==================== design 1
### Gate families picked out, design 1

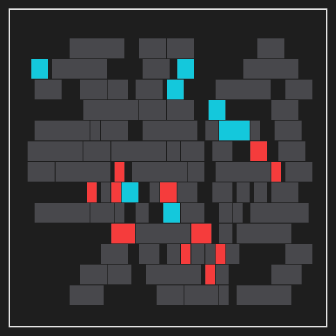
### The metal 1 layer, design 1

Supply wires on this layer in gray.
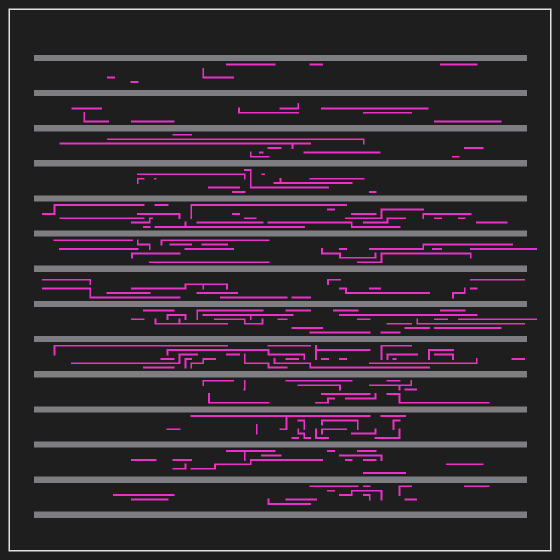
### Where the registers sit, design 1

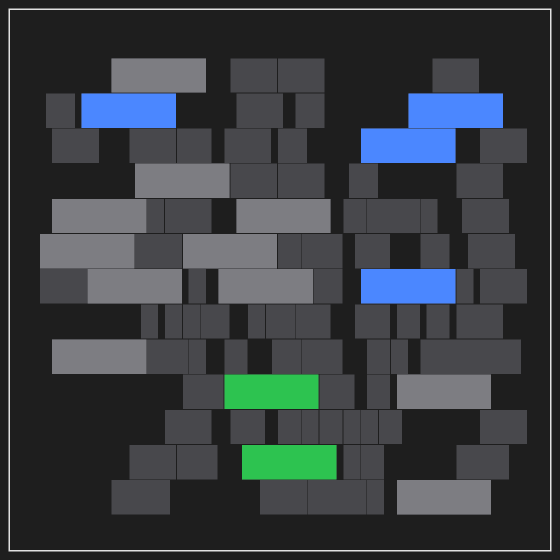
[config.mk]
export PLATFORM = sky130hd
export DESIGN_NAME = sync_bit_arbiter
export DESIGN_NICKNAME = d
export VERILOG_FILES = /design/src/rtl/sync_bit_arbiter.sv
export SDC_FILE = /design/constraint.sdc
export NUM_CORES = 1
export LEC_CHECK = 0
export CORE_MARGIN = 1.5
export CORE_UTILIZATION = 45
export DETAILED_ROUTE_END_ITERATION = 16
export GPL_TIMING_DRIVEN = 0
export PLACE_DENSITY = 0.75
export SYNTH_ARGS = -nofsm -noshare
export SYNTH_HDL_FRONTEND = slang
export SYNTH_SLANG_ARGS = --single-unit
export TNS_END_PERCENT = 5
[constraint.sdc]
create_clock -name CLK -period 1.65 [get_ports CLK]
set_input_delay 0.33 -clock CLK [delete_from_list [all_inputs] [get_ports CLK]]
set_output_delay 0.33 -clock CLK [all_outputs]
set_load 0.02 [all_outputs]
[src/rtl/sync_bit_arbiter.sv]
// rtl/sync_bit_arbiter.sv - round-robin owner of a shared toggle-handshake synchronizer bit
//
// Purpose: arbitrates NREQ requesters for one two-register bit synchronizer.
//   Each transaction toggles sD_IN once (with a one-cycle sEN pulse), then
//   waits for the synchronized far-end copy (ackIn) to match before pulsing
//   done to the owner.
// Optional feature macro: SYNC_BIT_ARB_TIMEOUT_EN adds a WAIT-state abort
//   counter and the timeout output.
// Ports:
//   CLK     in   block clock (synchronizer source clock)
//   RST     in   synchronous active-high reset
//   req     in   [NREQ] request levels, held until that requester's done
//   grant   out  [NREQ] one-hot owner of current transaction, 0 in IDLE
//   done    out  [NREQ] one-cycle completion pulse to the owner
//   sEN     out  synchronizer enable, one pulse per transaction
//   sD_IN   out  synchronizer data, toggles once per transaction
//   ackIn   in   synchronized far-end bit
//   busy    out  high whenever not IDLE
//   timeout out  one-cycle abort pulse (only with SYNC_BIT_ARB_TIMEOUT_EN)
module sync_bit_arbiter #(
    parameter int   NREQ    = 4,
    parameter logic init    = 1'b0,
    parameter int   TIMEOUT = 255
) (
    input  logic            CLK,
    input  logic            RST,
    input  logic [NREQ-1:0] req,
    output logic [NREQ-1:0] grant,
    output logic [NREQ-1:0] done,
    output logic            sEN,
    output logic            sD_IN,
    input  logic            ackIn,
    output logic            busy
`ifdef SYNC_BIT_ARB_TIMEOUT_EN
    ,
    output logic            timeout
`endif
);

    localparam int PW = $clog2(NREQ);

    if (NREQ < 2 || NREQ > 16 || TIMEOUT < 1 || TIMEOUT > 65535) begin : g_param_check
        $error("sync_bit_arbiter: NREQ or TIMEOUT out of range");
    end

    typedef enum logic [1:0] {
        S_IDLE = 2'd0,
        S_WAIT = 2'd1,
        S_DONE = 2'd2
    } state_t;

    state_t          state_q, state_d;
    logic [PW-1:0]   ptr_q, ptr_d;
    logic [PW-1:0]   win_q, win_d;
    logic [NREQ-1:0] grant_q, grant_d;
    logic [NREQ-1:0] done_q, done_d;
    logic            sen_q, sen_d;
    logic            sd_in_q, sd_in_d;
    logic            busy_q, busy_d;
`ifdef SYNC_BIT_ARB_TIMEOUT_EN
    logic [15:0]     cnt_q, cnt_d;
    logic            timeout_q, timeout_d;
`endif

    logic            found;
    logic [PW-1:0]   pick_idx;
    logic [PW-1:0]   ptr_next;
    logic [NREQ-1:0] pick_onehot;

    // First set request scanning upward from ptr, wrapping at NREQ-1.
    always_comb begin : pick
        int            idx;
        logic [PW-1:0] idx_v;
        found    = 1'b0;
        pick_idx = '0;
        idx      = 0;
        idx_v    = '0;
        for (int i = 0; i < NREQ; i++) begin
            idx = int'(ptr_q) + i;
            if (idx >= NREQ) begin
                idx = idx - NREQ;
            end
            idx_v = PW'(idx);
            if (!found && req[idx_v]) begin
                found    = 1'b1;
                pick_idx = idx_v;
            end
        end
        pick_onehot           = '0;
        pick_onehot[pick_idx] = 1'b1;
    end

    // The finished (or aborted) winner drops to lowest priority.
    assign ptr_next = (win_q == PW'(NREQ - 1)) ? '0 : win_q + 1'b1;

    always_comb begin
        state_d = state_q;
        ptr_d   = ptr_q;
        win_d   = win_q;
        grant_d = grant_q;
        done_d  = '0;
        sen_d   = 1'b0;
        sd_in_d = sd_in_q;
`ifdef SYNC_BIT_ARB_TIMEOUT_EN
        cnt_d     = cnt_q;
        timeout_d = 1'b0;
`endif
        case (state_q)
            S_IDLE: begin
                grant_d = '0;
                if (found) begin
                    win_d   = pick_idx;
                    grant_d = pick_onehot;
                    sen_d   = 1'b1;
                    sd_in_d = ~sd_in_q;
                    state_d = S_WAIT;
`ifdef SYNC_BIT_ARB_TIMEOUT_EN
                    cnt_d   = '0;
`endif
                end
            end
            S_WAIT: begin
                // sd_in_q already holds the toggled value, so a match means
                // the far end has seen this transaction's toggle.
                if (ackIn == sd_in_q) begin
                    done_d  = grant_q;
                    ptr_d   = ptr_next;
                    state_d = S_DONE;
                end
`ifdef SYNC_BIT_ARB_TIMEOUT_EN
                else if (cnt_q == 16'(TIMEOUT)) begin
                    // sD_IN is left toggled; a late ack is absorbed because
                    // the next transaction compares against its own toggle.
                    timeout_d = 1'b1;
                    grant_d   = '0;
                    ptr_d     = ptr_next;
                    state_d   = S_IDLE;
                end else begin
                    cnt_d = cnt_q + 16'd1;
                end
`endif
            end
            S_DONE: begin
                grant_d = '0;
                state_d = S_IDLE;
            end
            default: begin
                grant_d = '0;
                state_d = S_IDLE;
            end
        endcase
        busy_d = (state_d != S_IDLE);
    end

    always_ff @(posedge CLK) begin
        if (RST) begin
            state_q   <= S_IDLE;
            ptr_q     <= '0;
            win_q     <= '0;
            grant_q   <= '0;
            done_q    <= '0;
            sen_q     <= 1'b0;
            sd_in_q   <= init;
            busy_q    <= 1'b0;
`ifdef SYNC_BIT_ARB_TIMEOUT_EN
            cnt_q     <= '0;
            timeout_q <= 1'b0;
`endif
        end else begin
            state_q   <= state_d;
            ptr_q     <= ptr_d;
            win_q     <= win_d;
            grant_q   <= grant_d;
            done_q    <= done_d;
            sen_q     <= sen_d;
            sd_in_q   <= sd_in_d;
            busy_q    <= busy_d;
`ifdef SYNC_BIT_ARB_TIMEOUT_EN
            cnt_q     <= cnt_d;
            timeout_q <= timeout_d;
`endif
        end
    end

    assign grant = grant_q;
    assign done  = done_q;
    assign sEN   = sen_q;
    assign sD_IN = sd_in_q;
    assign busy  = busy_q;
`ifdef SYNC_BIT_ARB_TIMEOUT_EN
    assign timeout = timeout_q;
`endif

endmodule

==> notes.md <==
flow finished, numbers: outcome finished, final reports clean, crit path kind reg -> out, yosys aoi share 17.2%, ys flop type dfxtp_1, Hold WC Path Type reg -> reg, cts hold-fix bufs 0, Layout clock buffers 3, first-pass GRT wire length 2280 µm, hold path start win_q[1], reg2reg start ptr_q[1], Critical Path Source Type flop, slack of the critical path 0.0514 ns, Pre-Place Util 50.1%, Leak 0.356 nW, tap cell count 15, yosys adder share 1.85%, slowest stage cell, crit path clkdlybuf4s50_1, NonClk Buf Share 20.3%, critical path depth 1, post_cts resized 0, yosys xor share 2.59%, post-synth net total 77, total track usage 17.5%, crit path DRT 1.32 ns, Die Ht 41.8 µm, clk tree area frac 3.04%, antenna violations before repair 0, cell count listed in synth_stat.txt 69, cell with the most instances after synthesis dfxtp_1, Fin Hold WS 0.470 ns, drt wl/cell 12.8 µm, PD cells 1370 nW/µm², grt ovf 0, Non-clock buffers 18, core area 1350 µm², Worst-Margin Slew 0.349 ns, vias in the first global route 520, Die Size 1750 µm², CTS clk-pin slew, worst paths 0.10 ns, design area 905 µm², Post-Syn Area 677 µm², top logic cells by instance count in the layout dfxtp_1 (17), clkdlybuf4s50_1 (16), nand2_1 (7), H-tree depth 1, Post-Synthesis Cells 69, CP Capture Type output port, WP buf/inv 1, most frequent logic cell in the layout dfxtp_1, Yosys reg bits 17, Comb gates 49, final total power 1.24 mW, Seq pwr share 44.7%, DRC 0, Net Switching 0.445 mW, WHS Path Cells 2, Crit Path Max Fanout 3, dpl cell area 866 µm², Cell variety after synth 27, CP max stage delay 0.61 ns, Fill cells 113, Place WS -0.272 ns, root buf cell clkbuf_4, Gate Area 327 µm², clock skew 0.00286 ns, DRT Pass-1 Iters 2, gpl congestion 0.745
## Picture notes: 'Gate families picked out' of design 1
NAND gates: shown in red, cells 11, most used nand2_1. AND and OR gates: shown in cyan, cells 7, most used and2_1.
Comb area share: 36.1%
fin cells: 105

## Picture notes: 'The metal 1 layer' of design 1
88 nets have wire on it. The longest straight run is 19.8 µm.
met1 Use GR: 22.8%
vias: 555
Routed WL: 1350 µm

## Picture notes: 'Where the registers sit' of design 1
done: shown in blue, flops 4. win_q: shown in green, flops 2.
Another 11 sequential cells are not colored.
fraction of area in registers: 37.6%
sequential power: 0.556 mW
Reg area: 340 µm²
Layout Utilization: 67.0%

[sequential cells by signal, indices dropped and copies added (netlist names)]
register	count
win_q	2
done	4
state_q	2
sD_IN	1
ptr_q	2
grant	4
sEN	1
busy	1
[per-layer routing]
layer | track usage [%] | routed length [µm]
met1 | 22.8 | 641
met2 | 24.7 | 611
met3 | 5.22 | 55
met4 | 11.6 | 40
met5 | 0 | 0

==================== design 2
<file path="config.mk">
export PLATFORM = sky130hd
export DESIGN_NAME = display_scanner
export DESIGN_NICKNAME = d
export VERILOG_FILES = /design/src/rtl/display_scanner_pkg.sv /design/src/rtl/display_scanner_prescaler.sv /design/src/rtl/display_scanner.sv
export SDC_FILE = /design/constraint.sdc
export NUM_CORES = 1
export LEC_CHECK = 0
export CAP_MARGIN = 20
export CELL_PAD_IN_SITES_DETAIL_PLACEMENT = 0
export CELL_PAD_IN_SITES_GLOBAL_PLACEMENT = 1
export CORE_MARGIN = 8
export CORE_UTILIZATION = 40
export DETAILED_ROUTE_END_ITERATION = 10
export PLACE_DENSITY = 0.76
export SLEW_MARGIN = 0
export SYNTH_ARGS = -nofsm -noshare
export SYNTH_HDL_FRONTEND = slang
export SYNTH_SLANG_ARGS = --single-unit
</file>
<file path="constraint.sdc">
create_clock -name clk -period 6 [get_ports clk]
set_clock_uncertainty 0.05 [all_clocks]
set_input_delay 1.2 -clock clk [delete_from_list [all_inputs] [get_ports clk]]
set_output_delay 1.2 -clock clk [all_outputs]
set_load 0.01 [all_outputs]
</file>
<file path="src/rtl/display_scanner_pkg.sv">
// Shared constants, scan state encoding and leading-zero mask helper for the
// multiplexed 7-segment display scanner.
package display_scanner_pkg;

  localparam int unsigned DIGIT_W    = 4;
  localparam int unsigned MAX_DIGITS = 8;
  localparam int unsigned LZ_W       = DIGIT_W * MAX_DIGITS;

  typedef enum logic {
    BLANK = 1'b0,
    SHOW  = 1'b1
  } scan_state_e;

  // Bit i set when digit i must be lit: digit 0 always, higher digits only if
  // any nibble at or above them is non-zero.
  function automatic logic [MAX_DIGITS-1:0] lz_mask(
    input logic [LZ_W-1:0] value,
    input int unsigned     digits
  );
    logic [MAX_DIGITS-1:0] m;
    logic                  seen;
    m    = '0;
    seen = 1'b0;
    for (int i = MAX_DIGITS - 1; i >= 0; i--) begin
      if (i < int'(digits)) begin
        seen = seen | (value[i*DIGIT_W +: DIGIT_W] != '0);
        m[i] = seen | (i == 0);
      end
    end
    return m;
  endfunction

endpackage

</file>
<file path="src/rtl/display_scanner_prescaler.sv">
// Slot counter and digit-index counter with wrap; exposes next-cycle values so
// the top can register outputs aligned to the counter position.
module scan_prescaler #(
  parameter  int unsigned DIGITS   = 4,
  parameter  int unsigned PRESCALE = 1000,
  localparam int unsigned CNT_W    = (PRESCALE > 1) ? $clog2(PRESCALE) : 1,
  localparam int unsigned IDX_W    = (DIGITS > 1) ? $clog2(DIGITS) : 1
) (
  input  logic             clk,
  input  logic             rst_n,
  output logic [CNT_W-1:0] o_cnt,
  output logic [CNT_W-1:0] o_cnt_nxt_c,
  output logic [IDX_W-1:0] o_idx_nxt_c,
  output logic             o_slot_end_c,
  output logic             o_last_c,
  output logic             o_frame_tick
);

  logic [CNT_W-1:0] r_cnt;
  logic [IDX_W-1:0] r_idx;
  logic             r_frame_tick;
  logic             w_slot_end;
  logic             w_idx_last;
  logic [CNT_W-1:0] w_cnt_nxt;
  logic [IDX_W-1:0] w_idx_nxt;
  logic             w_tick_nxt;

  always_comb begin
    w_slot_end = (r_cnt == CNT_W'(PRESCALE - 1));
    w_idx_last = (r_idx == IDX_W'(DIGITS - 1));
    w_cnt_nxt  = w_slot_end ? '0 : r_cnt + CNT_W'(1);
    w_idx_nxt  = r_idx;
    if (w_slot_end) begin
      w_idx_nxt = w_idx_last ? '0 : r_idx + IDX_W'(1);
    end
    w_tick_nxt = (w_idx_nxt == IDX_W'(DIGITS - 1)) &&
                 (w_cnt_nxt == CNT_W'(PRESCALE - 1));
  end

  always_ff @(posedge clk or negedge rst_n) begin
    if (!rst_n) begin
      r_cnt        <= '0;
      r_idx        <= '0;
      r_frame_tick <= 1'b0;
    end else begin
      r_cnt        <= w_cnt_nxt;
      r_idx        <= w_idx_nxt;
      r_frame_tick <= w_tick_nxt;
    end
  end

  assign o_cnt        = r_cnt;
  assign o_cnt_nxt_c  = w_cnt_nxt;
  assign o_idx_nxt_c  = w_idx_nxt;
  assign o_slot_end_c = w_slot_end;
  assign o_last_c     = w_slot_end & w_idx_last;
  assign o_frame_tick = r_frame_tick;

endmodule

</file>
<file path="src/rtl/display_scanner.sv">
// Multiplexes a DIGITS-wide hex value onto a shared 7-segment bus with
// frame-synchronous value commit, per-slot dead time and leading-zero blanking.
module display_scanner
  import display_scanner_pkg::*;
#(
  parameter int unsigned DIGITS       = 4,
  parameter int unsigned PRESCALE     = 1000,
  parameter int unsigned BLANK_CYCLES = 16,
  parameter int unsigned LZ_SUPPRESS  = 1
) (
  input  logic                      clk,
  input  logic                      rst_n,
  input  logic                      load,
  input  logic [DIGIT_W*DIGITS-1:0] data,
  output logic [DIGIT_W-1:0]        nibble,
  output logic [DIGITS-1:0]         digit_en,
  output logic                      frame_tick
);

  localparam int unsigned DATA_W = DIGIT_W * DIGITS;
  localparam int unsigned CNT_W  = (PRESCALE > 1) ? $clog2(PRESCALE) : 1;
  localparam int unsigned IDX_W  = (DIGITS > 1) ? $clog2(DIGITS) : 1;

  logic [CNT_W-1:0]                w_cnt;
  logic [CNT_W-1:0]                w_cnt_nxt;
  logic [IDX_W-1:0]                w_idx_nxt;
  logic                            w_slot_end;
  logic                            w_last;
  logic                            w_frame_tick;

  logic [DATA_W-1:0]               r_active;
  logic [DATA_W-1:0]               r_shadow;
  logic                            r_pending;
  logic [DATA_W-1:0]               w_active_nxt;
  logic [DIGITS-1:0][DIGIT_W-1:0]  w_act_digits;
  logic [DIGITS-1:0]               w_mask;

  scan_state_e                     r_state;
  scan_state_e                     w_state_nxt;
  logic [DIGIT_W-1:0]              r_nibble;
  logic [DIGITS-1:0]               r_digit_en;
  logic [DIGIT_W-1:0]              w_nibble_nxt;
  logic [DIGITS-1:0]               w_digit_en_nxt;

  scan_prescaler #(
    .DIGITS   (DIGITS),
    .PRESCALE (PRESCALE)
  ) u_prescaler (
    .clk          (clk),
    .rst_n        (rst_n),
    .o_cnt        (w_cnt),
    .o_cnt_nxt_c  (w_cnt_nxt),
    .o_idx_nxt_c  (w_idx_nxt),
    .o_slot_end_c (w_slot_end),
    .o_last_c     (w_last),
    .o_frame_tick (w_frame_tick)
  );

  // Value shown from the next cycle on; a load on the last frame cycle wins.
  always_comb begin
    w_active_nxt = r_active;
    if (w_last) begin
      if (load) begin
        w_active_nxt = data;
      end else if (r_pending) begin
        w_active_nxt = r_shadow;
      end
    end
  end

  always_ff @(posedge clk or negedge rst_n) begin
    if (!rst_n) begin
      r_active  <= '0;
      r_shadow  <= '0;
      r_pending <= 1'b0;
    end else begin
      r_active <= w_active_nxt;
      if (load) begin
        r_shadow <= data;
      end
      if (w_last) begin
        r_pending <= 1'b0;
      end else if (load) begin
        r_pending <= 1'b1;
      end
    end
  end

  always_ff @(posedge clk or negedge rst_n) begin
    if (!rst_n) begin
      r_state <= BLANK;
    end else begin
      r_state <= w_state_nxt;
    end
  end

  always_comb begin
    w_state_nxt = r_state;
    case (r_state)
      BLANK:   if (w_cnt == CNT_W'(BLANK_CYCLES - 1)) w_state_nxt = SHOW;
      SHOW:    if (w_slot_end) w_state_nxt = BLANK;
      default: w_state_nxt = BLANK;
    endcase
  end

  // Next-cycle output values; nibble reloads only on entry to a slot's blank.
  always_comb begin
    w_act_digits   = w_active_nxt;
    w_mask         = (LZ_SUPPRESS != 0) ? DIGITS'(lz_mask(LZ_W'(w_active_nxt), DIGITS))
                                        : '1;
    w_nibble_nxt   = r_nibble;
    w_digit_en_nxt = '0;
    if (w_cnt_nxt == '0) begin
      w_nibble_nxt = w_act_digits[w_idx_nxt];
    end
    if (w_state_nxt == SHOW && w_mask[w_idx_nxt]) begin
      w_digit_en_nxt[w_idx_nxt] = 1'b1;
    end
  end

  always_ff @(posedge clk or negedge rst_n) begin
    if (!rst_n) begin
      r_nibble   <= '0;
      r_digit_en <= '0;
    end else begin
      r_nibble   <= w_nibble_nxt;
      r_digit_en <= w_digit_en_nxt;
    end
  end

  assign nibble     = r_nibble;
  assign digit_en   = r_digit_en;
  assign frame_tick = w_frame_tick;

endmodule

</file>
### The metal 1 layer, design 2

Supply wires on this layer in gray.
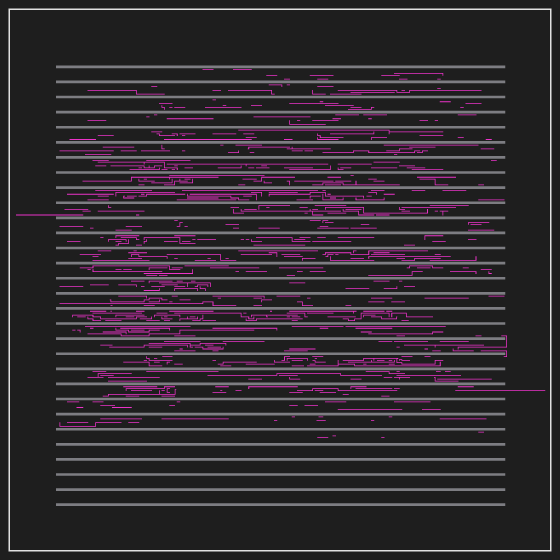
The longest straight run is 29.0 µm. The wires run mostly horizontal. 245 nets have wire on it. The layer carries 2430 µm of wire.
Routed WL: 5210 µm
vias: 1743
met1 Use GR: 14.4%

==> notes.md <==
flow finished, numbers: yosys aoi share 9.75%, antenna violations before repair 0, clock sink total 55, Fill cells 594, VDD IR-drop max 130 µV, Tcrit/Tclk final 63.9%, Arr. time, crit path 3.98 ns, # rows 29, Die Size 9460 µm², GR peak layer met2, comb area leader multiplexers, cell with the most instances after synthesis dfrtp_1, DRC 0, vias in the first global route 1846, met3 usage 2.92%, CTS tree done, Post-synth seq share 52.1%, yosys simple share 12.5%, Cell variety after synth 49, mux share 16.3%, Pre-Place Util 41.4%, outcome finished, final reports clean
### Clock routing, design 2

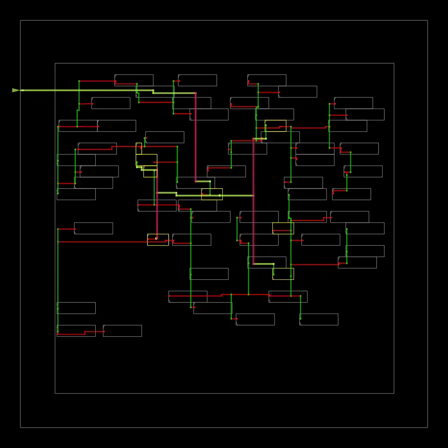
Insertion Delay late pin: 0.31 ns
Layout clock buffers: 7
seq_cells: 55
CTS Buf Count: 5

## stage by stage
step	total power, mW	cells
after floorplan	0.413	223
after global placement	0.439	317
after detailed placement	0.440	317
after CTS	0.656	325
after global routing	0.674	325
final	0.645	325
## worst max-delay path, cell delays in order
cell,delay (ns)
clkdlybuf4s50_1,0.45
buf_4,0.28
o21ai_1,0.14
nor4_4,0.70
mux2_2,0.44
mux4_2,0.47
mux2_1,0.29
## power breakdown
part           switching [mW]  internal [mW]  leakage (nW)
logic                  0.0205         0.0243         0.602
clock network           0.119         0.0949        0.0484
registers             0.00421          0.382         0.678
total                   0.144          0.501          1.33

==================== design 3
$ cat config.mk
export PLATFORM = sky130hd
export DESIGN_NAME = apb_sb_mux
export DESIGN_NICKNAME = d
export VERILOG_FILES = /design/src/rtl/apb_sb_pkg.sv /design/src/rtl/apb_sb_wdog.sv /design/src/rtl/apb_sb_mux.sv
export SDC_FILE = /design/constraint.sdc
export NUM_CORES = 1
export LEC_CHECK = 0
export CAP_MARGIN = 20
export CORE_AREA = 2 2 307 309
export CTS_CLUSTER_DIAMETER = 60
export DETAILED_ROUTE_END_ITERATION = 12
export DIE_AREA = 0 0 309 311
export DONT_BUFFER_PORTS = 1
export SLEW_MARGIN = 20
export SYNTH_ARGS = -nofsm -noshare
export SYNTH_HDL_FRONTEND = slang
export SYNTH_SLANG_ARGS = --single-unit
$ cat constraint.sdc
create_clock -name PCLK -period 8.24 [get_ports PCLK]
set_input_delay 1.648 -clock PCLK [delete_from_list [all_inputs] [get_ports PCLK]]
set_output_delay 1.648 -clock PCLK [all_outputs]
set_load 0.01 [all_outputs]
$ cat src/rtl/apb_sb_pkg.sv
// Shared encodings for the parametrised APB south-bridge decoder/mux.
// Holds error-cause codes, FSM states and the default error read data.
package apb_sb_pkg;

  typedef enum logic [1:0] {
    ERR_NONE     = 2'b00,
    ERR_UNMAPPED = 2'b01,
    ERR_TIMEOUT  = 2'b10,
    ERR_SLAVE    = 2'b11
  } err_cause_e;

  typedef enum logic [1:0] {
    IDLE   = 2'd0,
    SETUP  = 2'd1,
    ACCESS = 2'd2
  } sb_state_e;

  localparam logic [31:0] SB_DEF_RDATA = 32'hDEAD_BEEF;

endpackage

$ cat src/rtl/apb_sb_wdog.sv
// Per-transfer wait-state watchdog: counts stalled ACCESS cycles and flags
// expiry when the count reaches TIMEOUT (TIMEOUT = 0 never expires).
module apb_sb_wdog #(
  parameter int TIMEOUT = 255
) (
  input  logic clk_i,
  input  logic rst_i,
  input  logic clear_i,
  input  logic wait_i,
  output logic expire_o
);

  localparam int CNT_W = (TIMEOUT <= 0) ? 1 : $clog2(TIMEOUT + 1);
  localparam logic [CNT_W-1:0] TC = CNT_W'(TIMEOUT);

  logic [CNT_W-1:0] cnt_q, cnt_d;

  // Saturate at the terminal count so a stalled master cannot wrap it.
  always_comb begin
    cnt_d = cnt_q;
    if (clear_i) begin
      cnt_d = '0;
    end else if (wait_i && (cnt_q != TC)) begin
      cnt_d = cnt_q + 1'b1;
    end
  end

  always_ff @(posedge clk_i) begin
    if (rst_i) begin
      cnt_q <= '0;
    end else begin
      cnt_q <= cnt_d;
    end
  end

  assign expire_o = (TIMEOUT != 0) && (cnt_q == TC);

endmodule

$ cat src/rtl/apb_sb_mux.sv
// APB south-bridge decoder/mux: one master fanned out to NUM_SLOTS slaves with
// unmapped-slot errors, a wait-state watchdog, sticky error capture and IRQ masking.
//
// state  | meaning
// IDLE   | no transfer in flight; a setup phase may be on the bus this cycle
// SETUP  | setup phase captured; this cycle is the first access cycle
// ACCESS | later access cycles while the selected slave inserts wait states
module apb_sb_mux
  import apb_sb_pkg::*;
#(
  parameter int          NUM_SLOTS = 16,
  parameter int          SEL_W     = 4,
  parameter int          SEL_LSB   = 16,
  parameter logic [31:0] SLOT_EN   = 32'h0000_03FF,
  parameter logic [31:0] DEF_RDATA = SB_DEF_RDATA,
  parameter int          TIMEOUT   = 255
) (
  input  logic                     PCLK,
  input  logic                     PRESET,
  input  logic                     PSEL,
  input  logic                     PENABLE,
  input  logic                     PWRITE,
  input  logic [31:0]              PADDR,
  input  logic [31:0]              PWDATA,
  output logic [31:0]              PRDATA,
  output logic                     PREADY,
  output logic                     PSLVERR,
  output logic [NUM_SLOTS-1:0]     S_PSEL,
  output logic                     S_PENABLE,
  output logic                     S_PWRITE,
  output logic [31:0]              S_PADDR,
  output logic [31:0]              S_PWDATA,
  input  logic [32*NUM_SLOTS-1:0]  S_PRDATA,
  input  logic [NUM_SLOTS-1:0]     S_PREADY,
  input  logic [NUM_SLOTS-1:0]     S_PSLVERR,
  input  logic [NUM_SLOTS-1:0]     S_IRQ,
  output logic [NUM_SLOTS-1:0]     PIRQ,
  output logic                     ERR_VALID,
  output logic [1:0]               ERR_CAUSE,
  output logic                     ERR_WRITE,
  output logic [31:0]              ERR_ADDR,
  input  logic                     ERR_CLR
);

  sb_state_e            state_q, state_d;
  logic [SEL_W-1:0]     slot;
  logic [31:0]          slot_ext;
  logic                 hit;
  logic [NUM_SLOTS-1:0] slot_oh;
  logic [31:0]          sel_rdata;
  logic                 sel_ready, sel_err;
  logic                 acc, expire, timed_out, err_done;
  err_cause_e           cause;
  logic [NUM_SLOTS-1:0] pirq_q;
  logic                 err_valid_q, err_write_q;
  err_cause_e           err_cause_q;
  logic [31:0]          err_addr_q;

  assign slot     = PADDR[SEL_LSB +: SEL_W];
  assign slot_ext = 32'(slot);

  always_comb begin
    hit       = 1'b0;
    slot_oh   = '0;
    sel_rdata = '0;
    sel_ready = 1'b0;
    sel_err   = 1'b0;
    for (int i = 0; i < NUM_SLOTS; i++) begin
      if ((slot_ext == 32'(i)) && SLOT_EN[i]) begin
        hit        = 1'b1;
        slot_oh[i] = 1'b1;
        sel_rdata  = S_PRDATA[32*i +: 32];
        sel_ready  = S_PREADY[i];
        sel_err    = S_PSLVERR[i];
      end
    end
  end

  assign acc = (state_q != IDLE) && PSEL;

  // A stray PENABLE while idle must not reach any slave.
  assign S_PSEL    = {NUM_SLOTS{PSEL && ((state_q != IDLE) || !PENABLE)}} & slot_oh;
  assign S_PENABLE = PENABLE;
  assign S_PWRITE  = PWRITE;
  assign S_PADDR   = PADDR;
  assign S_PWDATA  = PWDATA;

  apb_sb_wdog #(.TIMEOUT(TIMEOUT)) u_wdog (
    .clk_i    (PCLK),
    .rst_i    (PRESET),
    .clear_i  (!acc),
    .wait_i   (acc && hit && !sel_ready),
    .expire_o (expire)
  );

  always_comb begin
    PREADY    = 1'b1;
    PSLVERR   = 1'b0;
    PRDATA    = '0;
    timed_out = 1'b0;
    if (acc) begin
      if (!hit) begin
        PSLVERR = 1'b1;
        PRDATA  = DEF_RDATA;
      end else if (!sel_ready && expire) begin
        PSLVERR   = 1'b1;
        PRDATA    = DEF_RDATA;
        timed_out = 1'b1;
      end else begin
        PREADY  = sel_ready;
        PSLVERR = sel_err;
        PRDATA  = sel_rdata;
      end
    end
  end

  assign err_done = acc && PREADY && PSLVERR;

  always_comb begin
    cause = ERR_SLAVE;
    if (!hit) begin
      cause = ERR_UNMAPPED;
    end else if (timed_out) begin
      cause = ERR_TIMEOUT;
    end
  end

  // Completion always returns to IDLE; a back-to-back setup is picked up there.
  always_comb begin
    state_d = state_q;
    case (state_q)
      IDLE:          if (PSEL && !PENABLE) state_d = SETUP;
      SETUP, ACCESS: state_d = (!PSEL || PREADY) ? IDLE : ACCESS;
      default:       state_d = IDLE;
    endcase
  end

  always_ff @(posedge PCLK) begin
    if (PRESET) begin
      state_q     <= IDLE;
      pirq_q      <= '0;
      err_valid_q <= 1'b0;
      err_cause_q <= ERR_NONE;
      err_write_q <= 1'b0;
      err_addr_q  <= '0;
    end else begin
      state_q <= state_d;
      pirq_q  <= S_IRQ & SLOT_EN[NUM_SLOTS-1:0];
      if (err_done && (!err_valid_q || ERR_CLR)) begin
        err_valid_q <= 1'b1;
        err_cause_q <= cause;
        err_write_q <= PWRITE;
        err_addr_q  <= PADDR;
      end else if (ERR_CLR) begin
        err_valid_q <= 1'b0;
        err_cause_q <= ERR_NONE;
        err_write_q <= 1'b0;
        err_addr_q  <= '0;
      end
    end
  end

  assign PIRQ      = pirq_q;
  assign ERR_VALID = err_valid_q;
  assign ERR_CAUSE = err_cause_q;
  assign ERR_WRITE = err_write_q;
  assign ERR_ADDR  = err_addr_q;

endmodule

### Where the registers sit, design 3

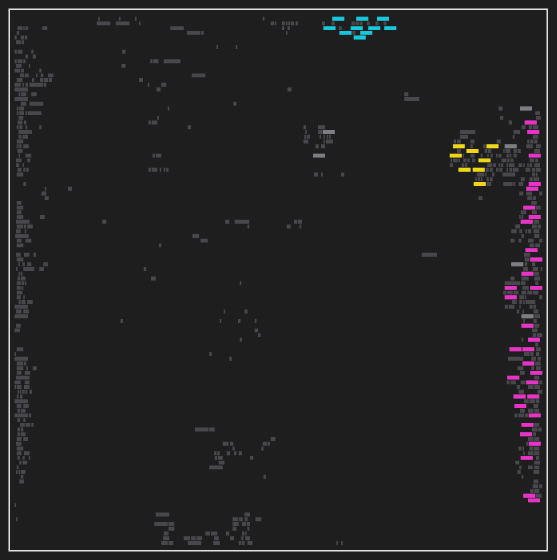
PIRQ: shown in cyan, flops 10. u_wdog.cnt_q: shown in yellow, flops 8, where upper right. ERR_ADDR: shown in magenta, flops 32.
sequential power: 0.282 mW
Layout Utilization: 7.87%
fraction of area in registers: 15.4%

### The metal 1 layer, design 3

Supply wires on this layer in gray.
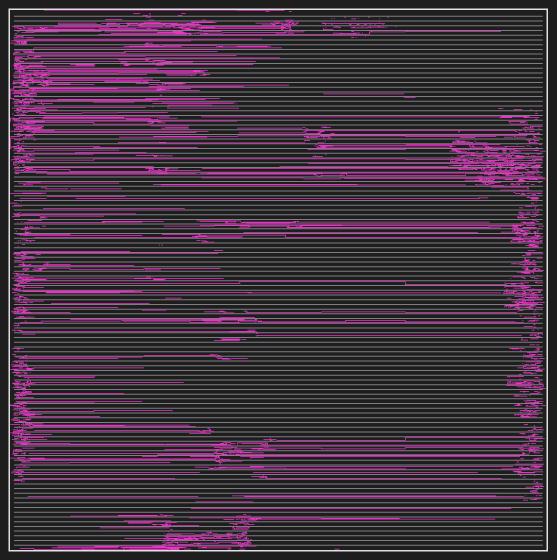
The layer carries 23.6 mm of wire. 885 nets have wire on it. The longest straight run is 233 µm. The layer holds 40% of the routed length.
vias: 6146
met1 Use GR: 13.7%
Routed WL: 58600 µm

==> notes.md <==
flow finished, numbers: RSZ-0062 raised after global routing false, Post-Synthesis Cells 741, stage-log warning count 242, Crit Path Max Fanout 101, Cell variety after synth 72, crit path kind in -> out, fin cells 1916, total track usage 11.5%, Starting DRT DRC Count 457, dpl cell area 7070 µm², CP Capture Type output port, Clock Power 0.232 mW, yosys xor share 0.560%, cts hold-fix bufs 0, Tcrit/Tclk final 72.6%, number of flops mapped to enable cells by yosys 0, Tmin final 5.99 ns, seq_cells 56, Post-synth seq share 17.9%, ys flop type dfxtp_1, Comb. pwr 0.205 mW, clock network power share 32.2%, WHS Path Cells 2, Final Hold Violating Endpoints 0, clk tree area frac 2.11%, final total power 0.719 mW, Layout clock buffers 6, Yosys warnings 0, comb area leader simple AND/OR/NAND/NOR gates, first-pass GRT wire length 69400 µm, NonClk Buf Share 1.71%, top cells by count, synth buf_4 (85), mux2i_1 (61), a21oi_1 (60), Inverters 5, Yosys reg bits 56, reg2reg start state_q[0], DP Cell Count 1877, met2 Track Usage GR 18.5%, setup bufs post-CTS 0, Leak 2.17 nW, GR peak layer met2, Fmax 167 MHz, outcome finished, final reports clean, grt ovf 0, vias in the first global route 5814, ANT cells 31, R2R depth 7, Area Overhead vs Synth 16.6%, tap cell count 1254, DRC 0, drt via density 3.21, Finish-stage setup viols 0, root buf cell clkbuf_16, switch share 32.5%, CTS tree done, nets 1263, Pre-Place Util 6.75%, CTS clk-pin slew, worst paths 0.08 ns, slack of the critical path 2.25 ns, Die Size 96100 µm², Worst-Margin Slew 0.960 ns, Hold Path Sink u_wdog.cnt_q[1], port bufs 0, DRT Pass-1 Iters 7, most frequent logic cell in the layout mux2i_1, hold path start u_wdog.cnt_q[1], metal1 wirelength 23600 µm
### PDN straps and rails, design 3

Pins as bars on the die edge.
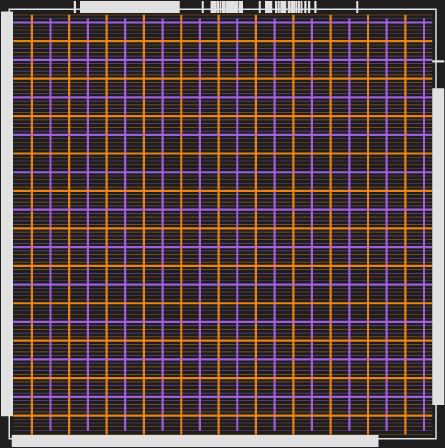
VDD: shown in purple. VSS: shown in orange.
22 straps on met4. 22 straps on met5. 798 signal pins sit on the boundary. The core has 112 rows. 113 met1 rails follow the rows.
core area: 92800 µm²
Die Ht: 311 µm
Die X-Extent: 309 µm
VDD IR-drop max: 74.8 µV

-- worst max path at each step --
stage	start	to	slack, ns	cells after the start
6_report	PADDR[17]	PRDATA[8]	2.25	6
5_1_grt	PADDR[17]	PRDATA[29]	2.23	6
4_1_cts	PADDR[19]	PRDATA[15]	2.37	7
3_5_place_dp	PADDR[19]	PRDATA[15]	2.38	7
3_3_place_gp	PADDR[19]	PRDATA[5]	2.05	5
2_1_floorplan	PADDR[16]	PRDATA[19]	3.14	9
-- critical path: stages --
cell and delay, ns:
and4b_2 0.63, a32o_1 0.38, nor2_1 0.29, nand2_1 0.16, o21ai_2 0.76, a31oi_1 0.29

==================== design 4
## config.mk

```make
export PLATFORM = sky130hd
export DESIGN_NAME = lockin_ctrl_regs
export DESIGN_NICKNAME = d
export VERILOG_FILES = /design/src/rtl/lockin_ctrl_regs.sv
export SDC_FILE = /design/constraint.sdc
export NUM_CORES = 1
export LEC_CHECK = 0
export CAP_MARGIN = 20
export CORE_ASPECT_RATIO = 1.5
export CORE_UTILIZATION = 56
export CTS_CLUSTER_DIAMETER = 100
export CTS_CLUSTER_SIZE = 14
export DETAILED_ROUTE_END_ITERATION = 10
export HOLD_SLACK_MARGIN = 0.1
export PLACE_DENSITY = 0.9
export SYNTH_ARGS = -nofsm -noshare
export SYNTH_HDL_FRONTEND = slang
export SYNTH_SLANG_ARGS = --single-unit
export TNS_END_PERCENT = 20
```

## constraint.sdc

```tcl
create_clock -name clk_clk -period 5.3 [get_ports clk_clk]
set_input_delay 0.795 -clock clk_clk [delete_from_list [all_inputs] [get_ports clk_clk]]
set_output_delay 0.795 -clock clk_clk [all_outputs]
set_load 0.01 [all_outputs]
```

## src/rtl/lockin_ctrl_regs.sv

```systemverilog
`default_nettype none
// ============================================================================
// Module   : lockin_ctrl_regs
// Purpose  : Avalon-MM shadow register bank for the multi-lock-in datapath,
//            with atomic shadow->live commit (immediate or sync-aligned).
// Options  : LOCKIN_REGS_READBACK_EN - enables shadow/STATUS readback data.
// Revision : 1.0 - initial release
// ============================================================================
module lockin_ctrl_regs #(
  parameter int NUM_CH   = 8,
  parameter int PHASE_W  = 20,
  parameter int GAIN_W   = 6,
  parameter int GAIN_RST = 0
) (
  input  logic                        clk_clk,
  input  logic                        reset_reset,
  input  logic [5:0]                  avs_address,
  input  logic                        avs_write,
  input  logic [31:0]                 avs_writedata,
  input  logic                        avs_read,
  output logic [31:0]                 avs_readdata,
  output logic                        avs_readdatavalid,
  input  logic                        sync_strobe,
  output logic [NUM_CH*PHASE_W-1:0]   phase_incr,
  output logic [NUM_CH*PHASE_W-1:0]   phase_offs,
  output logic [GAIN_W-1:0]           gain_ctrl,
  output logic                        update_pulse,
  output logic                        commit_pending
);

  localparam logic [GAIN_W-1:0] c_GAIN_RST = GAIN_RST[GAIN_W-1:0];
  localparam logic [5:0]        c_ADDR_CTRL   = 6'h00;
  localparam logic [5:0]        c_ADDR_STATUS = 6'h01;
  localparam logic [5:0]        c_ADDR_GAIN   = 6'h02;

  typedef enum logic [1:0] {
    ST_IDLE  = 2'd0,
    ST_ARMED = 2'd1,
    ST_LOAD  = 2'd2
  } state_t;

  state_t                      r_state;
  logic [PHASE_W-1:0]          r_sh_incr [NUM_CH];
  logic [PHASE_W-1:0]          r_sh_offs [NUM_CH];
  logic [GAIN_W-1:0]           r_sh_gain;
  logic [NUM_CH*PHASE_W-1:0]   r_live_incr;
  logic [NUM_CH*PHASE_W-1:0]   r_live_offs;
  logic [GAIN_W-1:0]           r_live_gain;
  logic [15:0]                 r_commit_cnt;
  logic                        r_update_pulse;
  logic [31:0]                 r_rdata;
  logic                        r_rdvalid;

  logic                        w_ctrl_wr;
  logic                        w_abort;
  logic                        w_commit;
  logic                        w_imm;
  logic                        w_gain_wr;
  logic                        w_incr_wr;
  logic                        w_offs_wr;
  logic [3:0]                  w_ch;
  logic                        w_pending;
  logic                        w_unused_wdata;

  assign w_ctrl_wr = avs_write && (avs_address == c_ADDR_CTRL);
  assign w_abort   = w_ctrl_wr && avs_writedata[2];
  // ABORT wins over COMMIT when both bits arrive in one write
  assign w_commit  = w_ctrl_wr && avs_writedata[0] && !avs_writedata[2];
  assign w_imm     = avs_writedata[1];
  assign w_gain_wr = avs_write && (avs_address == c_ADDR_GAIN);
  assign w_incr_wr = avs_write && (avs_address[5:4] == 2'b01);
  assign w_offs_wr = avs_write && (avs_address[5:4] == 2'b10);
  assign w_ch      = avs_address[3:0];
  assign w_pending = (r_state != ST_IDLE);

  assign w_unused_wdata = ^avs_writedata;

  // Commit FSM and live registers
  always_ff @(posedge clk_clk) begin
    if (reset_reset) begin
      r_state        <= ST_IDLE;
      r_live_incr    <= '0;
      r_live_offs    <= '0;
      r_live_gain    <= c_GAIN_RST;
      r_commit_cnt   <= 16'd0;
      r_update_pulse <= 1'b0;
    end else begin
      r_update_pulse <= 1'b0;
      case (r_state)
        ST_IDLE: begin
          if (w_commit) begin
            r_state <= w_imm ? ST_LOAD : ST_ARMED;
          end
        end
        ST_ARMED: begin
          if (w_abort) begin
            r_state <= ST_IDLE;
          end else if (sync_strobe || (w_commit && w_imm)) begin
            r_state <= ST_LOAD;
          end
        end
        ST_LOAD: begin
          // Shadows are sampled before any same-edge shadow write lands
          for (int k = 0; k < NUM_CH; k++) begin
            r_live_incr[k*PHASE_W +: PHASE_W] <= r_sh_incr[k];
            r_live_offs[k*PHASE_W +: PHASE_W] <= r_sh_offs[k];
          end
          r_live_gain    <= r_sh_gain;
          r_commit_cnt   <= r_commit_cnt + 16'd1;
          r_update_pulse <= 1'b1;
          r_state        <= ST_IDLE;
        end
        default: r_state <= ST_IDLE;
      endcase
    end
  end

  // Shadow registers accept writes in every FSM state
  always_ff @(posedge clk_clk) begin
    if (reset_reset) begin
      r_sh_gain <= c_GAIN_RST;
      for (int k = 0; k < NUM_CH; k++) begin
        r_sh_incr[k] <= '0;
        r_sh_offs[k] <= '0;
      end
    end else begin
      if (w_gain_wr) begin
        r_sh_gain <= avs_writedata[GAIN_W-1:0];
      end
      for (int k = 0; k < NUM_CH; k++) begin
        if (w_incr_wr && (w_ch == 4'(k))) begin
          r_sh_incr[k] <= avs_writedata[PHASE_W-1:0];
        end
        if (w_offs_wr && (w_ch == 4'(k))) begin
          r_sh_offs[k] <= avs_writedata[PHASE_W-1:0];
        end
      end
    end
  end

`ifdef LOCKIN_REGS_READBACK_EN
  logic [31:0] w_rd_mux;

  always_comb begin
    w_rd_mux = 32'd0;
    if (avs_address == c_ADDR_STATUS) begin
      w_rd_mux = {r_commit_cnt, 15'd0, w_pending};
    end else if (avs_address == c_ADDR_GAIN) begin
      w_rd_mux = 32'(r_sh_gain);
    end
    for (int k = 0; k < NUM_CH; k++) begin
      if (avs_address == 6'(16 + k)) begin
        w_rd_mux = 32'(r_sh_incr[k]);
      end
      if (avs_address == 6'(32 + k)) begin
        w_rd_mux = 32'(r_sh_offs[k]);
      end
    end
  end

  always_ff @(posedge clk_clk) begin
    if (reset_reset) begin
      r_rdata   <= 32'd0;
      r_rdvalid <= 1'b0;
    end else begin
      r_rdata   <= avs_read ? w_rd_mux : 32'd0;
      r_rdvalid <= avs_read;
    end
  end
`else
  logic w_unused_cnt;
  assign w_unused_cnt = ^r_commit_cnt;

  always_ff @(posedge clk_clk) begin
    if (reset_reset) begin
      r_rdata   <= 32'd0;
      r_rdvalid <= 1'b0;
    end else begin
      r_rdata   <= 32'd0;
      r_rdvalid <= avs_read;
    end
  end
`endif

  assign avs_readdata      = r_rdata;
  assign avs_readdatavalid = r_rdvalid;
  assign phase_incr        = r_live_incr;
  assign phase_offs        = r_live_offs;
  assign gain_ctrl         = r_live_gain;
  assign update_pulse      = r_update_pulse;
  assign commit_pending    = w_pending;

endmodule
`default_nettype wire

```

### The metal 1 layer, design 4

Supply wires on this layer in gray.
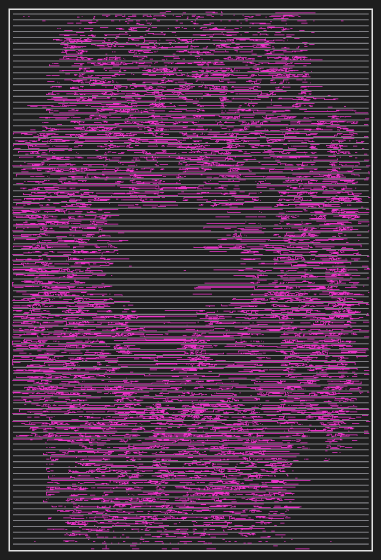
The layer holds 34% of the routed length. The wires run mostly horizontal. The longest straight run is 69.5 µm. 2321 nets have wire on it. The layer carries 22.0 mm of wire.
vias: 17400
met1 Use GR: 33.7%
Routed WL: 64900 µm

### PDN straps and rails, design 4

Pins as bars on the die edge.
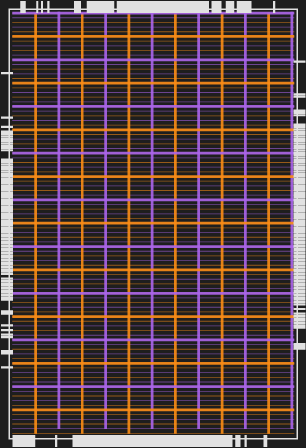
VSS: shown in orange. VDD: shown in purple.
18 straps on met5. 404 signal pins sit on the boundary.
VDD IR-drop max: 237 µV
core area: 40200 µm²
Die X-Extent: 167 µm
Die Ht: 249 µm

==> notes.md <==
flow finished, numbers: CTS Buf Count 52, first-pass GRT wire length 94800 µm, crit path DRT 5.50 ns, total track usage 30.1%, Final Hold Violating Endpoints 0, Reg area 16300 µm², met3 usage 4.54%, Finish-stage setup viols 0, Worst-Margin Slew 1.30 ns, Inverters 20, Setup crit end r_sh_offs[0][58], Top cells by area edfxtp_1 (42%), dfxtp_1 (29%), nand2_1 (11%), hold path start phase_incr[28], CP max stage delay 0.91 ns, Tcrit/Tclk final 68.9%, met3 wire len 5190 µm, Insertion Delay late pin 0.58 ns, stage-log warning count 44, R2R depth 4, tap cell count 506, Hold Path Sink phase_incr[28], Layout clock buffers 93, Relative slew margins 13.6%, top logic cells by instance count in the layout nand2_1 (659), clkdlybuf4s50_1 (358), dfxtp_1 (336), WHS Path Cells 2, Layout Utilization 70.2%, reg2reg start r_state[0], fin cells 3009, comb area leader simple AND/OR/NAND/NOR gates, Post-synth seq share 71.5%, Non-clock buffers 381, # rows 90, Area Overhead vs Synth 23.5%, CP Capture Type flop, Yosys reg bits 656, DP Cell Count 2902, slack of the critical path 1.65 ns, cell count listed in synth_stat.txt 2183, Fin Hold WS 0.456 ns, drt wl/cell 21.6 µm, nets 2498, Arr. time, crit path 3.85 ns, Reg-to-Reg End phase_offs[44], clock sink total 656, post_cts resized 0, port bufs 359, CTS clk-pin slew, worst paths 0.07 ns, Place WS 1.11 ns, vias in the first global route 16700, final setup TNS 0 ns, dpl hpwl 40200 µm, Post-Syn Area 22800 µm², yosys aoi share 7.72%, critical path depth 4, outcome finished, final reports clean, Leak 9.27 nW, yosys xor share 0%, Gate Area 5700 µm², RSZ-0062 raised after global routing false, Ports 404, Highest Signal Layer met4
[power breakdown]
part	leakage [nW]	internal, mW	switching, mW	total (mW)
sequential	5.76	5.47	0.0505	5.52
clock	0.715	1.89	1.73	3.62
combinational	2.79	0.0616	0.220	0.282
total	9.27	7.42	2.00	9.42
[sequential cells by signal, summed over array words and instances (netlist names)]
name,flops
update_pulse,1
r_sh_incr,160
phase_incr,160
r_state,2
gain_ctrl,6
r_sh_gain,6
r_sh_offs,160
phase_offs,160
avs_readdatavalid,1

==================== design 5
### src/rtl/bram_tile_reader.sv
// Sweeps a row-strided rectangular tile out of a registered-address block RAM
// and presents it as a valid/ready stream with row and tile end markers.
module bram_tile_reader #(
    parameter int datawidth = 32,
    parameter int addrwidth = 8,
    parameter int dimwidth  = 8
) (
    input  logic                 CLK,
    input  logic                 RST,
    input  logic                 start,
    input  logic [addrwidth-1:0] base_addr,
    input  logic [dimwidth-1:0]  num_rows,
    input  logic [dimwidth-1:0]  num_cols,
    input  logic [addrwidth-1:0] row_stride,
    output logic                 busy,
    output logic                 done,
    output logic [addrwidth-1:0] read_addr,
    output logic                 read_addr_valid,
    input  logic [datawidth-1:0] read_data,
    output logic [datawidth-1:0] out_data,
    output logic                 out_valid,
    input  logic                 out_ready,
    output logic                 out_row_last,
    output logic                 out_last
);

    typedef enum logic [1:0] {IDLE, RUN, DRAIN, DONE} state_t;

    state_t               state;
    state_t               state_next;
    logic [dimwidth-1:0]  rows_q;
    logic [dimwidth-1:0]  cols_q;
    logic [addrwidth-1:0] stride_q;
    logic [addrwidth-1:0] row_base;
    logic [dimwidth-1:0]  col;
    logic [dimwidth-1:0]  row;

    logic accept;
    logic empty_tile;
    logic col_end;
    logic row_end;
    logic issue;
    logic handshake;

    assign accept     = (state == IDLE) && start;
    assign empty_tile = (num_rows == '0) || (num_cols == '0);
    assign col_end    = (col == cols_q - dimwidth'(1));
    assign row_end    = (row == rows_q - dimwidth'(1));
    assign issue      = (state == RUN) && (!out_valid || out_ready);
    assign handshake  = out_valid && out_ready;

    assign read_addr       = row_base + addrwidth'(col);
    assign read_addr_valid = issue;
    assign out_data        = read_data;
    assign busy            = (state != IDLE);
    assign done            = (state == DONE);

    // An empty tile idles one cycle in DRAIN (out_valid is low there) so its
    // done pulse lands two cycles after the start, like every other tile end.
    always_comb begin
        state_next = state;
        case (state)
            IDLE: begin
                if (accept) begin
                    state_next = empty_tile ? DRAIN : RUN;
                end
            end
            RUN: begin
                if (issue && col_end && row_end) begin
                    state_next = DRAIN;
                end
            end
            DRAIN: begin
                if (!out_valid || (handshake && out_last)) begin
                    state_next = DONE;
                end
            end
            DONE: begin
                state_next = IDLE;
            end
            default: begin
                state_next = IDLE;
            end
        endcase
    end

    always_ff @(posedge CLK or negedge RST) begin
        if (!RST) begin
            state <= IDLE;
        end else begin
            state <= state_next;
        end
    end

    always_ff @(posedge CLK or negedge RST) begin
        if (!RST) begin
            rows_q   <= '0;
            cols_q   <= '0;
            stride_q <= '0;
            row_base <= '0;
            col      <= '0;
            row      <= '0;
        end else if (accept) begin
            rows_q   <= num_rows;
            cols_q   <= num_cols;
            stride_q <= row_stride;
            row_base <= base_addr;
            col      <= '0;
            row      <= '0;
        end else if (issue) begin
            if (col_end) begin
                col      <= '0;
                row      <= row + dimwidth'(1);
                row_base <= row_base + stride_q;
            end else begin
                col <= col + dimwidth'(1);
            end
        end
    end

    // Markers travel with the issued address so they line up with read_data.
    always_ff @(posedge CLK or negedge RST) begin
        if (!RST) begin
            out_valid    <= 1'b0;
            out_row_last <= 1'b0;
            out_last     <= 1'b0;
        end else if (issue) begin
            out_valid    <= 1'b1;
            out_row_last <= col_end;
            out_last     <= col_end && row_end;
        end else if (handshake) begin
            out_valid <= 1'b0;
        end
    end

endmodule
### config.mk
export PLATFORM = sky130hd
export DESIGN_NAME = bram_tile_reader
export DESIGN_NICKNAME = d
export VERILOG_FILES = /design/src/rtl/bram_tile_reader.sv
export SDC_FILE = /design/constraint.sdc
export NUM_CORES = 1
export LEC_CHECK = 0
export ABC_AREA = 1
export CAP_MARGIN = 5
export CORE_UTILIZATION = 25
export DETAILED_ROUTE_END_ITERATION = 8
export SYNTH_ARGS = -nofsm -noshare
export SYNTH_HDL_FRONTEND = slang
export SYNTH_SLANG_ARGS = --single-unit
### constraint.sdc
create_clock -name CLK -period 2.7 [get_ports CLK]
set_input_delay 0.81 -clock CLK [delete_from_list [all_inputs] [get_ports CLK]]
set_output_delay 0.81 -clock CLK [all_outputs]
set_load 0.01 [all_outputs]
### Clock routing, design 5

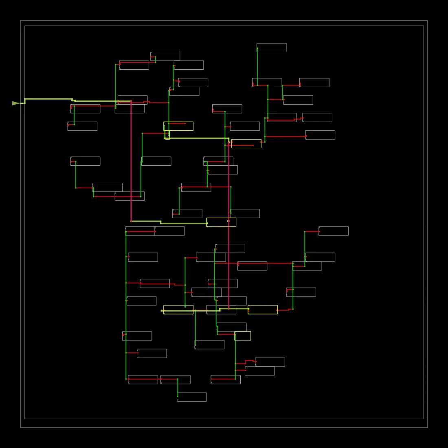
Layout clock buffers: 7
CTS Buf Count: 5
Clock Power: 0.651 mW

### Gate families picked out, design 5

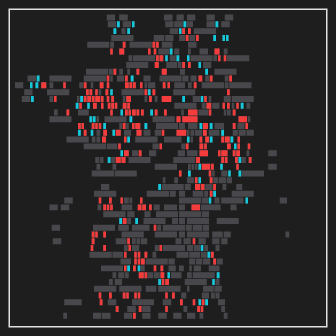
inverters: shown in cyan, cells 72, most used inv_1. NAND gates: shown in red, cells 202, most used nand2_1.
fin cells: 759
Comb area share: 43.5%
most frequent logic cell in the layout: nand2_1

==> notes.md <==
flow finished, numbers: vias in the first global route 3235, Fmax 357 MHz, outcome finished, violations left, CP Cell Sequence buf_4 -> inv_1 -> fa_2 -> o21ai_2 -> a21oi_1 -> o21ai_1 -> xor2_1 -> buf_2, Routed WL 8970 µm, slack of the critical path -0.104 ns, H-tree depth 2, gpl congestion 0.789, RSZ-0062 raised after global routing true, clock sink total 53, leading power group combinational logic, critical path depth 8, clock skew 0.00732 ns, Tmin final 2.80 ns, NonClk Buf Share 14.9%, Top cell area share 34.1%, DP Cell Count 749, Fin Hold WS 0.487 ns, cell with the most instances after synthesis nand2_1, Critical Path Source Type flop, cts hold-fix bufs 0, grt ovf 0, VDD IR-drop max 350 µV, switch share 44.6%, Post-Syn Area 3890 µm², Pre-Place Util 25.6%, drt via density 4.33, failing checks negative setup slack, Seq pwr share 27.9%, root buf cell clkbuf_16, share of layout cells above drive strength 1 13.3%, Layout Utilization 31.2%, largest class combinational gates, Finish-stage setup viols 3, Cell variety after synth 36, Place WS -0.358 ns, CTS clk-pin slew, worst paths 0.07 ns
==> kinds of logic (layout without fill, tap and decap cells) <==
kind of cell / count (synthesis) / count (layout) / share of synthesized area, %
and+or+nand+nor: 239 / 239 / 27.6
DFF: 53 / 53 / 34.1
AOI/OAI and AO/OA: 69 / 69 / 9.96
buffers and inverters: 112 / 159 / 14.1
xor gates and xnor gates: 26 / 26 / 5.85
adders and majority gates: 25 / 25 / 8.42

==================== design 6
### Gate families picked out, design 6

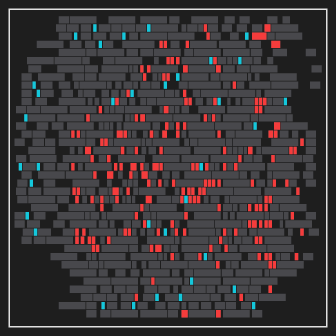
### Clock routing, design 6

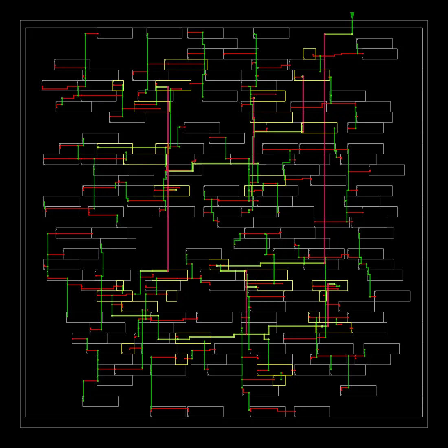
==> config.mk <==
export PLATFORM = sky130hd
export DESIGN_NAME = ks_subtractor_pipe_flat
export DESIGN_NICKNAME = d
export VERILOG_FILES = /design/src/rtl/ks_pkg.sv /design/src/rtl/ks_subtractor_pipe_if.sv /design/src/rtl/ks_prefix_level.sv /design/src/rtl/ks_subtractor_pipe.sv /design/src/flat_wrapper.sv
export SDC_FILE = /design/constraint.sdc
export NUM_CORES = 1
export LEC_CHECK = 0
export CAP_MARGIN = 20
export CORE_UTILIZATION = 60
export CTS_CLUSTER_SIZE = 8
export DETAILED_ROUTE_END_ITERATION = 8
export PLACE_DENSITY = 0.9
export REMOVE_ABC_BUFFERS = 1
export SYNTH_ARGS = -nofsm -noshare
export SYNTH_HDL_FRONTEND = slang
export SYNTH_SLANG_ARGS = --single-unit
==> constraint.sdc <==
create_clock -name clk -period 4.55 [get_ports clk]
set_input_delay 1.1375 -clock clk [delete_from_list [all_inputs] [get_ports clk]]
set_output_delay 1.1375 -clock clk [all_outputs]
set_load 0.005 [all_outputs]
==> src/rtl/ks_pkg.sv <==
// Shared Kogge-Stone definitions for the adder/subtractor datapath blocks.
package ks_pkg;

    localparam int KS_WIDTH        = 21;
    localparam int KS_LEVELS       = 5;
    // Prefix levels evaluated before the mid-pipeline register (spans 1, 2, 4).
    localparam int KS_FRONT_LEVELS = 3;

    typedef struct packed {
        logic [KS_WIDTH-1:0] g;
        logic [KS_WIDTH-1:0] p;
    } gp_t;

    // Subtraction is a + ~b, so generate/propagate are formed against the inverted subtrahend.
    function automatic gp_t gp_sub_init(input logic [KS_WIDTH-1:0] a, input logic [KS_WIDTH-1:0] b);
        gp_t r;
        r.g = a & ~b;
        r.p = a ^ ~b;
        return r;
    endfunction

endpackage

==> src/rtl/ks_subtractor_pipe_if.sv <==
// Operand and result valid/ready streams of the pipelined Kogge-Stone subtractor.
interface ks_subtractor_pipe_if #(parameter int WIDTH = ks_pkg::KS_WIDTH);

    logic             in_valid;
    logic             in_ready;
    logic [WIDTH-1:0] a;
    logic [WIDTH-1:0] b;
    logic             bin;
    logic             out_valid;
    logic             out_ready;
    logic [WIDTH-1:0] d;
    logic             bout;
    logic             ovf;

    modport master (
        output in_valid, a, b, bin, out_ready,
        input  in_ready, out_valid, d, bout, ovf
    );

    modport slave (
        input  in_valid, a, b, bin, out_ready,
        output in_ready, out_valid, d, bout, ovf
    );

endinterface

==> src/rtl/ks_prefix_level.sv <==
// One combinational Kogge-Stone level: combines each bit with the bit SPAN positions below.
module ks_prefix_level
    import ks_pkg::*;
#(
    parameter int WIDTH = KS_WIDTH,
    parameter int SPAN  = 1
) (
    input  gp_t gp_in,
    output gp_t gp_out
);

    // NOTE: the default assignment first makes every bit driven on every path, so no latch is inferred.
    always_comb begin
        gp_out = gp_in;
        for (int i = SPAN; i < WIDTH; i++) begin
            gp_out.g[i] = gp_in.g[i] | (gp_in.p[i] & gp_in.g[i-SPAN]);
            gp_out.p[i] = gp_in.p[i] & gp_in.p[i-SPAN];
        end
    end

endmodule

==> src/rtl/ks_subtractor_pipe.sv <==
// Three-stage pipelined Kogge-Stone subtractor d = a - b - bin with borrow-out and signed overflow.
module ks_subtractor_pipe
    import ks_pkg::*;
(
    input  logic                 clk,
    input  logic                 rst_n,
    ks_subtractor_pipe_if.slave  io
);

    localparam int MSB         = KS_WIDTH - 1;
    localparam int BACK_LEVELS = KS_LEVELS - KS_FRONT_LEVELS;

    logic v1, v2, v3;
    logic adv1, adv2, adv3;

    // A stage may load when it is empty or its content moves on, so bubbles collapse under a stall.
    assign adv3        = ~v3 | io.out_ready;
    assign adv2        = ~v2 | adv3;
    assign adv1        = ~v1 | adv2;
    assign io.in_ready = adv1;

    // Stage 1: raw generate/propagate, carry-in and operand sign bits.
    gp_t  s1_gp;
    logic s1_c0, s1_a_msb, s1_b_msb;

    // NOTE: state is assigned with <= so every stage samples the pre-edge values of its neighbours.
    // NOTE: payload registers are reset as well, so d/bout/ovf read 0 straight out of reset.
    always_ff @(posedge clk or negedge rst_n) begin
        if (!rst_n) begin
            v1       <= 1'b0;
            s1_gp    <= '0;
            s1_c0    <= 1'b0;
            s1_a_msb <= 1'b0;
            s1_b_msb <= 1'b0;
        end else if (adv1) begin
            v1 <= io.in_valid;
            if (io.in_valid) begin
                s1_gp    <= gp_sub_init(io.a, io.b);
                s1_c0    <= ~io.bin;
                s1_a_msb <= io.a[MSB];
                s1_b_msb <= io.b[MSB];
            end
        end
    end

    gp_t front [KS_FRONT_LEVELS+1];
    assign front[0] = s1_gp;

    for (genvar l = 0; l < KS_FRONT_LEVELS; l++) begin : g_front
        ks_prefix_level #(.WIDTH(KS_WIDTH), .SPAN(1 << l)) u_level (
            .gp_in  (front[l]),
            .gp_out (front[l+1])
        );
    end

    // Stage 2: partial prefix plus the original propagate vector needed for the sum.
    gp_t           s2_gp;
    logic [MSB:0]  s2_p;
    logic          s2_c0, s2_a_msb, s2_b_msb;

    always_ff @(posedge clk or negedge rst_n) begin
        if (!rst_n) begin
            v2       <= 1'b0;
            s2_gp    <= '0;
            s2_p     <= '0;
            s2_c0    <= 1'b0;
            s2_a_msb <= 1'b0;
            s2_b_msb <= 1'b0;
        end else if (adv2) begin
            v2 <= v1;
            if (v1) begin
                s2_gp    <= front[KS_FRONT_LEVELS];
                s2_p     <= s1_gp.p;
                s2_c0    <= s1_c0;
                s2_a_msb <= s1_a_msb;
                s2_b_msb <= s1_b_msb;
            end
        end
    end

    gp_t back [BACK_LEVELS+1];
    assign back[0] = s2_gp;

    for (genvar l = 0; l < BACK_LEVELS; l++) begin : g_back
        ks_prefix_level #(.WIDTH(KS_WIDTH), .SPAN(1 << (l + KS_FRONT_LEVELS))) u_level (
            .gp_in  (back[l]),
            .gp_out (back[l+1])
        );
    end

    // Group (G,P) over bits [i:0] gives the carry into bit i+1 once the carry-in is applied.
    logic [KS_WIDTH:0] carry;
    logic [MSB:0]      d_next;
    logic              bout_next, ovf_next;

    assign carry     = {back[BACK_LEVELS].g | (back[BACK_LEVELS].p & {KS_WIDTH{s2_c0}}), s2_c0};
    assign d_next    = s2_p ^ carry[MSB:0];
    assign bout_next = ~carry[KS_WIDTH];
    assign ovf_next  = (s2_a_msb ^ s2_b_msb) & (d_next[MSB] ^ s2_a_msb);

    // Stage 3: registered result, held while the consumer stalls.
    logic [MSB:0] s3_d;
    logic         s3_bout, s3_ovf;

    always_ff @(posedge clk or negedge rst_n) begin
        if (!rst_n) begin
            v3      <= 1'b0;
            s3_d    <= '0;
            s3_bout <= 1'b0;
            s3_ovf  <= 1'b0;
        end else if (adv3) begin
            v3 <= v2;
            if (v2) begin
                s3_d    <= d_next;
                s3_bout <= bout_next;
                s3_ovf  <= ovf_next;
            end
        end
    end

    assign io.out_valid = v3;
    assign io.d         = s3_d;
    assign io.bout      = s3_bout;
    assign io.ovf       = s3_ovf;

endmodule
==> src/flat_wrapper.sv <==
// flat-port wrapper written by rule: the top's interface ports become plain ports
module ks_subtractor_pipe_flat import ks_pkg::*;
  (clk, rst_n, io_in_valid, io_a, io_b, io_bin, io_out_ready, io_in_ready, io_out_valid, io_d, io_bout, io_ovf);
  ks_subtractor_pipe_if io_i ();
  input  logic clk;
  input  logic rst_n;
  input wire logic [$bits(io_i.in_valid)-1:0] io_in_valid;
  input wire logic [$bits(io_i.a)-1:0] io_a;
  input wire logic [$bits(io_i.b)-1:0] io_b;
  input wire logic [$bits(io_i.bin)-1:0] io_bin;
  input wire logic [$bits(io_i.out_ready)-1:0] io_out_ready;
  output wire logic [$bits(io_i.in_ready)-1:0] io_in_ready;
  output wire logic [$bits(io_i.out_valid)-1:0] io_out_valid;
  output wire logic [$bits(io_i.d)-1:0] io_d;
  output wire logic [$bits(io_i.bout)-1:0] io_bout;
  output wire logic [$bits(io_i.ovf)-1:0] io_ovf;
  assign io_i.in_valid = io_in_valid;
  assign io_i.a = io_a;
  assign io_i.b = io_b;
  assign io_i.bin = io_bin;
  assign io_i.out_ready = io_out_ready;
  assign io_in_ready = io_i.in_ready;
  assign io_out_valid = io_i.out_valid;
  assign io_d = io_i.d;
  assign io_bout = io_i.bout;
  assign io_ovf = io_i.ovf;
  ks_subtractor_pipe u_core (.clk(clk), .rst_n(rst_n), .io(io_i));
endmodule
==> notes.md <==
flow finished, numbers: share of layout cells above drive strength 1 14.0%, Relative slew margins 29.9%, Final Hold Violating Endpoints 0, post_cts resized 0, drt wl/cell 17.8 µm, dpl hpwl 9780 µm, setup bufs post-CTS 0, vias 5113, GR peak layer met2, CTS max path bufs 2, outcome finished, final reports clean, cell count listed in synth_stat.txt 636, dpl cell area 7130 µm², Non-clock buffers 79, NonClk Buf Share 10.1%, WP buf/inv 2, yosys simple share 13.6%, CP max stage delay 0.52 ns, largest net degree at the start of global routing 66, cts hold-fix bufs 0, metal1 wirelength 5890 µm, Highest Signal Layer met4, DP Cell Count 816, tap cell count 136, routed wl met2 7660 µm, sequential power 1.75 mW, Reg area 3400 µm², Hold Path Sink u_core.io.d[0], Place WS 1.05 ns, CP Capture Type output port, fin. max-slew vios 0, yosys adder share 4.30%, met2 Track Usage GR 49.1%, drt via density 6.02, Die X-Extent 105 µm, Top cells by area dfrtp_1 (53%), nand2_1 (8.7%), mux2_2 (7.6%), Setup crit end io_in_ready, Top cell area share 53.2%, Die Ht 105 µm, area reported by Yosys stat 6400 µm², grt ovf 0, critical path depth 3, CTS clk-pin slew, worst paths 0.06 ns, clk tree area frac 7.93%, DRT Pass-1 Iters 6
About 'Gate families picked out' of design 6:
inverters: shown in cyan, cells 35, most used inv_1, where widely spread. NAND gates: shown in red, cells 170, most used nand2_1.
fin cells: 849
most frequent logic cell in the layout: nand2_1
Comb area share: 34.3%

About 'Clock routing' of design 6:
CTS Buf Count: 17
Clock Power: 1.43 mW

==> worst min-delay path: cells and delay by family (launching register included) <==
kind	cells	cell delay (ns)
DFF	1	0.34
and+or+nand+nor	2	0.11
==> flip-flops by register name (all words and copies together), names as in the netlist <==
signal               count
u_core.io.bout           1
u_core.s2_b_msb          1
u_core.s1_a_msb          1
u_core.io.d             21
u_core.s2_c0             1
u_core.io.ovf            1
u_core.io.out_valid      1
u_core.s2_p             21
u_core.v2                1
u_core.s1_c0             1
u_core.front            42
u_core.back             41
u_core.s1_b_msb          1
u_core.s2_a_msb          1
u_core.v1                1

==================== design 7
### Where the registers sit, design 7

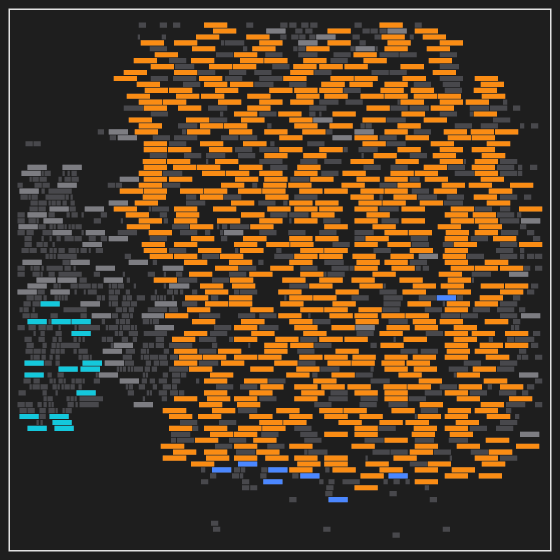
### The metal 1 layer, design 7

Supply wires on this layer in gray.
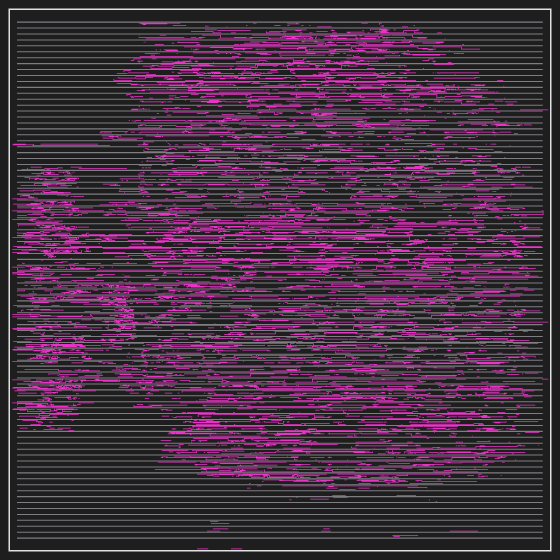
==> src/rtl/hsp_result_collector.sv <==
// Drains the Blastn_Array ungapped-HSP FIFO, drops low-score or empty hits,
// packs kept hits into 32-bit words and buffers them in a show-ahead FIFO for the host.
module hsp_result_collector #(
    parameter int LENGTH_COUNTER = 8,
    parameter int SCORE_MIN      = 8,
    parameter int DEPTH          = 16,
    parameter int ADDR_W         = 4
) (
    input  logic                        array_clk,
    input  logic                        reset_n,
    input  logic                        enable,
    input  logic                        clear,
    input  logic                        FIFO_empty,
    output logic                        read_HSP,
    input  logic [LENGTH_COUNTER-1:0]   hit_add_inQ_UnGap,
    input  logic [LENGTH_COUNTER-1:0]   hit_add_inS_UnGap,
    input  logic [LENGTH_COUNTER-1:0]   hit_length_UnGap,
    input  logic [LENGTH_COUNTER-1:0]   hit_add_score,
    input  logic                        out_rd,
    output logic [4*LENGTH_COUNTER-1:0] out_data,
    output logic                        out_valid,
    output logic                        out_full,
    output logic [15:0]                 hsp_count,
    output logic [15:0]                 drop_count,
    output logic                        done
);

    localparam logic [LENGTH_COUNTER-1:0] SCORE_MIN_L = LENGTH_COUNTER'(SCORE_MIN);
    localparam logic [ADDR_W:0]           FULL_COUNT  = (ADDR_W + 1)'(DEPTH);

    typedef enum logic [1:0] {IDLE, REQ, WAIT, EVAL} state_t;

    state_t state, next_state;

    logic [LENGTH_COUNTER-1:0]   cap_q, cap_s, cap_len, cap_score;
    logic [4*LENGTH_COUNTER-1:0] mem [DEPTH];
    logic [ADDR_W-1:0]           wr_ptr, rd_ptr;
    logic [ADDR_W:0]             count;
    logic                        keep_hit, wr_en, drop_en, rd_en;

    assign keep_hit  = (cap_len != '0) && (cap_score >= SCORE_MIN_L);
    assign out_valid = (count != '0);
    assign out_full  = (count == FULL_COUNT);
    assign rd_en     = out_rd && out_valid;
    assign out_data  = out_valid ? mem[rd_ptr] : '0;

    // A kept hit waits in EVAL while the output FIFO is full, so nothing is lost
    always_comb begin
        next_state = state;
        wr_en      = 1'b0;
        drop_en    = 1'b0;
        case (state)
            IDLE: if (enable && !FIFO_empty) next_state = REQ;
            REQ:  next_state = WAIT;
            WAIT: next_state = EVAL;
            EVAL: begin
                if (!keep_hit) begin
                    drop_en    = 1'b1;
                    next_state = IDLE;
                end else if (!out_full) begin
                    wr_en      = 1'b1;
                    next_state = IDLE;
                end
            end
            default: next_state = IDLE;
        endcase
    end

    always_ff @(posedge array_clk or negedge reset_n) begin
        if (!reset_n) begin
            state    <= IDLE;
            read_HSP <= 1'b0;
            done     <= 1'b0;
        end else if (clear) begin
            state    <= IDLE;
            read_HSP <= 1'b0;
            done     <= 1'b0;
        end else begin
            state    <= next_state;
            read_HSP <= (next_state == REQ);
            done     <= enable && FIFO_empty && (state == IDLE);
        end
    end

    // Hit fields are only valid in the cycle after read_HSP
    always_ff @(posedge array_clk or negedge reset_n) begin
        if (!reset_n) begin
            cap_q     <= '0;
            cap_s     <= '0;
            cap_len   <= '0;
            cap_score <= '0;
        end else if (clear) begin
            cap_q     <= '0;
            cap_s     <= '0;
            cap_len   <= '0;
            cap_score <= '0;
        end else if (state == WAIT) begin
            cap_q     <= hit_add_inQ_UnGap;
            cap_s     <= hit_add_inS_UnGap;
            cap_len   <= hit_length_UnGap;
            cap_score <= hit_add_score;
        end
    end

    always_ff @(posedge array_clk) begin
        if (wr_en && !clear) mem[wr_ptr] <= {cap_score, cap_len, cap_s, cap_q};
    end

    always_ff @(posedge array_clk or negedge reset_n) begin
        if (!reset_n) begin
            wr_ptr <= '0;
            rd_ptr <= '0;
            count  <= '0;
        end else if (clear) begin
            wr_ptr <= '0;
            rd_ptr <= '0;
            count  <= '0;
        end else begin
            if (wr_en) wr_ptr <= wr_ptr + 1'b1;
            if (rd_en) rd_ptr <= rd_ptr + 1'b1;
            case ({wr_en, rd_en})
                2'b10:   count <= count + 1'b1;
                2'b01:   count <= count - 1'b1;
                default: count <= count;
            endcase
        end
    end

    always_ff @(posedge array_clk or negedge reset_n) begin
        if (!reset_n) begin
            hsp_count  <= '0;
            drop_count <= '0;
        end else if (clear) begin
            hsp_count  <= '0;
            drop_count <= '0;
        end else begin
            if (wr_en && hsp_count != 16'hFFFF)    hsp_count  <= hsp_count + 16'd1;
            if (drop_en && drop_count != 16'hFFFF) drop_count <= drop_count + 16'd1;
        end
    end

endmodule

==> config.mk <==
export PLATFORM = sky130hd
export DESIGN_NAME = hsp_result_collector
export DESIGN_NICKNAME = d
export VERILOG_FILES = /design/src/rtl/hsp_result_collector.sv
export SDC_FILE = /design/constraint.sdc
export NUM_CORES = 1
export LEC_CHECK = 0
export CAP_MARGIN = 20
export CORE_MARGIN = 3
export CORE_UTILIZATION = 40
export DETAILED_ROUTE_END_ITERATION = 6
export MAX_ROUTING_LAYER = met4
export SLEW_MARGIN = 20
export SYNTH_ARGS = -nofsm -noshare
export SYNTH_HDL_FRONTEND = slang
export SYNTH_SLANG_ARGS = --single-unit
==> constraint.sdc <==
create_clock -name array_clk -period 11.1 [get_ports array_clk]
set_clock_uncertainty 0.2 [all_clocks]
set_input_delay 2.22 -clock array_clk [delete_from_list [all_inputs] [get_ports array_clk]]
set_output_delay 2.22 -clock array_clk [all_outputs]
set_load 0.01 [all_outputs]
==> notes.md <==
flow finished, numbers: Seq pwr share 45.7%, slack of the critical path 4.28 ns, cts hold-fix bufs 0, Top cell area share 65.8%, ys flop type edfxtp_1, Yosys reg bits 593, Fill cells 4686, Tmin final 6.82 ns, Net Switching 1.34 mW, outcome finished, final reports clean, CTS clk-pin slew, worst paths 0.06 ns, comb area leader multiplexers, largest area contributor in the netlist edfxtp_1, clock sink total 593, Hold WC Path Type reg -> reg, R2R setup slack 6.97 ns, port bufs 105
## Picture notes: 'Where the registers sit' of design 7
mem: shown in orange, flops 512. cap_q: shown in blue, flops 8, where bottom center. hsp_count: shown in cyan, flops 16.
Another 57 sequential cells are not colored.
fraction of area in registers: 63.3%
Layout Utilization: 48.2%
Reg area: 17400 µm²
sequential power: 2.52 mW

## Picture notes: 'The metal 1 layer' of design 7
The layer holds 44% of the routed length. The layer carries 23.2 mm of wire. The wires run mostly horizontal. The longest straight run is 62.1 µm.
vias: 11400
Routed WL: 53000 µm
met1 Use GR: 25.4%

## flip-flops by register name, indices dropped and copies added (netlist names)
signal      cells
cap_len         8
cap_q           8
cap_s           8
cap_score       8
count           5
done            1
drop_count     16
hsp_count      16
mem           512
rd_ptr          4
read_HSP        1
state           2
wr_ptr          4
## power groups by stage
stage	Sequential [mW]	Clock, mW	Combinational (mW)
floorplan	2.51	0	0.591
global placement	2.58	0	0.885
detailed placement	2.59	0	0.889
CTS	2.54	2.14	0.892
global route	2.53	2.23	0.966
finish	2.52	2.10	0.894

==================== design 8
File: config.mk
export PLATFORM = sky130hd
export DESIGN_NAME = serial_addsub
export DESIGN_NICKNAME = d
export VERILOG_FILES = /design/src/rtl/serial_addsub.sv
export SDC_FILE = /design/constraint.sdc
export NUM_CORES = 1
export LEC_CHECK = 0
export CAP_MARGIN = 20
export CORE_MARGIN = 2
export CORE_UTILIZATION = 30
export DETAILED_ROUTE_END_ITERATION = 12
export GPL_TIMING_DRIVEN = 0
export PLACE_DENSITY = 0.49
export SETUP_SLACK_MARGIN = 0.05
export SYNTH_ARGS = -nofsm -noshare
export SYNTH_HDL_FRONTEND = slang
export SYNTH_SLANG_ARGS = --single-unit
File: constraint.sdc
create_clock -name i_clk -period 1.6 [get_ports i_clk]
set_input_delay 0.24 -clock i_clk [delete_from_list [all_inputs] [get_ports i_clk]]
set_output_delay 0.24 -clock i_clk [all_outputs]
set_load 0.02 [all_outputs]
File: src/rtl/serial_addsub.sv
// serial_addsub: bit-serial WIDTH-bit adder/subtractor.
// A single 1-bit full-adder slice walks the operands LSB first, one bit per
// clock, under a start/done handshake. Subtraction is A + ~B + 1, where the
// "+1" is the initial carry-in.
// Optional build macro: SERIAL_ADDSUB_SATURATE_EN clamps the result on signed
// overflow (0111..1 for positive overflow, 1000..0 for negative overflow).
// Without the macro the result wraps modulo 2^WIDTH.

module serial_addsub #(
    parameter int WIDTH = 16
) (
    input  logic             i_clk,
    input  logic             i_rst,
    input  logic             i_start,
    input  logic             i_sub,
    input  logic [WIDTH-1:0] i_a,
    input  logic [WIDTH-1:0] i_b,
    output logic             o_busy,
    output logic             o_done,
    output logic [WIDTH-1:0] o_sum,
    output logic             o_cout,
    output logic             o_ovfl
);

    localparam int CW = (WIDTH > 2) ? $clog2(WIDTH) : 1;

    localparam logic [1:0] S_IDLE = 2'd0;
    localparam logic [1:0] S_RUN  = 2'd1;
    localparam logic [1:0] S_DONE = 2'd2;

`ifdef SERIAL_ADDSUB_SATURATE_EN
    localparam logic [WIDTH-1:0] SAT_POS = {1'b0, {(WIDTH-1){1'b1}}};
    localparam logic [WIDTH-1:0] SAT_NEG = {1'b1, {(WIDTH-1){1'b0}}};
`endif

    logic [1:0]       r_state;
    logic [WIDTH-1:0] r_a;
    logic [WIDTH-1:0] r_b;
    logic [WIDTH-2:0] r_res;
    logic             r_carry;
    logic [CW-1:0]    r_cnt;
    logic [WIDTH-1:0] r_sum;
    logic             r_cout;
    logic             r_ovfl;

    logic             w_sBit;
    logic             w_cBit;
    logic [WIDTH-1:0] w_resNext;
    logic             w_lastBit;
    logic             w_ovfl;

    // The full-adder slice. On the final bit, r_carry is the carry into the
    // MSB, so XOR with the carry out of the MSB gives signed overflow.
    // r_res holds the WIDTH-1 result bits already produced; together with the
    // current sum bit it forms the complete result on the final bit.
    always_comb begin
        w_sBit    = r_a[0] ^ r_b[0] ^ r_carry;
        w_cBit    = (r_a[0] & r_b[0]) | (r_a[0] & r_carry) | (r_b[0] & r_carry);
        w_resNext = {w_sBit, r_res};
        w_lastBit = (r_cnt == CW'(WIDTH - 1));
        w_ovfl    = r_carry ^ w_cBit;
    end

    // Control FSM and serial datapath; results are loaded on the edge that
    // enters DONE so they are valid while done is high and held afterwards.
    always_ff @(posedge i_clk) begin
        if (i_rst) begin
            r_state <= S_IDLE;
            r_a     <= '0;
            r_b     <= '0;
            r_res   <= '0;
            r_carry <= 1'b0;
            r_cnt   <= '0;
            r_sum   <= '0;
            r_cout  <= 1'b0;
            r_ovfl  <= 1'b0;
        end else begin
            case (r_state)
                S_IDLE: begin
                    if (i_start) begin
                        r_a     <= i_a;
                        r_b     <= i_sub ? ~i_b : i_b;
                        r_carry <= i_sub;
                        r_cnt   <= '0;
                        r_state <= S_RUN;
                    end
                end
                S_RUN: begin
                    r_a     <= r_a >> 1;
                    r_b     <= r_b >> 1;
                    r_res   <= w_resNext[WIDTH-1:1];
                    r_carry <= w_cBit;
                    r_cnt   <= r_cnt + CW'(1);
                    if (w_lastBit) begin
                        r_state <= S_DONE;
                        r_cout  <= w_cBit;
                        r_ovfl  <= w_ovfl;
`ifdef SERIAL_ADDSUB_SATURATE_EN
                        // r_a[0] is the original sign bit of A at this point;
                        // it tells which direction the overflow went.
                        if (w_ovfl) begin
                            r_sum <= r_a[0] ? SAT_NEG : SAT_POS;
                        end else begin
                            r_sum <= w_resNext;
                        end
`else
                        r_sum   <= w_resNext;
`endif
                    end
                end
                S_DONE: begin
                    r_state <= S_IDLE;
                end
                default: begin
                    r_state <= S_IDLE;
                end
            endcase
        end
    end

    assign o_busy = (r_state == S_RUN);
    assign o_done = (r_state == S_DONE);
    assign o_sum  = r_sum;
    assign o_cout = r_cout;
    assign o_ovfl = r_ovfl;

endmodule

### PDN straps and rails, design 8

Pins as bars on the die edge.
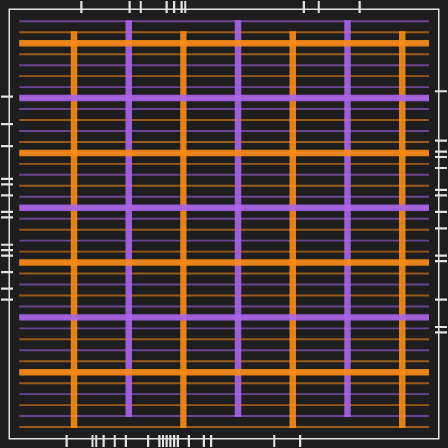
VDD: shown in purple. VSS: shown in orange.
56 signal pins sit on the boundary. The core has 37 rows.
VDD IR-drop max: 386 µV
Die X-Extent: 106 µm

==> notes.md <==
flow finished, numbers: Hold WC Path Type in -> reg, CTS Buf Count 9, yosys xor share 4.75%, Inverters 21, fin cells 567, setup bufs post-CTS 0, largest area contributor in the netlist dfxtp_1, nets 464, Yosys reg bits 72, Fin Hold WS 0.352 ns, grt ovf 0, clock skew 0.0116 ns, stage-log warning count 27, Top cell area share 46.0%, Comb area share 34.8%, metal1 wirelength 3750 µm, DRC 0, CTS tree done, port bufs 54, outcome finished, final reports clean, CP top delay family adder cells, Fmax 661 MHz, top logic cells by instance count in the layout dfxtp_1 (69), a21oi_1 (44), clkdlybuf4s50_1 (34), met2 Track Usage GR 21.5%, Leak 1.80 nW, cell count listed in synth_stat.txt 355, number of flops mapped to enable cells by yosys 0, Top cells by area dfxtp_1 (46%), a21oi_1 (7.5%), o21ai_0 (4.8%), fin. max-slew vios 0, WHS Path Cells 3, slowest stage cell, crit path fa_1, crit path kind reg -> reg, vias in the first global route 2548
### The metal 1 layer, design 8

Supply wires on this layer in gray.
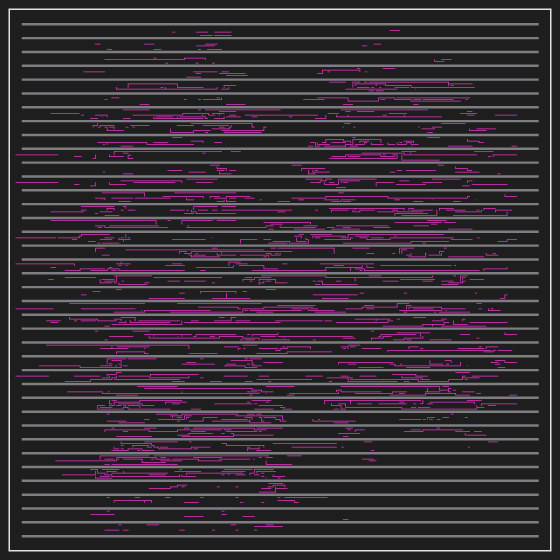
The layer holds 49% of the routed length. The layer carries 3750 µm of wire. The longest straight run is 30.8 µm. 423 nets have wire on it.
vias: 2720
met1 Use GR: 18.6%

stage by stage:
stage	power, mW	util [%]
floorplan	2.28	-
global placement	2.47	37.6
detailed placement	2.48	37.6
CTS	4.09	40.2
global route	4.28	41.8
finish	4.07	41.8
tightest hold or removal path, delay by kind of cell:
kind | cells | cell delay, ns
compound gates | 1 | 0.06
buf+inv | 1 | 0.18
xor+xnor | 1 | 0.16
report_power, final:
group | leakage (nW) | switching (mW) | total, mW | internal (mW)
clock network | 0.110 | 0.713 | 1.59 | 0.880
registers | 0.589 | 0.0508 | 1.92 | 1.87
logic | 1.10 | 0.280 | 0.555 | 0.276

==================== design 9
`src/rtl/program_sequencer.sv`:
```
// Program-mode sequencer: buffers register-write commands and replays them into the
// shape register file while the renderer is stalled between frames.
module program_sequencer #(
    parameter int unsigned FIFO_DEPTH = 8
) (
    input  logic        clk,
    input  logic        rst_n,
    input  logic        cmd_valid,
    input  logic [10:0] cmd_shape,
    input  logic [11:0] cmd_reg,
    input  logic [11:0] cmd_data,
    output logic        cmd_ready,
    input  logic        render_idle,
    input  logic        resume,
    output logic        program_out,
    output logic        wr_en,
    output logic [10:0] x_out,
    output logic [11:0] y_out,
    output logic [11:0] data_out,
    input  logic        wr_ack,
    output logic        overflow
);

    localparam int unsigned PtrW = (FIFO_DEPTH > 1) ? $clog2(FIFO_DEPTH) : 1;
    localparam int unsigned CntW = $clog2(FIFO_DEPTH + 1);
    localparam logic [CntW-1:0] FullCount = CntW'(FIFO_DEPTH);
    localparam logic [CntW-1:0] OneCount  = CntW'(1);
    localparam logic [PtrW-1:0] PtrOne    = PtrW'(1);

    typedef enum logic [1:0] {
        StRun,
        StWaitIdle,
        StWrite,
        StHold
    } state_e;

    // Entry layout: {shape[34:24], reg[23:12], data[11:0]}
    logic [34:0]     r_mem [FIFO_DEPTH];
    logic [PtrW-1:0] r_wptr;
    logic [PtrW-1:0] r_rptr;
    logic [CntW-1:0] r_count;
    logic            r_overflow;
    logic            r_resume_q;
    state_e          r_state;
    state_e          w_state_next;

    logic            w_push;
    logic            w_pop;
    logic            w_resume_rise;
    logic            w_wr_en;
    logic            w_program;
    logic [34:0]     w_head;

    assign cmd_ready     = (r_count != FullCount);
    assign w_push        = cmd_valid && cmd_ready;
    assign w_pop         = w_wr_en && wr_ack;
    assign w_resume_rise = resume && !r_resume_q;
    assign w_head        = r_mem[r_rptr];

    // Command storage; contents need no reset because outputs are gated by wr_en.
    always_ff @(posedge clk) begin
        if (w_push) begin
            r_mem[r_wptr] <= {cmd_shape, cmd_reg, cmd_data};
        end
    end

    // FIFO pointers and occupancy; push and pop may both happen in one cycle.
    always_ff @(posedge clk or negedge rst_n) begin
        if (!rst_n) begin
            r_wptr  <= '0;
            r_rptr  <= '0;
            r_count <= '0;
        end else begin
            if (w_push) begin
                r_wptr <= r_wptr + PtrOne;
            end
            if (w_pop) begin
                r_rptr <= r_rptr + PtrOne;
            end
            if (w_push && !w_pop) begin
                r_count <= r_count + OneCount;
            end else if (w_pop && !w_push) begin
                r_count <= r_count - OneCount;
            end
        end
    end

    // Sticky drop flag and resume edge history.
    // History resets high so a resume held across reset release is not an edge.
    always_ff @(posedge clk or negedge rst_n) begin
        if (!rst_n) begin
            r_overflow <= 1'b0;
            r_resume_q <= 1'b1;
        end else begin
            r_resume_q <= resume;
            if (cmd_valid && !cmd_ready) begin
                r_overflow <= 1'b1;
            end
        end
    end

    // State register.
    always_ff @(posedge clk or negedge rst_n) begin
        if (!rst_n) begin
            r_state <= StRun;
        end else begin
            r_state <= w_state_next;
        end
    end

    // Next-state and Moore outputs.
    always_comb begin
        w_state_next = r_state;
        w_wr_en      = 1'b0;
        w_program    = 1'b0;
        unique case (r_state)
            StRun: begin
                if (r_count != '0) begin
                    w_state_next = StWaitIdle;
                end
            end
            StWaitIdle: begin
                w_program = 1'b1;
                if (render_idle) begin
                    w_state_next = StWrite;
                end
            end
            StWrite: begin
                w_program = 1'b1;
                w_wr_en   = 1'b1;
                if (wr_ack && (r_count == OneCount) && !w_push) begin
                    w_state_next = StHold;
                end
            end
            StHold: begin
                w_program = 1'b1;
                // A push landing with the resume edge keeps the stall so program_out
                // never drops while the FIFO holds data.
                if (r_count != '0) begin
                    w_state_next = StWrite;
                end else if (w_resume_rise && !w_push) begin
                    w_state_next = StRun;
                end
            end
            default: begin
                w_state_next = StRun;
            end
        endcase
    end

    assign program_out = w_program;
    assign wr_en       = w_wr_en;
    assign x_out       = w_wr_en ? w_head[34:24] : '0;
    assign y_out       = w_wr_en ? w_head[23:12] : '0;
    assign data_out    = w_wr_en ? w_head[11:0]  : '0;
    assign overflow    = r_overflow;

endmodule
```
`config.mk`:
```
export PLATFORM = sky130hd
export DESIGN_NAME = program_sequencer
export DESIGN_NICKNAME = d
export VERILOG_FILES = /design/src/rtl/program_sequencer.sv
export SDC_FILE = /design/constraint.sdc
export NUM_CORES = 1
export LEC_CHECK = 0
export CAP_MARGIN = 0
export CORE_AREA = 2 2 171 173
export CTS_CLUSTER_SIZE = 16
export DETAILED_ROUTE_END_ITERATION = 6
export DIE_AREA = 0 0 173 175
export GPL_TIMING_DRIVEN = 0
export HOLD_SLACK_MARGIN = 0.02
export PLACE_DENSITY = 0.66
export SLEW_MARGIN = 20
export SYNTH_ARGS = -nofsm -noshare
export SYNTH_HDL_FRONTEND = slang
export SYNTH_SLANG_ARGS = --single-unit
```
`constraint.sdc`:
```
create_clock -name clk -period 6.7 [get_ports clk]
set_input_delay 1.005 -clock clk [delete_from_list [all_inputs] [get_ports clk]]
set_output_delay 1.005 -clock clk [all_outputs]
set_load 0.01 [all_outputs]
```
### PDN straps and rails, design 9

Pins as bars on the die edge.
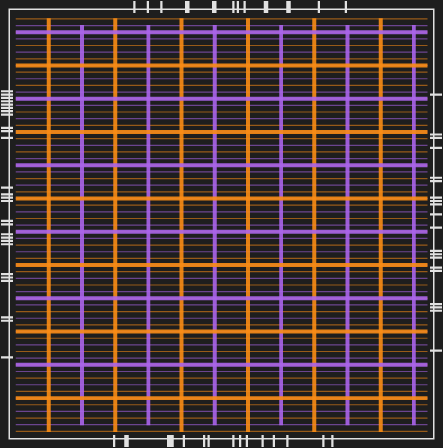
VDD: shown in purple. VSS: shown in orange.
12 straps on met4. 80 signal pins sit on the boundary. The core has 62 rows.
Die X-Extent: 173 µm
VDD IR-drop max: 205 µV

==> notes.md <==
flow finished, numbers: CP Cell Sequence buf_2 -> clkbuf_1 -> mux4_2 -> a22o_1 -> clkdlybuf4s50_1, dpl hpwl 15200 µm, Area Overhead vs Synth 23.0%, clk tree area frac 6.96%, CP Capture Type output port, worst setup path start r_rptr[1], routed wl met2 12200 µm, met1 Use GR 20.0%, Die Size 30300 µm², DP Cell Count 967, DRT Pass-1 Iters 4, Ports 80, critical path depth 5, Fin Hold WS 0.492 ns, antenna violations before repair 1, Finish-stage setup viols 0, Hold WC Path Type reg -> reg, Setup crit end data_out[4], Cell variety after synth 39, Comb gates 162, core area 28400 µm², met3 usage 2.83%, gpl congestion 0.737, Post-Syn Area 11300 µm², Comb. pwr 2.16 mW, H-tree depth 1, slowest stage cell, crit path clkbuf_1, vias 5368, ys flop type edfxtp_1, met2 Track Usage GR 27.9%, clock sink total 294, nets 662, vias in the first global route 5765, post_cts resized 0, Post-Syn Area per Cell 23.3 µm², NonClk Buf Share 9.10%, outcome finished, final reports clean, Int Power 4.42 mW, R2R depth 8, Post-Synthesis Cells 484, CTS max path bufs 3, Critical Path Source Type flop, crit path kind reg -> out, Leak 4.52 nW, port bufs 79, drt via density 5.26, Yosys warnings 0, R2R setup slack 3.87 ns, final setup TNS 0 ns, met3 wire len 1200 µm, Routed WL 23500 µm, Relative slew margins 48.8%, clock skew 0.0137 ns, design area 13900 µm², largest area contributor in the netlist edfxtp_1, Place WS 3.29 ns
### Where the registers sit, design 9

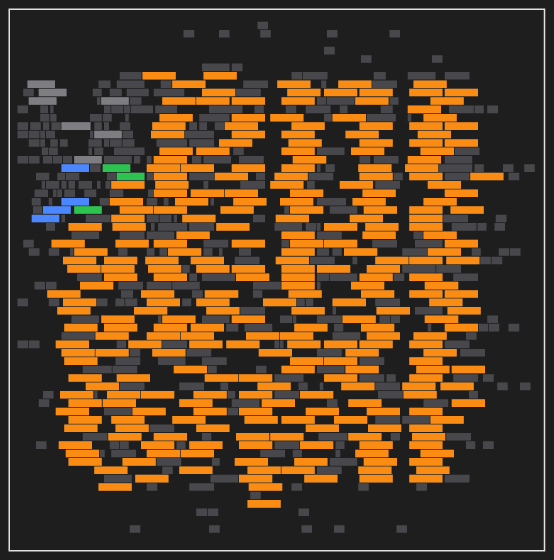
r_count: shown in blue, flops 4. r_rptr: shown in green, flops 3. r_mem: shown in orange, flops 280.
Another 7 sequential cells are not colored.
sequential power: 2.42 mW
fraction of area in registers: 63.2%
Reg area: 8760 µm²
Layout Utilization: 48.8%

-- logic make-up after synthesis --
| kind of cell | count (synthesis) | synth area share, % |
|---|---|---|
| DFF | 294 | 77.7 |
| xor gates and xnor gates | 8 | 0.621 |
| AOI/OAI and AO/OA | 43 | 3.17 |
| muxes | 73 | 14.5 |
| and+or+nand+nor | 31 | 1.55 |
| buffers and inverters | 28 | 1.70 |
| adders and majority gates | 7 | 0.777 |
-- registers in the layout (all words and copies together) (netlist names) --
name        flops
r_mem         280
overflow        1
r_state         2
r_resume_q      1
r_wptr          3
r_count         4
r_rptr          3

==================== design 10
### The metal 1 layer, design 10

Supply wires on this layer in gray.
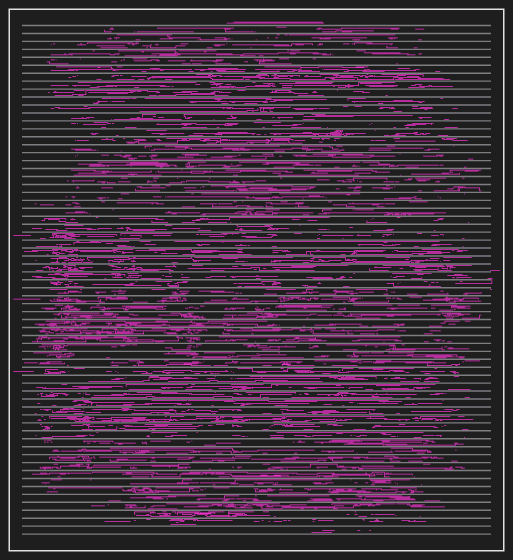
### Clock routing, design 10

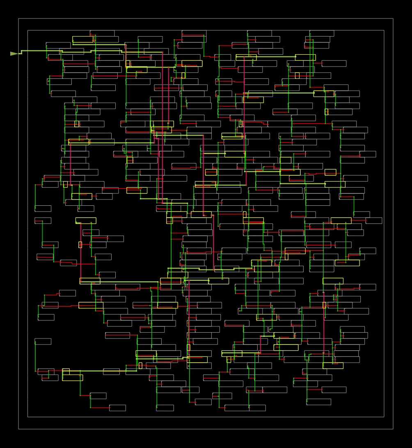
### Where the registers sit, design 10

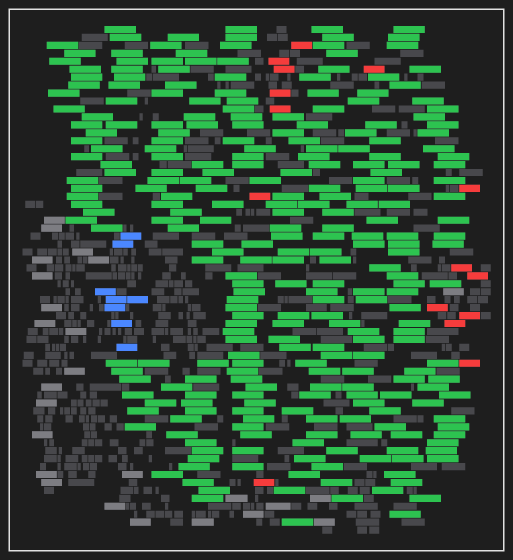
File: src/rtl/ppu_pkg.sv
// ppu_pkg: shared PPU mode encoding, LCD geometry and framebuffer entry type
package ppu_pkg;

    typedef enum logic [1:0] {
        H_BLANK = 2'd0,
        V_BLANK = 2'd1,
        SCAN    = 2'd2,
        DRAW    = 2'd3
    } ppu_mode_t;

    localparam int LCD_W = 160;
    localparam int LCD_H = 144;
    localparam int FB_AW = 15;

    typedef struct packed {
        logic [FB_AW-1:0] addr;
        logic [1:0]       shade;
    } fb_entry_t;

endpackage

File: src/rtl/ppu_px_fifo.sv
// ppu_px_fifo: synchronous ring FIFO with wrap-bit pointers for full/empty detection
module ppu_px_fifo #(
    parameter int DEPTH = 16,
    parameter int W     = 17
) (
    input  logic         clk,
    input  logic         rst,
    input  logic         push,
    input  logic [W-1:0] din,
    input  logic         pop,
    output logic [W-1:0] dout,
    output logic         full,
    output logic         empty
);

    localparam int AW = $clog2(DEPTH);

    logic [W-1:0] mem [DEPTH];
    logic [AW:0]  wr;
    logic [AW:0]  rd;

    assign dout  = mem[rd[AW-1:0]];
    assign empty = wr == rd;
    assign full  = wr == {~rd[AW], rd[AW-1:0]};

    // entry storage, written at the tail
    always_ff @(posedge clk) begin
        if (push)
            mem[wr[AW-1:0]] <= din;
    end

    // ring pointers; the extra top bit tells full from empty
    always_ff @(posedge clk) begin
        if (rst) begin
            wr <= '0;
            rd <= '0;
        end else begin
            if (push)
                wr <= wr + (AW+1)'(1);
            if (pop)
                rd <= rd + (AW+1)'(1);
        end
    end

endmodule

File: src/rtl/ppu_fb_writer.sv
// ppu_fb_writer: palette-maps PPU pixels, buffers them and writes them to the framebuffer (PPU_FB_WRITER_DROP_CNT_EN adds drop_cnt)
module ppu_fb_writer #(
    parameter int FIFO_DEPTH = 16,
    parameter int LCD_W      = ppu_pkg::LCD_W,
    parameter int LCD_H      = ppu_pkg::LCD_H
) (
    input  logic        clk,
    input  logic        rst,
    input  logic [1:0]  ppu_mode,
    input  logic [7:0]  ly,
    input  logic [7:0]  bgp,
    input  logic [1:0]  px_in,
    input  logic        px_valid,
    output logic [14:0] fb_addr,
    output logic [1:0]  fb_data,
    output logic        fb_we,
    input  logic        fb_ready,
    output logic        overflow,
    output logic        frame_done
`ifdef PPU_FB_WRITER_DROP_CNT_EN
    ,
    output logic [15:0] drop_cnt
`endif
);

    import ppu_pkg::*;

    localparam logic [7:0]       XMAX = 8'(LCD_W);
    localparam logic [7:0]       YMAX = 8'(LCD_H);
    localparam logic [FB_AW-1:0] LAST = FB_AW'(LCD_W * LCD_H - 1);

    ppu_mode_t prev_mode;
    logic [7:0] x;
    logic [7:0] line_y;
    logic [7:0] x_e;
    logic [7:0] y_e;
    logic       draw;
    logic       draw_start;
    logic       clr;
    logic       px_draw;
    logic       push_req;
    logic       push;
    logic       pop;
    logic       load;
    logic       drop;
    logic       full;
    logic       empty;
    fb_entry_t  in_entry;
    fb_entry_t  head;

    // line sync, pixel acceptance and FIFO handshake decisions
    always_comb begin
        draw          = ppu_mode_t'(ppu_mode) == DRAW;
        draw_start    = draw && prev_mode != DRAW;
        clr           = draw_start && ly == 8'd0;
        x_e           = draw_start ? 8'd0 : x;
        y_e           = draw_start ? ly : line_y;
        px_draw       = px_valid && draw;
        push_req      = px_draw && x_e < XMAX && y_e < YMAX;
        load          = !fb_we || fb_ready;
        pop           = load && !empty;
        push          = push_req && (!full || pop);
        drop          = push_req && !push;
        in_entry.addr = {y_e, 7'd0} + {2'd0, y_e, 5'd0} + {7'd0, x_e};
        in_entry.shade = bgp[{px_in, 1'b0} +: 2];
    end

    ppu_px_fifo #(
        .DEPTH(FIFO_DEPTH),
        .W    ($bits(fb_entry_t))
    ) u_fifo (
        .clk  (clk),
        .rst  (rst),
        .push (push),
        .din  (in_entry),
        .pop  (pop),
        .dout (head),
        .full (full),
        .empty(empty)
    );

    // mode history and x/line counters; x keeps counting across drops and saturates at the line end
    always_ff @(posedge clk) begin
        if (rst) begin
            prev_mode <= H_BLANK;
            x         <= 8'd0;
            line_y    <= 8'd0;
        end else begin
            prev_mode <= ppu_mode_t'(ppu_mode);
            line_y    <= y_e;
            x         <= px_draw ? (x_e < XMAX ? x_e + 8'd1 : XMAX) : x_e;
        end
    end

    // sticky overflow, cleared at the start of a new frame; a drop on that edge wins
    always_ff @(posedge clk) begin
        if (rst)
            overflow <= 1'b0;
        else
            overflow <= drop || (overflow && !clr);
    end

`ifdef PPU_FB_WRITER_DROP_CNT_EN
    logic [15:0] cnt_base;

    // saturating dropped-pixel counter, restarted with the overflow flag
    always_comb begin
        cnt_base = clr ? 16'd0 : drop_cnt;
    end

    // drop counter register
    always_ff @(posedge clk) begin
        if (rst)
            drop_cnt <= 16'd0;
        else
            drop_cnt <= cnt_base + 16'(drop && cnt_base != 16'hFFFF);
    end
`endif

    // output holding register, refilled from the FIFO head whenever it is free or being vacated
    always_ff @(posedge clk) begin
        if (rst) begin
            fb_we   <= 1'b0;
            fb_addr <= 15'd0;
            fb_data <= 2'd0;
        end else if (load) begin
            fb_we <= !empty;
            if (!empty) begin
                fb_addr <= head.addr;
                fb_data <= head.shade;
            end
        end
    end

    // end-of-frame pulse after the last framebuffer address is written
    always_ff @(posedge clk) begin
        if (rst)
            frame_done <= 1'b0;
        else
            frame_done <= fb_we && fb_ready && fb_addr == LAST;
    end

endmodule

File: config.mk
export PLATFORM = sky130hd
export DESIGN_NAME = ppu_fb_writer
export DESIGN_NICKNAME = d
export VERILOG_FILES = /design/src/rtl/ppu_pkg.sv /design/src/rtl/ppu_px_fifo.sv /design/src/rtl/ppu_fb_writer.sv
export SDC_FILE = /design/constraint.sdc
export NUM_CORES = 1
export LEC_CHECK = 0
export ABC_CLOCK_PERIOD_IN_PS = 5500
export CAP_MARGIN = 25
export CORE_ASPECT_RATIO = 1.1
export CORE_MARGIN = 4
export CORE_UTILIZATION = 45
export DETAILED_ROUTE_END_ITERATION = 10
export PLACE_DENSITY_LB_ADDON = 0.08
export SLEW_MARGIN = 20
export SYNTH_ARGS = -nofsm -noshare
export SYNTH_HDL_FRONTEND = slang
export SYNTH_SLANG_ARGS = --single-unit
File: constraint.sdc
create_clock -name clk -period 5.5 [get_ports clk]
set_input_delay 1.375 -clock clk [delete_from_list [all_inputs] [get_ports clk]]
set_output_delay 1.375 -clock clk [all_outputs]
set_load 0.01 [all_outputs]
==> notes.md <==
flow finished, numbers: outcome finished, final reports clean, Post-Syn Area per Cell 17.9 µm², Post-synth seq share 71.4%, Die X-Extent 169 µm, CP top delay family buffers and inverters, DP Cell Count 1115, total track usage 19.6%, mux share 13.0%, Tcrit/Tclk final 82.0%, setup bufs post-CTS 0, Yosys reg bits 320, CP Cell Sequence clkdlybuf4s50_1 -> nand2_1 -> a21oi_1 -> buf_4 -> mux2i_1 -> inv_1 -> ha_1 -> ha_1 -> o21ai_0 -> nor2_1 -> nor2_1 -> xnor2_1, Die Ht 185 µm, design area 15000 µm², Highest Signal Layer met4, vias in the first global route 6970, tap cell count 363, Starting DRT DRC Count 527, post_cts resized 0, Tmin final 4.51 ns, Seq pwr share 46.1%, Critical Path Source Type input port, Finish-stage setup viols 0, core area 27900 µm², yosys xor share 1.85%, met2 Track Usage GR 33.3%, Yosys warnings 0, DRC 0, Final Hold Violating Endpoints 0, Ports 44, stage-log warning count 29, Fmax 222 MHz, slowest stage cell, crit path xnor2_1, comb area leader multiplexers, top logic cells by instance count in the layout edfxtp_1 (272), mux4_2 (70), nor2_1 (45), dfxtp_1 (45), clkdlybuf4s50_1 (43), Comb area share 23.4%, combinational fraction of design power 15.4%, PD cells 408 nW/µm², CTS max path bufs 3, Int Power 4.65 mW, post-route ant nets 0, nets 836, slack of the critical path 0.989 ns, Top cells by area edfxtp_1 (64%), mux4_2 (12%), dfxtp_1 (7.5%), port bufs 43, ys flop type edfxtp_1, CTS Buf Count 35, crit path kind in -> reg, Arr. time, crit path 4.68 ns, number of flops mapped to enable cells by yosys 272, Non-clock buffers 75, Fill cells 2205, CTS clk-pin slew, worst paths 0.06 ns, crit path DRT 5.67 ns, yosys simple share 5.67%, Net Switching 1.46 mW, fin cells 1180, Reg-to-Reg End u_fifo.mem[7][14], fin. max-slew vios 0, NonClk Buf Share 4.57%, clk tree area frac 7.84%, dpl cell area 13700 µm², leading power group registers, share of layout cells above drive strength 1 20.9%, Post-Synthesis Cells 715, Worst-Margin Slew 0.956 ns, DRT Pass-1 Iters 5, reg2reg start prev_mode[0], area reported by Yosys stat 12800 µm², routed wl met2 15400 µm
Notes on 'The metal 1 layer' of design 10 above:
The layer holds 44% of the routed length. The layer carries 13200 µm of wire. The longest straight run is 90.6 µm. The wires run mostly horizontal. 795 nets have wire on it.
vias: 6811
Routed WL: 30300 µm
met1 Use GR: 27.2%

Notes on 'Clock routing' of design 10 above:
seq_cells: 320
clock skew: 0.0138 ns
clock sink total: 320

Notes on 'Where the registers sit' of design 10 above:
line_y: shown in blue, flops 8, where middle left. u_fifo.mem: shown in green, flops 272. fb_addr: shown in red, flops 15.
fraction of area in registers: 61.0%
Reg area: 9140 µm²
Layout Utilization: 53.6%
sequential power: 2.81 mW

==> flip-flops by register name, indices dropped and copies added (netlist names) <==
name and flops:
fb_addr 15, frame_done 1, u_fifo.rd 5, u_fifo.mem 272, x 8, line_y 8
fb_data 2, prev_mode 2, overflow 1, u_fifo.wr 5, fb_we 1
==> cell usage after synthesis (all sizes together), types with 6 or more instances <==
library cell / number
nand3: 8
edfxtp: 272
inv: 6
and3: 16
nor2b: 11
xnor2: 18
dfxtp: 48
o21ai: 7
ha: 19
nor2: 45
a21oi: 12
a22o: 16
and2: 10
nand2: 26
clkbuf: 14
o22ai: 35
xor2: 9
mux4: 70
buf: 21

==================== design 11
### PDN straps and rails, design 11

Pins as bars on the die edge.
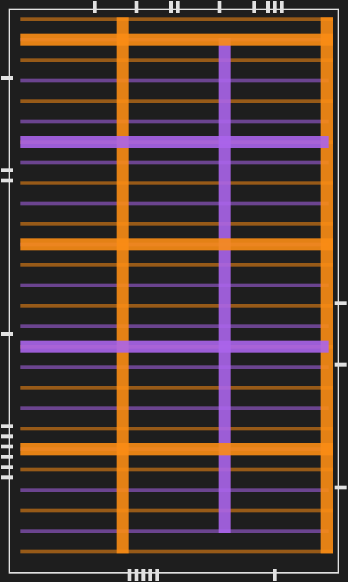
### The metal 1 layer, design 11

Supply wires on this layer in gray.
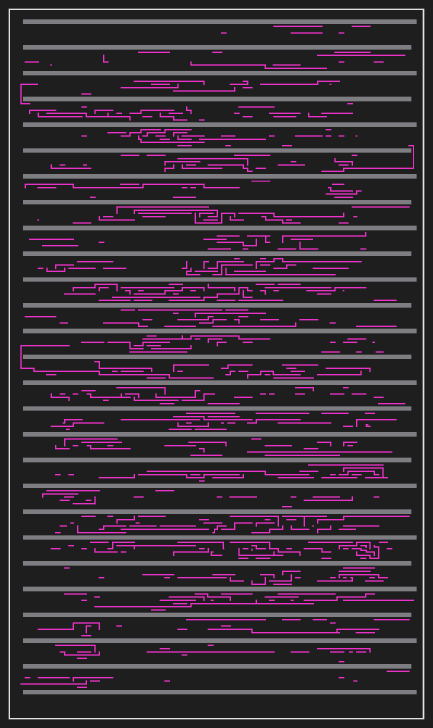
### Clock routing, design 11

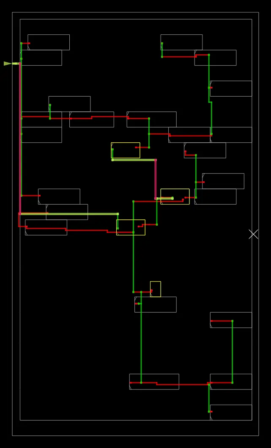
===== src/rtl/multicycle_ctrl.sv =====
// Multicycle RV32 control FSM (BOOT/IF/ID/EX/MEM/WB/TRAP) with per-wait ack watchdog and illegal-opcode trap.
// Define CTRL_PERF_EN to add the cycle_cnt / instret_cnt performance counters.
module multicycle_ctrl #(
    parameter int PCMUX_N = 2,
    parameter int TIMEOUT = 32,
    parameter int CNT_W   = 32
) (
    input  logic                                              clk,
    input  logic                                              rst,
    input  logic [6:0]                                        opcode,
    input  logic                                              br_taken,
    input  logic                                              imem_ack,
    input  logic                                              ex_valid,
    input  logic                                              dmem_ack,
    output logic                                              instrre,
    output logic                                              regre,
    output logic                                              ex_start,
    output logic                                              dmem_re,
    output logic                                              dmem_we,
    output logic                                              regwe,
    output logic [((PCMUX_N > 1) ? $clog2(PCMUX_N) : 1)-1:0] pcmuxctl,
    output logic                                              pcnextctl,
    output logic                                              retire,
    output logic                                              trap,
    output logic [1:0]                                        trap_cause,
    output logic [2:0]                                        state_o
`ifdef CTRL_PERF_EN
    ,
    output logic [CNT_W-1:0]                                  cycle_cnt,
    output logic [CNT_W-1:0]                                  instret_cnt
`endif
);

    localparam int PCW = (PCMUX_N > 1) ? $clog2(PCMUX_N) : 1;
    localparam int WCW = $clog2(TIMEOUT);

    localparam logic [6:0] OP_R      = 7'b0110011;
    localparam logic [6:0] OP_I      = 7'b0010011;
    localparam logic [6:0] OP_LOAD   = 7'b0000011;
    localparam logic [6:0] OP_STORE  = 7'b0100011;
    localparam logic [6:0] OP_BRANCH = 7'b1100011;
    localparam logic [6:0] OP_JAL    = 7'b1101111;
    localparam logic [6:0] OP_JALR   = 7'b1100111;
    localparam logic [6:0] OP_LUI    = 7'b0110111;
    localparam logic [6:0] OP_AUIPC  = 7'b0010111;

    localparam logic [1:0] CAUSE_ILLEGAL = 2'b01;
    localparam logic [1:0] CAUSE_TIMEOUT = 2'b10;

    if (TIMEOUT < 2) begin : g_badTimeout
        $error("multicycle_ctrl: TIMEOUT must be at least 2");
    end
    if (PCMUX_N < 2) begin : g_badPcmux
        $error("multicycle_ctrl: PCMUX_N must be at least 2");
    end
    if (CNT_W < 1) begin : g_badCntW
        $error("multicycle_ctrl: CNT_W must be at least 1");
    end

    typedef enum logic [2:0] {
        S_BOOT = 3'b000,
        S_IF   = 3'b001,
        S_ID   = 3'b010,
        S_EX   = 3'b011,
        S_MEM  = 3'b100,
        S_WB   = 3'b101,
        S_TRAP = 3'b110
    } state_t;

    state_t           state_q;
    logic [WCW-1:0]   waitCnt_q;
    logic             isLoad_q;
    logic             isStore_q;
    logic             isBranch_q;
    logic             isJump_q;
    logic             instrre_q;
    logic             regre_q;
    logic             exStart_q;
    logic             dmemRe_q;
    logic             dmemWe_q;
    logic             regwe_q;
    logic [PCW-1:0]   pcmux_q;
    logic             pcnext_q;
    logic             retire_q;
    logic             trap_q;
    logic [1:0]       cause_q;

    logic opLegal;
    logic waitExpired;

    always_comb begin
        opLegal = 1'b0;
        case (opcode)
            OP_R, OP_I, OP_LOAD, OP_STORE, OP_BRANCH,
            OP_JAL, OP_JALR, OP_LUI, OP_AUIPC: opLegal = 1'b1;
            default:                           opLegal = 1'b0;
        endcase
    end

    // Reaching TIMEOUT-1 without an ack means this is the last allowed waiting cycle.
    assign waitExpired = (waitCnt_q == WCW'(TIMEOUT - 1));

    always_ff @(posedge clk) begin
        if (rst) begin
            state_q    <= S_BOOT;
            waitCnt_q  <= '0;
            isLoad_q   <= 1'b0;
            isStore_q  <= 1'b0;
            isBranch_q <= 1'b0;
            isJump_q   <= 1'b0;
            instrre_q  <= 1'b0;
            regre_q    <= 1'b0;
            exStart_q  <= 1'b0;
            dmemRe_q   <= 1'b0;
            dmemWe_q   <= 1'b0;
            regwe_q    <= 1'b0;
            pcmux_q    <= '0;
            pcnext_q   <= 1'b0;
            retire_q   <= 1'b0;
            trap_q     <= 1'b0;
            cause_q    <= 2'b00;
        end else begin
            regre_q   <= 1'b0;
            exStart_q <= 1'b0;
            regwe_q   <= 1'b0;
            pcnext_q  <= 1'b0;
            retire_q  <= 1'b0;
            case (state_q)
                S_BOOT: begin
                    state_q   <= S_IF;
                    instrre_q <= 1'b1;
                    waitCnt_q <= '0;
                end
                S_IF: begin
                    if (imem_ack) begin
                        state_q   <= S_ID;
                        instrre_q <= 1'b0;
                        regre_q   <= 1'b1;
                    end else if (waitExpired) begin
                        state_q   <= S_TRAP;
                        instrre_q <= 1'b0;
                        trap_q    <= 1'b1;
                        cause_q   <= CAUSE_TIMEOUT;
                    end else begin
                        waitCnt_q <= waitCnt_q + WCW'(1);
                    end
                end
                S_ID: begin
                    // Instruction class is latched here so EX/MEM/WB do not depend on opcode staying valid.
                    if (opLegal) begin
                        state_q    <= S_EX;
                        exStart_q  <= 1'b1;
                        waitCnt_q  <= '0;
                        isLoad_q   <= (opcode == OP_LOAD);
                        isStore_q  <= (opcode == OP_STORE);
                        isBranch_q <= (opcode == OP_BRANCH);
                        isJump_q   <= (opcode == OP_JAL) || (opcode == OP_JALR);
                    end else begin
                        state_q <= S_TRAP;
                        trap_q  <= 1'b1;
                        cause_q <= CAUSE_ILLEGAL;
                    end
                end
                S_EX: begin
                    if (ex_valid) begin
                        if (isLoad_q || isStore_q) begin
                            state_q   <= S_MEM;
                            dmemRe_q  <= isLoad_q;
                            dmemWe_q  <= isStore_q;
                            waitCnt_q <= '0;
                        end else if (isBranch_q) begin
                            state_q   <= S_IF;
                            instrre_q <= 1'b1;
                            waitCnt_q <= '0;
                            pcmux_q   <= PCW'(br_taken);
                            pcnext_q  <= 1'b1;
                            retire_q  <= 1'b1;
                        end else begin
                            state_q <= S_WB;
                            regwe_q <= 1'b1;
                        end
                    end else if (waitExpired) begin
                        state_q <= S_TRAP;
                        trap_q  <= 1'b1;
                        cause_q <= CAUSE_TIMEOUT;
                    end else begin
                        waitCnt_q <= waitCnt_q + WCW'(1);
                    end
                end
                S_MEM: begin
                    if (dmem_ack) begin
                        dmemRe_q <= 1'b0;
                        dmemWe_q <= 1'b0;
                        if (isLoad_q) begin
                            state_q <= S_WB;
                            regwe_q <= 1'b1;
                        end else begin
                            state_q   <= S_IF;
                            instrre_q <= 1'b1;
                            waitCnt_q <= '0;
                            pcmux_q   <= '0;
                            pcnext_q  <= 1'b1;
                            retire_q  <= 1'b1;
                        end
                    end else if (waitExpired) begin
                        state_q  <= S_TRAP;
                        dmemRe_q <= 1'b0;
                        dmemWe_q <= 1'b0;
                        trap_q   <= 1'b1;
                        cause_q  <= CAUSE_TIMEOUT;
                    end else begin
                        waitCnt_q <= waitCnt_q + WCW'(1);
                    end
                end
                S_WB: begin
                    // pcmuxctl only moves together with pcnextctl, so a jump's target select is applied here.
                    state_q   <= S_IF;
                    instrre_q <= 1'b1;
                    waitCnt_q <= '0;
                    pcmux_q   <= PCW'(isJump_q);
                    pcnext_q  <= 1'b1;
                    retire_q  <= 1'b1;
                end
                S_TRAP: begin
                    state_q <= S_TRAP;
                end
                default: begin
                    state_q <= S_BOOT;
                end
            endcase
        end
    end

    assign instrre    = instrre_q;
    assign regre      = regre_q;
    assign ex_start   = exStart_q;
    assign dmem_re    = dmemRe_q;
    assign dmem_we    = dmemWe_q;
    assign regwe      = regwe_q;
    assign pcmuxctl   = pcmux_q;
    assign pcnextctl  = pcnext_q;
    assign retire     = retire_q;
    assign trap       = trap_q;
    assign trap_cause = cause_q;
    assign state_o    = state_q;

`ifdef CTRL_PERF_EN
    logic [CNT_W-1:0] cycleCnt_q;
    logic [CNT_W-1:0] instretCnt_q;

    // Counters wrap naturally; cycle counting freezes once the core is trapped.
    always_ff @(posedge clk) begin
        if (rst) begin
            cycleCnt_q   <= '0;
            instretCnt_q <= '0;
        end else begin
            if (state_q != S_TRAP) begin
                cycleCnt_q <= cycleCnt_q + CNT_W'(1);
            end
            if (retire_q) begin
                instretCnt_q <= instretCnt_q + CNT_W'(1);
            end
        end
    end

    assign cycle_cnt   = cycleCnt_q;
    assign instret_cnt = instretCnt_q;
`endif

endmodule


===== config.mk =====
export PLATFORM = sky130hd
export DESIGN_NAME = multicycle_ctrl
export DESIGN_NICKNAME = d
export VERILOG_FILES = /design/src/rtl/multicycle_ctrl.sv
export SDC_FILE = /design/constraint.sdc
export NUM_CORES = 1
export LEC_CHECK = 0
export CORE_ASPECT_RATIO = 1.75
export CORE_UTILIZATION = 45
export DETAILED_ROUTE_END_ITERATION = 6
export PLACE_DENSITY_LB_ADDON = 0.08
export SLEW_MARGIN = 10
export SYNTH_ARGS = -nofsm -noshare
export SYNTH_HDL_FRONTEND = slang
export SYNTH_SLANG_ARGS = --single-unit

===== constraint.sdc =====
create_clock -name clk -period 1.95 [get_ports clk]
set_clock_uncertainty 0.2 [all_clocks]
set_input_delay 0.39 -clock clk [delete_from_list [all_inputs] [get_ports clk]]
set_output_delay 0.39 -clock clk [all_outputs]
set_load 0.02 [all_outputs]

==> notes.md <==
flow finished, numbers: outcome finished, violations left, failing checks design-rule violations, Starting DRT DRC Count 75, tap cell count 28, nets 240, slack of the critical path 0.0530 ns, comb area leader simple AND/OR/NAND/NOR gates, WHS Path Cells 2, area reported by Yosys stat 1360 µm², Fill cells 254, root buf cell clkbuf_8, Critical Path Source Type flop, CTS clk-pin slew, worst paths 0.09 ns, port bufs 27, ys flop type dfxtp_1, sequential power 0.516 mW, stage-log warning count 28, fin cells 253, CTS tree done, H-tree depth 1, Hold Path Sink trap_cause[1], Tmin final 1.90 ns, cell with the most instances after synthesis dfxtp_1, top logic cells by instance count in the layout buf_4 (39), nor2_1 (21), dfxtp_1 (20), largest net degree at the start of global routing 14, Fin Hold WS 0.263 ns, drt via density 5.72, Reg area 469 µm², Reg-to-Reg End waitCnt_q[2], Int Power 0.854 mW, ANT cells 0, leading power group registers, yosys adder share 0.922%, DRC 2, Cell variety after synth 50, grt ovf 0, Die Size 3250 µm², top cells by count, synth dfxtp_1 (23), nor2_1 (21), nand2_1 (11), PD cells 616 nW/µm²
Notes on 'PDN straps and rails' of design 11 above:
VSS: shown in orange. VDD: shown in purple.
3 straps on met4. The core has 26 rows. 5 straps on met5.
Die X-Extent: 43.5 µm
core area: 2900 µm²
VDD IR-drop max: 420 µV
Die Ht: 74.7 µm

Notes on 'The metal 1 layer' of design 11 above:
218 nets have wire on it. The layer holds 35% of the routed length. The wires run mostly horizontal. The longest straight run is 15.2 µm. The layer carries 1400 µm of wire.
vias: 1446
met1 Use GR: 24.0%
Routed WL: 4000 µm

Notes on 'Clock routing' of design 11 above:
Clock Power: 0.300 mW
CTS Buf Count: 3
seq_cells: 23

[metal layers]
layer | wire length (µm) | up-vias | GRT usage [%]
met5 | 0 | - | 0
met2 | 2340 | 46 | 53.2
met1 | 1400 | 670 | 24.0
li1 | - | 718 | -
met3 | 137 | 12 | 2.40
met4 | 120 | 0 | 12.5
[through the flow]
step / area [µm²] / power (mW)
floorplan: 1360 / 0.723
global placement: 1880 / 0.909
detailed placement: 1880 / 0.918
CTS: 1950 / 1.22
global route: 2000 / 1.28
finish: 2000 / 1.23

==================== design 12
### src/rtl/hazard_scoreboard.sv
// hazard_scoreboard: decode-stage hazard controller for a 5-stage F-D-E-M-WB pipeline.
// Tracks destination-register records for the EX, MEM and WB stages, detects
// load-use hazards, and produces registered EX-operand forwarding selects.
// Optional feature macro: HAZ_WB_BYPASS_EN (decode-time WB bypass for rs1/rs2).
module hazard_scoreboard #(
  parameter int REG_AW = 5,
  parameter int CNT_W  = 16
) (
  input  logic              clk,
  input  logic              rst,
  input  logic              ext_stall,
  input  logic              id_valid,
  input  logic [REG_AW-1:0] id_rs1,
  input  logic [REG_AW-1:0] id_rs2,
  input  logic              id_use_rs1,
  input  logic              id_use_rs2,
  input  logic [REG_AW-1:0] id_rd,
  input  logic              id_rf_we,
  input  logic              id_is_load,
  output logic              stall_f,
  output logic              stall_d,
  output logic              flush_e,
  output logic [1:0]        fwd_a,
  output logic [1:0]        fwd_b,
  output logic              id_byp_a,
  output logic              id_byp_b,
  output logic [CNT_W-1:0]  stall_cnt
);

  typedef struct packed {
    logic              valid;
    logic [REG_AW-1:0] rd;
    logic              we;
    logic              load;
  } slot_t;

  localparam logic [1:0] SEL_RF  = 2'b00;
  localparam logic [1:0] SEL_WB  = 2'b01;
  localparam logic [1:0] SEL_MEM = 2'b10;

  slot_t            ex_q, mem_q, wb_q, ex_d;
  logic [1:0]       fwd_a_q, fwd_b_q, fwd_a_d, fwd_b_d;
  logic [CNT_W-1:0] cnt_q, cnt_d;
  logic             lu;

  // A slot produces register r only if it is a real, writing instruction; x0 never matches.
  function automatic logic writes(input slot_t s, input logic [REG_AW-1:0] r);
    return s.valid && s.we && (s.rd == r) && (r != '0);
  endfunction

  // Youngest producer wins: a non-load in EX beats anything in MEM.
  function automatic logic [1:0] fwd_sel(input logic rd_used, input logic [REG_AW-1:0] r,
                                         input slot_t ex_s, input slot_t mem_s);
    if (!rd_used)            return SEL_RF;
    else if (writes(ex_s, r))  return SEL_MEM;
    else if (writes(mem_s, r)) return SEL_WB;
    else                       return SEL_RF;
  endfunction

  // Hazard detection and next-state for the EX slot, forwarding selects and counter.
  always_comb begin
    // NOTE: every always_comb output gets a default first so no path can infer a latch.
    ex_d    = '{valid: id_valid, rd: id_rd, we: id_rf_we, load: id_is_load};
    fwd_a_d = fwd_sel(id_valid && id_use_rs1, id_rs1, ex_q, mem_q);
    fwd_b_d = fwd_sel(id_valid && id_use_rs2, id_rs2, ex_q, mem_q);
    cnt_d   = cnt_q;

    lu = id_valid && ex_q.load &&
         ((id_use_rs1 && writes(ex_q, id_rs1)) || (id_use_rs2 && writes(ex_q, id_rs2)));

    if (lu) begin
      ex_d    = '0;
      fwd_a_d = SEL_RF;
      fwd_b_d = SEL_RF;
    end

    if (flush_e && (cnt_q != '1)) cnt_d = cnt_q + CNT_W'(1);
  end

  // Stall/flush are same-cycle outputs; reset forces them low.
  assign stall_f = ~rst & (ext_stall | lu);
  assign stall_d = stall_f;
  assign flush_e = ~rst & lu & ~ext_stall;

  // Shadow pipeline, forwarding registers and stall counter; ext_stall freezes everything.
  always_ff @(posedge clk) begin
    // NOTE: sequential state uses non-blocking assignments so every register samples pre-edge values.
    if (rst) begin
      ex_q    <= '0;
      mem_q   <= '0;
      wb_q    <= '0;
      fwd_a_q <= SEL_RF;
      fwd_b_q <= SEL_RF;
      cnt_q   <= '0;
    end else if (!ext_stall) begin
      wb_q    <= mem_q;
      mem_q   <= ex_q;
      ex_q    <= ex_d;
      fwd_a_q <= fwd_a_d;
      fwd_b_q <= fwd_b_d;
      cnt_q   <= cnt_d;
    end
  end

  assign fwd_a     = fwd_a_q;
  assign fwd_b     = fwd_b_q;
  assign stall_cnt = cnt_q;

`ifdef HAZ_WB_BYPASS_EN
  // Decode reads the WB result directly when the WB slot produces the source register.
  assign id_byp_a = ~rst & id_valid & id_use_rs1 & writes(wb_q, id_rs1);
  assign id_byp_b = ~rst & id_valid & id_use_rs2 & writes(wb_q, id_rs2);
`else
  // The register file is write-first, so no decode-time bypass is needed.
  assign id_byp_a = 1'b0;
  assign id_byp_b = 1'b0;
`endif

  // The WB slot's load bit (and, without bypass, the whole slot) is kept for visibility only.
  logic unused_wb;
  assign unused_wb = ^wb_q;

endmodule
### config.mk
export PLATFORM = sky130hd
export DESIGN_NAME = hazard_scoreboard
export DESIGN_NICKNAME = d
export VERILOG_FILES = /design/src/rtl/hazard_scoreboard.sv
export SDC_FILE = /design/constraint.sdc
export NUM_CORES = 1
export LEC_CHECK = 0
export CAP_MARGIN = 30
export CORE_MARGIN = 3
export CORE_UTILIZATION = 40
export CTS_CLUSTER_DIAMETER = 150
export DETAILED_ROUTE_END_ITERATION = 16
export PLACE_DENSITY = 0.7
export SKIP_LAST_GASP = 1
export SLEW_MARGIN = 10
export SYNTH_ARGS = -nofsm -noshare
export SYNTH_HDL_FRONTEND = slang
export SYNTH_SLANG_ARGS = --single-unit
### constraint.sdc
create_clock -name clk -period 4.12 [get_ports clk]
set_clock_uncertainty 0.1 [all_clocks]
set_input_delay 0.618 -clock clk [delete_from_list [all_inputs] [get_ports clk]]
set_output_delay 0.618 -clock clk [all_outputs]
set_load 0.02 [all_outputs]
### Clock routing, design 12

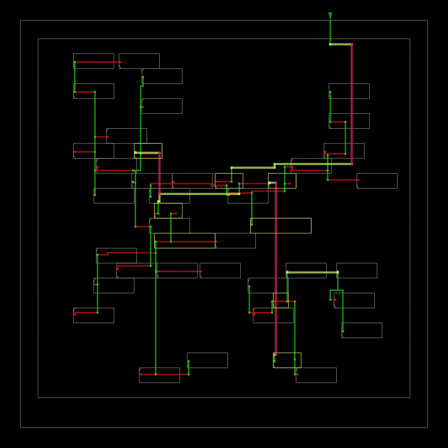
CTS Buf Count: 5
Insertion Delay late pin: 0.29 ns
seq_cells: 35
clock sink total: 35

### Gate families picked out, design 12

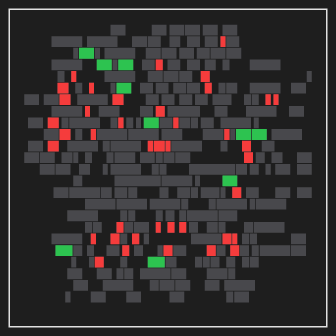
NAND gates: shown in red, cells 40, most used nand2_1. multiplexers: shown in green, cells 10, most used mux2i_1.
Comb area share: 43.9%
fin cells: 311
most frequent logic cell in the layout: clkdlybuf4s50_1

[final timing paths]
path / startpoint / depth (start not counted) / to
worst max-delay path: id_rs1[2] / 7 / stall_f
worst min register to register: fwd_b[0] / 2 / fwd_b[0]
worst max register to register: ex_q[5] / 6 / stall_cnt[11]
worst min-delay path: fwd_b[0] / 2 / fwd_b[0]
[registers in the layout (all words and copies together) (netlist names)]
signal,count
fwd_a,2
ex_q,8
fwd_b,2
mem_q,7
stall_cnt,16
[routing by layer]
metal / wire length (µm) / global-route usage (%)
met2: 1960 / 24.2
met4: 60 / 6.04
met5: 0 / 0
met1: 2060 / 24.4
met3: 181 / 2.70
==> notes.md <==
flow finished, numbers: outcome finished, final reports clean, Layout clock buffers 5, dpl hpwl 3260 µm, comb area leader simple AND/OR/NAND/NOR gates, drt wl/cell 13.7 µm, Critical Path Source Type input port, yosys xor share 10.4%, Comb gates 168, design area 2450 µm², ys flop type dfxtp_1, cell with the most instances after synthesis dfxtp_1, gpl congestion 0.805, share of layout cells above drive strength 1 6.95%, Top cells by area dfxtp_1 (38%), xnor2_1 (9.0%), a21oi_1 (5.9%), Hold WC Path Type reg -> reg, Post-Synthesis Cells 214, largest class combinational gates, PD cells 327 nW/µm², yosys simple share 28.2%, CP top delay family buffers and inverters, Fill cells 425, clock network power share 46.1%, leading power group clock, DP Cell Count 303, Starting DRT DRC Count 87, port bufs 45, vias 1683, largest area contributor in the netlist dfxtp_1, Gate Area 1080 µm², Top cell area share 37.8%, final total power 0.802 mW, Cell variety after synth 38, Clock Power 0.370 mW, Inverters 0, clk tree area frac 5.56%, Ports 48, cts hold-fix bufs 0, Routed WL 4260 µm, yosys adder share 0.675%, largest net degree at the start of global routing 22, VDD IR-drop max 182 µV, fraction of area in registers 28.6%, Leak 0.821 nW, Yosys warnings 0, WP buf/inv 2, CP Capture Type output port, slack of the critical path 0.309 ns, CTS tree done, ANT cells 0, # rows 24, Non-clock buffers 48, number of flops mapped to enable cells by yosys 0, Crit Path Max Fanout 6

==================== design 13
<file path="src/rtl/pc_seq_pkg.sv">
// pc_seq_pkg: sequencer state encoding and default geometry shared by the
// sequencer and its return stack.
package pc_seq_pkg;
    localparam int DEF_ADDR_W = 8;
    localparam int DEF_INSTR_W = 9;
    localparam int DEF_STACK_DEPTH = 4;
    localparam logic [8:0] DEF_HALT_INSTR = 9'h1FF;
    typedef enum logic [2:0] {IDLE, FETCH, ISSUE, EXEC, HALT} state_e;
endpackage

</file>
<file path="src/rtl/pc_sequencer_call_stack.sv">
// call_stack: return-address LIFO; the owner guarantees no push when full
// and no pop when empty.
module call_stack
    import pc_seq_pkg::*;
#(
    parameter int DEPTH = DEF_STACK_DEPTH,
    parameter int W = DEF_ADDR_W
) (
    input  logic         clk,
    input  logic         rst,
    input  logic         push_i,
    input  logic         pop_i,
    input  logic [W-1:0] din_i,
    output logic [W-1:0] dout_o,
    output logic         full_o,
    output logic         empty_o
);
    localparam int IW = DEPTH > 1 ? $clog2(DEPTH) : 1;
    logic [W-1:0] mem_q [DEPTH];
    logic [IW:0] cnt_q;
    logic [IW-1:0] top;
    assign top = IW'(cnt_q - 1'b1);
    assign dout_o = mem_q[top];
    assign full_o = cnt_q == (IW+1)'(DEPTH);
    assign empty_o = cnt_q == '0;
    always_ff @(posedge clk or posedge rst) begin
        if (rst) begin
            cnt_q <= '0;
            for (int i = 0; i < DEPTH; i++) mem_q[i] <= '0;
        end else if (push_i) begin
            mem_q[cnt_q[IW-1:0]] <= din_i;
            cnt_q <= cnt_q + 1'b1;
        end else if (pop_i) begin
            cnt_q <= cnt_q - 1'b1;
        end
    end
endmodule

</file>
<file path="src/rtl/pc_sequencer.sv">
// pc_sequencer: fetches instructions over req/ack, issues each for one cycle
// and resolves the next pc from sequential flow, jumps, calls and returns.
module pc_sequencer
    import pc_seq_pkg::*;
#(
    parameter int ADDR_W = DEF_ADDR_W,
    parameter int INSTR_W = DEF_INSTR_W,
    parameter int STACK_DEPTH = DEF_STACK_DEPTH,
    parameter logic [INSTR_W-1:0] HALT_INSTR = INSTR_W'(DEF_HALT_INSTR)
) (
    input  logic               clk,
    input  logic               rst,
    output logic               mem_req_o,
    output logic [ADDR_W-1:0]  mem_addr_o,
    input  logic               mem_ack_i,
    input  logic [INSTR_W-1:0] mem_data_i,
    output logic [INSTR_W-1:0] instr_o,
    output logic               instr_valid_o,
    input  logic               exec_done_i,
    input  logic               jump_taken_i,
    input  logic               call_i,
    input  logic               ret_i,
    input  logic [ADDR_W-1:0]  jump_addr_i,
    output logic [ADDR_W-1:0]  pc_o,
    output logic               halted_o,
    output logic               stack_err_o
);
    state_e state_q, state_d;
    logic [ADDR_W-1:0] pc_q, pc_d, pc_inc, ret_addr;
    logic [INSTR_W-1:0] instr_q, instr_d;
    logic err_q, err_d, push, pop, full, empty;

    assign pc_inc = pc_q + 1'b1;

    call_stack #(.DEPTH(STACK_DEPTH), .W(ADDR_W)) u_stack (
        .clk(clk),
        .rst(rst),
        .push_i(push),
        .pop_i(pop),
        .din_i(pc_inc),
        .dout_o(ret_addr),
        .full_o(full),
        .empty_o(empty)
    );

    always_comb begin
        state_d = state_q;
        pc_d = pc_q;
        instr_d = instr_q;
        err_d = err_q;
        push = 1'b0;
        pop = 1'b0;
        case (state_q)
            IDLE: state_d = FETCH;
            FETCH: if (mem_ack_i) begin
                instr_d = mem_data_i;
                state_d = mem_data_i == HALT_INSTR ? HALT : ISSUE;
            end
            ISSUE: state_d = EXEC;
            EXEC: if (exec_done_i) begin
                // ret outranks call, so a call+ret pair checks only for underflow
                if (ret_i ? empty : call_i && full) begin
                    err_d = 1'b1;
                    state_d = HALT;
                end else begin
                    pop = ret_i;
                    push = call_i && !ret_i;
                    pc_d = ret_i ? ret_addr : (call_i || jump_taken_i) ? jump_addr_i : pc_inc;
                    state_d = FETCH;
                end
            end
            default: ;
        endcase
    end

    always_ff @(posedge clk or posedge rst) begin
        if (rst) begin
            state_q <= IDLE;
            pc_q <= '0;
            instr_q <= '0;
            err_q <= 1'b0;
        end else begin
            state_q <= state_d;
            pc_q <= pc_d;
            instr_q <= instr_d;
            err_q <= err_d;
        end
    end

    assign mem_req_o = state_q == FETCH;
    assign instr_valid_o = state_q == ISSUE;
    assign halted_o = state_q == HALT;
    assign mem_addr_o = pc_q;
    assign pc_o = pc_q;
    assign instr_o = instr_q;
    assign stack_err_o = err_q;
endmodule

</file>
<file path="config.mk">
export PLATFORM = sky130hd
export DESIGN_NAME = pc_sequencer
export DESIGN_NICKNAME = d
export VERILOG_FILES = /design/src/rtl/pc_seq_pkg.sv /design/src/rtl/pc_sequencer_call_stack.sv /design/src/rtl/pc_sequencer.sv
export SDC_FILE = /design/constraint.sdc
export NUM_CORES = 1
export LEC_CHECK = 0
export CAP_MARGIN = 20
export CORE_ASPECT_RATIO = 1.4
export CORE_MARGIN = 3
export CORE_UTILIZATION = 53
export DETAILED_ROUTE_END_ITERATION = 10
export GPL_ROUTABILITY_DRIVEN = 1
export PLACE_DENSITY_LB_ADDON = 0.08
export SETUP_SLACK_MARGIN = 0.15
export SLEW_MARGIN = 25
export SYNTH_ARGS = -nofsm -noshare
export SYNTH_HDL_FRONTEND = slang
export SYNTH_HIERARCHICAL = 1
export SYNTH_SLANG_ARGS = --single-unit
</file>
<file path="constraint.sdc">
create_clock -name clk -period 3 [get_ports clk]
set_input_delay 0.6 -clock clk [delete_from_list [all_inputs] [get_ports clk]]
set_output_delay 0.6 -clock clk [all_outputs]
set_load 0.005 [all_outputs]
</file>
==> notes.md <==
flow finished, numbers: outcome finished, final reports clean, area reported by Yosys stat 3070 µm², number of flops mapped to enable cells by yosys 0, Hold Path Sink stack_err_o, Hold WC Path Type reg -> reg, CTS clk-pin slew, worst paths 0.09 ns, CTS Buf Count 5, CTS tree done, Pre-Place Util 55.2%, Top cell area share 45.6%, critical path depth 8, setup bufs post-CTS 0, Post-Syn Area per Cell 12.9 µm², DRC 0, stage-log warning count 31, CP max stage delay 0.44 ns, Ports 53, CP Cell Sequence inv_1 -> ha_1 -> and2_1 -> nand3b_1 -> and3_1 -> and3_1 -> nand2_1 -> mux2_2, largest net degree at the start of global routing 36, clock network power share 16.0%, CP Capture Type flop, slack of the critical path 0.626 ns, Starting DRT DRC Count 84, Yosys reg bits 56, met2 Track Usage GR 34.2%, dpl hpwl 4690 µm, # rows 32, dpl cell area 3600 µm², Reg-to-Reg End u_stack/mem_q[2], GR peak layer met2, post-synth net total 269, leading power group combinational logic, Leak 1.69 nW, cell with the most instances after synthesis dfrtp_1, top logic cells by instance count in the layout dfrtp_1 (56), clkdlybuf4s50_1 (52), mux2_4 (24), Crit Path Max Fanout 8, Post-synth seq share 45.6%, ANT cells 0, Worst-Margin Slew 0.827 ns, Int Power 2.04 mW, ys flop type dfrtp_1, asr flop ratio synth 100%, port bufs 52, mux share 25.2%, crit path kind reg -> reg, Fill cells 442, final setup TNS 0 ns, combinational fraction of design power 43.2%, Routed WL 6500 µm, nets 318, switch share 33.2%, yosys aoi share 6.92%, Die Ht 96.1 µm, Relative slew margins 44.8%, Gate Area 1520 µm², Seq pwr share 40.7%, Arr. time, crit path 2.57 ns, design area 3710 µm², Fin Hold WS 0.492 ns, drt via density 5.80
[area by class of cell]
class | count | area share, %
inverters | 7 | 0.708
well taps | 68 | 2.29
flip-flops and latches | 56 | 37.7
clock inverters | 2 | 1.04
clock buffers | 6 | 1.95
multi-input cells | 159 | 41.0
repair buffers | 58 | 15.2
[sequential cells by signal (all words and copies together) (netlist names)]
name           flops
instr_o            9
mem_addr_o         8
stack_err_o        1
state_q            3
u_stack/cnt_q      3
u_stack/mem_q     32
### Gate families picked out, design 13

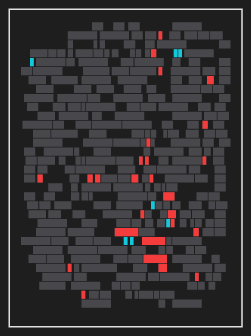
inverters: shown in cyan, cells 7, most used inv_1. NAND gates: shown in red, cells 26, most used nand2_1.
fin cells: 356
Comb area share: 41.0%

### Clock routing, design 13

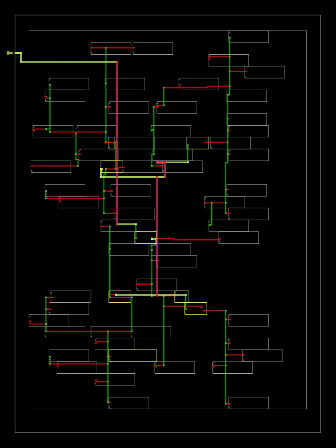
Insertion Delay late pin: 0.31 ns
Clock Power: 0.491 mW
seq_cells: 56
Layout clock buffers: 6


==================== design 14
### PDN straps and rails, design 14

Pins as bars on the die edge.
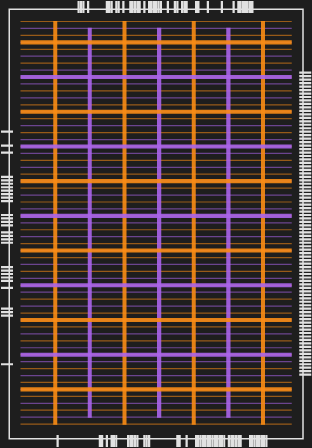
<file path="src/rtl/pc_gen_pkg.sv">
// rtl/pc_gen_pkg.sv - shared types and constants for the PC generator
package pc_gen_pkg;

  typedef enum logic {BOOT, RUN} state_t;

  // Numeric order is redirect priority: larger value wins.
  typedef enum logic [1:0] {
    NONE   = 2'd0,
    JUMP   = 2'd1,
    BRANCH = 2'd2,
    TRAP   = 2'd3
  } src_t;

  localparam int DEFAULT_INC = 4;

endpackage

</file>
<file path="src/rtl/pc_redirect_arbiter.sv">
// rtl/pc_redirect_arbiter.sv - combinational redirect priority select (trap > branch > jump)
module pc_redirect_arbiter
  import pc_gen_pkg::*;
#(
  parameter int XLEN = 32
) (
  input  logic            trap_valid,
  input  logic [XLEN-1:0] trap_target,
  input  logic            branch_valid,
  input  logic [XLEN-1:0] branch_target,
  input  logic            jump_valid,
  input  logic [XLEN-1:0] jump_target,
  input  logic            pend_valid,
  input  src_t            pend_src,
  input  logic [XLEN-1:0] pend_target,
  output src_t            live_src,
  output logic [XLEN-1:0] live_target,
  output src_t            sel_src,
  output logic [XLEN-1:0] sel_target
);

  always_comb begin
    live_src    = NONE;
    live_target = '0;
    if (trap_valid) begin
      live_src    = TRAP;
      live_target = trap_target;
    end else if (branch_valid) begin
      live_src    = BRANCH;
      live_target = branch_target;
    end else if (jump_valid) begin
      live_src    = JUMP;
      live_target = jump_target;
    end

    // An already-buffered redirect beats a live one of equal rank.
    sel_src    = live_src;
    sel_target = live_target;
    if (pend_valid && (pend_src >= live_src)) begin
      sel_src    = pend_src;
      sel_target = pend_target;
    end
  end

endmodule

</file>
<file path="src/rtl/pc_gen_unit.sv">
// rtl/pc_gen_unit.sv - fetch program-counter generator with buffered redirects
module pc_gen_unit
  import pc_gen_pkg::*;
#(
  parameter int              XLEN         = 32,
  parameter logic [XLEN-1:0] RESET_VECTOR = '0,
  parameter int              INC          = DEFAULT_INC
) (
  input  logic            clock,
  input  logic            reset,
  input  logic            stall,
  input  logic            fetch_ready,
  input  logic            trap_valid,
  input  logic [XLEN-1:0] trap_target,
  input  logic            branch_valid,
  input  logic [XLEN-1:0] branch_target,
  input  logic            jump_valid,
  input  logic [XLEN-1:0] jump_target,
  output logic [XLEN-1:0] pc_output,
  output logic            fetch_valid,
  output logic            flush,
  output logic            misaligned,
  output logic [63:0]     fetch_count
);

  localparam logic [XLEN-1:0] LOW_MASK = XLEN'(INC - 1);
  localparam logic [XLEN-1:0] INC_W    = XLEN'(INC);

  state_t          state;
  logic            pend_valid;
  src_t            pend_src;
  logic [XLEN-1:0] pend_target;

  src_t            live_src;
  src_t            sel_src;
  logic [XLEN-1:0] live_target;
  logic [XLEN-1:0] sel_target;

  pc_redirect_arbiter #(.XLEN(XLEN)) u_arbiter (
    .trap_valid    (trap_valid),
    .trap_target   (trap_target),
    .branch_valid  (branch_valid),
    .branch_target (branch_target),
    .jump_valid    (jump_valid),
    .jump_target   (jump_target),
    .pend_valid    (pend_valid),
    .pend_src      (pend_src),
    .pend_target   (pend_target),
    .live_src      (live_src),
    .live_target   (live_target),
    .sel_src       (sel_src),
    .sel_target    (sel_target)
  );

  assign fetch_valid = (state == RUN) && !stall;

  always_ff @(posedge clock) begin
    if (reset) begin
      state       <= BOOT;
      pc_output   <= RESET_VECTOR;
      flush       <= 1'b0;
      misaligned  <= 1'b0;
      fetch_count <= '0;
      pend_valid  <= 1'b0;
      pend_src    <= NONE;
      pend_target <= '0;
    end else begin
      state      <= RUN;
      flush      <= 1'b0;
      misaligned <= 1'b0;
      if ((state == BOOT) || stall) begin
        // PC frozen: keep the most important redirect seen so far.
        if ((live_src != NONE) && (!pend_valid || (live_src >= pend_src))) begin
          pend_valid  <= 1'b1;
          pend_src    <= live_src;
          pend_target <= live_target;
        end
      end else if (sel_src != NONE) begin
        pc_output   <= sel_target & ~LOW_MASK;
        misaligned  <= |(sel_target & LOW_MASK);
        flush       <= 1'b1;
        pend_valid  <= 1'b0;
        pend_src    <= NONE;
      end else if (fetch_ready) begin
        pc_output   <= pc_output + INC_W;
        fetch_count <= fetch_count + 64'd1;
      end
    end
  end

endmodule

</file>
<file path="config.mk">
export PLATFORM = sky130hd
export DESIGN_NAME = pc_gen_unit
export DESIGN_NICKNAME = d
export VERILOG_FILES = /design/src/rtl/pc_gen_pkg.sv /design/src/rtl/pc_redirect_arbiter.sv /design/src/rtl/pc_gen_unit.sv
export SDC_FILE = /design/constraint.sdc
export NUM_CORES = 1
export LEC_CHECK = 0
export CAP_MARGIN = 20
export CORE_ASPECT_RATIO = 1.5
export CORE_MARGIN = 4
export CORE_UTILIZATION = 45
export DETAILED_ROUTE_END_ITERATION = 10
export GPL_TIMING_DRIVEN = 0
export PLACE_DENSITY = 0.79
export SLEW_MARGIN = 20
export SYNTH_ARGS = -nofsm -noshare
export SYNTH_HDL_FRONTEND = slang
export SYNTH_HIERARCHICAL = 1
export SYNTH_SLANG_ARGS = --single-unit
</file>
<file path="constraint.sdc">
create_clock -name clock -period 4.25 [get_ports clock]
set_input_delay 0.425 -clock clock [delete_from_list [all_inputs] [get_ports clock]]
set_output_delay 0.425 -clock clock [all_outputs]
set_load 0.01 [all_outputs]
</file>
==> notes.md <==
flow finished, numbers: outcome finished, final reports clean, CP Cell Sequence clkdlybuf4s50_1 -> nor2b_2 -> buf_12 -> or2_4 -> ha_1 -> nand2b_4 -> a21oi_4 -> nor2b_4 -> buf_12 -> mux2_4 -> nand4bb_4 -> or4_4 -> or4_4 -> buf_6 -> or3_1 -> a21oi_1, Hold WC Path Type in -> reg, Fill cells 1433, crit path kind in -> reg, grt ovf 0, Post-Syn Area 7650 µm², drt wl/cell 19.1 µm, Setup crit end fetch_count[56], most frequent logic cell in the layout clkdlybuf4s50_1, CTS Buf Count 17, Arr. time, crit path 4.53 ns, Post-synth seq share 34.5%, number of flops mapped to enable cells by yosys 0, R2R setup slack 0.58 ns, Inverters 55, vias in the first global route 8081, Reg area 2640 µm², WHS Path Cells 5, metal1 wirelength 9130 µm, switch share 28.0%, final total power 3.37 mW, NonClk Buf Share 22.5%, setup bufs post-CTS 7, Non-clock buffers 267, Crit Path Max Fanout 15, Tmin final 4.17 ns, yosys aoi share 21.5%, Tcrit/Tclk final 98.2%, crit path DRT 4.60 ns, first-pass GRT wire length 41000 µm, Area Overhead vs Synth 38.9%, top logic cells by instance count in the layout clkdlybuf4s50_1 (196), dfxtp_1 (132), a21oi_1 (94), Leak 3.77 nW, Final Hold Violating Endpoints 0, Clock Power 1.42 mW, WP buf/inv 4, asr flop ratio synth 0%, Net Switching 0.945 mW, largest net degree at the start of global routing 17, yosys simple share 23.8%, hold path start fetch_ready, H-tree depth 4, clock sink total 132, Layout clock buffers 18, # rows 58, Yosys reg bits 132, clk tree area frac 5.33%, Int Power 2.43 mW, root buf cell clkbuf_16, max-cap violations 0, leading power group clock, nets 1261, DRC 0, DRT Pass-1 Iters 5, vias 8119, post-route ant nets 0, Die Size 19200 µm², routed wl met2 14000 µm
## Picture notes: 'PDN straps and rails' of design 14
VDD: shown in purple. VSS: shown in orange.
59 met1 rails follow the rows. The core has 58 rows. 7 straps on met4.
core area: 16800 µm²
VDD IR-drop max: 219 µV
Die X-Extent: 114 µm
Die Ht: 168 µm

==> metrics by stage <==
| stage | worst slack (ns) | cells | hold WS (ns) | area, µm² | setup TNS [ns] |
|---|---|---|---|---|---|
| 3_3_place_gp | -0.770 | 1332 | 0.455 | 9900 | -25.82 |
| 3_5_place_dp | -0.827 | 1332 | 0.470 | 9900 | -27.85 |
| 2_1_floorplan | 0.0127 | 926 | 0.445 | 7680 | 0 |
| 4_1_cts | 0.0512 | 1370 | 0.463 | 10600 | 0 |
| 6_report | 0.0761 | 1375 | 0.469 | 10600 | 0 |
| 5_1_grt | -0.0216 | 1375 | 0.467 | 10600 | -0.0303 |

==================== design 15
### The metal 1 layer, design 15

Supply wires on this layer in gray.
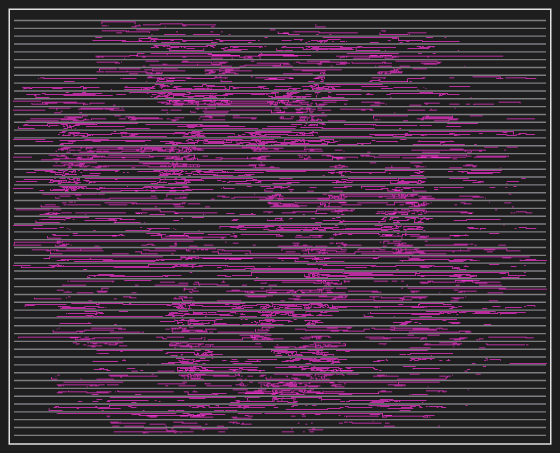
### Clock routing, design 15

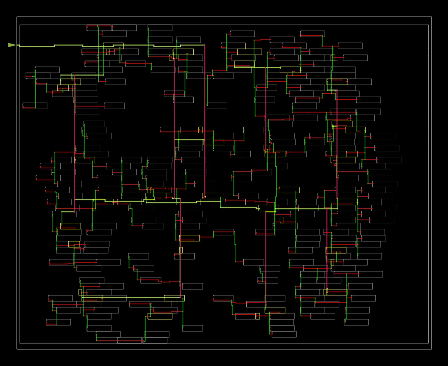
### src/rtl/l0_pool_if.sv
// rtl/l0_pool_if.sv - pooled-pixel output stream between l0_pool and the next layer
interface l0_pool_if #(
  parameter int DATA_WIDTH = 18,
  parameter int IDX_WIDTH  = 8
);
  logic                  out_vld;
  logic                  out_rdy;
  logic [DATA_WIDTH-1:0] out_0;
  logic [DATA_WIDTH-1:0] out_1;
  logic [IDX_WIDTH-1:0]  out_idx;

  modport master (
    output out_vld,
    output out_0,
    output out_1,
    output out_idx,
    input  out_rdy
  );

  modport slave (
    input  out_vld,
    input  out_0,
    input  out_1,
    input  out_idx,
    output out_rdy
  );
endinterface

### src/rtl/l0_pool.sv
// rtl/l0_pool.sv - 2x2 max-pool of the first conv layer read stream into a show-ahead FIFO
module l0_pool #(
  parameter int DATA_WIDTH    = 18,
  parameter int FIFO_DEPTH    = 4,
  parameter int WIN_PER_FRAME = 169,
  parameter int IDX_WIDTH     = 8
) (
  input  logic                  clk,
  input  logic                  rst_n,
  input  logic                  tx_done,
  input  logic                  rdy_in,
  input  logic [DATA_WIDTH-1:0] din_0,
  input  logic [DATA_WIDTH-1:0] din_1,
  l0_pool_if.master             out_if,
  output logic                  frame_done,
  output logic                  ovf
);

  localparam int PTR_W = (FIFO_DEPTH > 1) ? $clog2(FIFO_DEPTH) : 1;
  localparam int CNT_W = PTR_W + 1;

  typedef enum logic [2:0] {IDLE, E0, E1, E2, E3} state_t;

  state_t state, state_nxt;

  logic [DATA_WIDTH-1:0] max_0, max_1;
  logic [DATA_WIDTH-1:0] final_0, final_1;
  logic [IDX_WIDTH-1:0]  win_cnt;
  logic                  win_last;

  logic [DATA_WIDTH-1:0] mem_0   [FIFO_DEPTH];
  logic [DATA_WIDTH-1:0] mem_1   [FIFO_DEPTH];
  logic [IDX_WIDTH-1:0]  mem_idx [FIFO_DEPTH];
  logic [PTR_W-1:0]      wr_ptr, rd_ptr;
  logic [CNT_W-1:0]      count;

  logic push, pop, wr_en, full, empty;

  always_ff @(posedge clk or negedge rst_n) begin
    if (!rst_n) begin
      state <= IDLE;
    end else if (tx_done) begin
      state <= IDLE;
    end else begin
      state <= state_nxt;
    end
  end

  always_comb begin
    state_nxt = state;
    case (state)
      IDLE:    if (rdy_in) state_nxt = E0;
      E0:      state_nxt = E1;
      E1:      state_nxt = E2;
      E2:      state_nxt = E3;
      E3:      state_nxt = IDLE;
      default: state_nxt = IDLE;
    endcase
  end

  // Strict greater-than keeps the earlier element on ties.
  assign final_0 = (din_0 > max_0) ? din_0 : max_0;
  assign final_1 = (din_1 > max_1) ? din_1 : max_1;

  always_ff @(posedge clk or negedge rst_n) begin
    if (!rst_n) begin
      max_0 <= '0;
      max_1 <= '0;
    end else if (tx_done) begin
      max_0 <= '0;
      max_1 <= '0;
    end else begin
      case (state)
        E0: begin
          max_0 <= din_0;
          max_1 <= din_1;
        end
        E1, E2: begin
          max_0 <= final_0;
          max_1 <= final_1;
        end
        default: ;
      endcase
    end
  end

  assign push     = (state == E3);
  assign empty    = (count == '0);
  assign full     = (count == CNT_W'(FIFO_DEPTH));
  assign pop      = !empty && out_if.out_rdy;
  // A pop in the same cycle frees the slot the push needs.
  assign wr_en    = push && (!full || pop);
  assign win_last = (win_cnt == IDX_WIDTH'(WIN_PER_FRAME - 1));

  always_ff @(posedge clk or negedge rst_n) begin
    if (!rst_n) begin
      win_cnt    <= '0;
      frame_done <= 1'b0;
      ovf        <= 1'b0;
    end else if (tx_done) begin
      win_cnt    <= '0;
      frame_done <= 1'b0;
      ovf        <= 1'b0;
    end else begin
      frame_done <= push && win_last;
      if (push) begin
        win_cnt <= win_last ? '0 : win_cnt + IDX_WIDTH'(1);
      end
      if (push && full && !pop) begin
        ovf <= 1'b1;
      end
    end
  end

  // Storage needs no reset: outputs are gated by the occupancy count.
  always_ff @(posedge clk) begin
    if (wr_en) begin
      mem_0[wr_ptr]   <= final_0;
      mem_1[wr_ptr]   <= final_1;
      mem_idx[wr_ptr] <= win_cnt;
    end
  end

  always_ff @(posedge clk or negedge rst_n) begin
    if (!rst_n) begin
      wr_ptr <= '0;
      rd_ptr <= '0;
      count  <= '0;
    end else if (tx_done) begin
      wr_ptr <= '0;
      rd_ptr <= '0;
      count  <= '0;
    end else begin
      if (wr_en) begin
        wr_ptr <= (wr_ptr == PTR_W'(FIFO_DEPTH - 1)) ? '0 : wr_ptr + PTR_W'(1);
      end
      if (pop) begin
        rd_ptr <= (rd_ptr == PTR_W'(FIFO_DEPTH - 1)) ? '0 : rd_ptr + PTR_W'(1);
      end
      case ({wr_en, pop})
        2'b10:   count <= count + CNT_W'(1);
        2'b01:   count <= count - CNT_W'(1);
        default: ;
      endcase
    end
  end

  assign out_if.out_vld = !empty;
  assign out_if.out_0   = empty ? '0 : mem_0[rd_ptr];
  assign out_if.out_1   = empty ? '0 : mem_1[rd_ptr];
  assign out_if.out_idx = empty ? '0 : mem_idx[rd_ptr];

endmodule

### src/flat_wrapper.sv
// flat-port wrapper written by rule: the top's interface ports become plain ports
module l0_pool_flat 
#(
  parameter int DATA_WIDTH    = 18,
  parameter int FIFO_DEPTH    = 4,
  parameter int WIN_PER_FRAME = 169,
  parameter int IDX_WIDTH     = 8
)
  (clk, rst_n, tx_done, rdy_in, din_0, din_1, frame_done, ovf, out_if_out_vld, out_if_out_0, out_if_out_1, out_if_out_idx, out_if_out_rdy);
  l0_pool_if #(.DATA_WIDTH(DATA_WIDTH), .IDX_WIDTH(IDX_WIDTH)) out_if_i ();
  input  logic clk;
  input  logic rst_n;
  input  logic tx_done;
  input  logic rdy_in;
  input  logic [DATA_WIDTH-1:0] din_0;
  input  logic [DATA_WIDTH-1:0] din_1;
  output logic frame_done;
  output logic ovf;
  output wire logic [$bits(out_if_i.out_vld)-1:0] out_if_out_vld;
  output wire logic [$bits(out_if_i.out_0)-1:0] out_if_out_0;
  output wire logic [$bits(out_if_i.out_1)-1:0] out_if_out_1;
  output wire logic [$bits(out_if_i.out_idx)-1:0] out_if_out_idx;
  input wire logic [$bits(out_if_i.out_rdy)-1:0] out_if_out_rdy;
  assign out_if_out_vld = out_if_i.out_vld;
  assign out_if_out_0 = out_if_i.out_0;
  assign out_if_out_1 = out_if_i.out_1;
  assign out_if_out_idx = out_if_i.out_idx;
  assign out_if_i.out_rdy = out_if_out_rdy;
  l0_pool #(.DATA_WIDTH(DATA_WIDTH), .FIFO_DEPTH(FIFO_DEPTH), .WIN_PER_FRAME(WIN_PER_FRAME), .IDX_WIDTH(IDX_WIDTH)) u_core (.clk(clk), .rst_n(rst_n), .tx_done(tx_done), .rdy_in(rdy_in), .din_0(din_0), .din_1(din_1), .out_if(out_if_i), .frame_done(frame_done), .ovf(ovf));
endmodule
### config.mk
export PLATFORM = sky130hd
export DESIGN_NAME = l0_pool_flat
export DESIGN_NICKNAME = d
export VERILOG_FILES = /design/src/rtl/l0_pool_if.sv /design/src/rtl/l0_pool.sv /design/src/flat_wrapper.sv
export SDC_FILE = /design/constraint.sdc
export NUM_CORES = 1
export LEC_CHECK = 0
export CORE_ASPECT_RATIO = 0.8
export CORE_UTILIZATION = 40
export DETAILED_ROUTE_END_ITERATION = 6
export PLACE_DENSITY_LB_ADDON = 0.15
export SLEW_MARGIN = 40
export SYNTH_ARGS = -nofsm -noshare
export SYNTH_HDL_FRONTEND = slang
export SYNTH_SLANG_ARGS = --single-unit
### constraint.sdc
create_clock -name clk -period 4.6 [get_ports clk]
set_clock_uncertainty 0.1 [all_clocks]
set_input_delay 0.92 -clock clk [delete_from_list [all_inputs] [get_ports clk]]
set_output_delay 0.92 -clock clk [all_outputs]
set_load 0.01 [all_outputs]
==> notes.md <==
flow finished, numbers: outcome finished, final reports clean, clock network power share 33.5%, Net Switching 1.63 mW, PD cells 447 nW/µm², Fill cells 2298, asr flop ratio synth 24.1%, drt via density 5.65, seq_cells 232, Post-Syn Area 11000 µm², Seq pwr share 41.8%, Crit Path Max Fanout 15, met3 wire len 1140 µm, Post-synth seq share 60.6%, crit path DRT 3.58 ns, gpl congestion 0.848, area reported by Yosys stat 11000 µm², # rows 53, Relative slew margins 48.6%, core area 26700 µm², worst setup path start u_core.rd_ptr[0], clk tree area frac 6.13%, largest net degree at the start of global routing 45, ys flop type edfxtp_1, Die Size 28300 µm², top logic cells by instance count in the layout edfxtp_1 (176), clkdlybuf4s50_1 (86), dfrtp_1 (54)
## Picture notes: 'The metal 1 layer' of design 15
The layer carries 12100 µm of wire. 898 nets have wire on it. The layer holds 47% of the routed length.
Routed WL: 25700 µm
vias: 7051
met1 Use GR: 26.4%

## Picture notes: 'Clock routing' of design 15
Insertion Delay late pin: 0.51 ns
Clock Power: 1.99 mW
Layout clock buffers: 34

[logic make-up after synthesis]
group	synth area share (%)
flops	60.6
simple gates	9.46
compound gates	8.57
buf+inv	2.98
mux	12.9
fa+ha+maj	5.06
xor+xnor	0.397
[layer usage]
layer / track usage (%) / up-vias
met4: 6.79 / 0
met2: 28.9 / 220
li1: - / 3215
met5: 0 / -
met1: 26.4 / 3570
met3: 2.80 / 46

==================== design 16
**src/rtl/piso_frame_tx.sv**
```systemverilog
// Purpose  : framed parallel-in/serial-out transmitter (start, data MSB-first, [parity], stop).
// Latency  : start bit appears the cycle after the accept edge; frame lasts WIDTH+2 cycles (WIDTH+3 with parity).
// Backpr.  : din_ready high only in IDLE and STOP; nothing is queued while a frame is on the line.
//
// Ports:
//   clk        rising-edge clock
//   reset      synchronous reset, active-low
//   din        parallel word, captured on the din_valid && din_ready edge
//   din_valid  source offers a word
//   din_ready  block can accept a word this cycle (IDLE or STOP)
//   sout       serial line, idles high
//   busy       a frame is on the line (START through STOP)
//   frame_done high during the stop-bit cycle
//
// Optional feature: define PISO_TX_PARITY_EN to insert one even-parity bit
// between the last data bit and the stop bit.
module piso_frame_tx #(
  parameter int WIDTH = 8
) (
  input  logic             clk,
  input  logic             reset,
  input  logic [WIDTH-1:0] din,
  input  logic             din_valid,
  output logic             din_ready,
  output logic             sout,
  output logic             busy,
  output logic             frame_done
);

  localparam int CW = $clog2(WIDTH);
  localparam logic [CW-1:0] CNT_LAST = CW'(WIDTH - 1);

  typedef enum logic [2:0] {
    IDLE,
    START,
    DATA,
`ifdef PISO_TX_PARITY_EN
    PARITY,
`endif
    STOP
  } state_t;

  state_t           state;
  logic [WIDTH-1:0] shreg;
  logic [CW-1:0]    cnt;
`ifdef PISO_TX_PARITY_EN
  logic             par;
`endif

  // Status outputs decode purely from the state register.
  assign din_ready  = (state == IDLE) || (state == STOP);
  assign busy       = (state != IDLE);
  assign frame_done = (state == STOP);

  // sout is loaded with the value belonging to the state being entered, so
  // the line bit and the state always line up in the same cycle.
  always_ff @(posedge clk) begin
    if (!reset) begin
      state <= IDLE;
      sout  <= 1'b1;
      shreg <= '0;
      cnt   <= '0;
`ifdef PISO_TX_PARITY_EN
      par   <= 1'b0;
`endif
    end else begin
      case (state)
        IDLE: begin
          sout <= 1'b1;
          if (din_valid) begin
            shreg <= din;
            state <= START;
            sout  <= 1'b0;
`ifdef PISO_TX_PARITY_EN
            par   <= ^din;
`endif
          end
        end

        START: begin
          state <= DATA;
          cnt   <= '0;
          sout  <= shreg[WIDTH-1];
          shreg <= {shreg[WIDTH-2:0], 1'b0};
        end

        DATA: begin
          if (cnt == CNT_LAST) begin
`ifdef PISO_TX_PARITY_EN
            state <= PARITY;
            sout  <= par;
`else
            state <= STOP;
            sout  <= 1'b1;
`endif
          end else begin
            cnt   <= cnt + 1'b1;
            sout  <= shreg[WIDTH-1];
            shreg <= {shreg[WIDTH-2:0], 1'b0};
          end
        end

`ifdef PISO_TX_PARITY_EN
        PARITY: begin
          state <= STOP;
          sout  <= 1'b1;
        end
`endif

        STOP: begin
          // A word offered during the stop bit starts the next frame with no idle gap.
          if (din_valid) begin
            shreg <= din;
            state <= START;
            sout  <= 1'b0;
`ifdef PISO_TX_PARITY_EN
            par   <= ^din;
`endif
          end else begin
            state <= IDLE;
            sout  <= 1'b1;
          end
        end

        default: begin
          state <= IDLE;
          sout  <= 1'b1;
        end
      endcase
    end
  end

endmodule

```
**config.mk**
```make
export PLATFORM = sky130hd
export DESIGN_NAME = piso_frame_tx
export DESIGN_NICKNAME = d
export VERILOG_FILES = /design/src/rtl/piso_frame_tx.sv
export SDC_FILE = /design/constraint.sdc
export NUM_CORES = 1
export LEC_CHECK = 0
export CAP_MARGIN = 20
export CORE_MARGIN = 4
export CORE_UTILIZATION = 52
export DETAILED_ROUTE_END_ITERATION = 7
export PLACE_DENSITY_LB_ADDON = 0.08
export SKIP_LAST_GASP = 1
export SLEW_MARGIN = 0
export SYNTH_ARGS = -nofsm -noshare
export SYNTH_HDL_FRONTEND = slang
export SYNTH_SLANG_ARGS = --single-unit
export TNS_END_PERCENT = 10
```
**constraint.sdc**
```tcl
create_clock -name clk -period 4.4 [get_ports clk]
set_input_delay 0.66 -clock clk [delete_from_list [all_inputs] [get_ports clk]]
set_output_delay 0.66 -clock clk [all_outputs]
set_load 0.01 [all_outputs]
```
==> notes.md <==
flow finished, numbers: outcome finished, final reports clean, switch share 38.4%, H-tree depth 1, number of flops mapped to enable cells by yosys 0, Die Size 2060 µm², mux share 9.62%, fin. max-slew vios 0, DP Cell Count 101, RSZ-0062 raised after global routing false, yosys simple share 14.4%, PD cells 714 nW/µm², Int Power 0.395 mW, Fill cells 109, critical path depth 4, Tmin final 2.68 ns, cell count listed in synth_stat.txt 75, Post-Syn Area per Cell 9.71 µm², Leak 0.368 nW, seq_cells 14, Pre-Place Util 55.3%, clock skew 0.00481 ns, dpl cell area 861 µm², Post-synth seq share 38.5%, asr flop ratio synth 0%, first-pass GRT wire length 2330 µm, fin cells 105, Starting DRT DRC Count 6, Setup crit end din_ready, largest class combinational gates, CP max stage delay 0.61 ns, post_cts resized 0, clk tree area frac 4.04%, WP buf/inv 3, slack of the critical path 1.72 ns, worst setup path start state[0], tap cell count 15, # rows 13, grt ovf 0
state kept, by name (all words and copies together), names as in the netlist:
signal and count:
state 2, cnt 3, sout 1, shreg 8
power by group through the flow:
stage / combinational, mW / clock [mW] / sequential (mW)
after floorplan: 0.280 / 0 / 0.200
after global placement: 0.339 / 0 / 0.203
after detailed placement: 0.344 / 0 / 0.207
after CTS: 0.346 / 0.0977 / 0.203
after global routing: 0.385 / 0.102 / 0.208
final: 0.344 / 0.0939 / 0.203
routing by layer:
metal  GRT usage [%]  share of wire (%)
met3            7.11                6.5
met2            25.9                 46
met1            18.2                 46
met5               0                  0
met4            7.02                1.7
### Where the registers sit, design 16

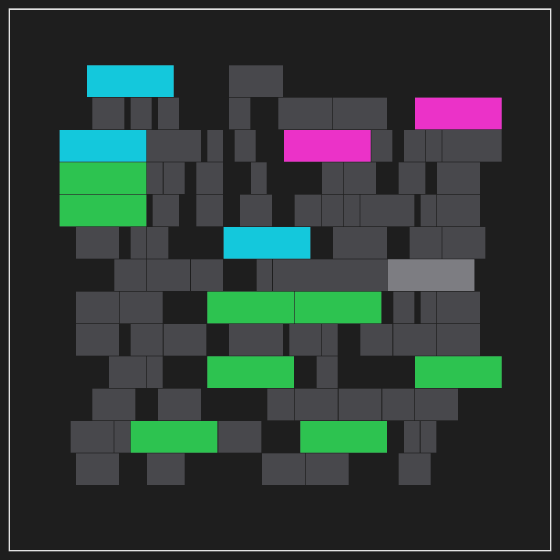
state: shown in magenta, flops 2. cnt: shown in cyan, flops 3. shreg: shown in green, flops 8.
Another 1 sequential cells are not colored.
fraction of area in registers: 31.2%
Reg area: 280 µm²
Layout Utilization: 68.1%


==================== design 17
===== src/rtl/mdu_alu_ctrl.sv =====
// Execute-stage control: single-cycle ALU op decode plus an iterative
// multiply/divide unit that owns the HI/LO registers and stalls the pipe while busy.
module mdu_alu_ctrl #(
  parameter int WIDTH = 32
) (
  input  logic             i_clk,
  input  logic             i_rst,
  input  logic             i_valid_in,
  input  logic [1:0]       i_aluop,
  input  logic [5:0]       i_func,
  input  logic [WIDTH-1:0] i_a,
  input  logic [WIDTH-1:0] i_b,
  output logic [2:0]       o_alu_ctl,
  output logic [WIDTH-1:0] o_mdu_result,
  output logic             o_is_mf,
  output logic             o_stall,
  output logic             o_busy,
  output logic             o_done,
  output logic [WIDTH-1:0] o_hi,
  output logic [WIDTH-1:0] o_lo
);

  localparam int CW = $clog2(WIDTH);
  localparam logic [CW-1:0] LAST_CNT = CW'(WIDTH - 1);

  typedef enum logic [1:0] {
    IDLE = 2'b00,
    RUN  = 2'b01,
    FIX  = 2'b10
  } state_t;

  state_t             r_state;
  logic [CW-1:0]      r_cnt;
  logic [WIDTH-1:0]   r_acc;
  logic [WIDTH-1:0]   r_lq;
  logic [WIDTH-1:0]   r_opb;
  logic               r_is_div;
  logic               r_neg_q;
  logic               r_neg_r;
  logic               r_dz;
  logic               r_done;
  logic [WIDTH-1:0]   r_hi;
  logic [WIDTH-1:0]   r_lo;

  logic               w_rtype;
  logic               w_muldiv;
  logic               w_mfhi;
  logic               w_mflo;
  logic               w_mthi;
  logic               w_mtlo;
  logic               w_mdu_op;
  logic               w_signed;
  logic               w_sa;
  logic               w_sb;
  logic [WIDTH-1:0]   w_mag_a;
  logic [WIDTH-1:0]   w_mag_b;
  logic [WIDTH-1:0]   w_addend;
  logic [WIDTH:0]     w_sum;
  logic [WIDTH:0]     w_shift;
  logic               w_ge;
  logic [WIDTH-1:0]   w_sub;
  logic [2*WIDTH-1:0] w_prod;
  logic [2*WIDTH-1:0] w_prod_fix;
  logic [WIDTH-1:0]   w_quo_fix;
  logic [WIDTH-1:0]   w_rem_fix;

  assign w_rtype  = i_valid_in && (i_aluop == 2'b10);
  assign w_muldiv = w_rtype && (i_func[5:2] == 4'b0110);
  assign w_mfhi   = w_rtype && (i_func == 6'b010000);
  assign w_mflo   = w_rtype && (i_func == 6'b010010);
  assign w_mthi   = w_rtype && (i_func == 6'b010001);
  assign w_mtlo   = w_rtype && (i_func == 6'b010011);
  assign w_mdu_op = w_muldiv || w_mfhi || w_mflo || w_mthi || w_mtlo;

  assign o_stall = w_mdu_op && (r_state != IDLE);
  assign o_busy  = (r_state != IDLE);
  assign o_is_mf = w_mfhi || w_mflo;
  assign o_done  = r_done;
  assign o_hi    = r_hi;
  assign o_lo    = r_lo;

  // Signed ops (even func codes) work on magnitudes; signs are fixed up in FIX.
  assign w_signed = ~i_func[0];
  assign w_sa     = w_signed & i_a[WIDTH-1];
  assign w_sb     = w_signed & i_b[WIDTH-1];
  assign w_mag_a  = w_sa ? (~i_a + {{(WIDTH-1){1'b0}}, 1'b1}) : i_a;
  assign w_mag_b  = w_sb ? (~i_b + {{(WIDTH-1){1'b0}}, 1'b1}) : i_b;

  assign w_addend = r_lq[0] ? r_opb : {WIDTH{1'b0}};
  assign w_sum    = {1'b0, r_acc} + {1'b0, w_addend};
  assign w_shift  = {r_acc, r_lq[WIDTH-1]};
  assign w_ge     = (w_shift >= {1'b0, r_opb});
  assign w_sub    = w_shift[WIDTH-1:0] - r_opb;

  // A zero divisor leaves the dividend in the remainder, so only the quotient needs forcing.
  assign w_prod     = {r_acc, r_lq};
  assign w_prod_fix = r_neg_q ? (~w_prod + {{(2*WIDTH-1){1'b0}}, 1'b1}) : w_prod;
  assign w_quo_fix  = r_dz ? {WIDTH{1'b1}} :
                      (r_neg_q ? (~r_lq + {{(WIDTH-1){1'b0}}, 1'b1}) : r_lq);
  assign w_rem_fix  = r_neg_r ? (~r_acc + {{(WIDTH-1){1'b0}}, 1'b1}) : r_acc;

  always_comb begin
    o_alu_ctl = 3'b010;
    case (i_aluop)
      2'b00: o_alu_ctl = 3'b010;
      2'b01: o_alu_ctl = 3'b110;
      2'b11: o_alu_ctl = 3'b011;
      2'b10: begin
        case (i_func[3:0])
          4'b0000: o_alu_ctl = 3'b010;
          4'b0010: o_alu_ctl = 3'b110;
          4'b0100: o_alu_ctl = 3'b000;
          4'b0101: o_alu_ctl = 3'b001;
          4'b1010: o_alu_ctl = 3'b111;
          default: o_alu_ctl = 3'b010;
        endcase
      end
      default: o_alu_ctl = 3'b010;
    endcase
  end

  always_comb begin
    o_mdu_result = {WIDTH{1'b0}};
    if (w_mfhi) begin
      o_mdu_result = r_hi;
    end else if (w_mflo) begin
      o_mdu_result = r_lo;
    end else begin
      o_mdu_result = {WIDTH{1'b0}};
    end
  end

  always_ff @(posedge i_clk) begin
    if (i_rst) begin
      r_state  <= IDLE;
      r_cnt    <= {CW{1'b0}};
      r_acc    <= {WIDTH{1'b0}};
      r_lq     <= {WIDTH{1'b0}};
      r_opb    <= {WIDTH{1'b0}};
      r_is_div <= 1'b0;
      r_neg_q  <= 1'b0;
      r_neg_r  <= 1'b0;
      r_dz     <= 1'b0;
      r_done   <= 1'b0;
      r_hi     <= {WIDTH{1'b0}};
      r_lo     <= {WIDTH{1'b0}};
    end else begin
      r_done <= 1'b0;
      case (r_state)
        IDLE: begin
          if (w_muldiv) begin
            r_state  <= RUN;
            r_cnt    <= {CW{1'b0}};
            r_acc    <= {WIDTH{1'b0}};
            r_lq     <= w_mag_a;
            r_opb    <= w_mag_b;
            r_is_div <= i_func[1];
            r_neg_q  <= w_sa ^ w_sb;
            r_neg_r  <= w_sa;
            r_dz     <= (i_b == {WIDTH{1'b0}});
          end else if (w_mthi) begin
            r_hi <= i_a;
          end else if (w_mtlo) begin
            r_lo <= i_a;
          end
        end
        // Multiply: shift-add into {acc,lq}. Divide: restoring step, lq holds quotient.
        RUN: begin
          if (r_is_div) begin
            r_acc <= w_ge ? w_sub : w_shift[WIDTH-1:0];
            r_lq  <= {r_lq[WIDTH-2:0], w_ge};
          end else begin
            r_acc <= w_sum[WIDTH:1];
            r_lq  <= {w_sum[0], r_lq[WIDTH-1:1]};
          end
          r_cnt <= r_cnt + {{(CW-1){1'b0}}, 1'b1};
          if (r_cnt == LAST_CNT) begin
            r_state <= FIX;
          end
        end
        FIX: begin
          if (r_is_div) begin
            r_lo <= w_quo_fix;
            r_hi <= w_rem_fix;
          end else begin
            r_hi <= w_prod_fix[2*WIDTH-1:WIDTH];
            r_lo <= w_prod_fix[WIDTH-1:0];
          end
          r_done  <= 1'b1;
          r_state <= IDLE;
        end
        default: r_state <= IDLE;
      endcase
    end
  end

endmodule


===== config.mk =====
export PLATFORM = sky130hd
export DESIGN_NAME = mdu_alu_ctrl
export DESIGN_NICKNAME = d
export VERILOG_FILES = /design/src/rtl/mdu_alu_ctrl.sv
export SDC_FILE = /design/constraint.sdc
export NUM_CORES = 1
export LEC_CHECK = 0
export CORE_UTILIZATION = 35
export CTS_BUF_LIST = sky130_fd_sc_hd__clkbuf_8
export CTS_CLUSTER_SIZE = 8
export DETAILED_ROUTE_END_ITERATION = 8
export HOLD_SLACK_MARGIN = 0.08
export SETUP_SLACK_MARGIN = 0.05
export SLEW_MARGIN = 20
export SYNTH_ARGS = -nofsm -noshare
export SYNTH_HDL_FRONTEND = slang
export SYNTH_SLANG_ARGS = --single-unit
export TNS_END_PERCENT = 10

===== constraint.sdc =====
create_clock -name i_clk -period 10.1 [get_ports i_clk]
set_input_delay 2.02 -clock i_clk [delete_from_list [all_inputs] [get_ports i_clk]]
set_output_delay 2.02 -clock i_clk [all_outputs]
set_load 0.01 [all_outputs]

### Gate families picked out, design 17

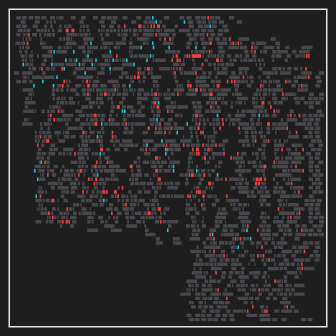
NAND gates: shown in red, cells 216, most used nand2_1. inverters: shown in cyan, cells 64, most used inv_1.
most frequent logic cell in the layout: nor2_1
fin cells: 2483
Comb area share: 59.7%

### Pin placement, design 17

Pins as bars across the die edge, other pins in gray.
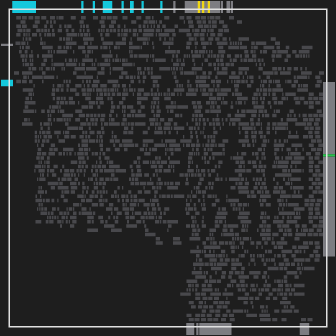
o_done: shown in green, pins 1, direction output, edge right. i_b: shown in cyan, pins 32, direction input, edge 29 top, 3 left. o_alu_ctl: shown in yellow, pins 3, direction output, edge top.
All pins by edge: 82 right, 58 top, 34 bottom, 4 left.
port bufs: 177
Die Ht: 202 µm
Die X-Extent: 202 µm

==> through the flow <==
step | total power, mW | hold slack, ns | setup slack (ns) | cells | util, %
floorplan | 0.819 | 0.432 | 4.59 | 1866 | -
global placement | 0.901 | 0.442 | 3.70 | 2451 | 41.3
detailed placement | 0.902 | 0.448 | 3.63 | 2451 | 41.3
CTS | 1.47 | 0.462 | 3.63 | 2483 | 42.4
global route | 1.51 | 0.488 | 3.49 | 2483 | 42.4
finish | 1.46 | 0.462 | 3.61 | 2483 | 42.4
==> notes.md <==
flow finished, numbers: comb area leader AND-OR/OR-AND gates, outcome finished, final reports clean, CP Cell Sequence clkdlybuf4s50_1 -> nor4bb_1 -> nand2_1 -> nor4b_2 -> buf_4 -> a22o_1 -> clkdlybuf4s50_1, crit path kind in -> out, hold path start r_opb[31], CP top delay family buffers and inverters, grt ovf 0, Top cells by area dfxtp_1 (25%), xnor2_1 (6.9%), ha_1 (6.2%), Insertion Delay late pin 0.52 ns, Highest Signal Layer met4, Post-Syn Area per Cell 7.51 µm², combinational fraction of design power 14.0%, yosys aoi share 30.2%, Cell variety after synth 72, Fill cells 4054, Tmin final 6.49 ns, Tcrit/Tclk final 64.3%, CTS tree done, final setup TNS 0 ns, Post-Syn Area 14000 µm², design area 16600 µm², sequential power 0.685 mW, Yosys warnings 0, ANT cells 0, Hold Path Sink r_opb[31], cell with the most instances after synthesis nor2_1, WHS Path Cells 2, Clock Power 0.570 mW, antenna violations before repair 0, first-pass GRT wire length 77100 µm, Reg area 3440 µm², Inverters 64, Critical Path Source Type input port, critical path's most frequent cell clkdlybuf4s50_1, CTS Buf Count 17, seq_cells 172, met3 wire len 2370 µm, gpl congestion 0.949, clock network power share 39.1%, ys flop type dfxtp_1, Non-clock buffers 195, Die Size 40900 µm², metal1 wirelength 22700 µm, # rows 72, clock sink total 172, NonClk Buf Share 11.5%, CP max stage delay 0.54 ns, number of flops mapped to enable cells by yosys 0, area reported by Yosys stat 14000 µm², met2 Track Usage GR 39.1%, max-cap violations 0, CP Capture Type output port, top cells by count, synth nor2_1 (212), dfxtp_1 (172), a21oi_1 (170), yosys adder share 6.53%, core area 39100 µm², GR peak layer met2, post-synth net total 2013

==================== design 18
### Gate families picked out, design 18

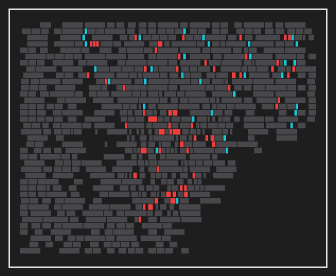
### PDN straps and rails, design 18

Pins as bars on the die edge.
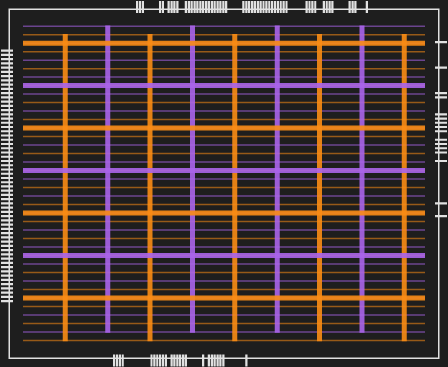
### Clock routing, design 18

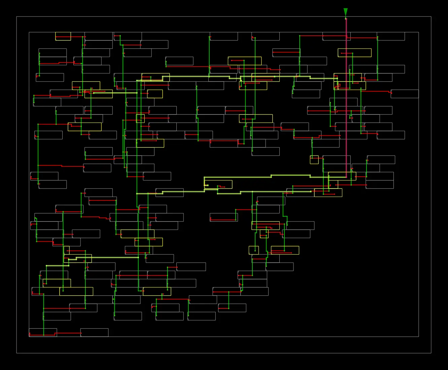
<file path="src/rtl/NXConstants.sv">
// Shared encodings for the control host and the controller it drives.
// Latency: n/a (types and constants only).
// Backpressure: n/a.
package NXConstants;

   localparam int MESSAGE_WIDTH = 32;

   // Command opcodes carried in the upper bits of every control message.
   typedef enum logic [3:0] {
      CMD_ID       = 4'd0,
      CMD_VERSION  = 4'd1,
      CMD_PARAM    = 4'd2,
      CMD_INTERVAL = 4'd3,
      CMD_ACTIVE   = 4'd4,
      CMD_STATUS   = 4'd5,
      CMD_CYCLES   = 4'd6
   } control_command_t;

   localparam int PAYLOAD_WIDTH = MESSAGE_WIDTH - $bits(control_command_t);

   typedef struct packed {
      control_command_t           command;
      logic [PAYLOAD_WIDTH-1:0]   payload;
   } control_message_t;

   typedef logic [MESSAGE_WIDTH-1:0] control_response_t;

   // PARAM payload selects which mesh dimension is read back.
   localparam logic [PAYLOAD_WIDTH-1:0] PARAM_ROWS    = '0;
   localparam logic [PAYLOAD_WIDTH-1:0] PARAM_COLUMNS = PAYLOAD_WIDTH'(1);

   // Only the low 24 bits identify the device; the top byte is revision.
   localparam logic [MESSAGE_WIDTH-1:0] HW_DEV_ID = 32'h004E_5843;

   // Bit of the STATUS response that reports the mesh is still running.
   localparam int STATUS_ACTIVE_BIT = 3;

   typedef enum logic [2:0] {
      ST_IDLE     = 3'd0,
      ST_SEND     = 3'd1,
      ST_WAIT_RSP = 3'd2,
      ST_POLL_GAP = 3'd3,
      ST_DONE     = 3'd4,
      ST_ERROR    = 3'd5
   } host_state_t;

   typedef enum logic [1:0] {
      ERR_NONE     = 2'd0,
      ERR_BAD_ID   = 2'd1,
      ERR_TIMEOUT  = 2'd2,
      ERR_ZERO_RUN = 2'd3
   } error_code_t;

endpackage

</file>
<file path="src/rtl/nx_control_host.sv">
// Control host: identifies the mesh, reads its size, programs a run, polls
// until idle and reads back the cycle count. Latency: one command per
// accepted handshake, responses awaited up to TIMEOUT cycles.
// Backpressure: cmd held stable until cmd_ready_i; rsp_ready_o only in WAIT_RSP.
//
// Ports:
//   clk_i, rst_i            clock, async active-low reset
//   start_i, run_cycles_i   kick off a run with the given interval
//   cmd_data_o/valid/ready  command channel to the controller
//   rsp_data_i/valid/ready  response channel from the controller
//   busy_o, done_o, error_o, error_code_o   run status
//   rows_o, columns_o, cycles_o             values read back from the mesh
module nx_control_host
   import NXConstants::*;
#(
   parameter int TIMEOUT  = 1024,
   parameter int POLL_GAP = 16
) (
   input  logic                      clk_i,
   input  logic                      rst_i,
   input  logic                      start_i,
   input  logic [PAYLOAD_WIDTH-1:0]  run_cycles_i,
   output control_message_t          cmd_data_o,
   output logic                      cmd_valid_o,
   input  logic                      cmd_ready_i,
   input  control_response_t         rsp_data_i,
   input  logic                      rsp_valid_i,
   output logic                      rsp_ready_o,
   output logic                      busy_o,
   output logic                      done_o,
   output logic                      error_o,
   output logic [1:0]                error_code_o,
   output logic [7:0]                rows_o,
   output logic [7:0]                columns_o,
   output logic [MESSAGE_WIDTH-1:0]  cycles_o
);

   // One counter serves both the response timeout and the poll gap.
   localparam int CNT_MAX = (TIMEOUT > POLL_GAP) ? TIMEOUT : POLL_GAP;
   localparam int CNT_W   = $clog2(CNT_MAX + 1);
   localparam logic [CNT_W-1:0] TIMEOUT_LAST = CNT_W'(TIMEOUT - 1);
   localparam logic [CNT_W-1:0] GAP_LAST     = CNT_W'(POLL_GAP - 1);

   host_state_t               state_q;
   logic [2:0]                step_q;
   logic [CNT_W-1:0]          cnt_q;
   logic [PAYLOAD_WIDTH-1:0]  run_q;

   logic [2:0]                nxt_step;
   control_message_t          nxt_cmd;

   // Maps a step index onto the message the controller expects.
   function automatic control_message_t build_cmd(input logic [2:0]               step,
                                                  input logic [PAYLOAD_WIDTH-1:0] rc);
      control_message_t m;
      m.command = CMD_ID;
      m.payload = '0;
      case (step)
         3'd0: m.command = CMD_ID;
         3'd1: m.command = CMD_VERSION;
         3'd2: begin m.command = CMD_PARAM;    m.payload = PARAM_ROWS;    end
         3'd3: begin m.command = CMD_PARAM;    m.payload = PARAM_COLUMNS; end
         3'd4: begin m.command = CMD_INTERVAL; m.payload = rc;            end
         3'd5: begin m.command = CMD_ACTIVE;   m.payload = PAYLOAD_WIDTH'(1); end
         3'd6: m.command = CMD_STATUS;
         default: m.command = CMD_CYCLES;
      endcase
      return m;
   endfunction

   always_comb begin
      nxt_step = step_q + 3'd1;
      nxt_cmd  = build_cmd(nxt_step, run_q);
   end

   always_ff @(posedge clk_i or negedge rst_i) begin
      if (!rst_i) begin
         state_q      <= ST_IDLE;
         step_q       <= '0;
         cnt_q        <= '0;
         run_q        <= '0;
         cmd_data_o   <= '0;
         cmd_valid_o  <= 1'b0;
         rsp_ready_o  <= 1'b0;
         busy_o       <= 1'b0;
         done_o       <= 1'b0;
         error_o      <= 1'b0;
         error_code_o <= ERR_NONE;
         rows_o       <= '0;
         columns_o    <= '0;
         cycles_o     <= '0;
      end else begin
         case (state_q)
            ST_IDLE, ST_DONE, ST_ERROR: begin
               if (start_i) begin
                  done_o       <= 1'b0;
                  error_o      <= 1'b0;
                  error_code_o <= ERR_NONE;
                  step_q       <= '0;
                  if (run_cycles_i == '0) begin
                     // Nothing to run: fail without touching the controller.
                     state_q      <= ST_ERROR;
                     error_o      <= 1'b1;
                     error_code_o <= ERR_ZERO_RUN;
                  end else begin
                     run_q       <= run_cycles_i;
                     state_q     <= ST_SEND;
                     cmd_data_o  <= build_cmd(3'd0, run_cycles_i);
                     cmd_valid_o <= 1'b1;
                     busy_o      <= 1'b1;
                  end
               end
            end

            ST_SEND: begin
               if (cmd_ready_i) begin
                  if (step_q == 3'd4 || step_q == 3'd5) begin
                     // INTERVAL and ACTIVE are fire-and-forget.
                     step_q     <= nxt_step;
                     cmd_data_o <= nxt_cmd;
                  end else begin
                     cmd_valid_o <= 1'b0;
                     rsp_ready_o <= 1'b1;
                     cnt_q       <= '0;
                     state_q     <= ST_WAIT_RSP;
                  end
               end
            end

            ST_WAIT_RSP: begin
               // A response in the final timeout cycle still counts.
               if (rsp_valid_i) begin
                  rsp_ready_o <= 1'b0;
                  cnt_q       <= '0;
                  case (step_q)
                     3'd0: begin
                        if (rsp_data_i[23:0] != HW_DEV_ID[23:0]) begin
                           state_q      <= ST_ERROR;
                           busy_o       <= 1'b0;
                           error_o      <= 1'b1;
                           error_code_o <= ERR_BAD_ID;
                        end else begin
                           state_q     <= ST_SEND;
                           step_q      <= nxt_step;
                           cmd_data_o  <= nxt_cmd;
                           cmd_valid_o <= 1'b1;
                        end
                     end
                     3'd6: begin
                        if (rsp_data_i[STATUS_ACTIVE_BIT]) begin
                           state_q <= ST_POLL_GAP;
                        end else begin
                           state_q     <= ST_SEND;
                           step_q      <= nxt_step;
                           cmd_data_o  <= nxt_cmd;
                           cmd_valid_o <= 1'b1;
                        end
                     end
                     3'd7: begin
                        cycles_o <= rsp_data_i;
                        state_q  <= ST_DONE;
                        busy_o   <= 1'b0;
                        done_o   <= 1'b1;
                     end
                     default: begin
                        if (step_q == 3'd2) rows_o    <= rsp_data_i[7:0];
                        if (step_q == 3'd3) columns_o <= rsp_data_i[7:0];
                        state_q     <= ST_SEND;
                        step_q      <= nxt_step;
                        cmd_data_o  <= nxt_cmd;
                        cmd_valid_o <= 1'b1;
                     end
                  endcase
               end else if (cnt_q == TIMEOUT_LAST) begin
                  rsp_ready_o  <= 1'b0;
                  state_q      <= ST_ERROR;
                  busy_o       <= 1'b0;
                  error_o      <= 1'b1;
                  error_code_o <= ERR_TIMEOUT;
               end else if (cnt_q < TIMEOUT_LAST) begin
                  cnt_q <= cnt_q + 1'b1;
               end
            end

            ST_POLL_GAP: begin
               // cmd_data_o still holds STATUS from the previous poll.
               if (cnt_q >= GAP_LAST) begin
                  cnt_q       <= '0;
                  state_q     <= ST_SEND;
                  cmd_valid_o <= 1'b1;
               end else begin
                  cnt_q <= cnt_q + 1'b1;
               end
            end

            default: begin
               state_q     <= ST_IDLE;
               cmd_valid_o <= 1'b0;
               rsp_ready_o <= 1'b0;
               busy_o      <= 1'b0;
            end
         endcase
      end
   end

endmodule

</file>
<file path="config.mk">
export PLATFORM = sky130hd
export DESIGN_NAME = nx_control_host
export DESIGN_NICKNAME = d
export VERILOG_FILES = /design/src/rtl/NXConstants.sv /design/src/rtl/nx_control_host.sv
export SDC_FILE = /design/constraint.sdc
export NUM_CORES = 1
export LEC_CHECK = 0
export ABC_CLOCK_PERIOD_IN_PS = 2600
export CORE_ASPECT_RATIO = 0.8
export CORE_MARGIN = 4
export CORE_UTILIZATION = 45
export CTS_CLUSTER_DIAMETER = 50
export DETAILED_ROUTE_END_ITERATION = 8
export GPL_TIMING_DRIVEN = 0
export PLACE_DENSITY = 0.85
export SYNTH_ARGS = -nofsm -noshare
export SYNTH_HDL_FRONTEND = slang
export SYNTH_SLANG_ARGS = --single-unit
</file>
<file path="constraint.sdc">
create_clock -name clk_i -period 2.6 [get_ports clk_i]
set_clock_uncertainty 0.1 [all_clocks]
set_input_delay 0.26 -clock clk_i [delete_from_list [all_inputs] [get_ports clk_i]]
set_output_delay 0.26 -clock clk_i [all_outputs]
set_load 0.005 [all_outputs]
</file>
==> notes.md <==
flow finished, numbers: max-cap violations 0, # rows 37, Place WS -0.508 ns, Int Power 6.54 mW, DP Cell Count 812, ANT cells 0, outcome finished, violations left, met3 wire len 1390 µm, Finish-stage setup viols 18, nets 745, Cell variety after synth 60, yosys adder share 1.67%, fin. max-slew vios 0, Routed WL 17500 µm, root buf cell clkbuf_16, WP buf/inv 4, reg2reg start step_q[0], mux share 20.9%, Yosys reg bits 131, Final Hold Violating Endpoints 0, DRC 0, Insertion Delay late pin 0.42 ns, cell count listed in synth_stat.txt 486, top logic cells by instance count in the layout clkdlybuf4s50_1 (149), dfrtp_1 (128), mux2_2 (63), Gate Area 2610 µm², critical path depth 10, core area 13000 µm², slack of the critical path -0.0919 ns, Fin Hold WS 0.275 ns, Seq pwr share 30.3%, CP top delay family buffers and inverters, met1 Use GR 28.7%, Fill cells 883, slowest stage cell, crit path dfrtp_1, Crit Path Max Fanout 7, Reg-to-Reg End run_q[24], post-synth net total 559, GR peak layer met2, metal1 wirelength 7030 µm, switch share 31.4%, failing checks negative setup slack, Fmax 371 MHz, gpl congestion 0.918, fraction of area in registers 37.6%, Layout Utilization 67.4%, Yosys warnings 0
## Picture notes: 'Gate families picked out' of design 18
NAND gates: shown in red, cells 59, most used nand2_1. inverters: shown in cyan, cells 33, most used inv_1.
fin cells: 860
most frequent logic cell in the layout: clkdlybuf4s50_1
Comb area share: 29.8%

## Picture notes: 'PDN straps and rails' of design 18
VSS: shown in orange. VDD: shown in purple.
38 met1 rails follow the rows. 7 straps on met5. 9 straps on met4. The core has 37 rows.
VDD IR-drop max: 657 µV
Die Ht: 111 µm

## Picture notes: 'Clock routing' of design 18
CTS Buf Count: 17
clock sink total: 131
Layout clock buffers: 20
Clock Power: 2.75 mW

cells in the mapped netlist (9+ instances only):
| library cell | instances | area [µm²] |
|---|---|---|
| a21oi_1 | 9 | 45.0 |
| nor2_1 | 19 | 71.3 |
| mux2i_1 | 32 | 320 |
| nand2_1 | 41 | 154 |
| dfrtp_1 | 131 | 3280 |
| nor3_1 | 9 | 45.0 |
| nand3_1 | 10 | 50.1 |
| mux2_2 | 70 | 788 |
| o21ai_0 | 9 | 45.0 |
| mux2_4 | 9 | 135 |
| inv_1 | 33 | 124 |

==================== design 19
## src/rtl/divider_ctrl.sv

```systemverilog
// Control sequencer for an N_BITS non-restoring divider datapath: issues load, shift/count,
// add/sub and final correction strobes, then a one-cycle result_valid pulse.
module divider_ctrl #(
  parameter int unsigned N_BITS = 8,
  parameter int unsigned CNT_W  = 3
) (
  input  logic             clk,
  input  logic             reset,
  input  logic             start,
  input  logic             abort,
  input  logic             div_zero,
  input  logic             sign_rem,
  output logic             load,
  output logic             shift_en,
  output logic             count_en,
  output logic             add_en,
  output logic             sub_en,
  output logic             final_add,
  output logic             busy,
  output logic             result_valid,
  output logic             dbz_err,
  output logic [CNT_W-1:0] iter
);

  typedef enum logic [2:0] {
    StIdle,
    StLoad,
    StShift,
    StAddSub,
    StCorrect,
    StDone
  } state_e;

  localparam logic [CNT_W-1:0] LastIter = CNT_W'(N_BITS - 1);

  state_e           state_q, state_d;
  logic [CNT_W-1:0] iter_q, iter_d;
  logic             neg_q, neg_d;
  logic             dbz_q, dbz_d;

  always_ff @(posedge clk or posedge reset) begin
    if (reset) begin
      state_q <= StIdle;
      iter_q  <= '0;
      neg_q   <= 1'b0;
      dbz_q   <= 1'b0;
    end else begin
      state_q <= state_d;
      iter_q  <= iter_d;
      neg_q   <= neg_d;
      dbz_q   <= dbz_d;
    end
  end

  always_comb begin
    state_d = state_q;
    iter_d  = iter_q;
    neg_d   = neg_q;
    dbz_d   = dbz_q;
    unique case (state_q)
      StIdle: begin
        if (start) begin
          dbz_d   = div_zero;
          state_d = div_zero ? StDone : StLoad;
        end
      end
      StLoad: begin
        iter_d  = '0;
        state_d = StShift;
      end
      StShift: begin
        // Sign of R before the shift picks add vs sub for this iteration
        neg_d   = sign_rem;
        state_d = StAddSub;
      end
      StAddSub: begin
        if (iter_q == LastIter) begin
          state_d = StCorrect;
        end else begin
          iter_d  = iter_q + 1'b1;
          state_d = StShift;
        end
      end
      StCorrect: state_d = StDone;
      StDone:    state_d = StIdle;
      default:   state_d = StIdle;
    endcase

    // Abort overrides every transition and freezes the counters
    if (abort && (state_q != StIdle)) begin
      state_d = StIdle;
      iter_d  = iter_q;
      neg_d   = neg_q;
    end
  end

  always_comb begin
    load         = (state_q == StLoad);
    shift_en     = (state_q == StShift);
    count_en     = (state_q == StShift);
    add_en       = (state_q == StAddSub) && neg_q;
    sub_en       = (state_q == StAddSub) && !neg_q;
    final_add    = (state_q == StCorrect);
    busy         = (state_q != StIdle);
    result_valid = (state_q == StDone);
    dbz_err      = (state_q == StDone) && dbz_q;
    iter         = iter_q;
  end

endmodule

```

## config.mk

```make
export PLATFORM = sky130hd
export DESIGN_NAME = divider_ctrl
export DESIGN_NICKNAME = d
export VERILOG_FILES = /design/src/rtl/divider_ctrl.sv
export SDC_FILE = /design/constraint.sdc
export NUM_CORES = 1
export LEC_CHECK = 0
export ABC_AREA = 1
export CAP_MARGIN = 15
export CORE_AREA = 2 2 39 41
export CTS_CLUSTER_SIZE = 12
export DETAILED_ROUTE_END_ITERATION = 8
export DIE_AREA = 0 0 41 43
export PLACE_DENSITY = 0.81
export SLEW_MARGIN = 0
export SYNTH_ARGS = -nofsm -noshare
export SYNTH_HDL_FRONTEND = slang
export SYNTH_SLANG_ARGS = --single-unit
export TNS_END_PERCENT = 50
```

## constraint.sdc

```tcl
create_clock -name clk -period 1.6 [get_ports clk]
set_input_delay 0.16 -clock clk [delete_from_list [all_inputs] [get_ports clk]]
set_output_delay 0.16 -clock clk [all_outputs]
set_load 0.1 [all_outputs]
```

==> notes.md <==
flow finished, numbers: Gate Area 294 µm², Crit Path Max Fanout 10, drt via density 4.73, area reported by Yosys stat 510 µm², Post-synth seq share 39.2%, yosys adder share 4.90%, slack of the critical path 0.0789 ns, top logic cells by instance count in the layout nand2_1 (13), buf_12 (12), inv_1 (10), nor2_1 (10), dfrtp_1 (6), DRT Pass-1 Iters 4, yosys simple share 40.0%, Top cells by area dfrtp_1 (39%), nand2_1 (9.6%), nor2_1 (8.8%), NonClk Buf Share 33.5%, CTS tree done, outcome finished, final reports clean, Die Size 1760 µm², design area 888 µm², seq_cells 8, fraction of area in registers 22.8%, crit path DRT 1.44 ns, crit path kind reg -> out, cell count listed in synth_stat.txt 70, CTS Buf Count 3, Place WS 0.252 ns, vias in the first global route 468, Reg-to-Reg End iter[0], reg2reg start iter[0], largest area contributor in the netlist dfrtp_1, clk tree area frac 2.54%, CP max stage delay 0.43 ns, asr flop ratio synth 100%, Starting DRT DRC Count 6, Routed WL 1050 µm, slowest stage cell, crit path dfrtp_1, first-pass GRT wire length 1860 µm, setup bufs post-CTS 0, Post-Syn Area 510 µm², WP buf/inv 2, Relative slew margins 81.3%, DRC 0, yosys aoi share 3.92%, share of layout cells above drive strength 1 38.2%, gpl congestion 0.750
## layer usage
| metal | routed length, µm | up-vias | GRT usage [%] |
|---|---|---|---|
| li1 | - | 256 | - |
| met1 | 421 | 227 | 19.9 |
| met2 | 557 | 12 | 24.7 |
| met3 | 44 | 2 | 2.09 |
| met4 | 29 | 0 | 12.0 |
| met5 | 0 | - | 0 |
## per-stage QoR
stage / std cells
floorplan: 70
global placement: 101
detailed placement: 101
CTS: 104
global route: 105
finish: 105
### Pin placement, design 19

Pins as bars across the die edge, other pins in gray.
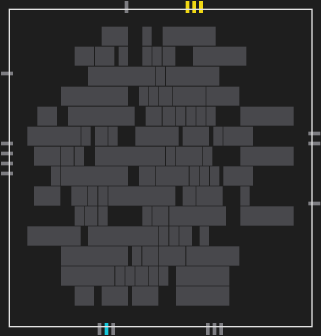
iter: shown in yellow, pins 3, direction output, edge top. busy: shown in cyan, pins 1, direction output, edge bottom.
Die X-Extent: 41 µm
Die Ht: 43 µm

### Gate families picked out, design 19

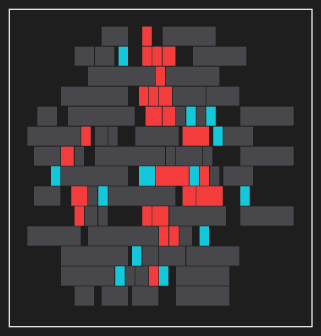
NAND gates: shown in red, cells 24, most used nand2_1. inverters: shown in cyan, cells 13, most used inv_1.
Comb area share: 33.1%
fin cells: 105
most frequent logic cell in the layout: nand2_1

### PDN straps and rails, design 19

Pins as bars on the die edge.
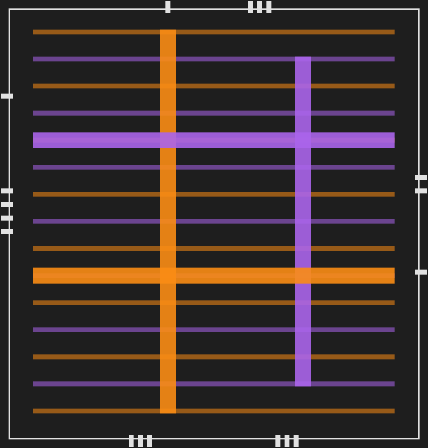
VDD: shown in purple. VSS: shown in orange.
2 straps on met5. 2 straps on met4.
core area: 1380 µm²


==================== design 20
--- config.mk ---
export PLATFORM = sky130hd
export DESIGN_NAME = adc_sar_multi
export DESIGN_NICKNAME = d
export VERILOG_FILES = /design/src/rtl/adc_sar_multi.sv
export SDC_FILE = /design/constraint.sdc
export NUM_CORES = 1
export LEC_CHECK = 0
export ABC_AREA = 1
export CELL_PAD_IN_SITES_DETAIL_PLACEMENT = 0
export CELL_PAD_IN_SITES_GLOBAL_PLACEMENT = 1
export CORE_MARGIN = 8
export CORE_UTILIZATION = 35
export CTS_CLUSTER_DIAMETER = 40
export DETAILED_ROUTE_END_ITERATION = 7
export PLACE_DENSITY_LB_ADDON = 0.08
export SLEW_MARGIN = 30
export SYNTH_ARGS = -nofsm -noshare
export SYNTH_HDL_FRONTEND = slang
export SYNTH_SLANG_ARGS = --single-unit
--- constraint.sdc ---
create_clock -name CLK -period 2.05 [get_ports CLK]
set_input_delay 0.3075 -clock CLK [delete_from_list [all_inputs] [get_ports CLK]]
set_output_delay 0.3075 -clock CLK [all_outputs]
set_load 0.01 [all_outputs]
--- src/rtl/adc_sar_multi.sv ---
`default_nettype none
// ============================================================================
// adc_sar_multi : multi-channel RC/comparator SAR ADC sequencer with averaging
// Revision      : 1.0
// ============================================================================
module adc_sar_multi #(
  parameter int          CHANNELS         = 2,
  parameter int          RES_BITS         = 8,
  parameter int          AVG_LOG2         = 0,
  parameter logic [15:0] HALF_CHARGE_TIME = 16'd130,
  parameter logic [15:0] DISCHARGE_TIME   = 16'd255
) (
  input  logic                                             CLK,
  input  logic                                             RESET,
  input  logic                                             ENABLE,
  input  logic [CHANNELS-1:0]                              comp_in,
  output logic [CHANNELS-1:0]                              RC_CNTL,
  output logic [RES_BITS-1:0]                              DATA_OUT,
  output logic [((CHANNELS > 1) ? $clog2(CHANNELS) : 1)-1:0] CHAN_OUT,
  output logic                                             DATA_VALID,
  output logic [CHANNELS*RES_BITS-1:0]                     DATA_ALL
);

  localparam int CW     = (CHANNELS > 1) ? $clog2(CHANNELS) : 1;
  localparam int BW     = $clog2(RES_BITS);
  localparam int AW     = RES_BITS + AVG_LOG2;
  localparam int PASSES = 1 << AVG_LOG2;

  typedef enum logic [1:0] {
    S_IDLE      = 2'd0,
    S_DISCHARGE = 2'd1,
    S_CONVERT   = 2'd2
  } state_t;

  state_t                       state_q, state_d;
  logic [15:0]                  cnt_q, cnt_d;
  logic [15:0]                  step_q, step_d;
  logic [BW-1:0]                bit_q, bit_d;
  logic [CW-1:0]                ch_q, ch_d;
  logic [3:0]                   pass_q, pass_d;
  logic [AW-1:0]                acc_q, acc_d;
  logic [RES_BITS-1:0]          code_q, code_d;
  logic [CHANNELS-1:0]          rc_q, rc_d;
  logic [RES_BITS-1:0]          data_q, data_d;
  logic [CHANNELS*RES_BITS-1:0] all_q, all_d;
  logic [CW-1:0]                chan_q, chan_d;
  logic                         valid_q, valid_d;

  logic                         comp_bit;
  logic [RES_BITS-1:0]          code_full;
  logic [AW-1:0]                acc_sum;
  logic [RES_BITS-1:0]          avg;
  logic                         last_pass;
  logic                         last_chan;

  always_comb begin
    state_d   = state_q;
    cnt_d     = cnt_q;
    step_d    = step_q;
    bit_d     = bit_q;
    ch_d      = ch_q;
    pass_d    = pass_q;
    acc_d     = acc_q;
    code_d    = code_q;
    rc_d      = rc_q;
    data_d    = data_q;
    all_d     = all_q;
    chan_d    = chan_q;
    valid_d   = 1'b0;

    // The code including the bit being sampled this edge feeds the accumulator.
    comp_bit         = comp_in[ch_q];
    code_full        = code_q;
    code_full[bit_q] = comp_bit;
    acc_sum          = acc_q + AW'(code_full);
    avg              = RES_BITS'(acc_sum >> AVG_LOG2);
    last_pass        = (pass_q == 4'(PASSES - 1));
    last_chan        = (ch_q == CW'(CHANNELS - 1));

    case (state_q)
      S_IDLE: begin
        rc_d = '0;
        if (ENABLE) begin
          state_d = S_DISCHARGE;
          cnt_d   = DISCHARGE_TIME;
        end
      end

      S_DISCHARGE: begin
        rc_d = '0;
        if (cnt_q == 16'd0) begin
          state_d    = S_CONVERT;
          rc_d[ch_q] = 1'b1;
          cnt_d      = HALF_CHARGE_TIME;
          step_d     = HALF_CHARGE_TIME;
          bit_d      = BW'(RES_BITS - 1);
          code_d     = '0;
        end else begin
          cnt_d = cnt_q - 16'd1;
        end
      end

      S_CONVERT: begin
        if (cnt_q != 16'd0) begin
          cnt_d = cnt_q - 16'd1;
        end else begin
          code_d     = code_full;
          step_d     = step_q >> 1;
          cnt_d      = step_q >> 1;
          rc_d[ch_q] = comp_bit;
          if (bit_q != '0) begin
            bit_d = bit_q - BW'(1);
          end else begin
            rc_d    = '0;
            state_d = S_DISCHARGE;
            cnt_d   = DISCHARGE_TIME;
            if (last_pass) begin
              acc_d   = '0;
              pass_d  = '0;
              data_d  = avg;
              all_d[int'(ch_q)*RES_BITS +: RES_BITS] = avg;
              chan_d  = ch_q;
              valid_d = 1'b1;
              ch_d    = last_chan ? '0 : ch_q + CW'(1);
              if (!ENABLE) state_d = S_IDLE;
            end else begin
              acc_d  = acc_sum;
              pass_d = pass_q + 4'd1;
            end
          end
        end
      end

      default: begin
        state_d = S_IDLE;
        rc_d    = '0;
      end
    endcase
  end

  always_ff @(posedge CLK) begin
    if (RESET) begin
      state_q <= S_IDLE;
      cnt_q   <= '0;
      step_q  <= '0;
      bit_q   <= '0;
      ch_q    <= '0;
      pass_q  <= '0;
      acc_q   <= '0;
      code_q  <= '0;
      rc_q    <= '0;
      data_q  <= '0;
      all_q   <= '0;
      chan_q  <= '0;
      valid_q <= 1'b0;
    end else begin
      state_q <= state_d;
      cnt_q   <= cnt_d;
      step_q  <= step_d;
      bit_q   <= bit_d;
      ch_q    <= ch_d;
      pass_q  <= pass_d;
      acc_q   <= acc_d;
      code_q  <= code_d;
      rc_q    <= rc_d;
      data_q  <= data_d;
      all_q   <= all_d;
      chan_q  <= chan_d;
      valid_q <= valid_d;
    end
  end

  assign RC_CNTL    = rc_q;
  assign DATA_OUT   = data_q;
  assign CHAN_OUT   = chan_q;
  assign DATA_VALID = valid_q;
  assign DATA_ALL   = all_q;

endmodule
`default_nettype wire

==> notes.md <==
flow finished, numbers: Yosys reg bits 77, reg2reg start bit_q[0], DRC 0, cell with the most instances after synthesis nand2_1, yosys adder share 5.03%, largest class combinational gates, Tmin final 2.00 ns, Relative slew margins 51.4%, # rows 41, CP Capture Type flop, Reg area 1550 µm², Net Switching 1.20 mW, Hold Path Sink code_q[0], top logic cells by instance count in the layout nand2_1 (155), dfxtp_1 (73), nand3_1 (57), crit path kind in -> reg, Critical Path Source Type input port, final setup TNS 0 ns, nets 713, largest area contributor in the netlist dfxtp_1, post-route ant nets 0, leading power group clock, H-tree depth 3, WHS Path Cells 3, outcome finished, final reports clean, DRT Pass-1 Iters 5, root buf cell clkbuf_16, CTS Buf Count 9, clock sink total 77, CP Cell Sequence clkdlybuf4s50_1 -> inv_1 -> nand2_2 -> nand2_8 -> o21ai_1 -> buf_4 -> ha_4 -> nand2_2 -> inv_1 -> nand2_1 -> nand2_2 -> inv_1 -> nand2_1 -> nand2_1 -> nand2_2 -> nor2_1 -> nor2_1, R2R depth 9
sequential cells by signal, summed over array words and instances (netlist names), 3 cells and up:
signal and flops:
DATA_ALL 16, DATA_OUT 8, acc_q 8, bit_q 3, cnt_q 16, code_q 8, pass_q 4, step_q 7
metal layers:
metal | global-route usage (%) | vias up | part of all wire [%]
met3 | 3.08 | 13 | 3.1
met2 | 27.5 | 43 | 50
met1 | 18.1 | 1953 | 45
met5 | 0 | - | 0
met4 | 5.66 | 0 | 1.4
li1 | - | 2138 | -
### Where the registers sit, design 20

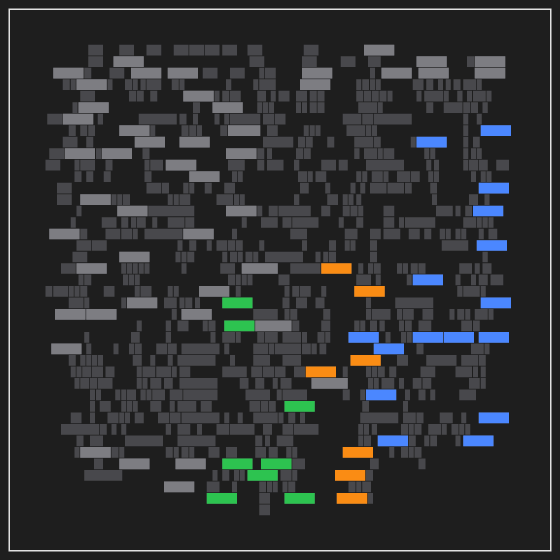
code_q: shown in green, flops 8, where bottom center. cnt_q: shown in blue, flops 16. step_q: shown in orange, flops 7.
Another 46 sequential cells are not colored.
Layout Utilization: 46.4%
fraction of area in registers: 27.0%
sequential power: 1.59 mW

### Gate families picked out, design 20

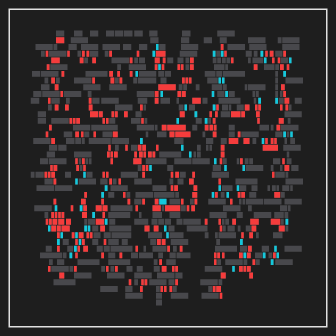
NAND gates: shown in red, cells 262, most used nand2_1, where widely spread. inverters: shown in cyan, cells 64, most used inv_1.
fin cells: 868
Comb area share: 47.8%
most frequent logic cell in the layout: nand2_1


==================== design 21
$ cat src/rtl/jk_seq_driver.sv
// jk_seq_driver: steps a JK flip-flop through a loaded target pattern, one bit
// every two cycles (DRIVE then CHECK). It logs the Q it reads back and counts
// the bits that missed the target.
module jk_seq_driver #(
  parameter int WIDTH = 8,
  parameter int CNT_W = 4,
  parameter bit MODE  = 1'b0
) (
  input  logic             clk,
  input  logic             rst_n,
  input  logic             start,
  input  logic [WIDTH-1:0] pattern,
  input  logic             q_in,
  output logic             j,
  output logic             k,
  output logic             busy,
  output logic             done,
  output logic [CNT_W-1:0] err_cnt,
  output logic [WIDTH-1:0] q_log
);

  localparam int IDX_W = (WIDTH > 1) ? $clog2(WIDTH) : 1;
  localparam logic [IDX_W-1:0] LAST_IDX = IDX_W'(WIDTH - 1);
  localparam logic [CNT_W-1:0] ERR_MAX  = {CNT_W{1'b1}};

  typedef enum logic [1:0] {
    S_IDLE  = 2'd0,
    S_DRIVE = 2'd1,
    S_CHECK = 2'd2,
    S_DONE  = 2'd3
  } state_t;

  // J/K needed to move Q to tgt. Drive 00 when Q already matches.
  function automatic logic [1:0] excite(input logic tgt, input logic q);
    logic [1:0] jk;
    if (tgt == q) begin
      jk = 2'b00;
    end else if (MODE) begin
      jk = 2'b11;
    end else begin
      jk = {tgt, ~tgt};
    end
    return jk;
  endfunction

  state_t           state_r, state_s;
  logic [WIDTH-1:0] pat_r, pat_s;
  logic [IDX_W-1:0] idx_r, idx_s;
  logic [IDX_W-1:0] idx_nx_s;
  logic             tgt_s;
  logic             j_r, j_s;
  logic             k_r, k_s;
  logic             busy_r, busy_s;
  logic             done_r, done_s;
  logic [CNT_W-1:0] err_r, err_s;
  logic [WIDTH-1:0] qlog_r, qlog_s;

  // Target bit for the current index and the index of the following bit.
  always_comb begin
    idx_nx_s = idx_r + IDX_W'(1);
    tgt_s    = pat_r[idx_r];
  end

  // Next-state and next-output logic. J/K default to hold (00) outside DRIVE.
  always_comb begin
    state_s = state_r;
    pat_s   = pat_r;
    idx_s   = idx_r;
    j_s     = 1'b0;
    k_s     = 1'b0;
    busy_s  = busy_r;
    done_s  = 1'b0;
    err_s   = err_r;
    qlog_s  = qlog_r;
    case (state_r)
      S_IDLE: begin
        busy_s = 1'b0;
        if (start) begin
          pat_s      = pattern;
          idx_s      = {IDX_W{1'b0}};
          err_s      = {CNT_W{1'b0}};
          qlog_s     = {WIDTH{1'b0}};
          {j_s, k_s} = excite(pattern[0], q_in);
          busy_s     = 1'b1;
          state_s    = S_DRIVE;
        end else begin
          state_s = S_IDLE;
        end
      end
      S_DRIVE: begin
        busy_s  = 1'b1;
        state_s = S_CHECK;
      end
      S_CHECK: begin
        busy_s        = 1'b1;
        qlog_s[idx_r] = q_in;
        if ((q_in != tgt_s) && (err_r != ERR_MAX)) begin
          err_s = err_r + CNT_W'(1);
        end else begin
          err_s = err_r;
        end
        if (idx_r == LAST_IDX) begin
          done_s  = 1'b1;
          state_s = S_DONE;
        end else begin
          // Q has settled, so the next bit's excitation is computed from it.
          idx_s      = idx_nx_s;
          {j_s, k_s} = excite(pat_r[idx_nx_s], q_in);
          state_s    = S_DRIVE;
        end
      end
      S_DONE: begin
        busy_s  = 1'b0;
        state_s = S_IDLE;
      end
      default: begin
        busy_s  = 1'b0;
        state_s = S_IDLE;
      end
    endcase
  end

  // State and output registers. Reset discards any run in progress.
  always_ff @(posedge clk or negedge rst_n) begin
    if (!rst_n) begin
      state_r <= S_IDLE;
      pat_r   <= {WIDTH{1'b0}};
      idx_r   <= {IDX_W{1'b0}};
      j_r     <= 1'b0;
      k_r     <= 1'b0;
      busy_r  <= 1'b0;
      done_r  <= 1'b0;
      err_r   <= {CNT_W{1'b0}};
      qlog_r  <= {WIDTH{1'b0}};
    end else begin
      state_r <= state_s;
      pat_r   <= pat_s;
      idx_r   <= idx_s;
      j_r     <= j_s;
      k_r     <= k_s;
      busy_r  <= busy_s;
      done_r  <= done_s;
      err_r   <= err_s;
      qlog_r  <= qlog_s;
    end
  end

  assign j       = j_r;
  assign k       = k_r;
  assign busy    = busy_r;
  assign done    = done_r;
  assign err_cnt = err_r;
  assign q_log   = qlog_r;

endmodule

$ cat config.mk
export PLATFORM = sky130hd
export DESIGN_NAME = jk_seq_driver
export DESIGN_NICKNAME = d
export VERILOG_FILES = /design/src/rtl/jk_seq_driver.sv
export SDC_FILE = /design/constraint.sdc
export NUM_CORES = 1
export LEC_CHECK = 0
export CORE_ASPECT_RATIO = 1.1
export CORE_MARGIN = 2
export CORE_UTILIZATION = 52
export DETAILED_ROUTE_END_ITERATION = 10
export PLACE_DENSITY = 0.79
export SYNTH_ARGS = -nofsm -noshare
export SYNTH_HDL_FRONTEND = slang
export SYNTH_SLANG_ARGS = --single-unit
$ cat constraint.sdc
create_clock -name clk -period 2.1 [get_ports clk]
set_input_delay 0.42 -clock clk [delete_from_list [all_inputs] [get_ports clk]]
set_output_delay 0.42 -clock clk [all_outputs]
set_load 0.1 [all_outputs]
### PDN straps and rails, design 21

Pins as bars on the die edge.
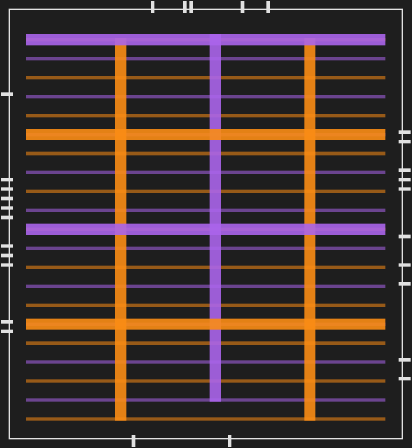
VSS: shown in orange. VDD: shown in purple.
28 signal pins sit on the boundary. 3 straps on met4. 21 met1 rails follow the rows. 4 straps on met5.
Die Ht: 61.4 µm
core area: 2800 µm²
VDD IR-drop max: 968 µV
Die X-Extent: 56.2 µm

### Where the registers sit, design 21

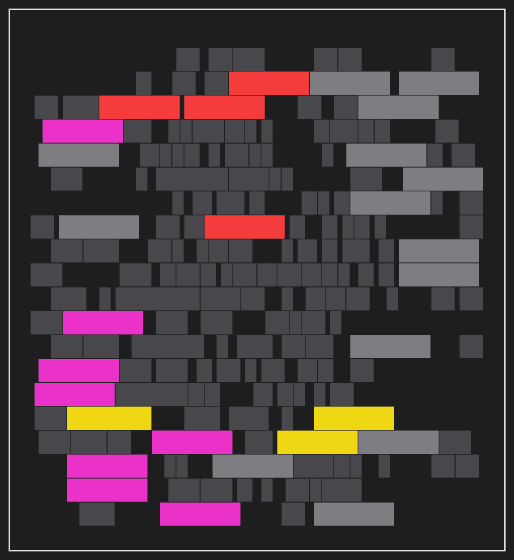
err_cnt: shown in red, flops 4, where top center. pat_r: shown in magenta, flops 8. idx_r: shown in yellow, flops 3.
Another 14 sequential cells are not colored.
Reg area: 727 µm²
Layout Utilization: 67.5%
fraction of area in registers: 38.4%
sequential power: 0.894 mW

### The metal 1 layer, design 21

Supply wires on this layer in gray.
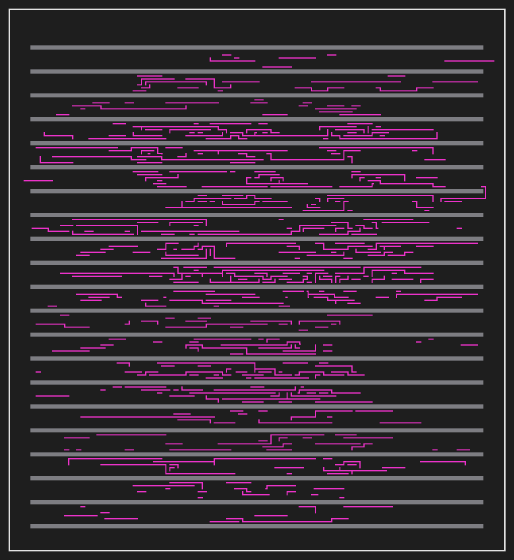
The layer carries 1420 µm of wire. The longest straight run is 16.6 µm. The layer holds 42% of the routed length. 170 nets have wire on it.
met1 Use GR: 25.4%
Routed WL: 3370 µm

==> notes.md <==
flow finished, numbers: DP Cell Count 211, area reported by Yosys stat 1560 µm², cell count listed in synth_stat.txt 152, port bufs 27, Non-clock buffers 34, final setup TNS 0 ns, Comb. pwr 1.52 mW, design area 1890 µm², drt via density 5.91, first-pass GRT wire length 5670 µm, DRT Pass-1 Iters 4, Layout clock buffers 8, root buf cell clkbuf_4, Die Size 3450 µm², Post-Syn Area 1560 µm², Fill cells 234, clock network power share 11.6%, Yosys warnings 0, clock sink total 29, total track usage 22.4%, setup bufs post-CTS 0, Fmax 520 MHz, crit path kind reg -> reg, dpl hpwl 2510 µm, largest net degree at the start of global routing 30, Starting DRT DRC Count 43, clock skew 0.00851 ns, Comb gates 107, final total power 2.73 mW, outcome finished, final reports clean, Relative slew margins 75.8%
==> per-layer routing <==
layer,global-route usage [%],part of all wire [%],wire length (µm),vias up
met5,0,0,0,-
met4,10.2,1.8,61,0
met3,5.88,4.7,158,7
met2,40.7,51,1730,35
met1,25.4,42,1420,639
li1,-,-,-,614
==> logic make-up after synthesis <==
logic type	share of synthesized area [%]
AND/OR/NAND/NOR	14.8
AND-OR/OR-AND	15.1
flip-flops	46.6
multiplexers	15.0
buffers and inverters	4.42
adder cells (fa/ha/maj)	4.02

==================== design 22
### Where the registers sit, design 22

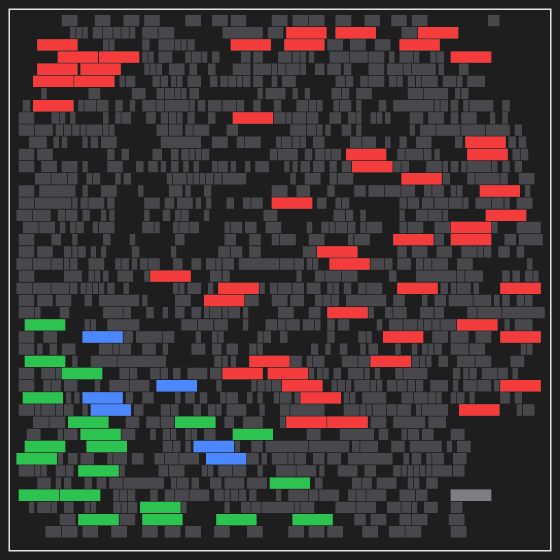
<file path="src/rtl/bitstream_window_buffer.sv">
// Bitstream window buffer.
// Sits upstream of the Exp-Golomb decoder. It collects 16-bit NAL payload
// words into a 48-bit MSB-aligned shift buffer and presents the top 16 bits
// as the decode window. The decoder discards bits from the head each cycle
// by a variable length, or aligns to the next byte boundary.
module bitstream_window_buffer #(
    parameter int PC_W = 20
) (
    input  logic            clk,
    input  logic            reset_n,
    input  logic [15:0]     word_in,
    input  logic            word_valid,
    output logic            word_ready,
    input  logic            consume_en,
    input  logic [4:0]      consume_len,
    input  logic            byte_align,
    input  logic            flush,
    output logic [15:0]     BitStream_buffer_output,
    output logic            window_valid,
    output logic [3:0]      heading_one_pos,
    output logic [PC_W-1:0] pc,
    output logic            underflow_err
);

    // The buffer width is tied to the 16-bit word and window sizes.
    localparam int BUF_W = 48;

    logic [BUF_W-1:0] buf_q;
    logic [BUF_W-1:0] buf_next;
    logic [5:0]       cnt_q;
    logic [5:0]       cnt_next;
    logic [PC_W-1:0]  pc_q;
    logic [PC_W-1:0]  pc_next;
    logic             err_q;
    logic             err_next;

    logic             accept;
    logic [4:0]       drop;
    logic [2:0]       align_drop;
    logic [5:0]       cnt_after_drop;
    logic [BUF_W-1:0] buf_after_drop;
    logic [BUF_W-1:0] word_aligned;

    // A word can be taken only while it is guaranteed to fit, even if no
    // bits are dropped in the same cycle.
    assign word_ready = reset_n & ~flush & (cnt_q <= 6'd32);
    assign accept     = word_valid & word_ready;

    // Bits still needed to reach the next byte boundary of the stream.
    assign align_drop = 3'd0 - pc_q[2:0];

    // Resolve the drop request (flush > consume > align), then merge the
    // incoming word directly below the surviving valid bits.
    always_comb begin
        drop     = 5'd0;
        err_next = err_q;
        if (!flush) begin
            if (consume_en) begin
                if ((consume_len <= 5'd16) && ({1'b0, consume_len} <= cnt_q)) begin
                    drop = consume_len;
                end else begin
                    err_next = 1'b1;
                end
            end else if (byte_align) begin
                if ({3'd0, align_drop} <= cnt_q) begin
                    drop = {2'd0, align_drop};
                end else begin
                    err_next = 1'b1;
                end
            end
        end

        buf_after_drop = buf_q << drop;
        cnt_after_drop = cnt_q - {1'b0, drop};
        word_aligned   = {word_in, 32'd0} >> cnt_after_drop;

        if (flush) begin
            buf_next = '0;
            cnt_next = 6'd0;
            pc_next  = '0;
        end else begin
            buf_next = buf_after_drop;
            cnt_next = cnt_after_drop;
            pc_next  = pc_q + PC_W'(drop);
            if (accept) begin
                buf_next = buf_after_drop | word_aligned;
                cnt_next = cnt_after_drop + 6'd16;
            end
        end
    end

    // State registers; the underflow flag survives flush and clears only on reset.
    always_ff @(posedge clk or negedge reset_n) begin
        if (!reset_n) begin
            buf_q <= '0;
            cnt_q <= 6'd0;
            pc_q  <= '0;
            err_q <= 1'b0;
        end else begin
            buf_q <= buf_next;
            cnt_q <= cnt_next;
            pc_q  <= pc_next;
            err_q <= err_next;
        end
    end

    assign BitStream_buffer_output = buf_q[BUF_W-1:BUF_W-16];
    assign window_valid            = (cnt_q >= 6'd16);
    assign pc                      = pc_q;
    assign underflow_err           = err_q;

    // Leading-zero count over the top byte of the window; 15 flags a prefix
    // longer than the decoder handles in one step.
    always_comb begin
        heading_one_pos = 4'd15;
        for (int i = 8; i <= 15; i++) begin
            if (BitStream_buffer_output[i]) begin
                heading_one_pos = 4'(15 - i);
            end
        end
    end

endmodule
</file>
<file path="config.mk">
export PLATFORM = sky130hd
export DESIGN_NAME = bitstream_window_buffer
export DESIGN_NICKNAME = d
export VERILOG_FILES = /design/src/rtl/bitstream_window_buffer.sv
export SDC_FILE = /design/constraint.sdc
export NUM_CORES = 1
export LEC_CHECK = 0
export CORE_UTILIZATION = 55
export CTS_CLUSTER_SIZE = 12
export DETAILED_ROUTE_END_ITERATION = 10
export HOLD_SLACK_MARGIN = 0.05
export MAX_ROUTING_LAYER = met4
export PLACE_DENSITY_LB_ADDON = 0.2
export REMOVE_ABC_BUFFERS = 1
export SYNTH_ARGS = -nofsm -noshare
export SYNTH_HDL_FRONTEND = slang
export SYNTH_SLANG_ARGS = --single-unit
export TNS_END_PERCENT = 5
</file>
<file path="constraint.sdc">
create_clock -name clk -period 11.55 [get_ports clk]
set_clock_uncertainty 0.2 [all_clocks]
set_input_delay 2.31 -clock clk [delete_from_list [all_inputs] [get_ports clk]]
set_output_delay 2.31 -clock clk [all_outputs]
set_load 0.01 [all_outputs]
</file>
==> notes.md <==
flow finished, numbers: yosys adder share 3.59%, Reg area 1880 µm², grt ovf 0, Seq pwr share 20.9%, met1 Use GR 54.8%, critical path's most frequent cell ha_1, Area Overhead vs Synth 11.5%, Fill cells 1240, mux share 11.5%, max-cap violations 0, clock sink total 75, switch share 52.0%, DRC 0, RSZ-0062 raised after global routing false, Post-Synthesis Cells 989, ANT cells 1, CTS clk-pin slew, worst paths 0.07 ns, core area 13800 µm², Starting DRT DRC Count 1355, cell count listed in synth_stat.txt 989, Largest register FFs 48, Highest Signal Layer met4, critical path depth 18, Yosys reg bits 75, Post-Syn Area per Cell 7.83 µm², setup bufs post-CTS 0, CP top delay family AND-OR/OR-AND gates, outcome finished, final reports clean, hold path start underflow_err, clk tree area frac 3.56%, PD cells 223 nW/µm², root buf cell clkbuf_16, Net Switching 1.00 mW, Setup crit end buf_q[46], CP Cell Sequence clkdlybuf4s50_1 -> ha_1 -> a21o_1 -> a21oi_1 -> a2111oi_4 -> a211oi_4 -> buf_4 -> inv_2 -> ha_1 -> nor2b_1 -> o21ai_0 -> nand2b_1 -> a2111oi_0 -> or3_1 -> nand3_1 -> nor3_1 -> nor2_1 -> a2111oi_2, Die X-Extent 121 µm, seq_cells 75, H-tree depth 3, routed wl met2 11700 µm, clock network power share 16.1%, reg2reg start pc[0], Inverters 26, most frequent logic cell in the layout nand2_1, combinational fraction of design power 63.0%, met3 wire len 3820 µm, fin cells 1191, slack of the critical path 3.43 ns, share of layout cells above drive strength 1 9.60%, design area 8640 µm², Finish-stage setup viols 0, Clock Power 0.311 mW, port bufs 69, Fin Hold WS 0.280 ns, drt wl/cell 23.8 µm, Comb. pwr 1.22 mW, comb area leader AND-OR/OR-AND gates, antenna violations before repair 1
## Picture notes: 'Where the registers sit' of design 22
buf_q: shown in red, flops 48, where widely spread. cnt_q: shown in blue, flops 6, where lower left. pc: shown in green, flops 20, where lower left.
Another 1 sequential cells are not colored.
Layout Utilization: 62.5%
fraction of area in registers: 21.7%

[synthesized netlist by cell type (all sizes together), types with 25 or more instances]
library cell	instances	area, µm²
nor2	122	460
a21oi	69	364
dfrtp	75	1880
o221ai	29	347
nand3	41	205
nand2	135	517
buf	52	360
clkbuf	27	101
o22ai	27	175
o21ai	66	334
inv	25	93.8
mux2i	63	631
[worst register-to-register path, delay by kind of cell (launching register included)]
family,cells,cell delay (ns)
buffers and inverters,2,0.70
AND/OR/NAND/NOR,7,1.66
adder cells (fa/ha/maj),3,0.87
AND-OR/OR-AND,6,2.48
XOR/XNOR,1,0.27
flip-flops,1,0.46

==================== design 23
$ cat src/rtl/log_normalizer_if.sv
// Handshake bus of the log normalizer: number/log pair in, mantissa/exponent result out.
interface log_normalizer_if #(
   parameter int W  = 8,
   parameter int LW = 3,
   parameter int CW = 16
);
   logic          in_valid;
   logic          in_ready;
   logic [W-1:0]  in_number;
   logic [LW-1:0] in_log;
   logic          out_valid;
   logic          out_ready;
   logic [W-1:0]  out_mant;
   logic [LW-1:0] out_exp;
   logic          out_zero;
   logic          out_err;
   logic [CW-1:0] out_count;

   modport slave (
      input  in_valid, in_number, in_log, out_ready,
      output in_ready, out_valid, out_mant, out_exp, out_zero, out_err, out_count
   );

   modport master (
      output in_valid, in_number, in_log, out_ready,
      input  in_ready, out_valid, out_mant, out_exp, out_zero, out_err, out_count
   );
endinterface

$ cat src/rtl/log_normalizer.sv
// Two-stage valid/ready normalizer: left-justifies a number using its MSB index, counts results.
// Optional consistency check of the supplied log is enabled with `define LOG_NORM_CHECK_EN.
module log_normalizer #(
   parameter int W  = 8,
   parameter int LW = 3,
   parameter int CW = 16
) (
   input logic             clk,
   input logic             rst,
   log_normalizer_if.slave bus
);

   logic          s1_valid_q, s1_valid_d;
   logic [W-1:0]  s1_number_q;
   logic [LW-1:0] s1_log_q;
   logic          s2_valid_q, s2_valid_d;
   logic [W-1:0]  s2_mant_q, s2_mant_d;
   logic [LW-1:0] s2_exp_q;
   logic          s2_zero_q, s2_zero_d;
   logic          s2_err_q, s2_err_d;
   logic [CW-1:0] count_q, count_d;

   logic          s2_adv;
   logic          in_fire;
   logic          out_fire;
   logic [LW-1:0] shamt;

   assign s2_adv   = s1_valid_q && (!s2_valid_q || bus.out_ready);
   assign bus.in_ready = !s1_valid_q || s2_adv;
   assign in_fire  = bus.in_valid && bus.in_ready;
   assign out_fire = s2_valid_q && bus.out_ready;
   assign shamt    = LW'(W - 1) - s1_log_q;

`ifdef LOG_NORM_CHECK_EN
   function automatic logic [LW-1:0] msb_idx(input logic [W-1:0] n);
      logic [LW-1:0] idx;
      idx = '0;
      for (int i = 0; i < W; i++) begin
         if (n[i]) idx = LW'(i);
      end
      return idx;
   endfunction
`endif

   always_comb begin
      s1_valid_d = s1_valid_q;
      if (in_fire)     s1_valid_d = 1'b1;
      else if (s2_adv) s1_valid_d = 1'b0;

      s2_valid_d = s2_valid_q;
      if (s2_adv)        s2_valid_d = 1'b1;
      else if (out_fire) s2_valid_d = 1'b0;

      s2_mant_d = s1_number_q << shamt;
      s2_zero_d = (s1_number_q == '0);
`ifdef LOG_NORM_CHECK_EN
      // Flags the mismatch only; mantissa/exponent still follow the supplied log.
      s2_err_d = s2_zero_d ? (s1_log_q != '0) : (msb_idx(s1_number_q) != s1_log_q);
`else
      s2_err_d = 1'b0;
`endif

      count_d = count_q + {{(CW-1){1'b0}}, out_fire};
   end

   always_ff @(posedge clk or posedge rst) begin
      if (rst) begin
         s1_valid_q  <= 1'b0;
         s1_number_q <= '0;
         s1_log_q    <= '0;
         s2_valid_q  <= 1'b0;
         s2_mant_q   <= '0;
         s2_exp_q    <= '0;
         s2_zero_q   <= 1'b0;
         s2_err_q    <= 1'b0;
         count_q     <= '0;
      end else begin
         s1_valid_q <= s1_valid_d;
         s2_valid_q <= s2_valid_d;
         count_q    <= count_d;
         if (in_fire) begin
            s1_number_q <= bus.in_number;
            s1_log_q    <= bus.in_log;
         end
         if (s2_adv) begin
            s2_mant_q <= s2_mant_d;
            s2_exp_q  <= s1_log_q;
            s2_zero_q <= s2_zero_d;
            s2_err_q  <= s2_err_d;
         end
      end
   end

   assign bus.out_valid = s2_valid_q;
   assign bus.out_mant  = s2_mant_q;
   assign bus.out_exp   = s2_exp_q;
   assign bus.out_zero  = s2_zero_q;
   assign bus.out_err   = s2_err_q;
   assign bus.out_count = count_q;

endmodule

$ cat src/flat_wrapper.sv
// flat-port wrapper written by rule: the top's interface ports become plain ports
module log_normalizer_flat 
#(
   parameter int W  = 8,
   parameter int LW = 3,
   parameter int CW = 16
)
  (clk, rst, bus_in_valid, bus_in_number, bus_in_log, bus_out_ready, bus_in_ready, bus_out_valid, bus_out_mant, bus_out_exp, bus_out_zero, bus_out_err, bus_out_count);
  log_normalizer_if #(.W(W), .LW(LW), .CW(CW)) bus_i ();
  input logic clk;
  input logic rst;
  input wire logic [$bits(bus_i.in_valid)-1:0] bus_in_valid;
  input wire logic [$bits(bus_i.in_number)-1:0] bus_in_number;
  input wire logic [$bits(bus_i.in_log)-1:0] bus_in_log;
  input wire logic [$bits(bus_i.out_ready)-1:0] bus_out_ready;
  output wire logic [$bits(bus_i.in_ready)-1:0] bus_in_ready;
  output wire logic [$bits(bus_i.out_valid)-1:0] bus_out_valid;
  output wire logic [$bits(bus_i.out_mant)-1:0] bus_out_mant;
  output wire logic [$bits(bus_i.out_exp)-1:0] bus_out_exp;
  output wire logic [$bits(bus_i.out_zero)-1:0] bus_out_zero;
  output wire logic [$bits(bus_i.out_err)-1:0] bus_out_err;
  output wire logic [$bits(bus_i.out_count)-1:0] bus_out_count;
  assign bus_i.in_valid = bus_in_valid;
  assign bus_i.in_number = bus_in_number;
  assign bus_i.in_log = bus_in_log;
  assign bus_i.out_ready = bus_out_ready;
  assign bus_in_ready = bus_i.in_ready;
  assign bus_out_valid = bus_i.out_valid;
  assign bus_out_mant = bus_i.out_mant;
  assign bus_out_exp = bus_i.out_exp;
  assign bus_out_zero = bus_i.out_zero;
  assign bus_out_err = bus_i.out_err;
  assign bus_out_count = bus_i.out_count;
  log_normalizer #(.W(W), .LW(LW), .CW(CW)) u_core (.clk(clk), .rst(rst), .bus(bus_i));
endmodule
$ cat config.mk
export PLATFORM = sky130hd
export DESIGN_NAME = log_normalizer_flat
export DESIGN_NICKNAME = d
export VERILOG_FILES = /design/src/rtl/log_normalizer_if.sv /design/src/rtl/log_normalizer.sv /design/src/flat_wrapper.sv
export SDC_FILE = /design/constraint.sdc
export NUM_CORES = 1
export LEC_CHECK = 0
export ABC_AREA = 0
export CAP_MARGIN = 5
export CORE_MARGIN = 3
export CORE_UTILIZATION = 49
export CTS_BUF_LIST = sky130_fd_sc_hd__clkbuf_4 sky130_fd_sc_hd__clkbuf_8 sky130_fd_sc_hd__clkbuf_16
export CTS_CLUSTER_DIAMETER = 200
export CTS_CLUSTER_SIZE = 14
export DETAILED_ROUTE_END_ITERATION = 10
export PLACE_DENSITY = 0.84
export SLEW_MARGIN = 20
export SYNTH_ARGS = -nofsm -noshare
export SYNTH_HDL_FRONTEND = slang
export SYNTH_SLANG_ARGS = --single-unit
$ cat constraint.sdc
create_clock -name clk -period 1.8 [get_ports clk]
set_input_delay 0.54 -clock clk [delete_from_list [all_inputs] [get_ports clk]]
set_output_delay 0.54 -clock clk [all_outputs]
set_load 0.02 [all_outputs]
==> notes.md <==
flow finished, numbers: outcome finished, final reports clean, Die Size 4680 µm², metal1 wirelength 1620 µm, Layout clock buffers 5, largest net degree at the start of global routing 19, CP Capture Type output port, met1 Use GR 23.9%, Yosys reg bits 41, yosys adder share 1.97%, Cell variety after synth 36, drt wl/cell 14.4 µm, Area Overhead vs Synth 39.3%, Die X-Extent 68.4 µm, Post-Synthesis Cells 165, CTS Buf Count 5, clk tree area frac 5.04%, CTS max path bufs 2, Post-Syn Area 1910 µm², Starting DRT DRC Count 95, design area 2660 µm², CP Cell Sequence dlygate4sd2_1 -> nand3b_1 -> buf_2, WHS Path Cells 2, post-route ant nets 0
## worst reg2reg max path: stages, from the launching register on
cell and delay (ns):
dfrtp_1 0.67, mux2_2 0.43, o311ai_0 0.31, o21ai_1 0.09
## where the power goes
part / internal, mW / switching (mW)
clock network: 0.551 / 0.310
logic: 0.421 / 0.428
registers: 1.08 / 0.192
## flip-flops by register name, summed over array words and instances (netlist names)
name and flops:
u_core.bus.out_count 16, u_core.bus.out_mant 8, u_core.s1_number_q 8, u_core.bus.out_exp 3
u_core.s1_log_q 3, u_core.bus.out_valid 1, u_core.bus.out_zero 1, u_core.s1_valid_q 1
### Where the registers sit, design 23

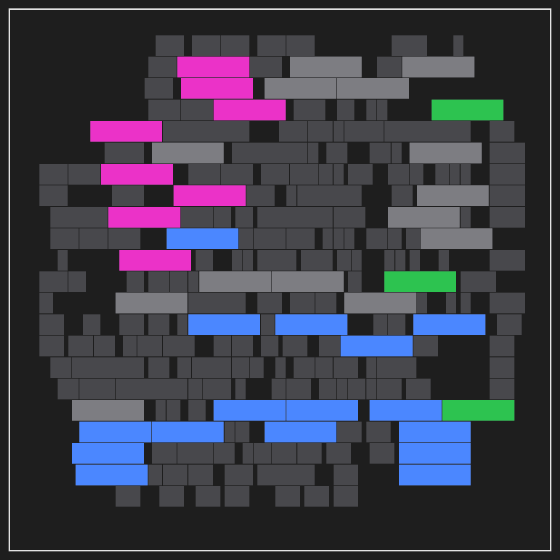
u_core.bus.out_exp: shown in green, flops 3. u_core.bus.out_count: shown in blue, flops 16. u_core.s1_number_q: shown in magenta, flops 8.
fraction of area in registers: 38.6%
sequential power: 1.28 mW
Reg area: 1030 µm²
Layout Utilization: 71.5%


==================== design 24
### PDN straps and rails, design 24

Pins as bars on the die edge.
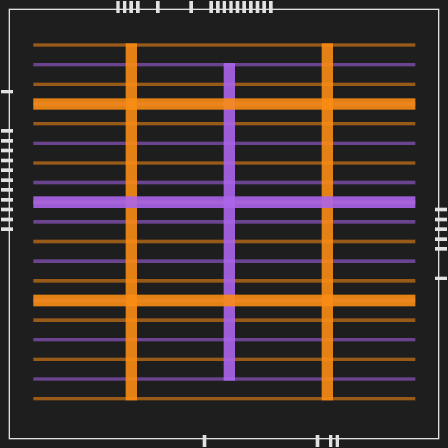
`src/rtl/tx_sched_pkg.sv`:
```
// -----------------------------------------------------------------------------
// tx_sched_pkg
// Shared types and default parameters for the transmitter scheduler.
//   state_e      : scheduler FSM states (IDLE, LOAD, WAIT, GAP)
//   N_REQ_DEF    : default number of requesters
//   DATA_W_DEF   : default word width (transmitter data_in width)
//   TIMEOUT_DEF  : default watchdog limit in WAIT cycles
// -----------------------------------------------------------------------------
package tx_sched_pkg;

  localparam int N_REQ_DEF   = 4;
  localparam int DATA_W_DEF  = 4;
  localparam int TIMEOUT_DEF = 64;

  typedef enum logic [1:0] {
    IDLE = 2'd0,
    LOAD = 2'd1,
    WAIT = 2'd2,
    GAP  = 2'd3
  } state_e;

endpackage

```
`src/rtl/rr_arbiter.sv`:
```
// -----------------------------------------------------------------------------
// rr_arbiter
// Combinational rotating-priority pick: the first set request bit found when
// searching upward from ptr_i, wrapping from N_REQ-1 back to 0.
//   req_i    in  N_REQ          request vector
//   ptr_i    in  $clog2(N_REQ)  highest-priority index this round
//   winner_o out $clog2(N_REQ)  selected requester (0 when valid_o is low)
//   valid_o  out 1              at least one request is set
// -----------------------------------------------------------------------------
module rr_arbiter #(
  parameter int N_REQ = 4
) (
  input  logic [N_REQ-1:0]         req_i,
  input  logic [$clog2(N_REQ)-1:0] ptr_i,
  output logic [$clog2(N_REQ)-1:0] winner_o,
  output logic                     valid_o
);

  localparam int              ID_W  = $clog2(N_REQ);
  localparam logic [ID_W:0]   N_EXT = (ID_W+1)'(N_REQ);

  logic [2*N_REQ-1:0] req_dbl;
  logic [N_REQ-1:0]   rot;
  logic [ID_W-1:0]    off;
  logic [ID_W:0]      sum;

  // Rotate the request vector so bit 0 of rot corresponds to ptr_i.
  assign req_dbl = {req_i, req_i} >> ptr_i;
  assign rot     = req_dbl[N_REQ-1:0];

  always_comb begin
    off     = '0;
    valid_o = 1'b0;
    // Descending scan so the lowest set offset is the one left standing.
    for (int j = N_REQ - 1; j >= 0; j--) begin
      if (rot[j]) begin
        off     = ID_W'(j);
        valid_o = 1'b1;
      end
    end
    // Map the offset back to an absolute index; explicit modulo so
    // non-power-of-two N_REQ wraps correctly.
    sum = {1'b0, ptr_i} + {1'b0, off};
    if (sum >= N_EXT) begin
      sum = sum - N_EXT;
    end
    winner_o = sum[ID_W-1:0];
  end

endmodule

```
`src/rtl/tx_scheduler.sv`:
```
// -----------------------------------------------------------------------------
// tx_scheduler
// Round-robin scheduler sharing one parallel-load serial transmitter among
// N_REQ requesters. A pending requester is picked, its word is presented on
// data_out with a one-cycle load/grant pulse, and the next grant waits for
// the transmitter's fn (frame finished). A watchdog aborts frames whose fn
// never arrives.
//
// Handshake: a requester holds req[i] high until it sees grant[i]; grant is a
// one-cycle pulse coincident with load and is the only acknowledgement.
// req is only sampled in IDLE.
//
// Ports
//   clk          in   clock, rising edge
//   reset        in   synchronous, active-low
//   req          in   N_REQ         request per requester
//   req_data     in   N_REQ*DATA_W  word of requester i at [i*DATA_W +: DATA_W]
//   fn           in   transmitter frame-finished flag
//   load         out  one-cycle load strobe
//   data_out     out  DATA_W        word to transmitter, held until next load
//   grant        out  N_REQ         one-hot pulse with load
//   cur_id       out  $clog2(N_REQ) requester being served
//   busy         out  high in LOAD, WAIT, GAP
//   err          out  one-cycle pulse on watchdog abort
//   dbg_state_o  out  2             current FSM state (state_e encoding)
// -----------------------------------------------------------------------------
module tx_scheduler
  import tx_sched_pkg::*;
#(
  parameter int N_REQ   = N_REQ_DEF,
  parameter int DATA_W  = DATA_W_DEF,
  parameter int TIMEOUT = TIMEOUT_DEF
) (
  input  logic                      clk,
  input  logic                      reset,
  input  logic [N_REQ-1:0]          req,
  input  logic [N_REQ*DATA_W-1:0]   req_data,
  input  logic                      fn,
  output logic                      load,
  output logic [DATA_W-1:0]         data_out,
  output logic [N_REQ-1:0]          grant,
  output logic [$clog2(N_REQ)-1:0]  cur_id,
  output logic                      busy,
  output logic                      err,
  output logic [1:0]                dbg_state_o
);

  localparam int                ID_W    = $clog2(N_REQ);
  localparam int                CNT_W   = $clog2(TIMEOUT);
  localparam logic [ID_W-1:0]   LAST_ID = ID_W'(N_REQ - 1);
  localparam logic [CNT_W-1:0]  CNT_MAX = CNT_W'(TIMEOUT - 1);

  state_e              state_q, state_d;
  logic [ID_W-1:0]     ptr_q, ptr_d;
  logic [ID_W-1:0]     cur_id_q, cur_id_d;
  logic [CNT_W-1:0]    cnt_q, cnt_d;
  logic [DATA_W-1:0]   data_q, data_d;
  logic [N_REQ-1:0]    grant_q, grant_d;
  logic                load_q, load_d;
  logic                busy_q, busy_d;
  logic                err_q, err_d;

  logic [ID_W-1:0]     winner;
  logic                arb_valid;
  logic [ID_W-1:0]     next_ptr;
  logic [DATA_W-1:0]   win_word;
  logic                fn_qual;

  rr_arbiter #(.N_REQ(N_REQ)) u_arb (
    .req_i    (req),
    .ptr_i    (ptr_q),
    .winner_o (winner),
    .valid_o  (arb_valid)
  );

  always_comb begin
    win_word = '0;
    for (int i = 0; i < N_REQ; i++) begin
      if (winner == ID_W'(i)) begin
        win_word = req_data[i*DATA_W +: DATA_W];
      end
    end
  end

  assign next_ptr = (cur_id_q == LAST_ID) ? '0 : cur_id_q + ID_W'(1);

  // fn in the first WAIT cycle (cnt_q == 0) may be left over from the
  // previous frame, so it only counts from the second WAIT cycle on.
  assign fn_qual = fn && (cnt_q != '0);

  // Outputs are registered: each *_d is the value for the state being entered.
  always_comb begin
    state_d  = state_q;
    ptr_d    = ptr_q;
    cur_id_d = cur_id_q;
    cnt_d    = cnt_q;
    data_d   = data_q;
    grant_d  = '0;
    load_d   = 1'b0;
    err_d    = 1'b0;

    case (state_q)
      IDLE: begin
        if (arb_valid) begin
          state_d         = LOAD;
          cur_id_d        = winner;
          data_d          = win_word;
          load_d          = 1'b1;
          grant_d[winner] = 1'b1;
        end
      end
      LOAD: begin
        state_d = WAIT;
        cnt_d   = '0;
      end
      WAIT: begin
        // Qualified fn takes priority over a simultaneous watchdog expiry.
        if (fn_qual) begin
          state_d = GAP;
          ptr_d   = next_ptr;
        end else if (cnt_q == CNT_MAX) begin
          state_d = GAP;
          ptr_d   = next_ptr;
          err_d   = 1'b1;
        end else begin
          cnt_d = cnt_q + CNT_W'(1);
        end
      end
      GAP: begin
        state_d = IDLE;
      end
      default: begin
        state_d = IDLE;
      end
    endcase

    busy_d = (state_d != IDLE);
  end

  always_ff @(posedge clk) begin
    if (!reset) begin
      state_q  <= IDLE;
      ptr_q    <= '0;
      cur_id_q <= '0;
      cnt_q    <= '0;
      data_q   <= '0;
      grant_q  <= '0;
      load_q   <= 1'b0;
      busy_q   <= 1'b0;
      err_q    <= 1'b0;
    end else begin
      state_q  <= state_d;
      ptr_q    <= ptr_d;
      cur_id_q <= cur_id_d;
      cnt_q    <= cnt_d;
      data_q   <= data_d;
      grant_q  <= grant_d;
      load_q   <= load_d;
      busy_q   <= busy_d;
      err_q    <= err_d;
    end
  end

  assign load        = load_q;
  assign data_out    = data_q;
  assign grant       = grant_q;
  assign cur_id      = cur_id_q;
  assign busy        = busy_q;
  assign err         = err_q;
  assign dbg_state_o = state_q;

endmodule

```
`config.mk`:
```
export PLATFORM = sky130hd
export DESIGN_NAME = tx_scheduler
export DESIGN_NICKNAME = d
export VERILOG_FILES = /design/src/rtl/tx_sched_pkg.sv /design/src/rtl/rr_arbiter.sv /design/src/rtl/tx_scheduler.sv
export SDC_FILE = /design/constraint.sdc
export NUM_CORES = 1
export LEC_CHECK = 0
export CAP_MARGIN = 10
export CORE_MARGIN = 3
export CORE_UTILIZATION = 47
export DETAILED_ROUTE_END_ITERATION = 16
export GPL_TIMING_DRIVEN = 0
export PLACE_DENSITY = 0.79
export SYNTH_ARGS = -nofsm -noshare
export SYNTH_HDL_FRONTEND = slang
export SYNTH_SLANG_ARGS = --single-unit
export TNS_END_PERCENT = 20
```
`constraint.sdc`:
```
create_clock -name clk -period 3.25 [get_ports clk]
set_input_delay 0.65 -clock clk [delete_from_list [all_inputs] [get_ports clk]]
set_output_delay 0.65 -clock clk [all_outputs]
set_load 0.005 [all_outputs]
```
==> notes.md <==
flow finished, numbers: Clock Power 0.134 mW, yosys xor share 4.51%, post_cts resized 0, asr flop ratio synth 0%, Layout Utilization 67.3%, Post-Syn Area 1330 µm², outcome finished, final reports clean, Seq pwr share 40.1%, NonClk Buf Share 22.1%, crit path kind in -> reg, first-pass GRT wire length 5000 µm, CP Cell Sequence clkdlybuf4s50_1 -> inv_1 -> and3_1 -> o21ai_0 -> o2111ai_1 -> ha_1 -> mux2i_1 -> mux2i_1 -> a22oi_1 -> o21ai_1, DRT Pass-1 Iters 4, Tmin final 2.91 ns, vias in the first global route 1173, CP top delay family buffers and inverters, Int Power 0.605 mW, yosys adder share 6.57%
Notes on 'PDN straps and rails' of design 24 above:
VSS: shown in orange. VDD: shown in purple.
38 signal pins sit on the boundary. 19 met1 rails follow the rows.
Die X-Extent: 59.2 µm
core area: 2590 µm²

[metal layers]
metal / share of wire [%] / track usage (%) / vias to the layer above / routed length [µm]
li1: - / - / 592 / -
met1: 45 / 22.7 / 524 / 1360
met2: 49 / 32.1 / 27 / 1480
met3: 4.2 / 3.49 / 4 / 125
met4: 0.90 / 4.21 / 0 / 27
met5: 0 / 0 / - / 0
[registers in the layout, indices dropped and copies added, names as in the netlist]
| name | flops |
|---|---|
| load | 1 |
| err | 1 |
| cnt_q | 6 |
| busy | 1 |
| cur_id | 2 |
| ptr_q | 2 |
| dbg_state_o | 2 |
| data_out | 4 |
| grant | 4 |

==================== design 25
$ cat config.mk
export PLATFORM = sky130hd
export DESIGN_NAME = imem_sync
export DESIGN_NICKNAME = d
export VERILOG_FILES = /design/src/rtl/imem_pkg.sv /design/src/rtl/imem_load_ctrl.sv /design/src/rtl/imem_sync.sv
export SDC_FILE = /design/constraint.sdc
export NUM_CORES = 2
export LEC_CHECK = 0
export CAP_MARGIN = 20
export CORE_ASPECT_RATIO = 1.75
export CORE_MARGIN = 2
export CORE_UTILIZATION = 45
export CTS_BUF_LIST = sky130_fd_sc_hd__clkbuf_16
export DETAILED_ROUTE_END_ITERATION = 12
export PLACE_DENSITY = 0.64
export SYNTH_ARGS = -nofsm -noshare
export SYNTH_HDL_FRONTEND = slang
export SYNTH_HIERARCHICAL = 1
export SYNTH_SLANG_ARGS = --single-unit
$ cat constraint.sdc
create_clock -name clk -period 13.2 [get_ports clk]
set_input_delay 3.3 -clock clk [delete_from_list [all_inputs] [get_ports clk]]
set_output_delay 3.3 -clock clk [all_outputs]
set_load 0.1 [all_outputs]
$ cat src/rtl/imem_pkg.sv
// Shared types and constants for the synchronous instruction memory.
// Holds the load-FSM state enum, the instruction width and the default NOP.
package imem_pkg;

    localparam int INSTR_W = 32;

    // RISC-V addi x0,x0,0, returned on a faulting fetch.
    localparam logic [INSTR_W-1:0] NOP_WORD = 32'h0000_0013;

    typedef enum logic {
        RUN  = 1'b0,
        LOAD = 1'b1
    } state_e;

    // One registered fetch response.
    typedef struct packed {
        logic               fault;
        logic [INSTR_W-1:0] data;
    } rsp_t;

endpackage

$ cat src/rtl/imem_load_ctrl.sv
// Load-mode controller: RUN/LOAD FSM, write pointer, word count, busy.
// Ports: clk, reset (sync, active-high); ld_start/ld_valid/ld_last in;
//   rsp_idle in (no fetch response is left pending this cycle);
//   ld_ready, busy, ld_count, run out; wr_en/wr_addr drive the array.
module imem_load_ctrl
    import imem_pkg::*;
#(
    parameter int unsigned DEPTH = 64
)(
    input  logic                     clk,
    input  logic                     reset,
    input  logic                     ld_start,
    input  logic                     ld_valid,
    input  logic                     ld_last,
    input  logic                     rsp_idle,
    output logic                     ld_ready,
    output logic                     busy,
    output logic [$clog2(DEPTH):0]   ld_count,
    output logic                     run,
    output logic                     wr_en,
    output logic [$clog2(DEPTH)-1:0] wr_addr
);

    localparam int AW = $clog2(DEPTH);
    localparam int CW = AW + 1;

    state_e        r_state;
    logic [AW-1:0] r_wptr;
    logic [CW-1:0] r_count;
    logic          r_ld_ready;
    logic          r_busy;

    logic w_beat;
    logic w_end;

    // ld_ready is a registered copy of the LOAD state, so a beat is
    // simply ld_valid while ld_ready is up.
    assign w_beat = r_ld_ready && ld_valid;

    // Leave on the last-marked beat or when the array fills.
    assign w_end = w_beat
                && (ld_last || (r_wptr == AW'(DEPTH - 1)));

    always_ff @(posedge clk) begin
        if (reset) begin
            r_state    <= RUN;
            r_wptr     <= '0;
            r_count    <= '0;
            r_ld_ready <= 1'b0;
            r_busy     <= 1'b0;
        end else begin
            unique case (r_state)
                RUN: begin
                    if (ld_start && rsp_idle) begin
                        r_state    <= LOAD;
                        r_wptr     <= '0;
                        r_count    <= '0;
                        r_ld_ready <= 1'b1;
                        r_busy     <= 1'b1;
                    end
                end
                LOAD: begin
                    if (w_beat) begin
                        r_wptr  <= r_wptr + AW'(1);
                        r_count <= r_count + CW'(1);
                    end
                    if (w_end) begin
                        r_state    <= RUN;
                        r_ld_ready <= 1'b0;
                        r_busy     <= 1'b0;
                    end
                end
            endcase
        end
    end

    assign ld_ready = r_ld_ready;
    assign busy     = r_busy;
    assign ld_count = r_count;
    assign run      = (r_state == RUN);

    // A reset cycle must not scribble on the array.
    assign wr_en   = w_beat && !reset;
    assign wr_addr = r_wptr;

endmodule

$ cat src/rtl/imem_sync.sv
// Synchronous-read instruction memory with valid/ready fetch and load port.
// Ports: clk, reset; req_valid/req_ready/req_addr fetch request;
//   rsp_valid/rsp_ready/rsp_data/rsp_fault response (1-cycle latency);
//   ld_start/ld_valid/ld_ready/ld_data/ld_last load stream; ld_count, busy.
// Macro IMEM_BOUNDS_CHECK_EN enables misaligned/out-of-range fault reporting.
module imem_sync
    import imem_pkg::*;
#(
    parameter int unsigned        DEPTH     = 64,
    parameter logic [INSTR_W-1:0] BASE_ADDR = 32'h0000_0000,
    parameter logic [INSTR_W-1:0] NOP_WORD  = imem_pkg::NOP_WORD
)(
    input  logic                   clk,
    input  logic                   reset,
    input  logic                   req_valid,
    output logic                   req_ready,
    input  logic [INSTR_W-1:0]     req_addr,
    output logic                   rsp_valid,
    input  logic                   rsp_ready,
    output logic [INSTR_W-1:0]     rsp_data,
    output logic                   rsp_fault,
    input  logic                   ld_start,
    input  logic                   ld_valid,
    output logic                   ld_ready,
    input  logic [INSTR_W-1:0]     ld_data,
    input  logic                   ld_last,
    output logic [$clog2(DEPTH):0] ld_count,
    output logic                   busy
);

    localparam int AW = $clog2(DEPTH);

    logic [INSTR_W-1:0] r_mem [DEPTH];
    logic               r_rsp_valid;
    rsp_t               r_rsp;

    logic               w_run;
    logic               w_rsp_idle;
    logic               w_req_acc;
    logic [INSTR_W-1:0] w_off;
    logic [AW-1:0]      w_idx;
    logic               w_fault;
    logic               w_wr_en;
    logic [AW-1:0]      w_wr_addr;
    logic               w_unused;

    imem_load_ctrl #(
        .DEPTH (DEPTH)
    ) u_load_ctrl (
        .clk      (clk),
        .reset    (reset),
        .ld_start (ld_start),
        .ld_valid (ld_valid),
        .ld_last  (ld_last),
        .rsp_idle (w_rsp_idle),
        .ld_ready (ld_ready),
        .busy     (busy),
        .ld_count (ld_count),
        .run      (w_run),
        .wr_en    (w_wr_en),
        .wr_addr  (w_wr_addr)
    );

    // The output slot is free when empty or drained this cycle.
    assign w_rsp_idle = !r_rsp_valid || rsp_ready;
    assign req_ready  = w_run && w_rsp_idle;
    assign w_req_acc  = req_valid && req_ready;

    assign w_off = req_addr - BASE_ADDR;
    assign w_idx = w_off[2 +: AW];

`ifdef IMEM_BOUNDS_CHECK_EN
    // Any offset bit at or above DEPTH*4 means out of range.
    assign w_fault = (req_addr[1:0] != 2'b00)
                  || (req_addr < BASE_ADDR)
                  || (|w_off[INSTR_W-1:AW+2]);
    assign w_unused = ^w_off[1:0];
`else
    // Byte-lane bits ignored, index wraps modulo DEPTH.
    assign w_fault  = 1'b0;
    assign w_unused = ^{w_off[INSTR_W-1:AW+2], w_off[1:0]};
`endif

    // Array: no reset, written only in LOAD (fetch is blocked there).
    always_ff @(posedge clk) begin
        if (w_wr_en) begin
            r_mem[w_wr_addr] <= ld_data;
        end
    end

    // Response register: loads on accept, holds while stalled.
    always_ff @(posedge clk) begin
        if (reset) begin
            r_rsp_valid <= 1'b0;
            r_rsp.data  <= NOP_WORD;
            r_rsp.fault <= 1'b0;
        end else if (w_req_acc) begin
            r_rsp_valid <= 1'b1;
            r_rsp.data  <= w_fault ? NOP_WORD : r_mem[w_idx];
            r_rsp.fault <= w_fault;
        end else if (rsp_ready) begin
            r_rsp_valid <= 1'b0;
        end
    end

    assign rsp_valid = r_rsp_valid;
    assign rsp_data  = r_rsp.data;
    assign rsp_fault = r_rsp.fault;

endmodule

### PDN straps and rails, design 25

Pins as bars on the die edge.
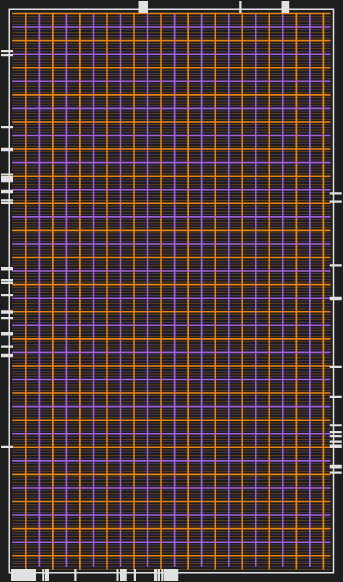
VSS: shown in orange. VDD: shown in purple.
115 signal pins sit on the boundary. 23 straps on met4. 41 straps on met5. The core has 205 rows.
Die X-Extent: 324 µm
VDD IR-drop max: 105 µV
core area: 178000 µm²
Die Ht: 564 µm

### Clock routing, design 25

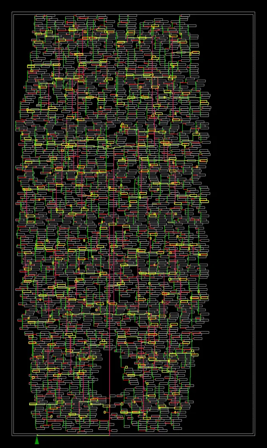
CTS Buf Count: 179
Clock Power: 5.13 mW
Insertion Delay late pin: 0.82 ns
clock skew: 0.0384 ns
seq_cells: 2096

==> notes.md <==
flow finished, numbers: CTS max path bufs 4, Comb gates 1376, DP Cell Count 6043, CTS clk-pin slew, worst paths 0.07 ns, critical path's most frequent cell clkdlybuf4s50_1, reg2reg start u_load_ctrl/busy, number of flops mapped to enable cells by yosys 2048, grt ovf 0, met3 usage 2.50%, Finish-stage setup viols 0, Routed WL 204000 µm, Post-Syn Area 80600 µm², Reg with most FFs r_mem, Crit Path Max Fanout 7, met3 wire len 12100 µm, slowest stage cell, crit path clkdlybuf4s50_1, yosys simple share 1.72%, Post-synth seq share 77.5%, largest net degree at the start of global routing 103, comb area leader multiplexers, Tmin final 8.67 ns, yosys xor share 0%, outcome finished, final reports clean, stage-log warning count 58, final setup TNS 0 ns, met2 Track Usage GR 39.9%, total track usage 22.3%, Cell variety after synth 64, DRC 0, drt wl/cell 32.0 µm, NonClk Buf Share 1.95%, post_cts resized 0, Post-Syn Area per Cell 21.9 µm², largest class registers, Top cell area share 76.3%, top logic cells by instance count in the layout edfxtp_1 (2048), mux4_2 (420), mux2i_1 (258), Starting DRT DRC Count 4212, Gate Area 17300 µm², Worst-Margin Slew 1.18 ns, ANT cells 7, tap cell count 2380, Die Size 183000 µm², nets 3928, Fmax 115 MHz, Place WS 4.55 ns, mux share 15.7%, Highest Signal Layer met5
### Where the registers sit, design 25

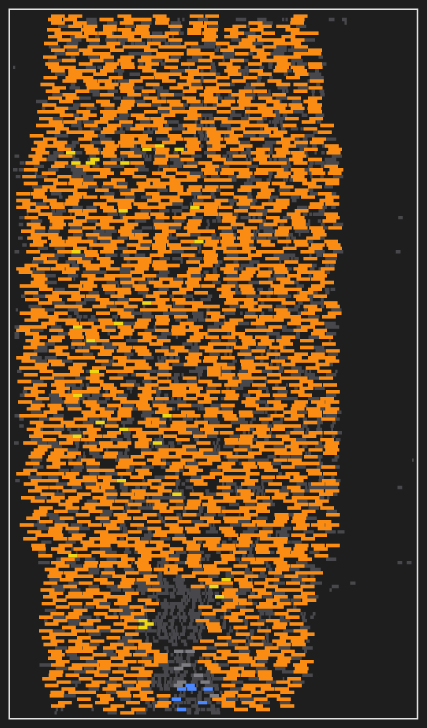
r_mem: shown in orange, flops 2048. u_load_ctrl/ld_count: shown in blue, flops 7, where bottom center. rsp_data: shown in yellow, flops 32.
Layout Utilization: 50.6%
fraction of area in registers: 69.3%

## worst max path at each step
stage,startpoint,end,depth (start not counted)
after floorplan,rsp_ready,req_ready,2
after global placement,rsp_ready,req_ready,4
after detailed placement,rsp_ready,req_ready,4
after CTS,rsp_ready,req_ready,4
after global routing,rsp_ready,req_ready,4
final,rsp_ready,req_ready,4
## worst max-delay path: cells and delay by family
family                 cells  cell delay (ns)
buffers and inverters      2             1.60
and+or+nand+nor            2             0.47
## report_power, final
part           internal, mW  total, mW  switching, mW
clock network          2.80       5.13           2.33
logic                 0.230      0.664          0.434
registers              7.31       7.33         0.0188
total                  10.3       13.1           2.78

==================== design 26
### Gate families picked out, design 26

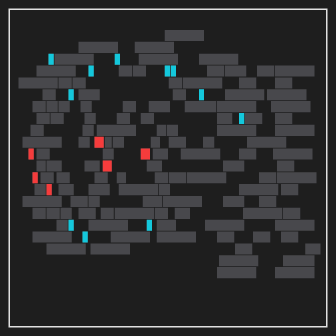
### Where the registers sit, design 26

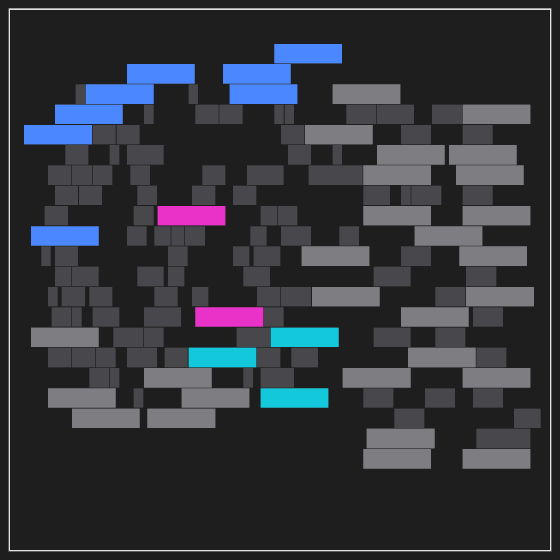
### Clock routing, design 26

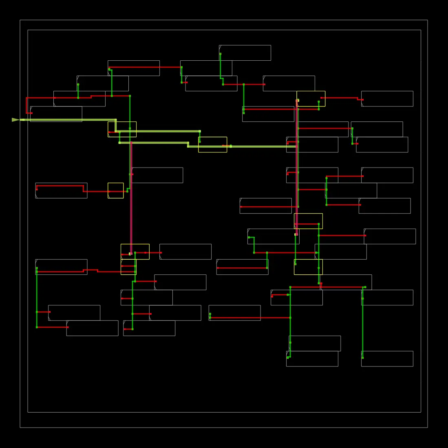
### src/rtl/serial_sub_pkg.sv
// Shared types and constants for the bit-serial subtractor.
// Holds the FSM state encoding and the default operand width.
package serial_sub_pkg;

    typedef enum logic [1:0] {
        IDLE  = 2'd0,
        SHIFT = 2'd1,
        DONE  = 2'd2
    } state_t;

    localparam int DEFAULT_WIDTH = 8;

endpackage

### src/rtl/full_subtractor.sv
// One-bit full subtractor: computes a - b - bin.
// Ports: a, b, bin (inputs); diff, bout (difference and borrow out).
module full_subtractor (
    input  logic a,
    input  logic b,
    input  logic bin,
    output logic diff,
    output logic bout
);

    assign diff = a ^ b ^ bin;
    assign bout = (~a & b) | (~(a ^ b) & bin);

endmodule

### src/rtl/serial_subtractor.sv
// Bit-serial unsigned subtractor (diff = a - b), LSB first, one bit/cycle.
// Ports: clk, rst_n (async, active-low), start, a, b -> diff, borrow_out,
// busy, done. Macro SERIAL_SUB_SAT_EN: saturate diff to 0 on underflow.
module serial_subtractor
    import serial_sub_pkg::*;
#(
    parameter int WIDTH = DEFAULT_WIDTH
) (
    input  logic             clk,
    input  logic             rst_n,
    input  logic             start,
    input  logic [WIDTH-1:0] a,
    input  logic [WIDTH-1:0] b,
    output logic [WIDTH-1:0] diff,
    output logic             borrow_out,
    output logic             busy,
    output logic             done
);

    localparam int CW = $clog2(WIDTH);
    localparam logic [CW-1:0] LAST = CW'(WIDTH - 1);

    state_t           state;
    state_t           state_nxt;
    logic [WIDTH-1:0] a_sr;
    logic [WIDTH-1:0] b_sr;
    logic [WIDTH-1:0] res_sr;
    logic [CW-1:0]    cnt;
    logic             br;
    logic             d_bit;
    logic             br_bit;
    logic [WIDTH-1:0] final_diff;

    full_subtractor u_fs (
        .a    (a_sr[0]),
        .b    (b_sr[0]),
        .bin  (br),
        .diff (d_bit),
        .bout (br_bit)
    );

    // Final diff as presented on leaving DONE.
`ifdef SERIAL_SUB_SAT_EN
    assign final_diff = br ? '0 : res_sr;
`else
    assign final_diff = res_sr;
`endif

    assign busy = (state != IDLE);

    always_ff @(posedge clk or negedge rst_n) begin
        if (!rst_n) begin
            state <= IDLE;
        end else begin
            state <= state_nxt;
        end
    end

    always_comb begin
        state_nxt = state;
        unique case (state)
            IDLE:    if (start) state_nxt = SHIFT;
            SHIFT:   if (cnt == LAST) state_nxt = DONE;
            DONE:    state_nxt = IDLE;
            default: state_nxt = IDLE;
        endcase
    end

    always_ff @(posedge clk or negedge rst_n) begin
        if (!rst_n) begin
            a_sr       <= '0;
            b_sr       <= '0;
            res_sr     <= '0;
            cnt        <= '0;
            br         <= 1'b0;
            diff       <= '0;
            borrow_out <= 1'b0;
            done       <= 1'b0;
        end else begin
            done <= 1'b0;
            unique case (state)
                IDLE: begin
                    if (start) begin
                        a_sr <= a;
                        b_sr <= b;
                        cnt  <= '0;
                        br   <= 1'b0;
                    end
                end
                SHIFT: begin
                    // Result fills from the MSB end so after WIDTH
                    // shifts bit 0 lands in res_sr[0].
                    res_sr <= {d_bit, res_sr[WIDTH-1:1]};
                    a_sr   <= a_sr >> 1;
                    b_sr   <= b_sr >> 1;
                    br     <= br_bit;
                    cnt    <= cnt + 1'b1;
                end
                DONE: begin
                    diff       <= final_diff;
                    borrow_out <= br;
                    done       <= 1'b1;
                end
                default: ;
            endcase
        end
    end

endmodule

### config.mk
export PLATFORM = sky130hd
export DESIGN_NAME = serial_subtractor
export DESIGN_NICKNAME = d
export VERILOG_FILES = /design/src/rtl/serial_sub_pkg.sv /design/src/rtl/full_subtractor.sv /design/src/rtl/serial_subtractor.sv
export SDC_FILE = /design/constraint.sdc
export NUM_CORES = 1
export LEC_CHECK = 0
export ABC_AREA = 0
export CAP_MARGIN = 20
export CORE_UTILIZATION = 35
export DETAILED_ROUTE_END_ITERATION = 12
export DONT_BUFFER_PORTS = 1
export SYNTH_ARGS = -nofsm -noshare
export SYNTH_HDL_FRONTEND = slang
export SYNTH_SLANG_ARGS = --single-unit
### constraint.sdc
create_clock -name clk -period 1.7 [get_ports clk]
set_input_delay 0.17 -clock clk [delete_from_list [all_inputs] [get_ports clk]]
set_output_delay 0.17 -clock clk [all_outputs]
set_load 0.02 [all_outputs]
==> notes.md <==
flow finished, numbers: ANT cells 0, CTS clk-pin slew, worst paths 0.07 ns, metal1 wirelength 1510 µm, Starting DRT DRC Count 41, cell count listed in synth_stat.txt 131, vias in the first global route 1098, Hold Path Sink state[0], post_cts resized 0, drt wl/cell 15.8 µm, yosys aoi share 11.2%, Highest Signal Layer met4, Hold WC Path Type in -> reg, gpl congestion 0.813, hold path start start, CTS max path bufs 2, Insertion Delay late pin 0.29 ns, Post-synth seq share 57.6%, Tmin final 1.52 ns, core area 4750 µm², yosys simple share 11.9%, Yosys reg bits 40, slack of the critical path 0.179 ns, asr flop ratio synth 100%, grt ovf 0, Top cells by area dfrtp_1 (58%), mux2_2 (10%), nor4b_1 (5.0%), CP Cell Sequence buf_4 -> or2_2, Die Size 5250 µm², antenna violations before repair 0, CTS tree done, GR peak layer met2, switch share 34.8%, Clock Power 0.668 mW, met3 usage 4.31%, H-tree depth 2, Comb. pwr 1.18 mW, post-synth net total 153, top cells by count, synth dfrtp_1 (40), mux2_2 (16), inv_1 (11), CP top delay family flip-flops, mux share 11.5%, Cell variety after synth 28, Routed WL 3250 µm, max-cap violations 0, combinational fraction of design power 32.5%, largest area contributor in the netlist dfrtp_1, Leak 0.826 nW, largest net degree at the start of global routing 41, WHS Path Cells 2, R2R setup slack 0.23 ns, Place WS 0.253 ns, outcome finished, final reports clean, Tcrit/Tclk final 89.5%, stage-log warning count 26, Int Power 2.37 mW, Fin Hold WS 0.0258 ns, critical path depth 2, WP buf/inv 1, Crit Path Max Fanout 16, yosys xor share 0%, yosys adder share 2.59%, total track usage 14.3%, crit path kind reg -> out, Worst-Margin Slew 0.305 ns, Die Ht 72.5 µm, DRC 0
## Picture notes: 'Gate families picked out' of design 26
NAND gates: shown in red, cells 6, where middle left. inverters: shown in cyan, cells 11, most used inv_1.
Comb area share: 33.1%
fin cells: 205
most frequent logic cell in the layout: dfrtp_1

## Picture notes: 'Where the registers sit' of design 26
a_sr: shown in blue, flops 8. state: shown in magenta, flops 2. cnt: shown in cyan, flops 3.
Reg area: 1000 µm²
fraction of area in registers: 51.2%
sequential power: 1.79 mW
Layout Utilization: 41.1%

## Picture notes: 'Clock routing' of design 26
clock skew: 0.00819 ns
Layout clock buffers: 6
clock sink total: 40
CTS Buf Count: 5

==> per-stage QoR <==
step / power [mW] / instances / area [µm²]
global route: 3.93 / 205 / 1950
global placement: 2.91 / 195 / 1830
floorplan: 2.69 / 131 / 1740
CTS: 3.69 / 205 / 1950
detailed placement: 2.99 / 195 / 1830
finish: 3.64 / 205 / 1950
==> cell type report <==
type | instances | area (µm²)
Sequential cell | 40 | 1000
Clock buffer | 6 | 82.6
Clock inverter | 2 | 15.0
Timing Repair Buffer | 9 | 82.6
Multi-Input combinational cell | 70 | 647
Inverter | 11 | 41.3
Tap cell | 67 | 83.8
Fill cell | 471 | 2800


==> screenshots <==
PDN straps and rails.
Pins as bars on the die edge.
(a)
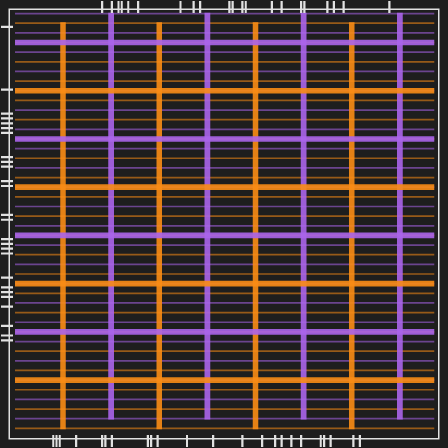
(b)
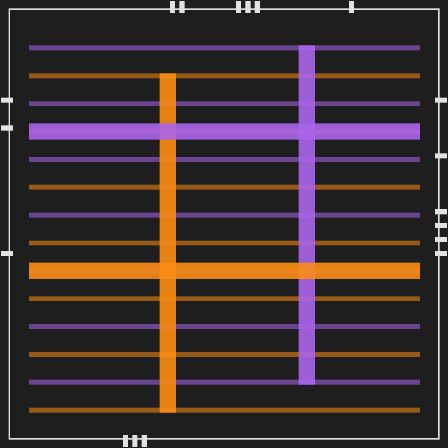
(c)
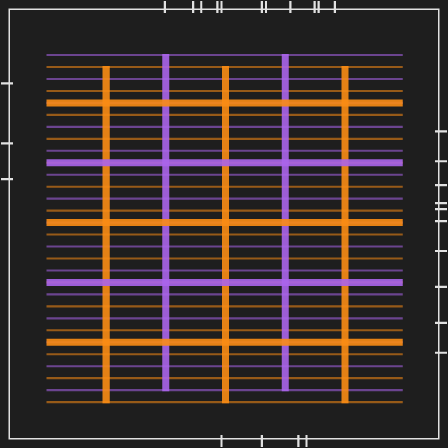
(d)
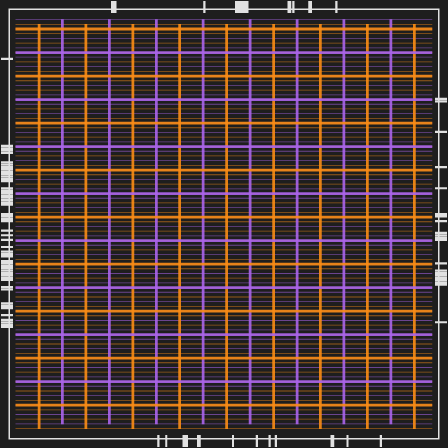
(e)
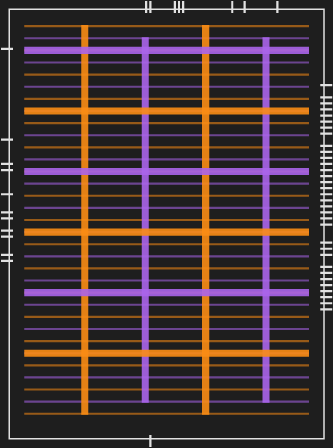
(f)
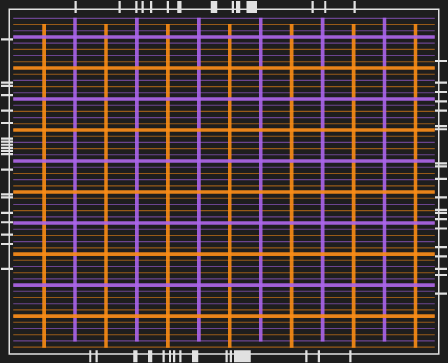
| picture | from |
|---|---|
| (d) | design 7 |
| (f) | design 15 |
| (a) | design 22 |
| (b) | design 1 |
| (e) | design 13 |
| (c) | design 2 |
Of these, fewest pins: (b)
Of these, largest die: (d)


==> layout pictures side by side <==
Gate families picked out.
image #1
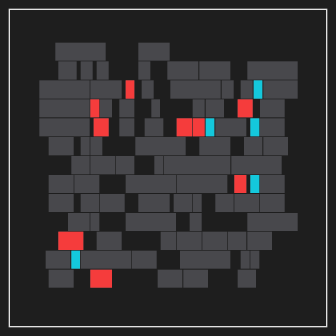
image #2
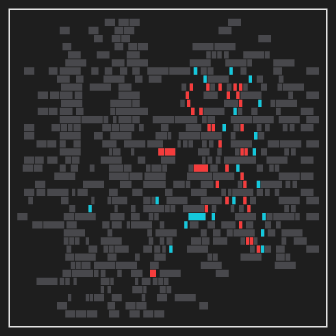
image #3
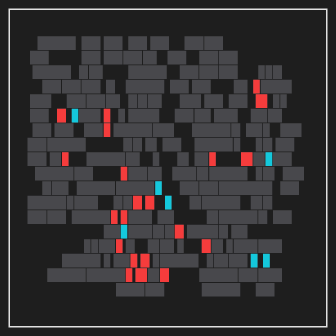
image #4
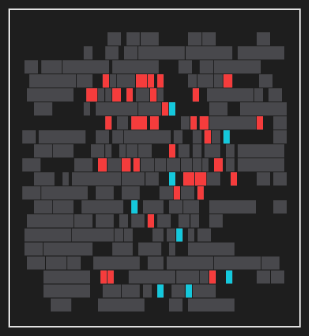
image #5
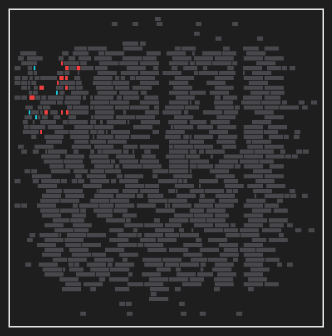
image #6
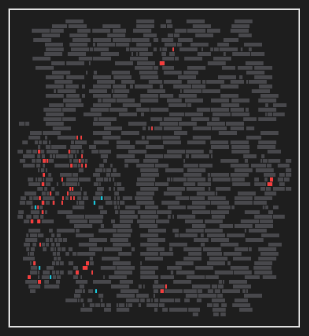
| picture | from |
|---|---|
| image #6 | design 10 |
| image #2 | design 8 |
| image #4 | design 21 |
| image #1 | design 16 |
| image #3 | design 24 |
| image #5 | design 9 |
The one with the most cells is image #6.
The one with the fewest cells is image #1.

Key to image #5:
NAND gates: shown in red, cells 13, most used nand2_1, where upper left. inverters: shown in cyan, cells 4, most used inv_1.

Power and IR drop assume default switching activity.
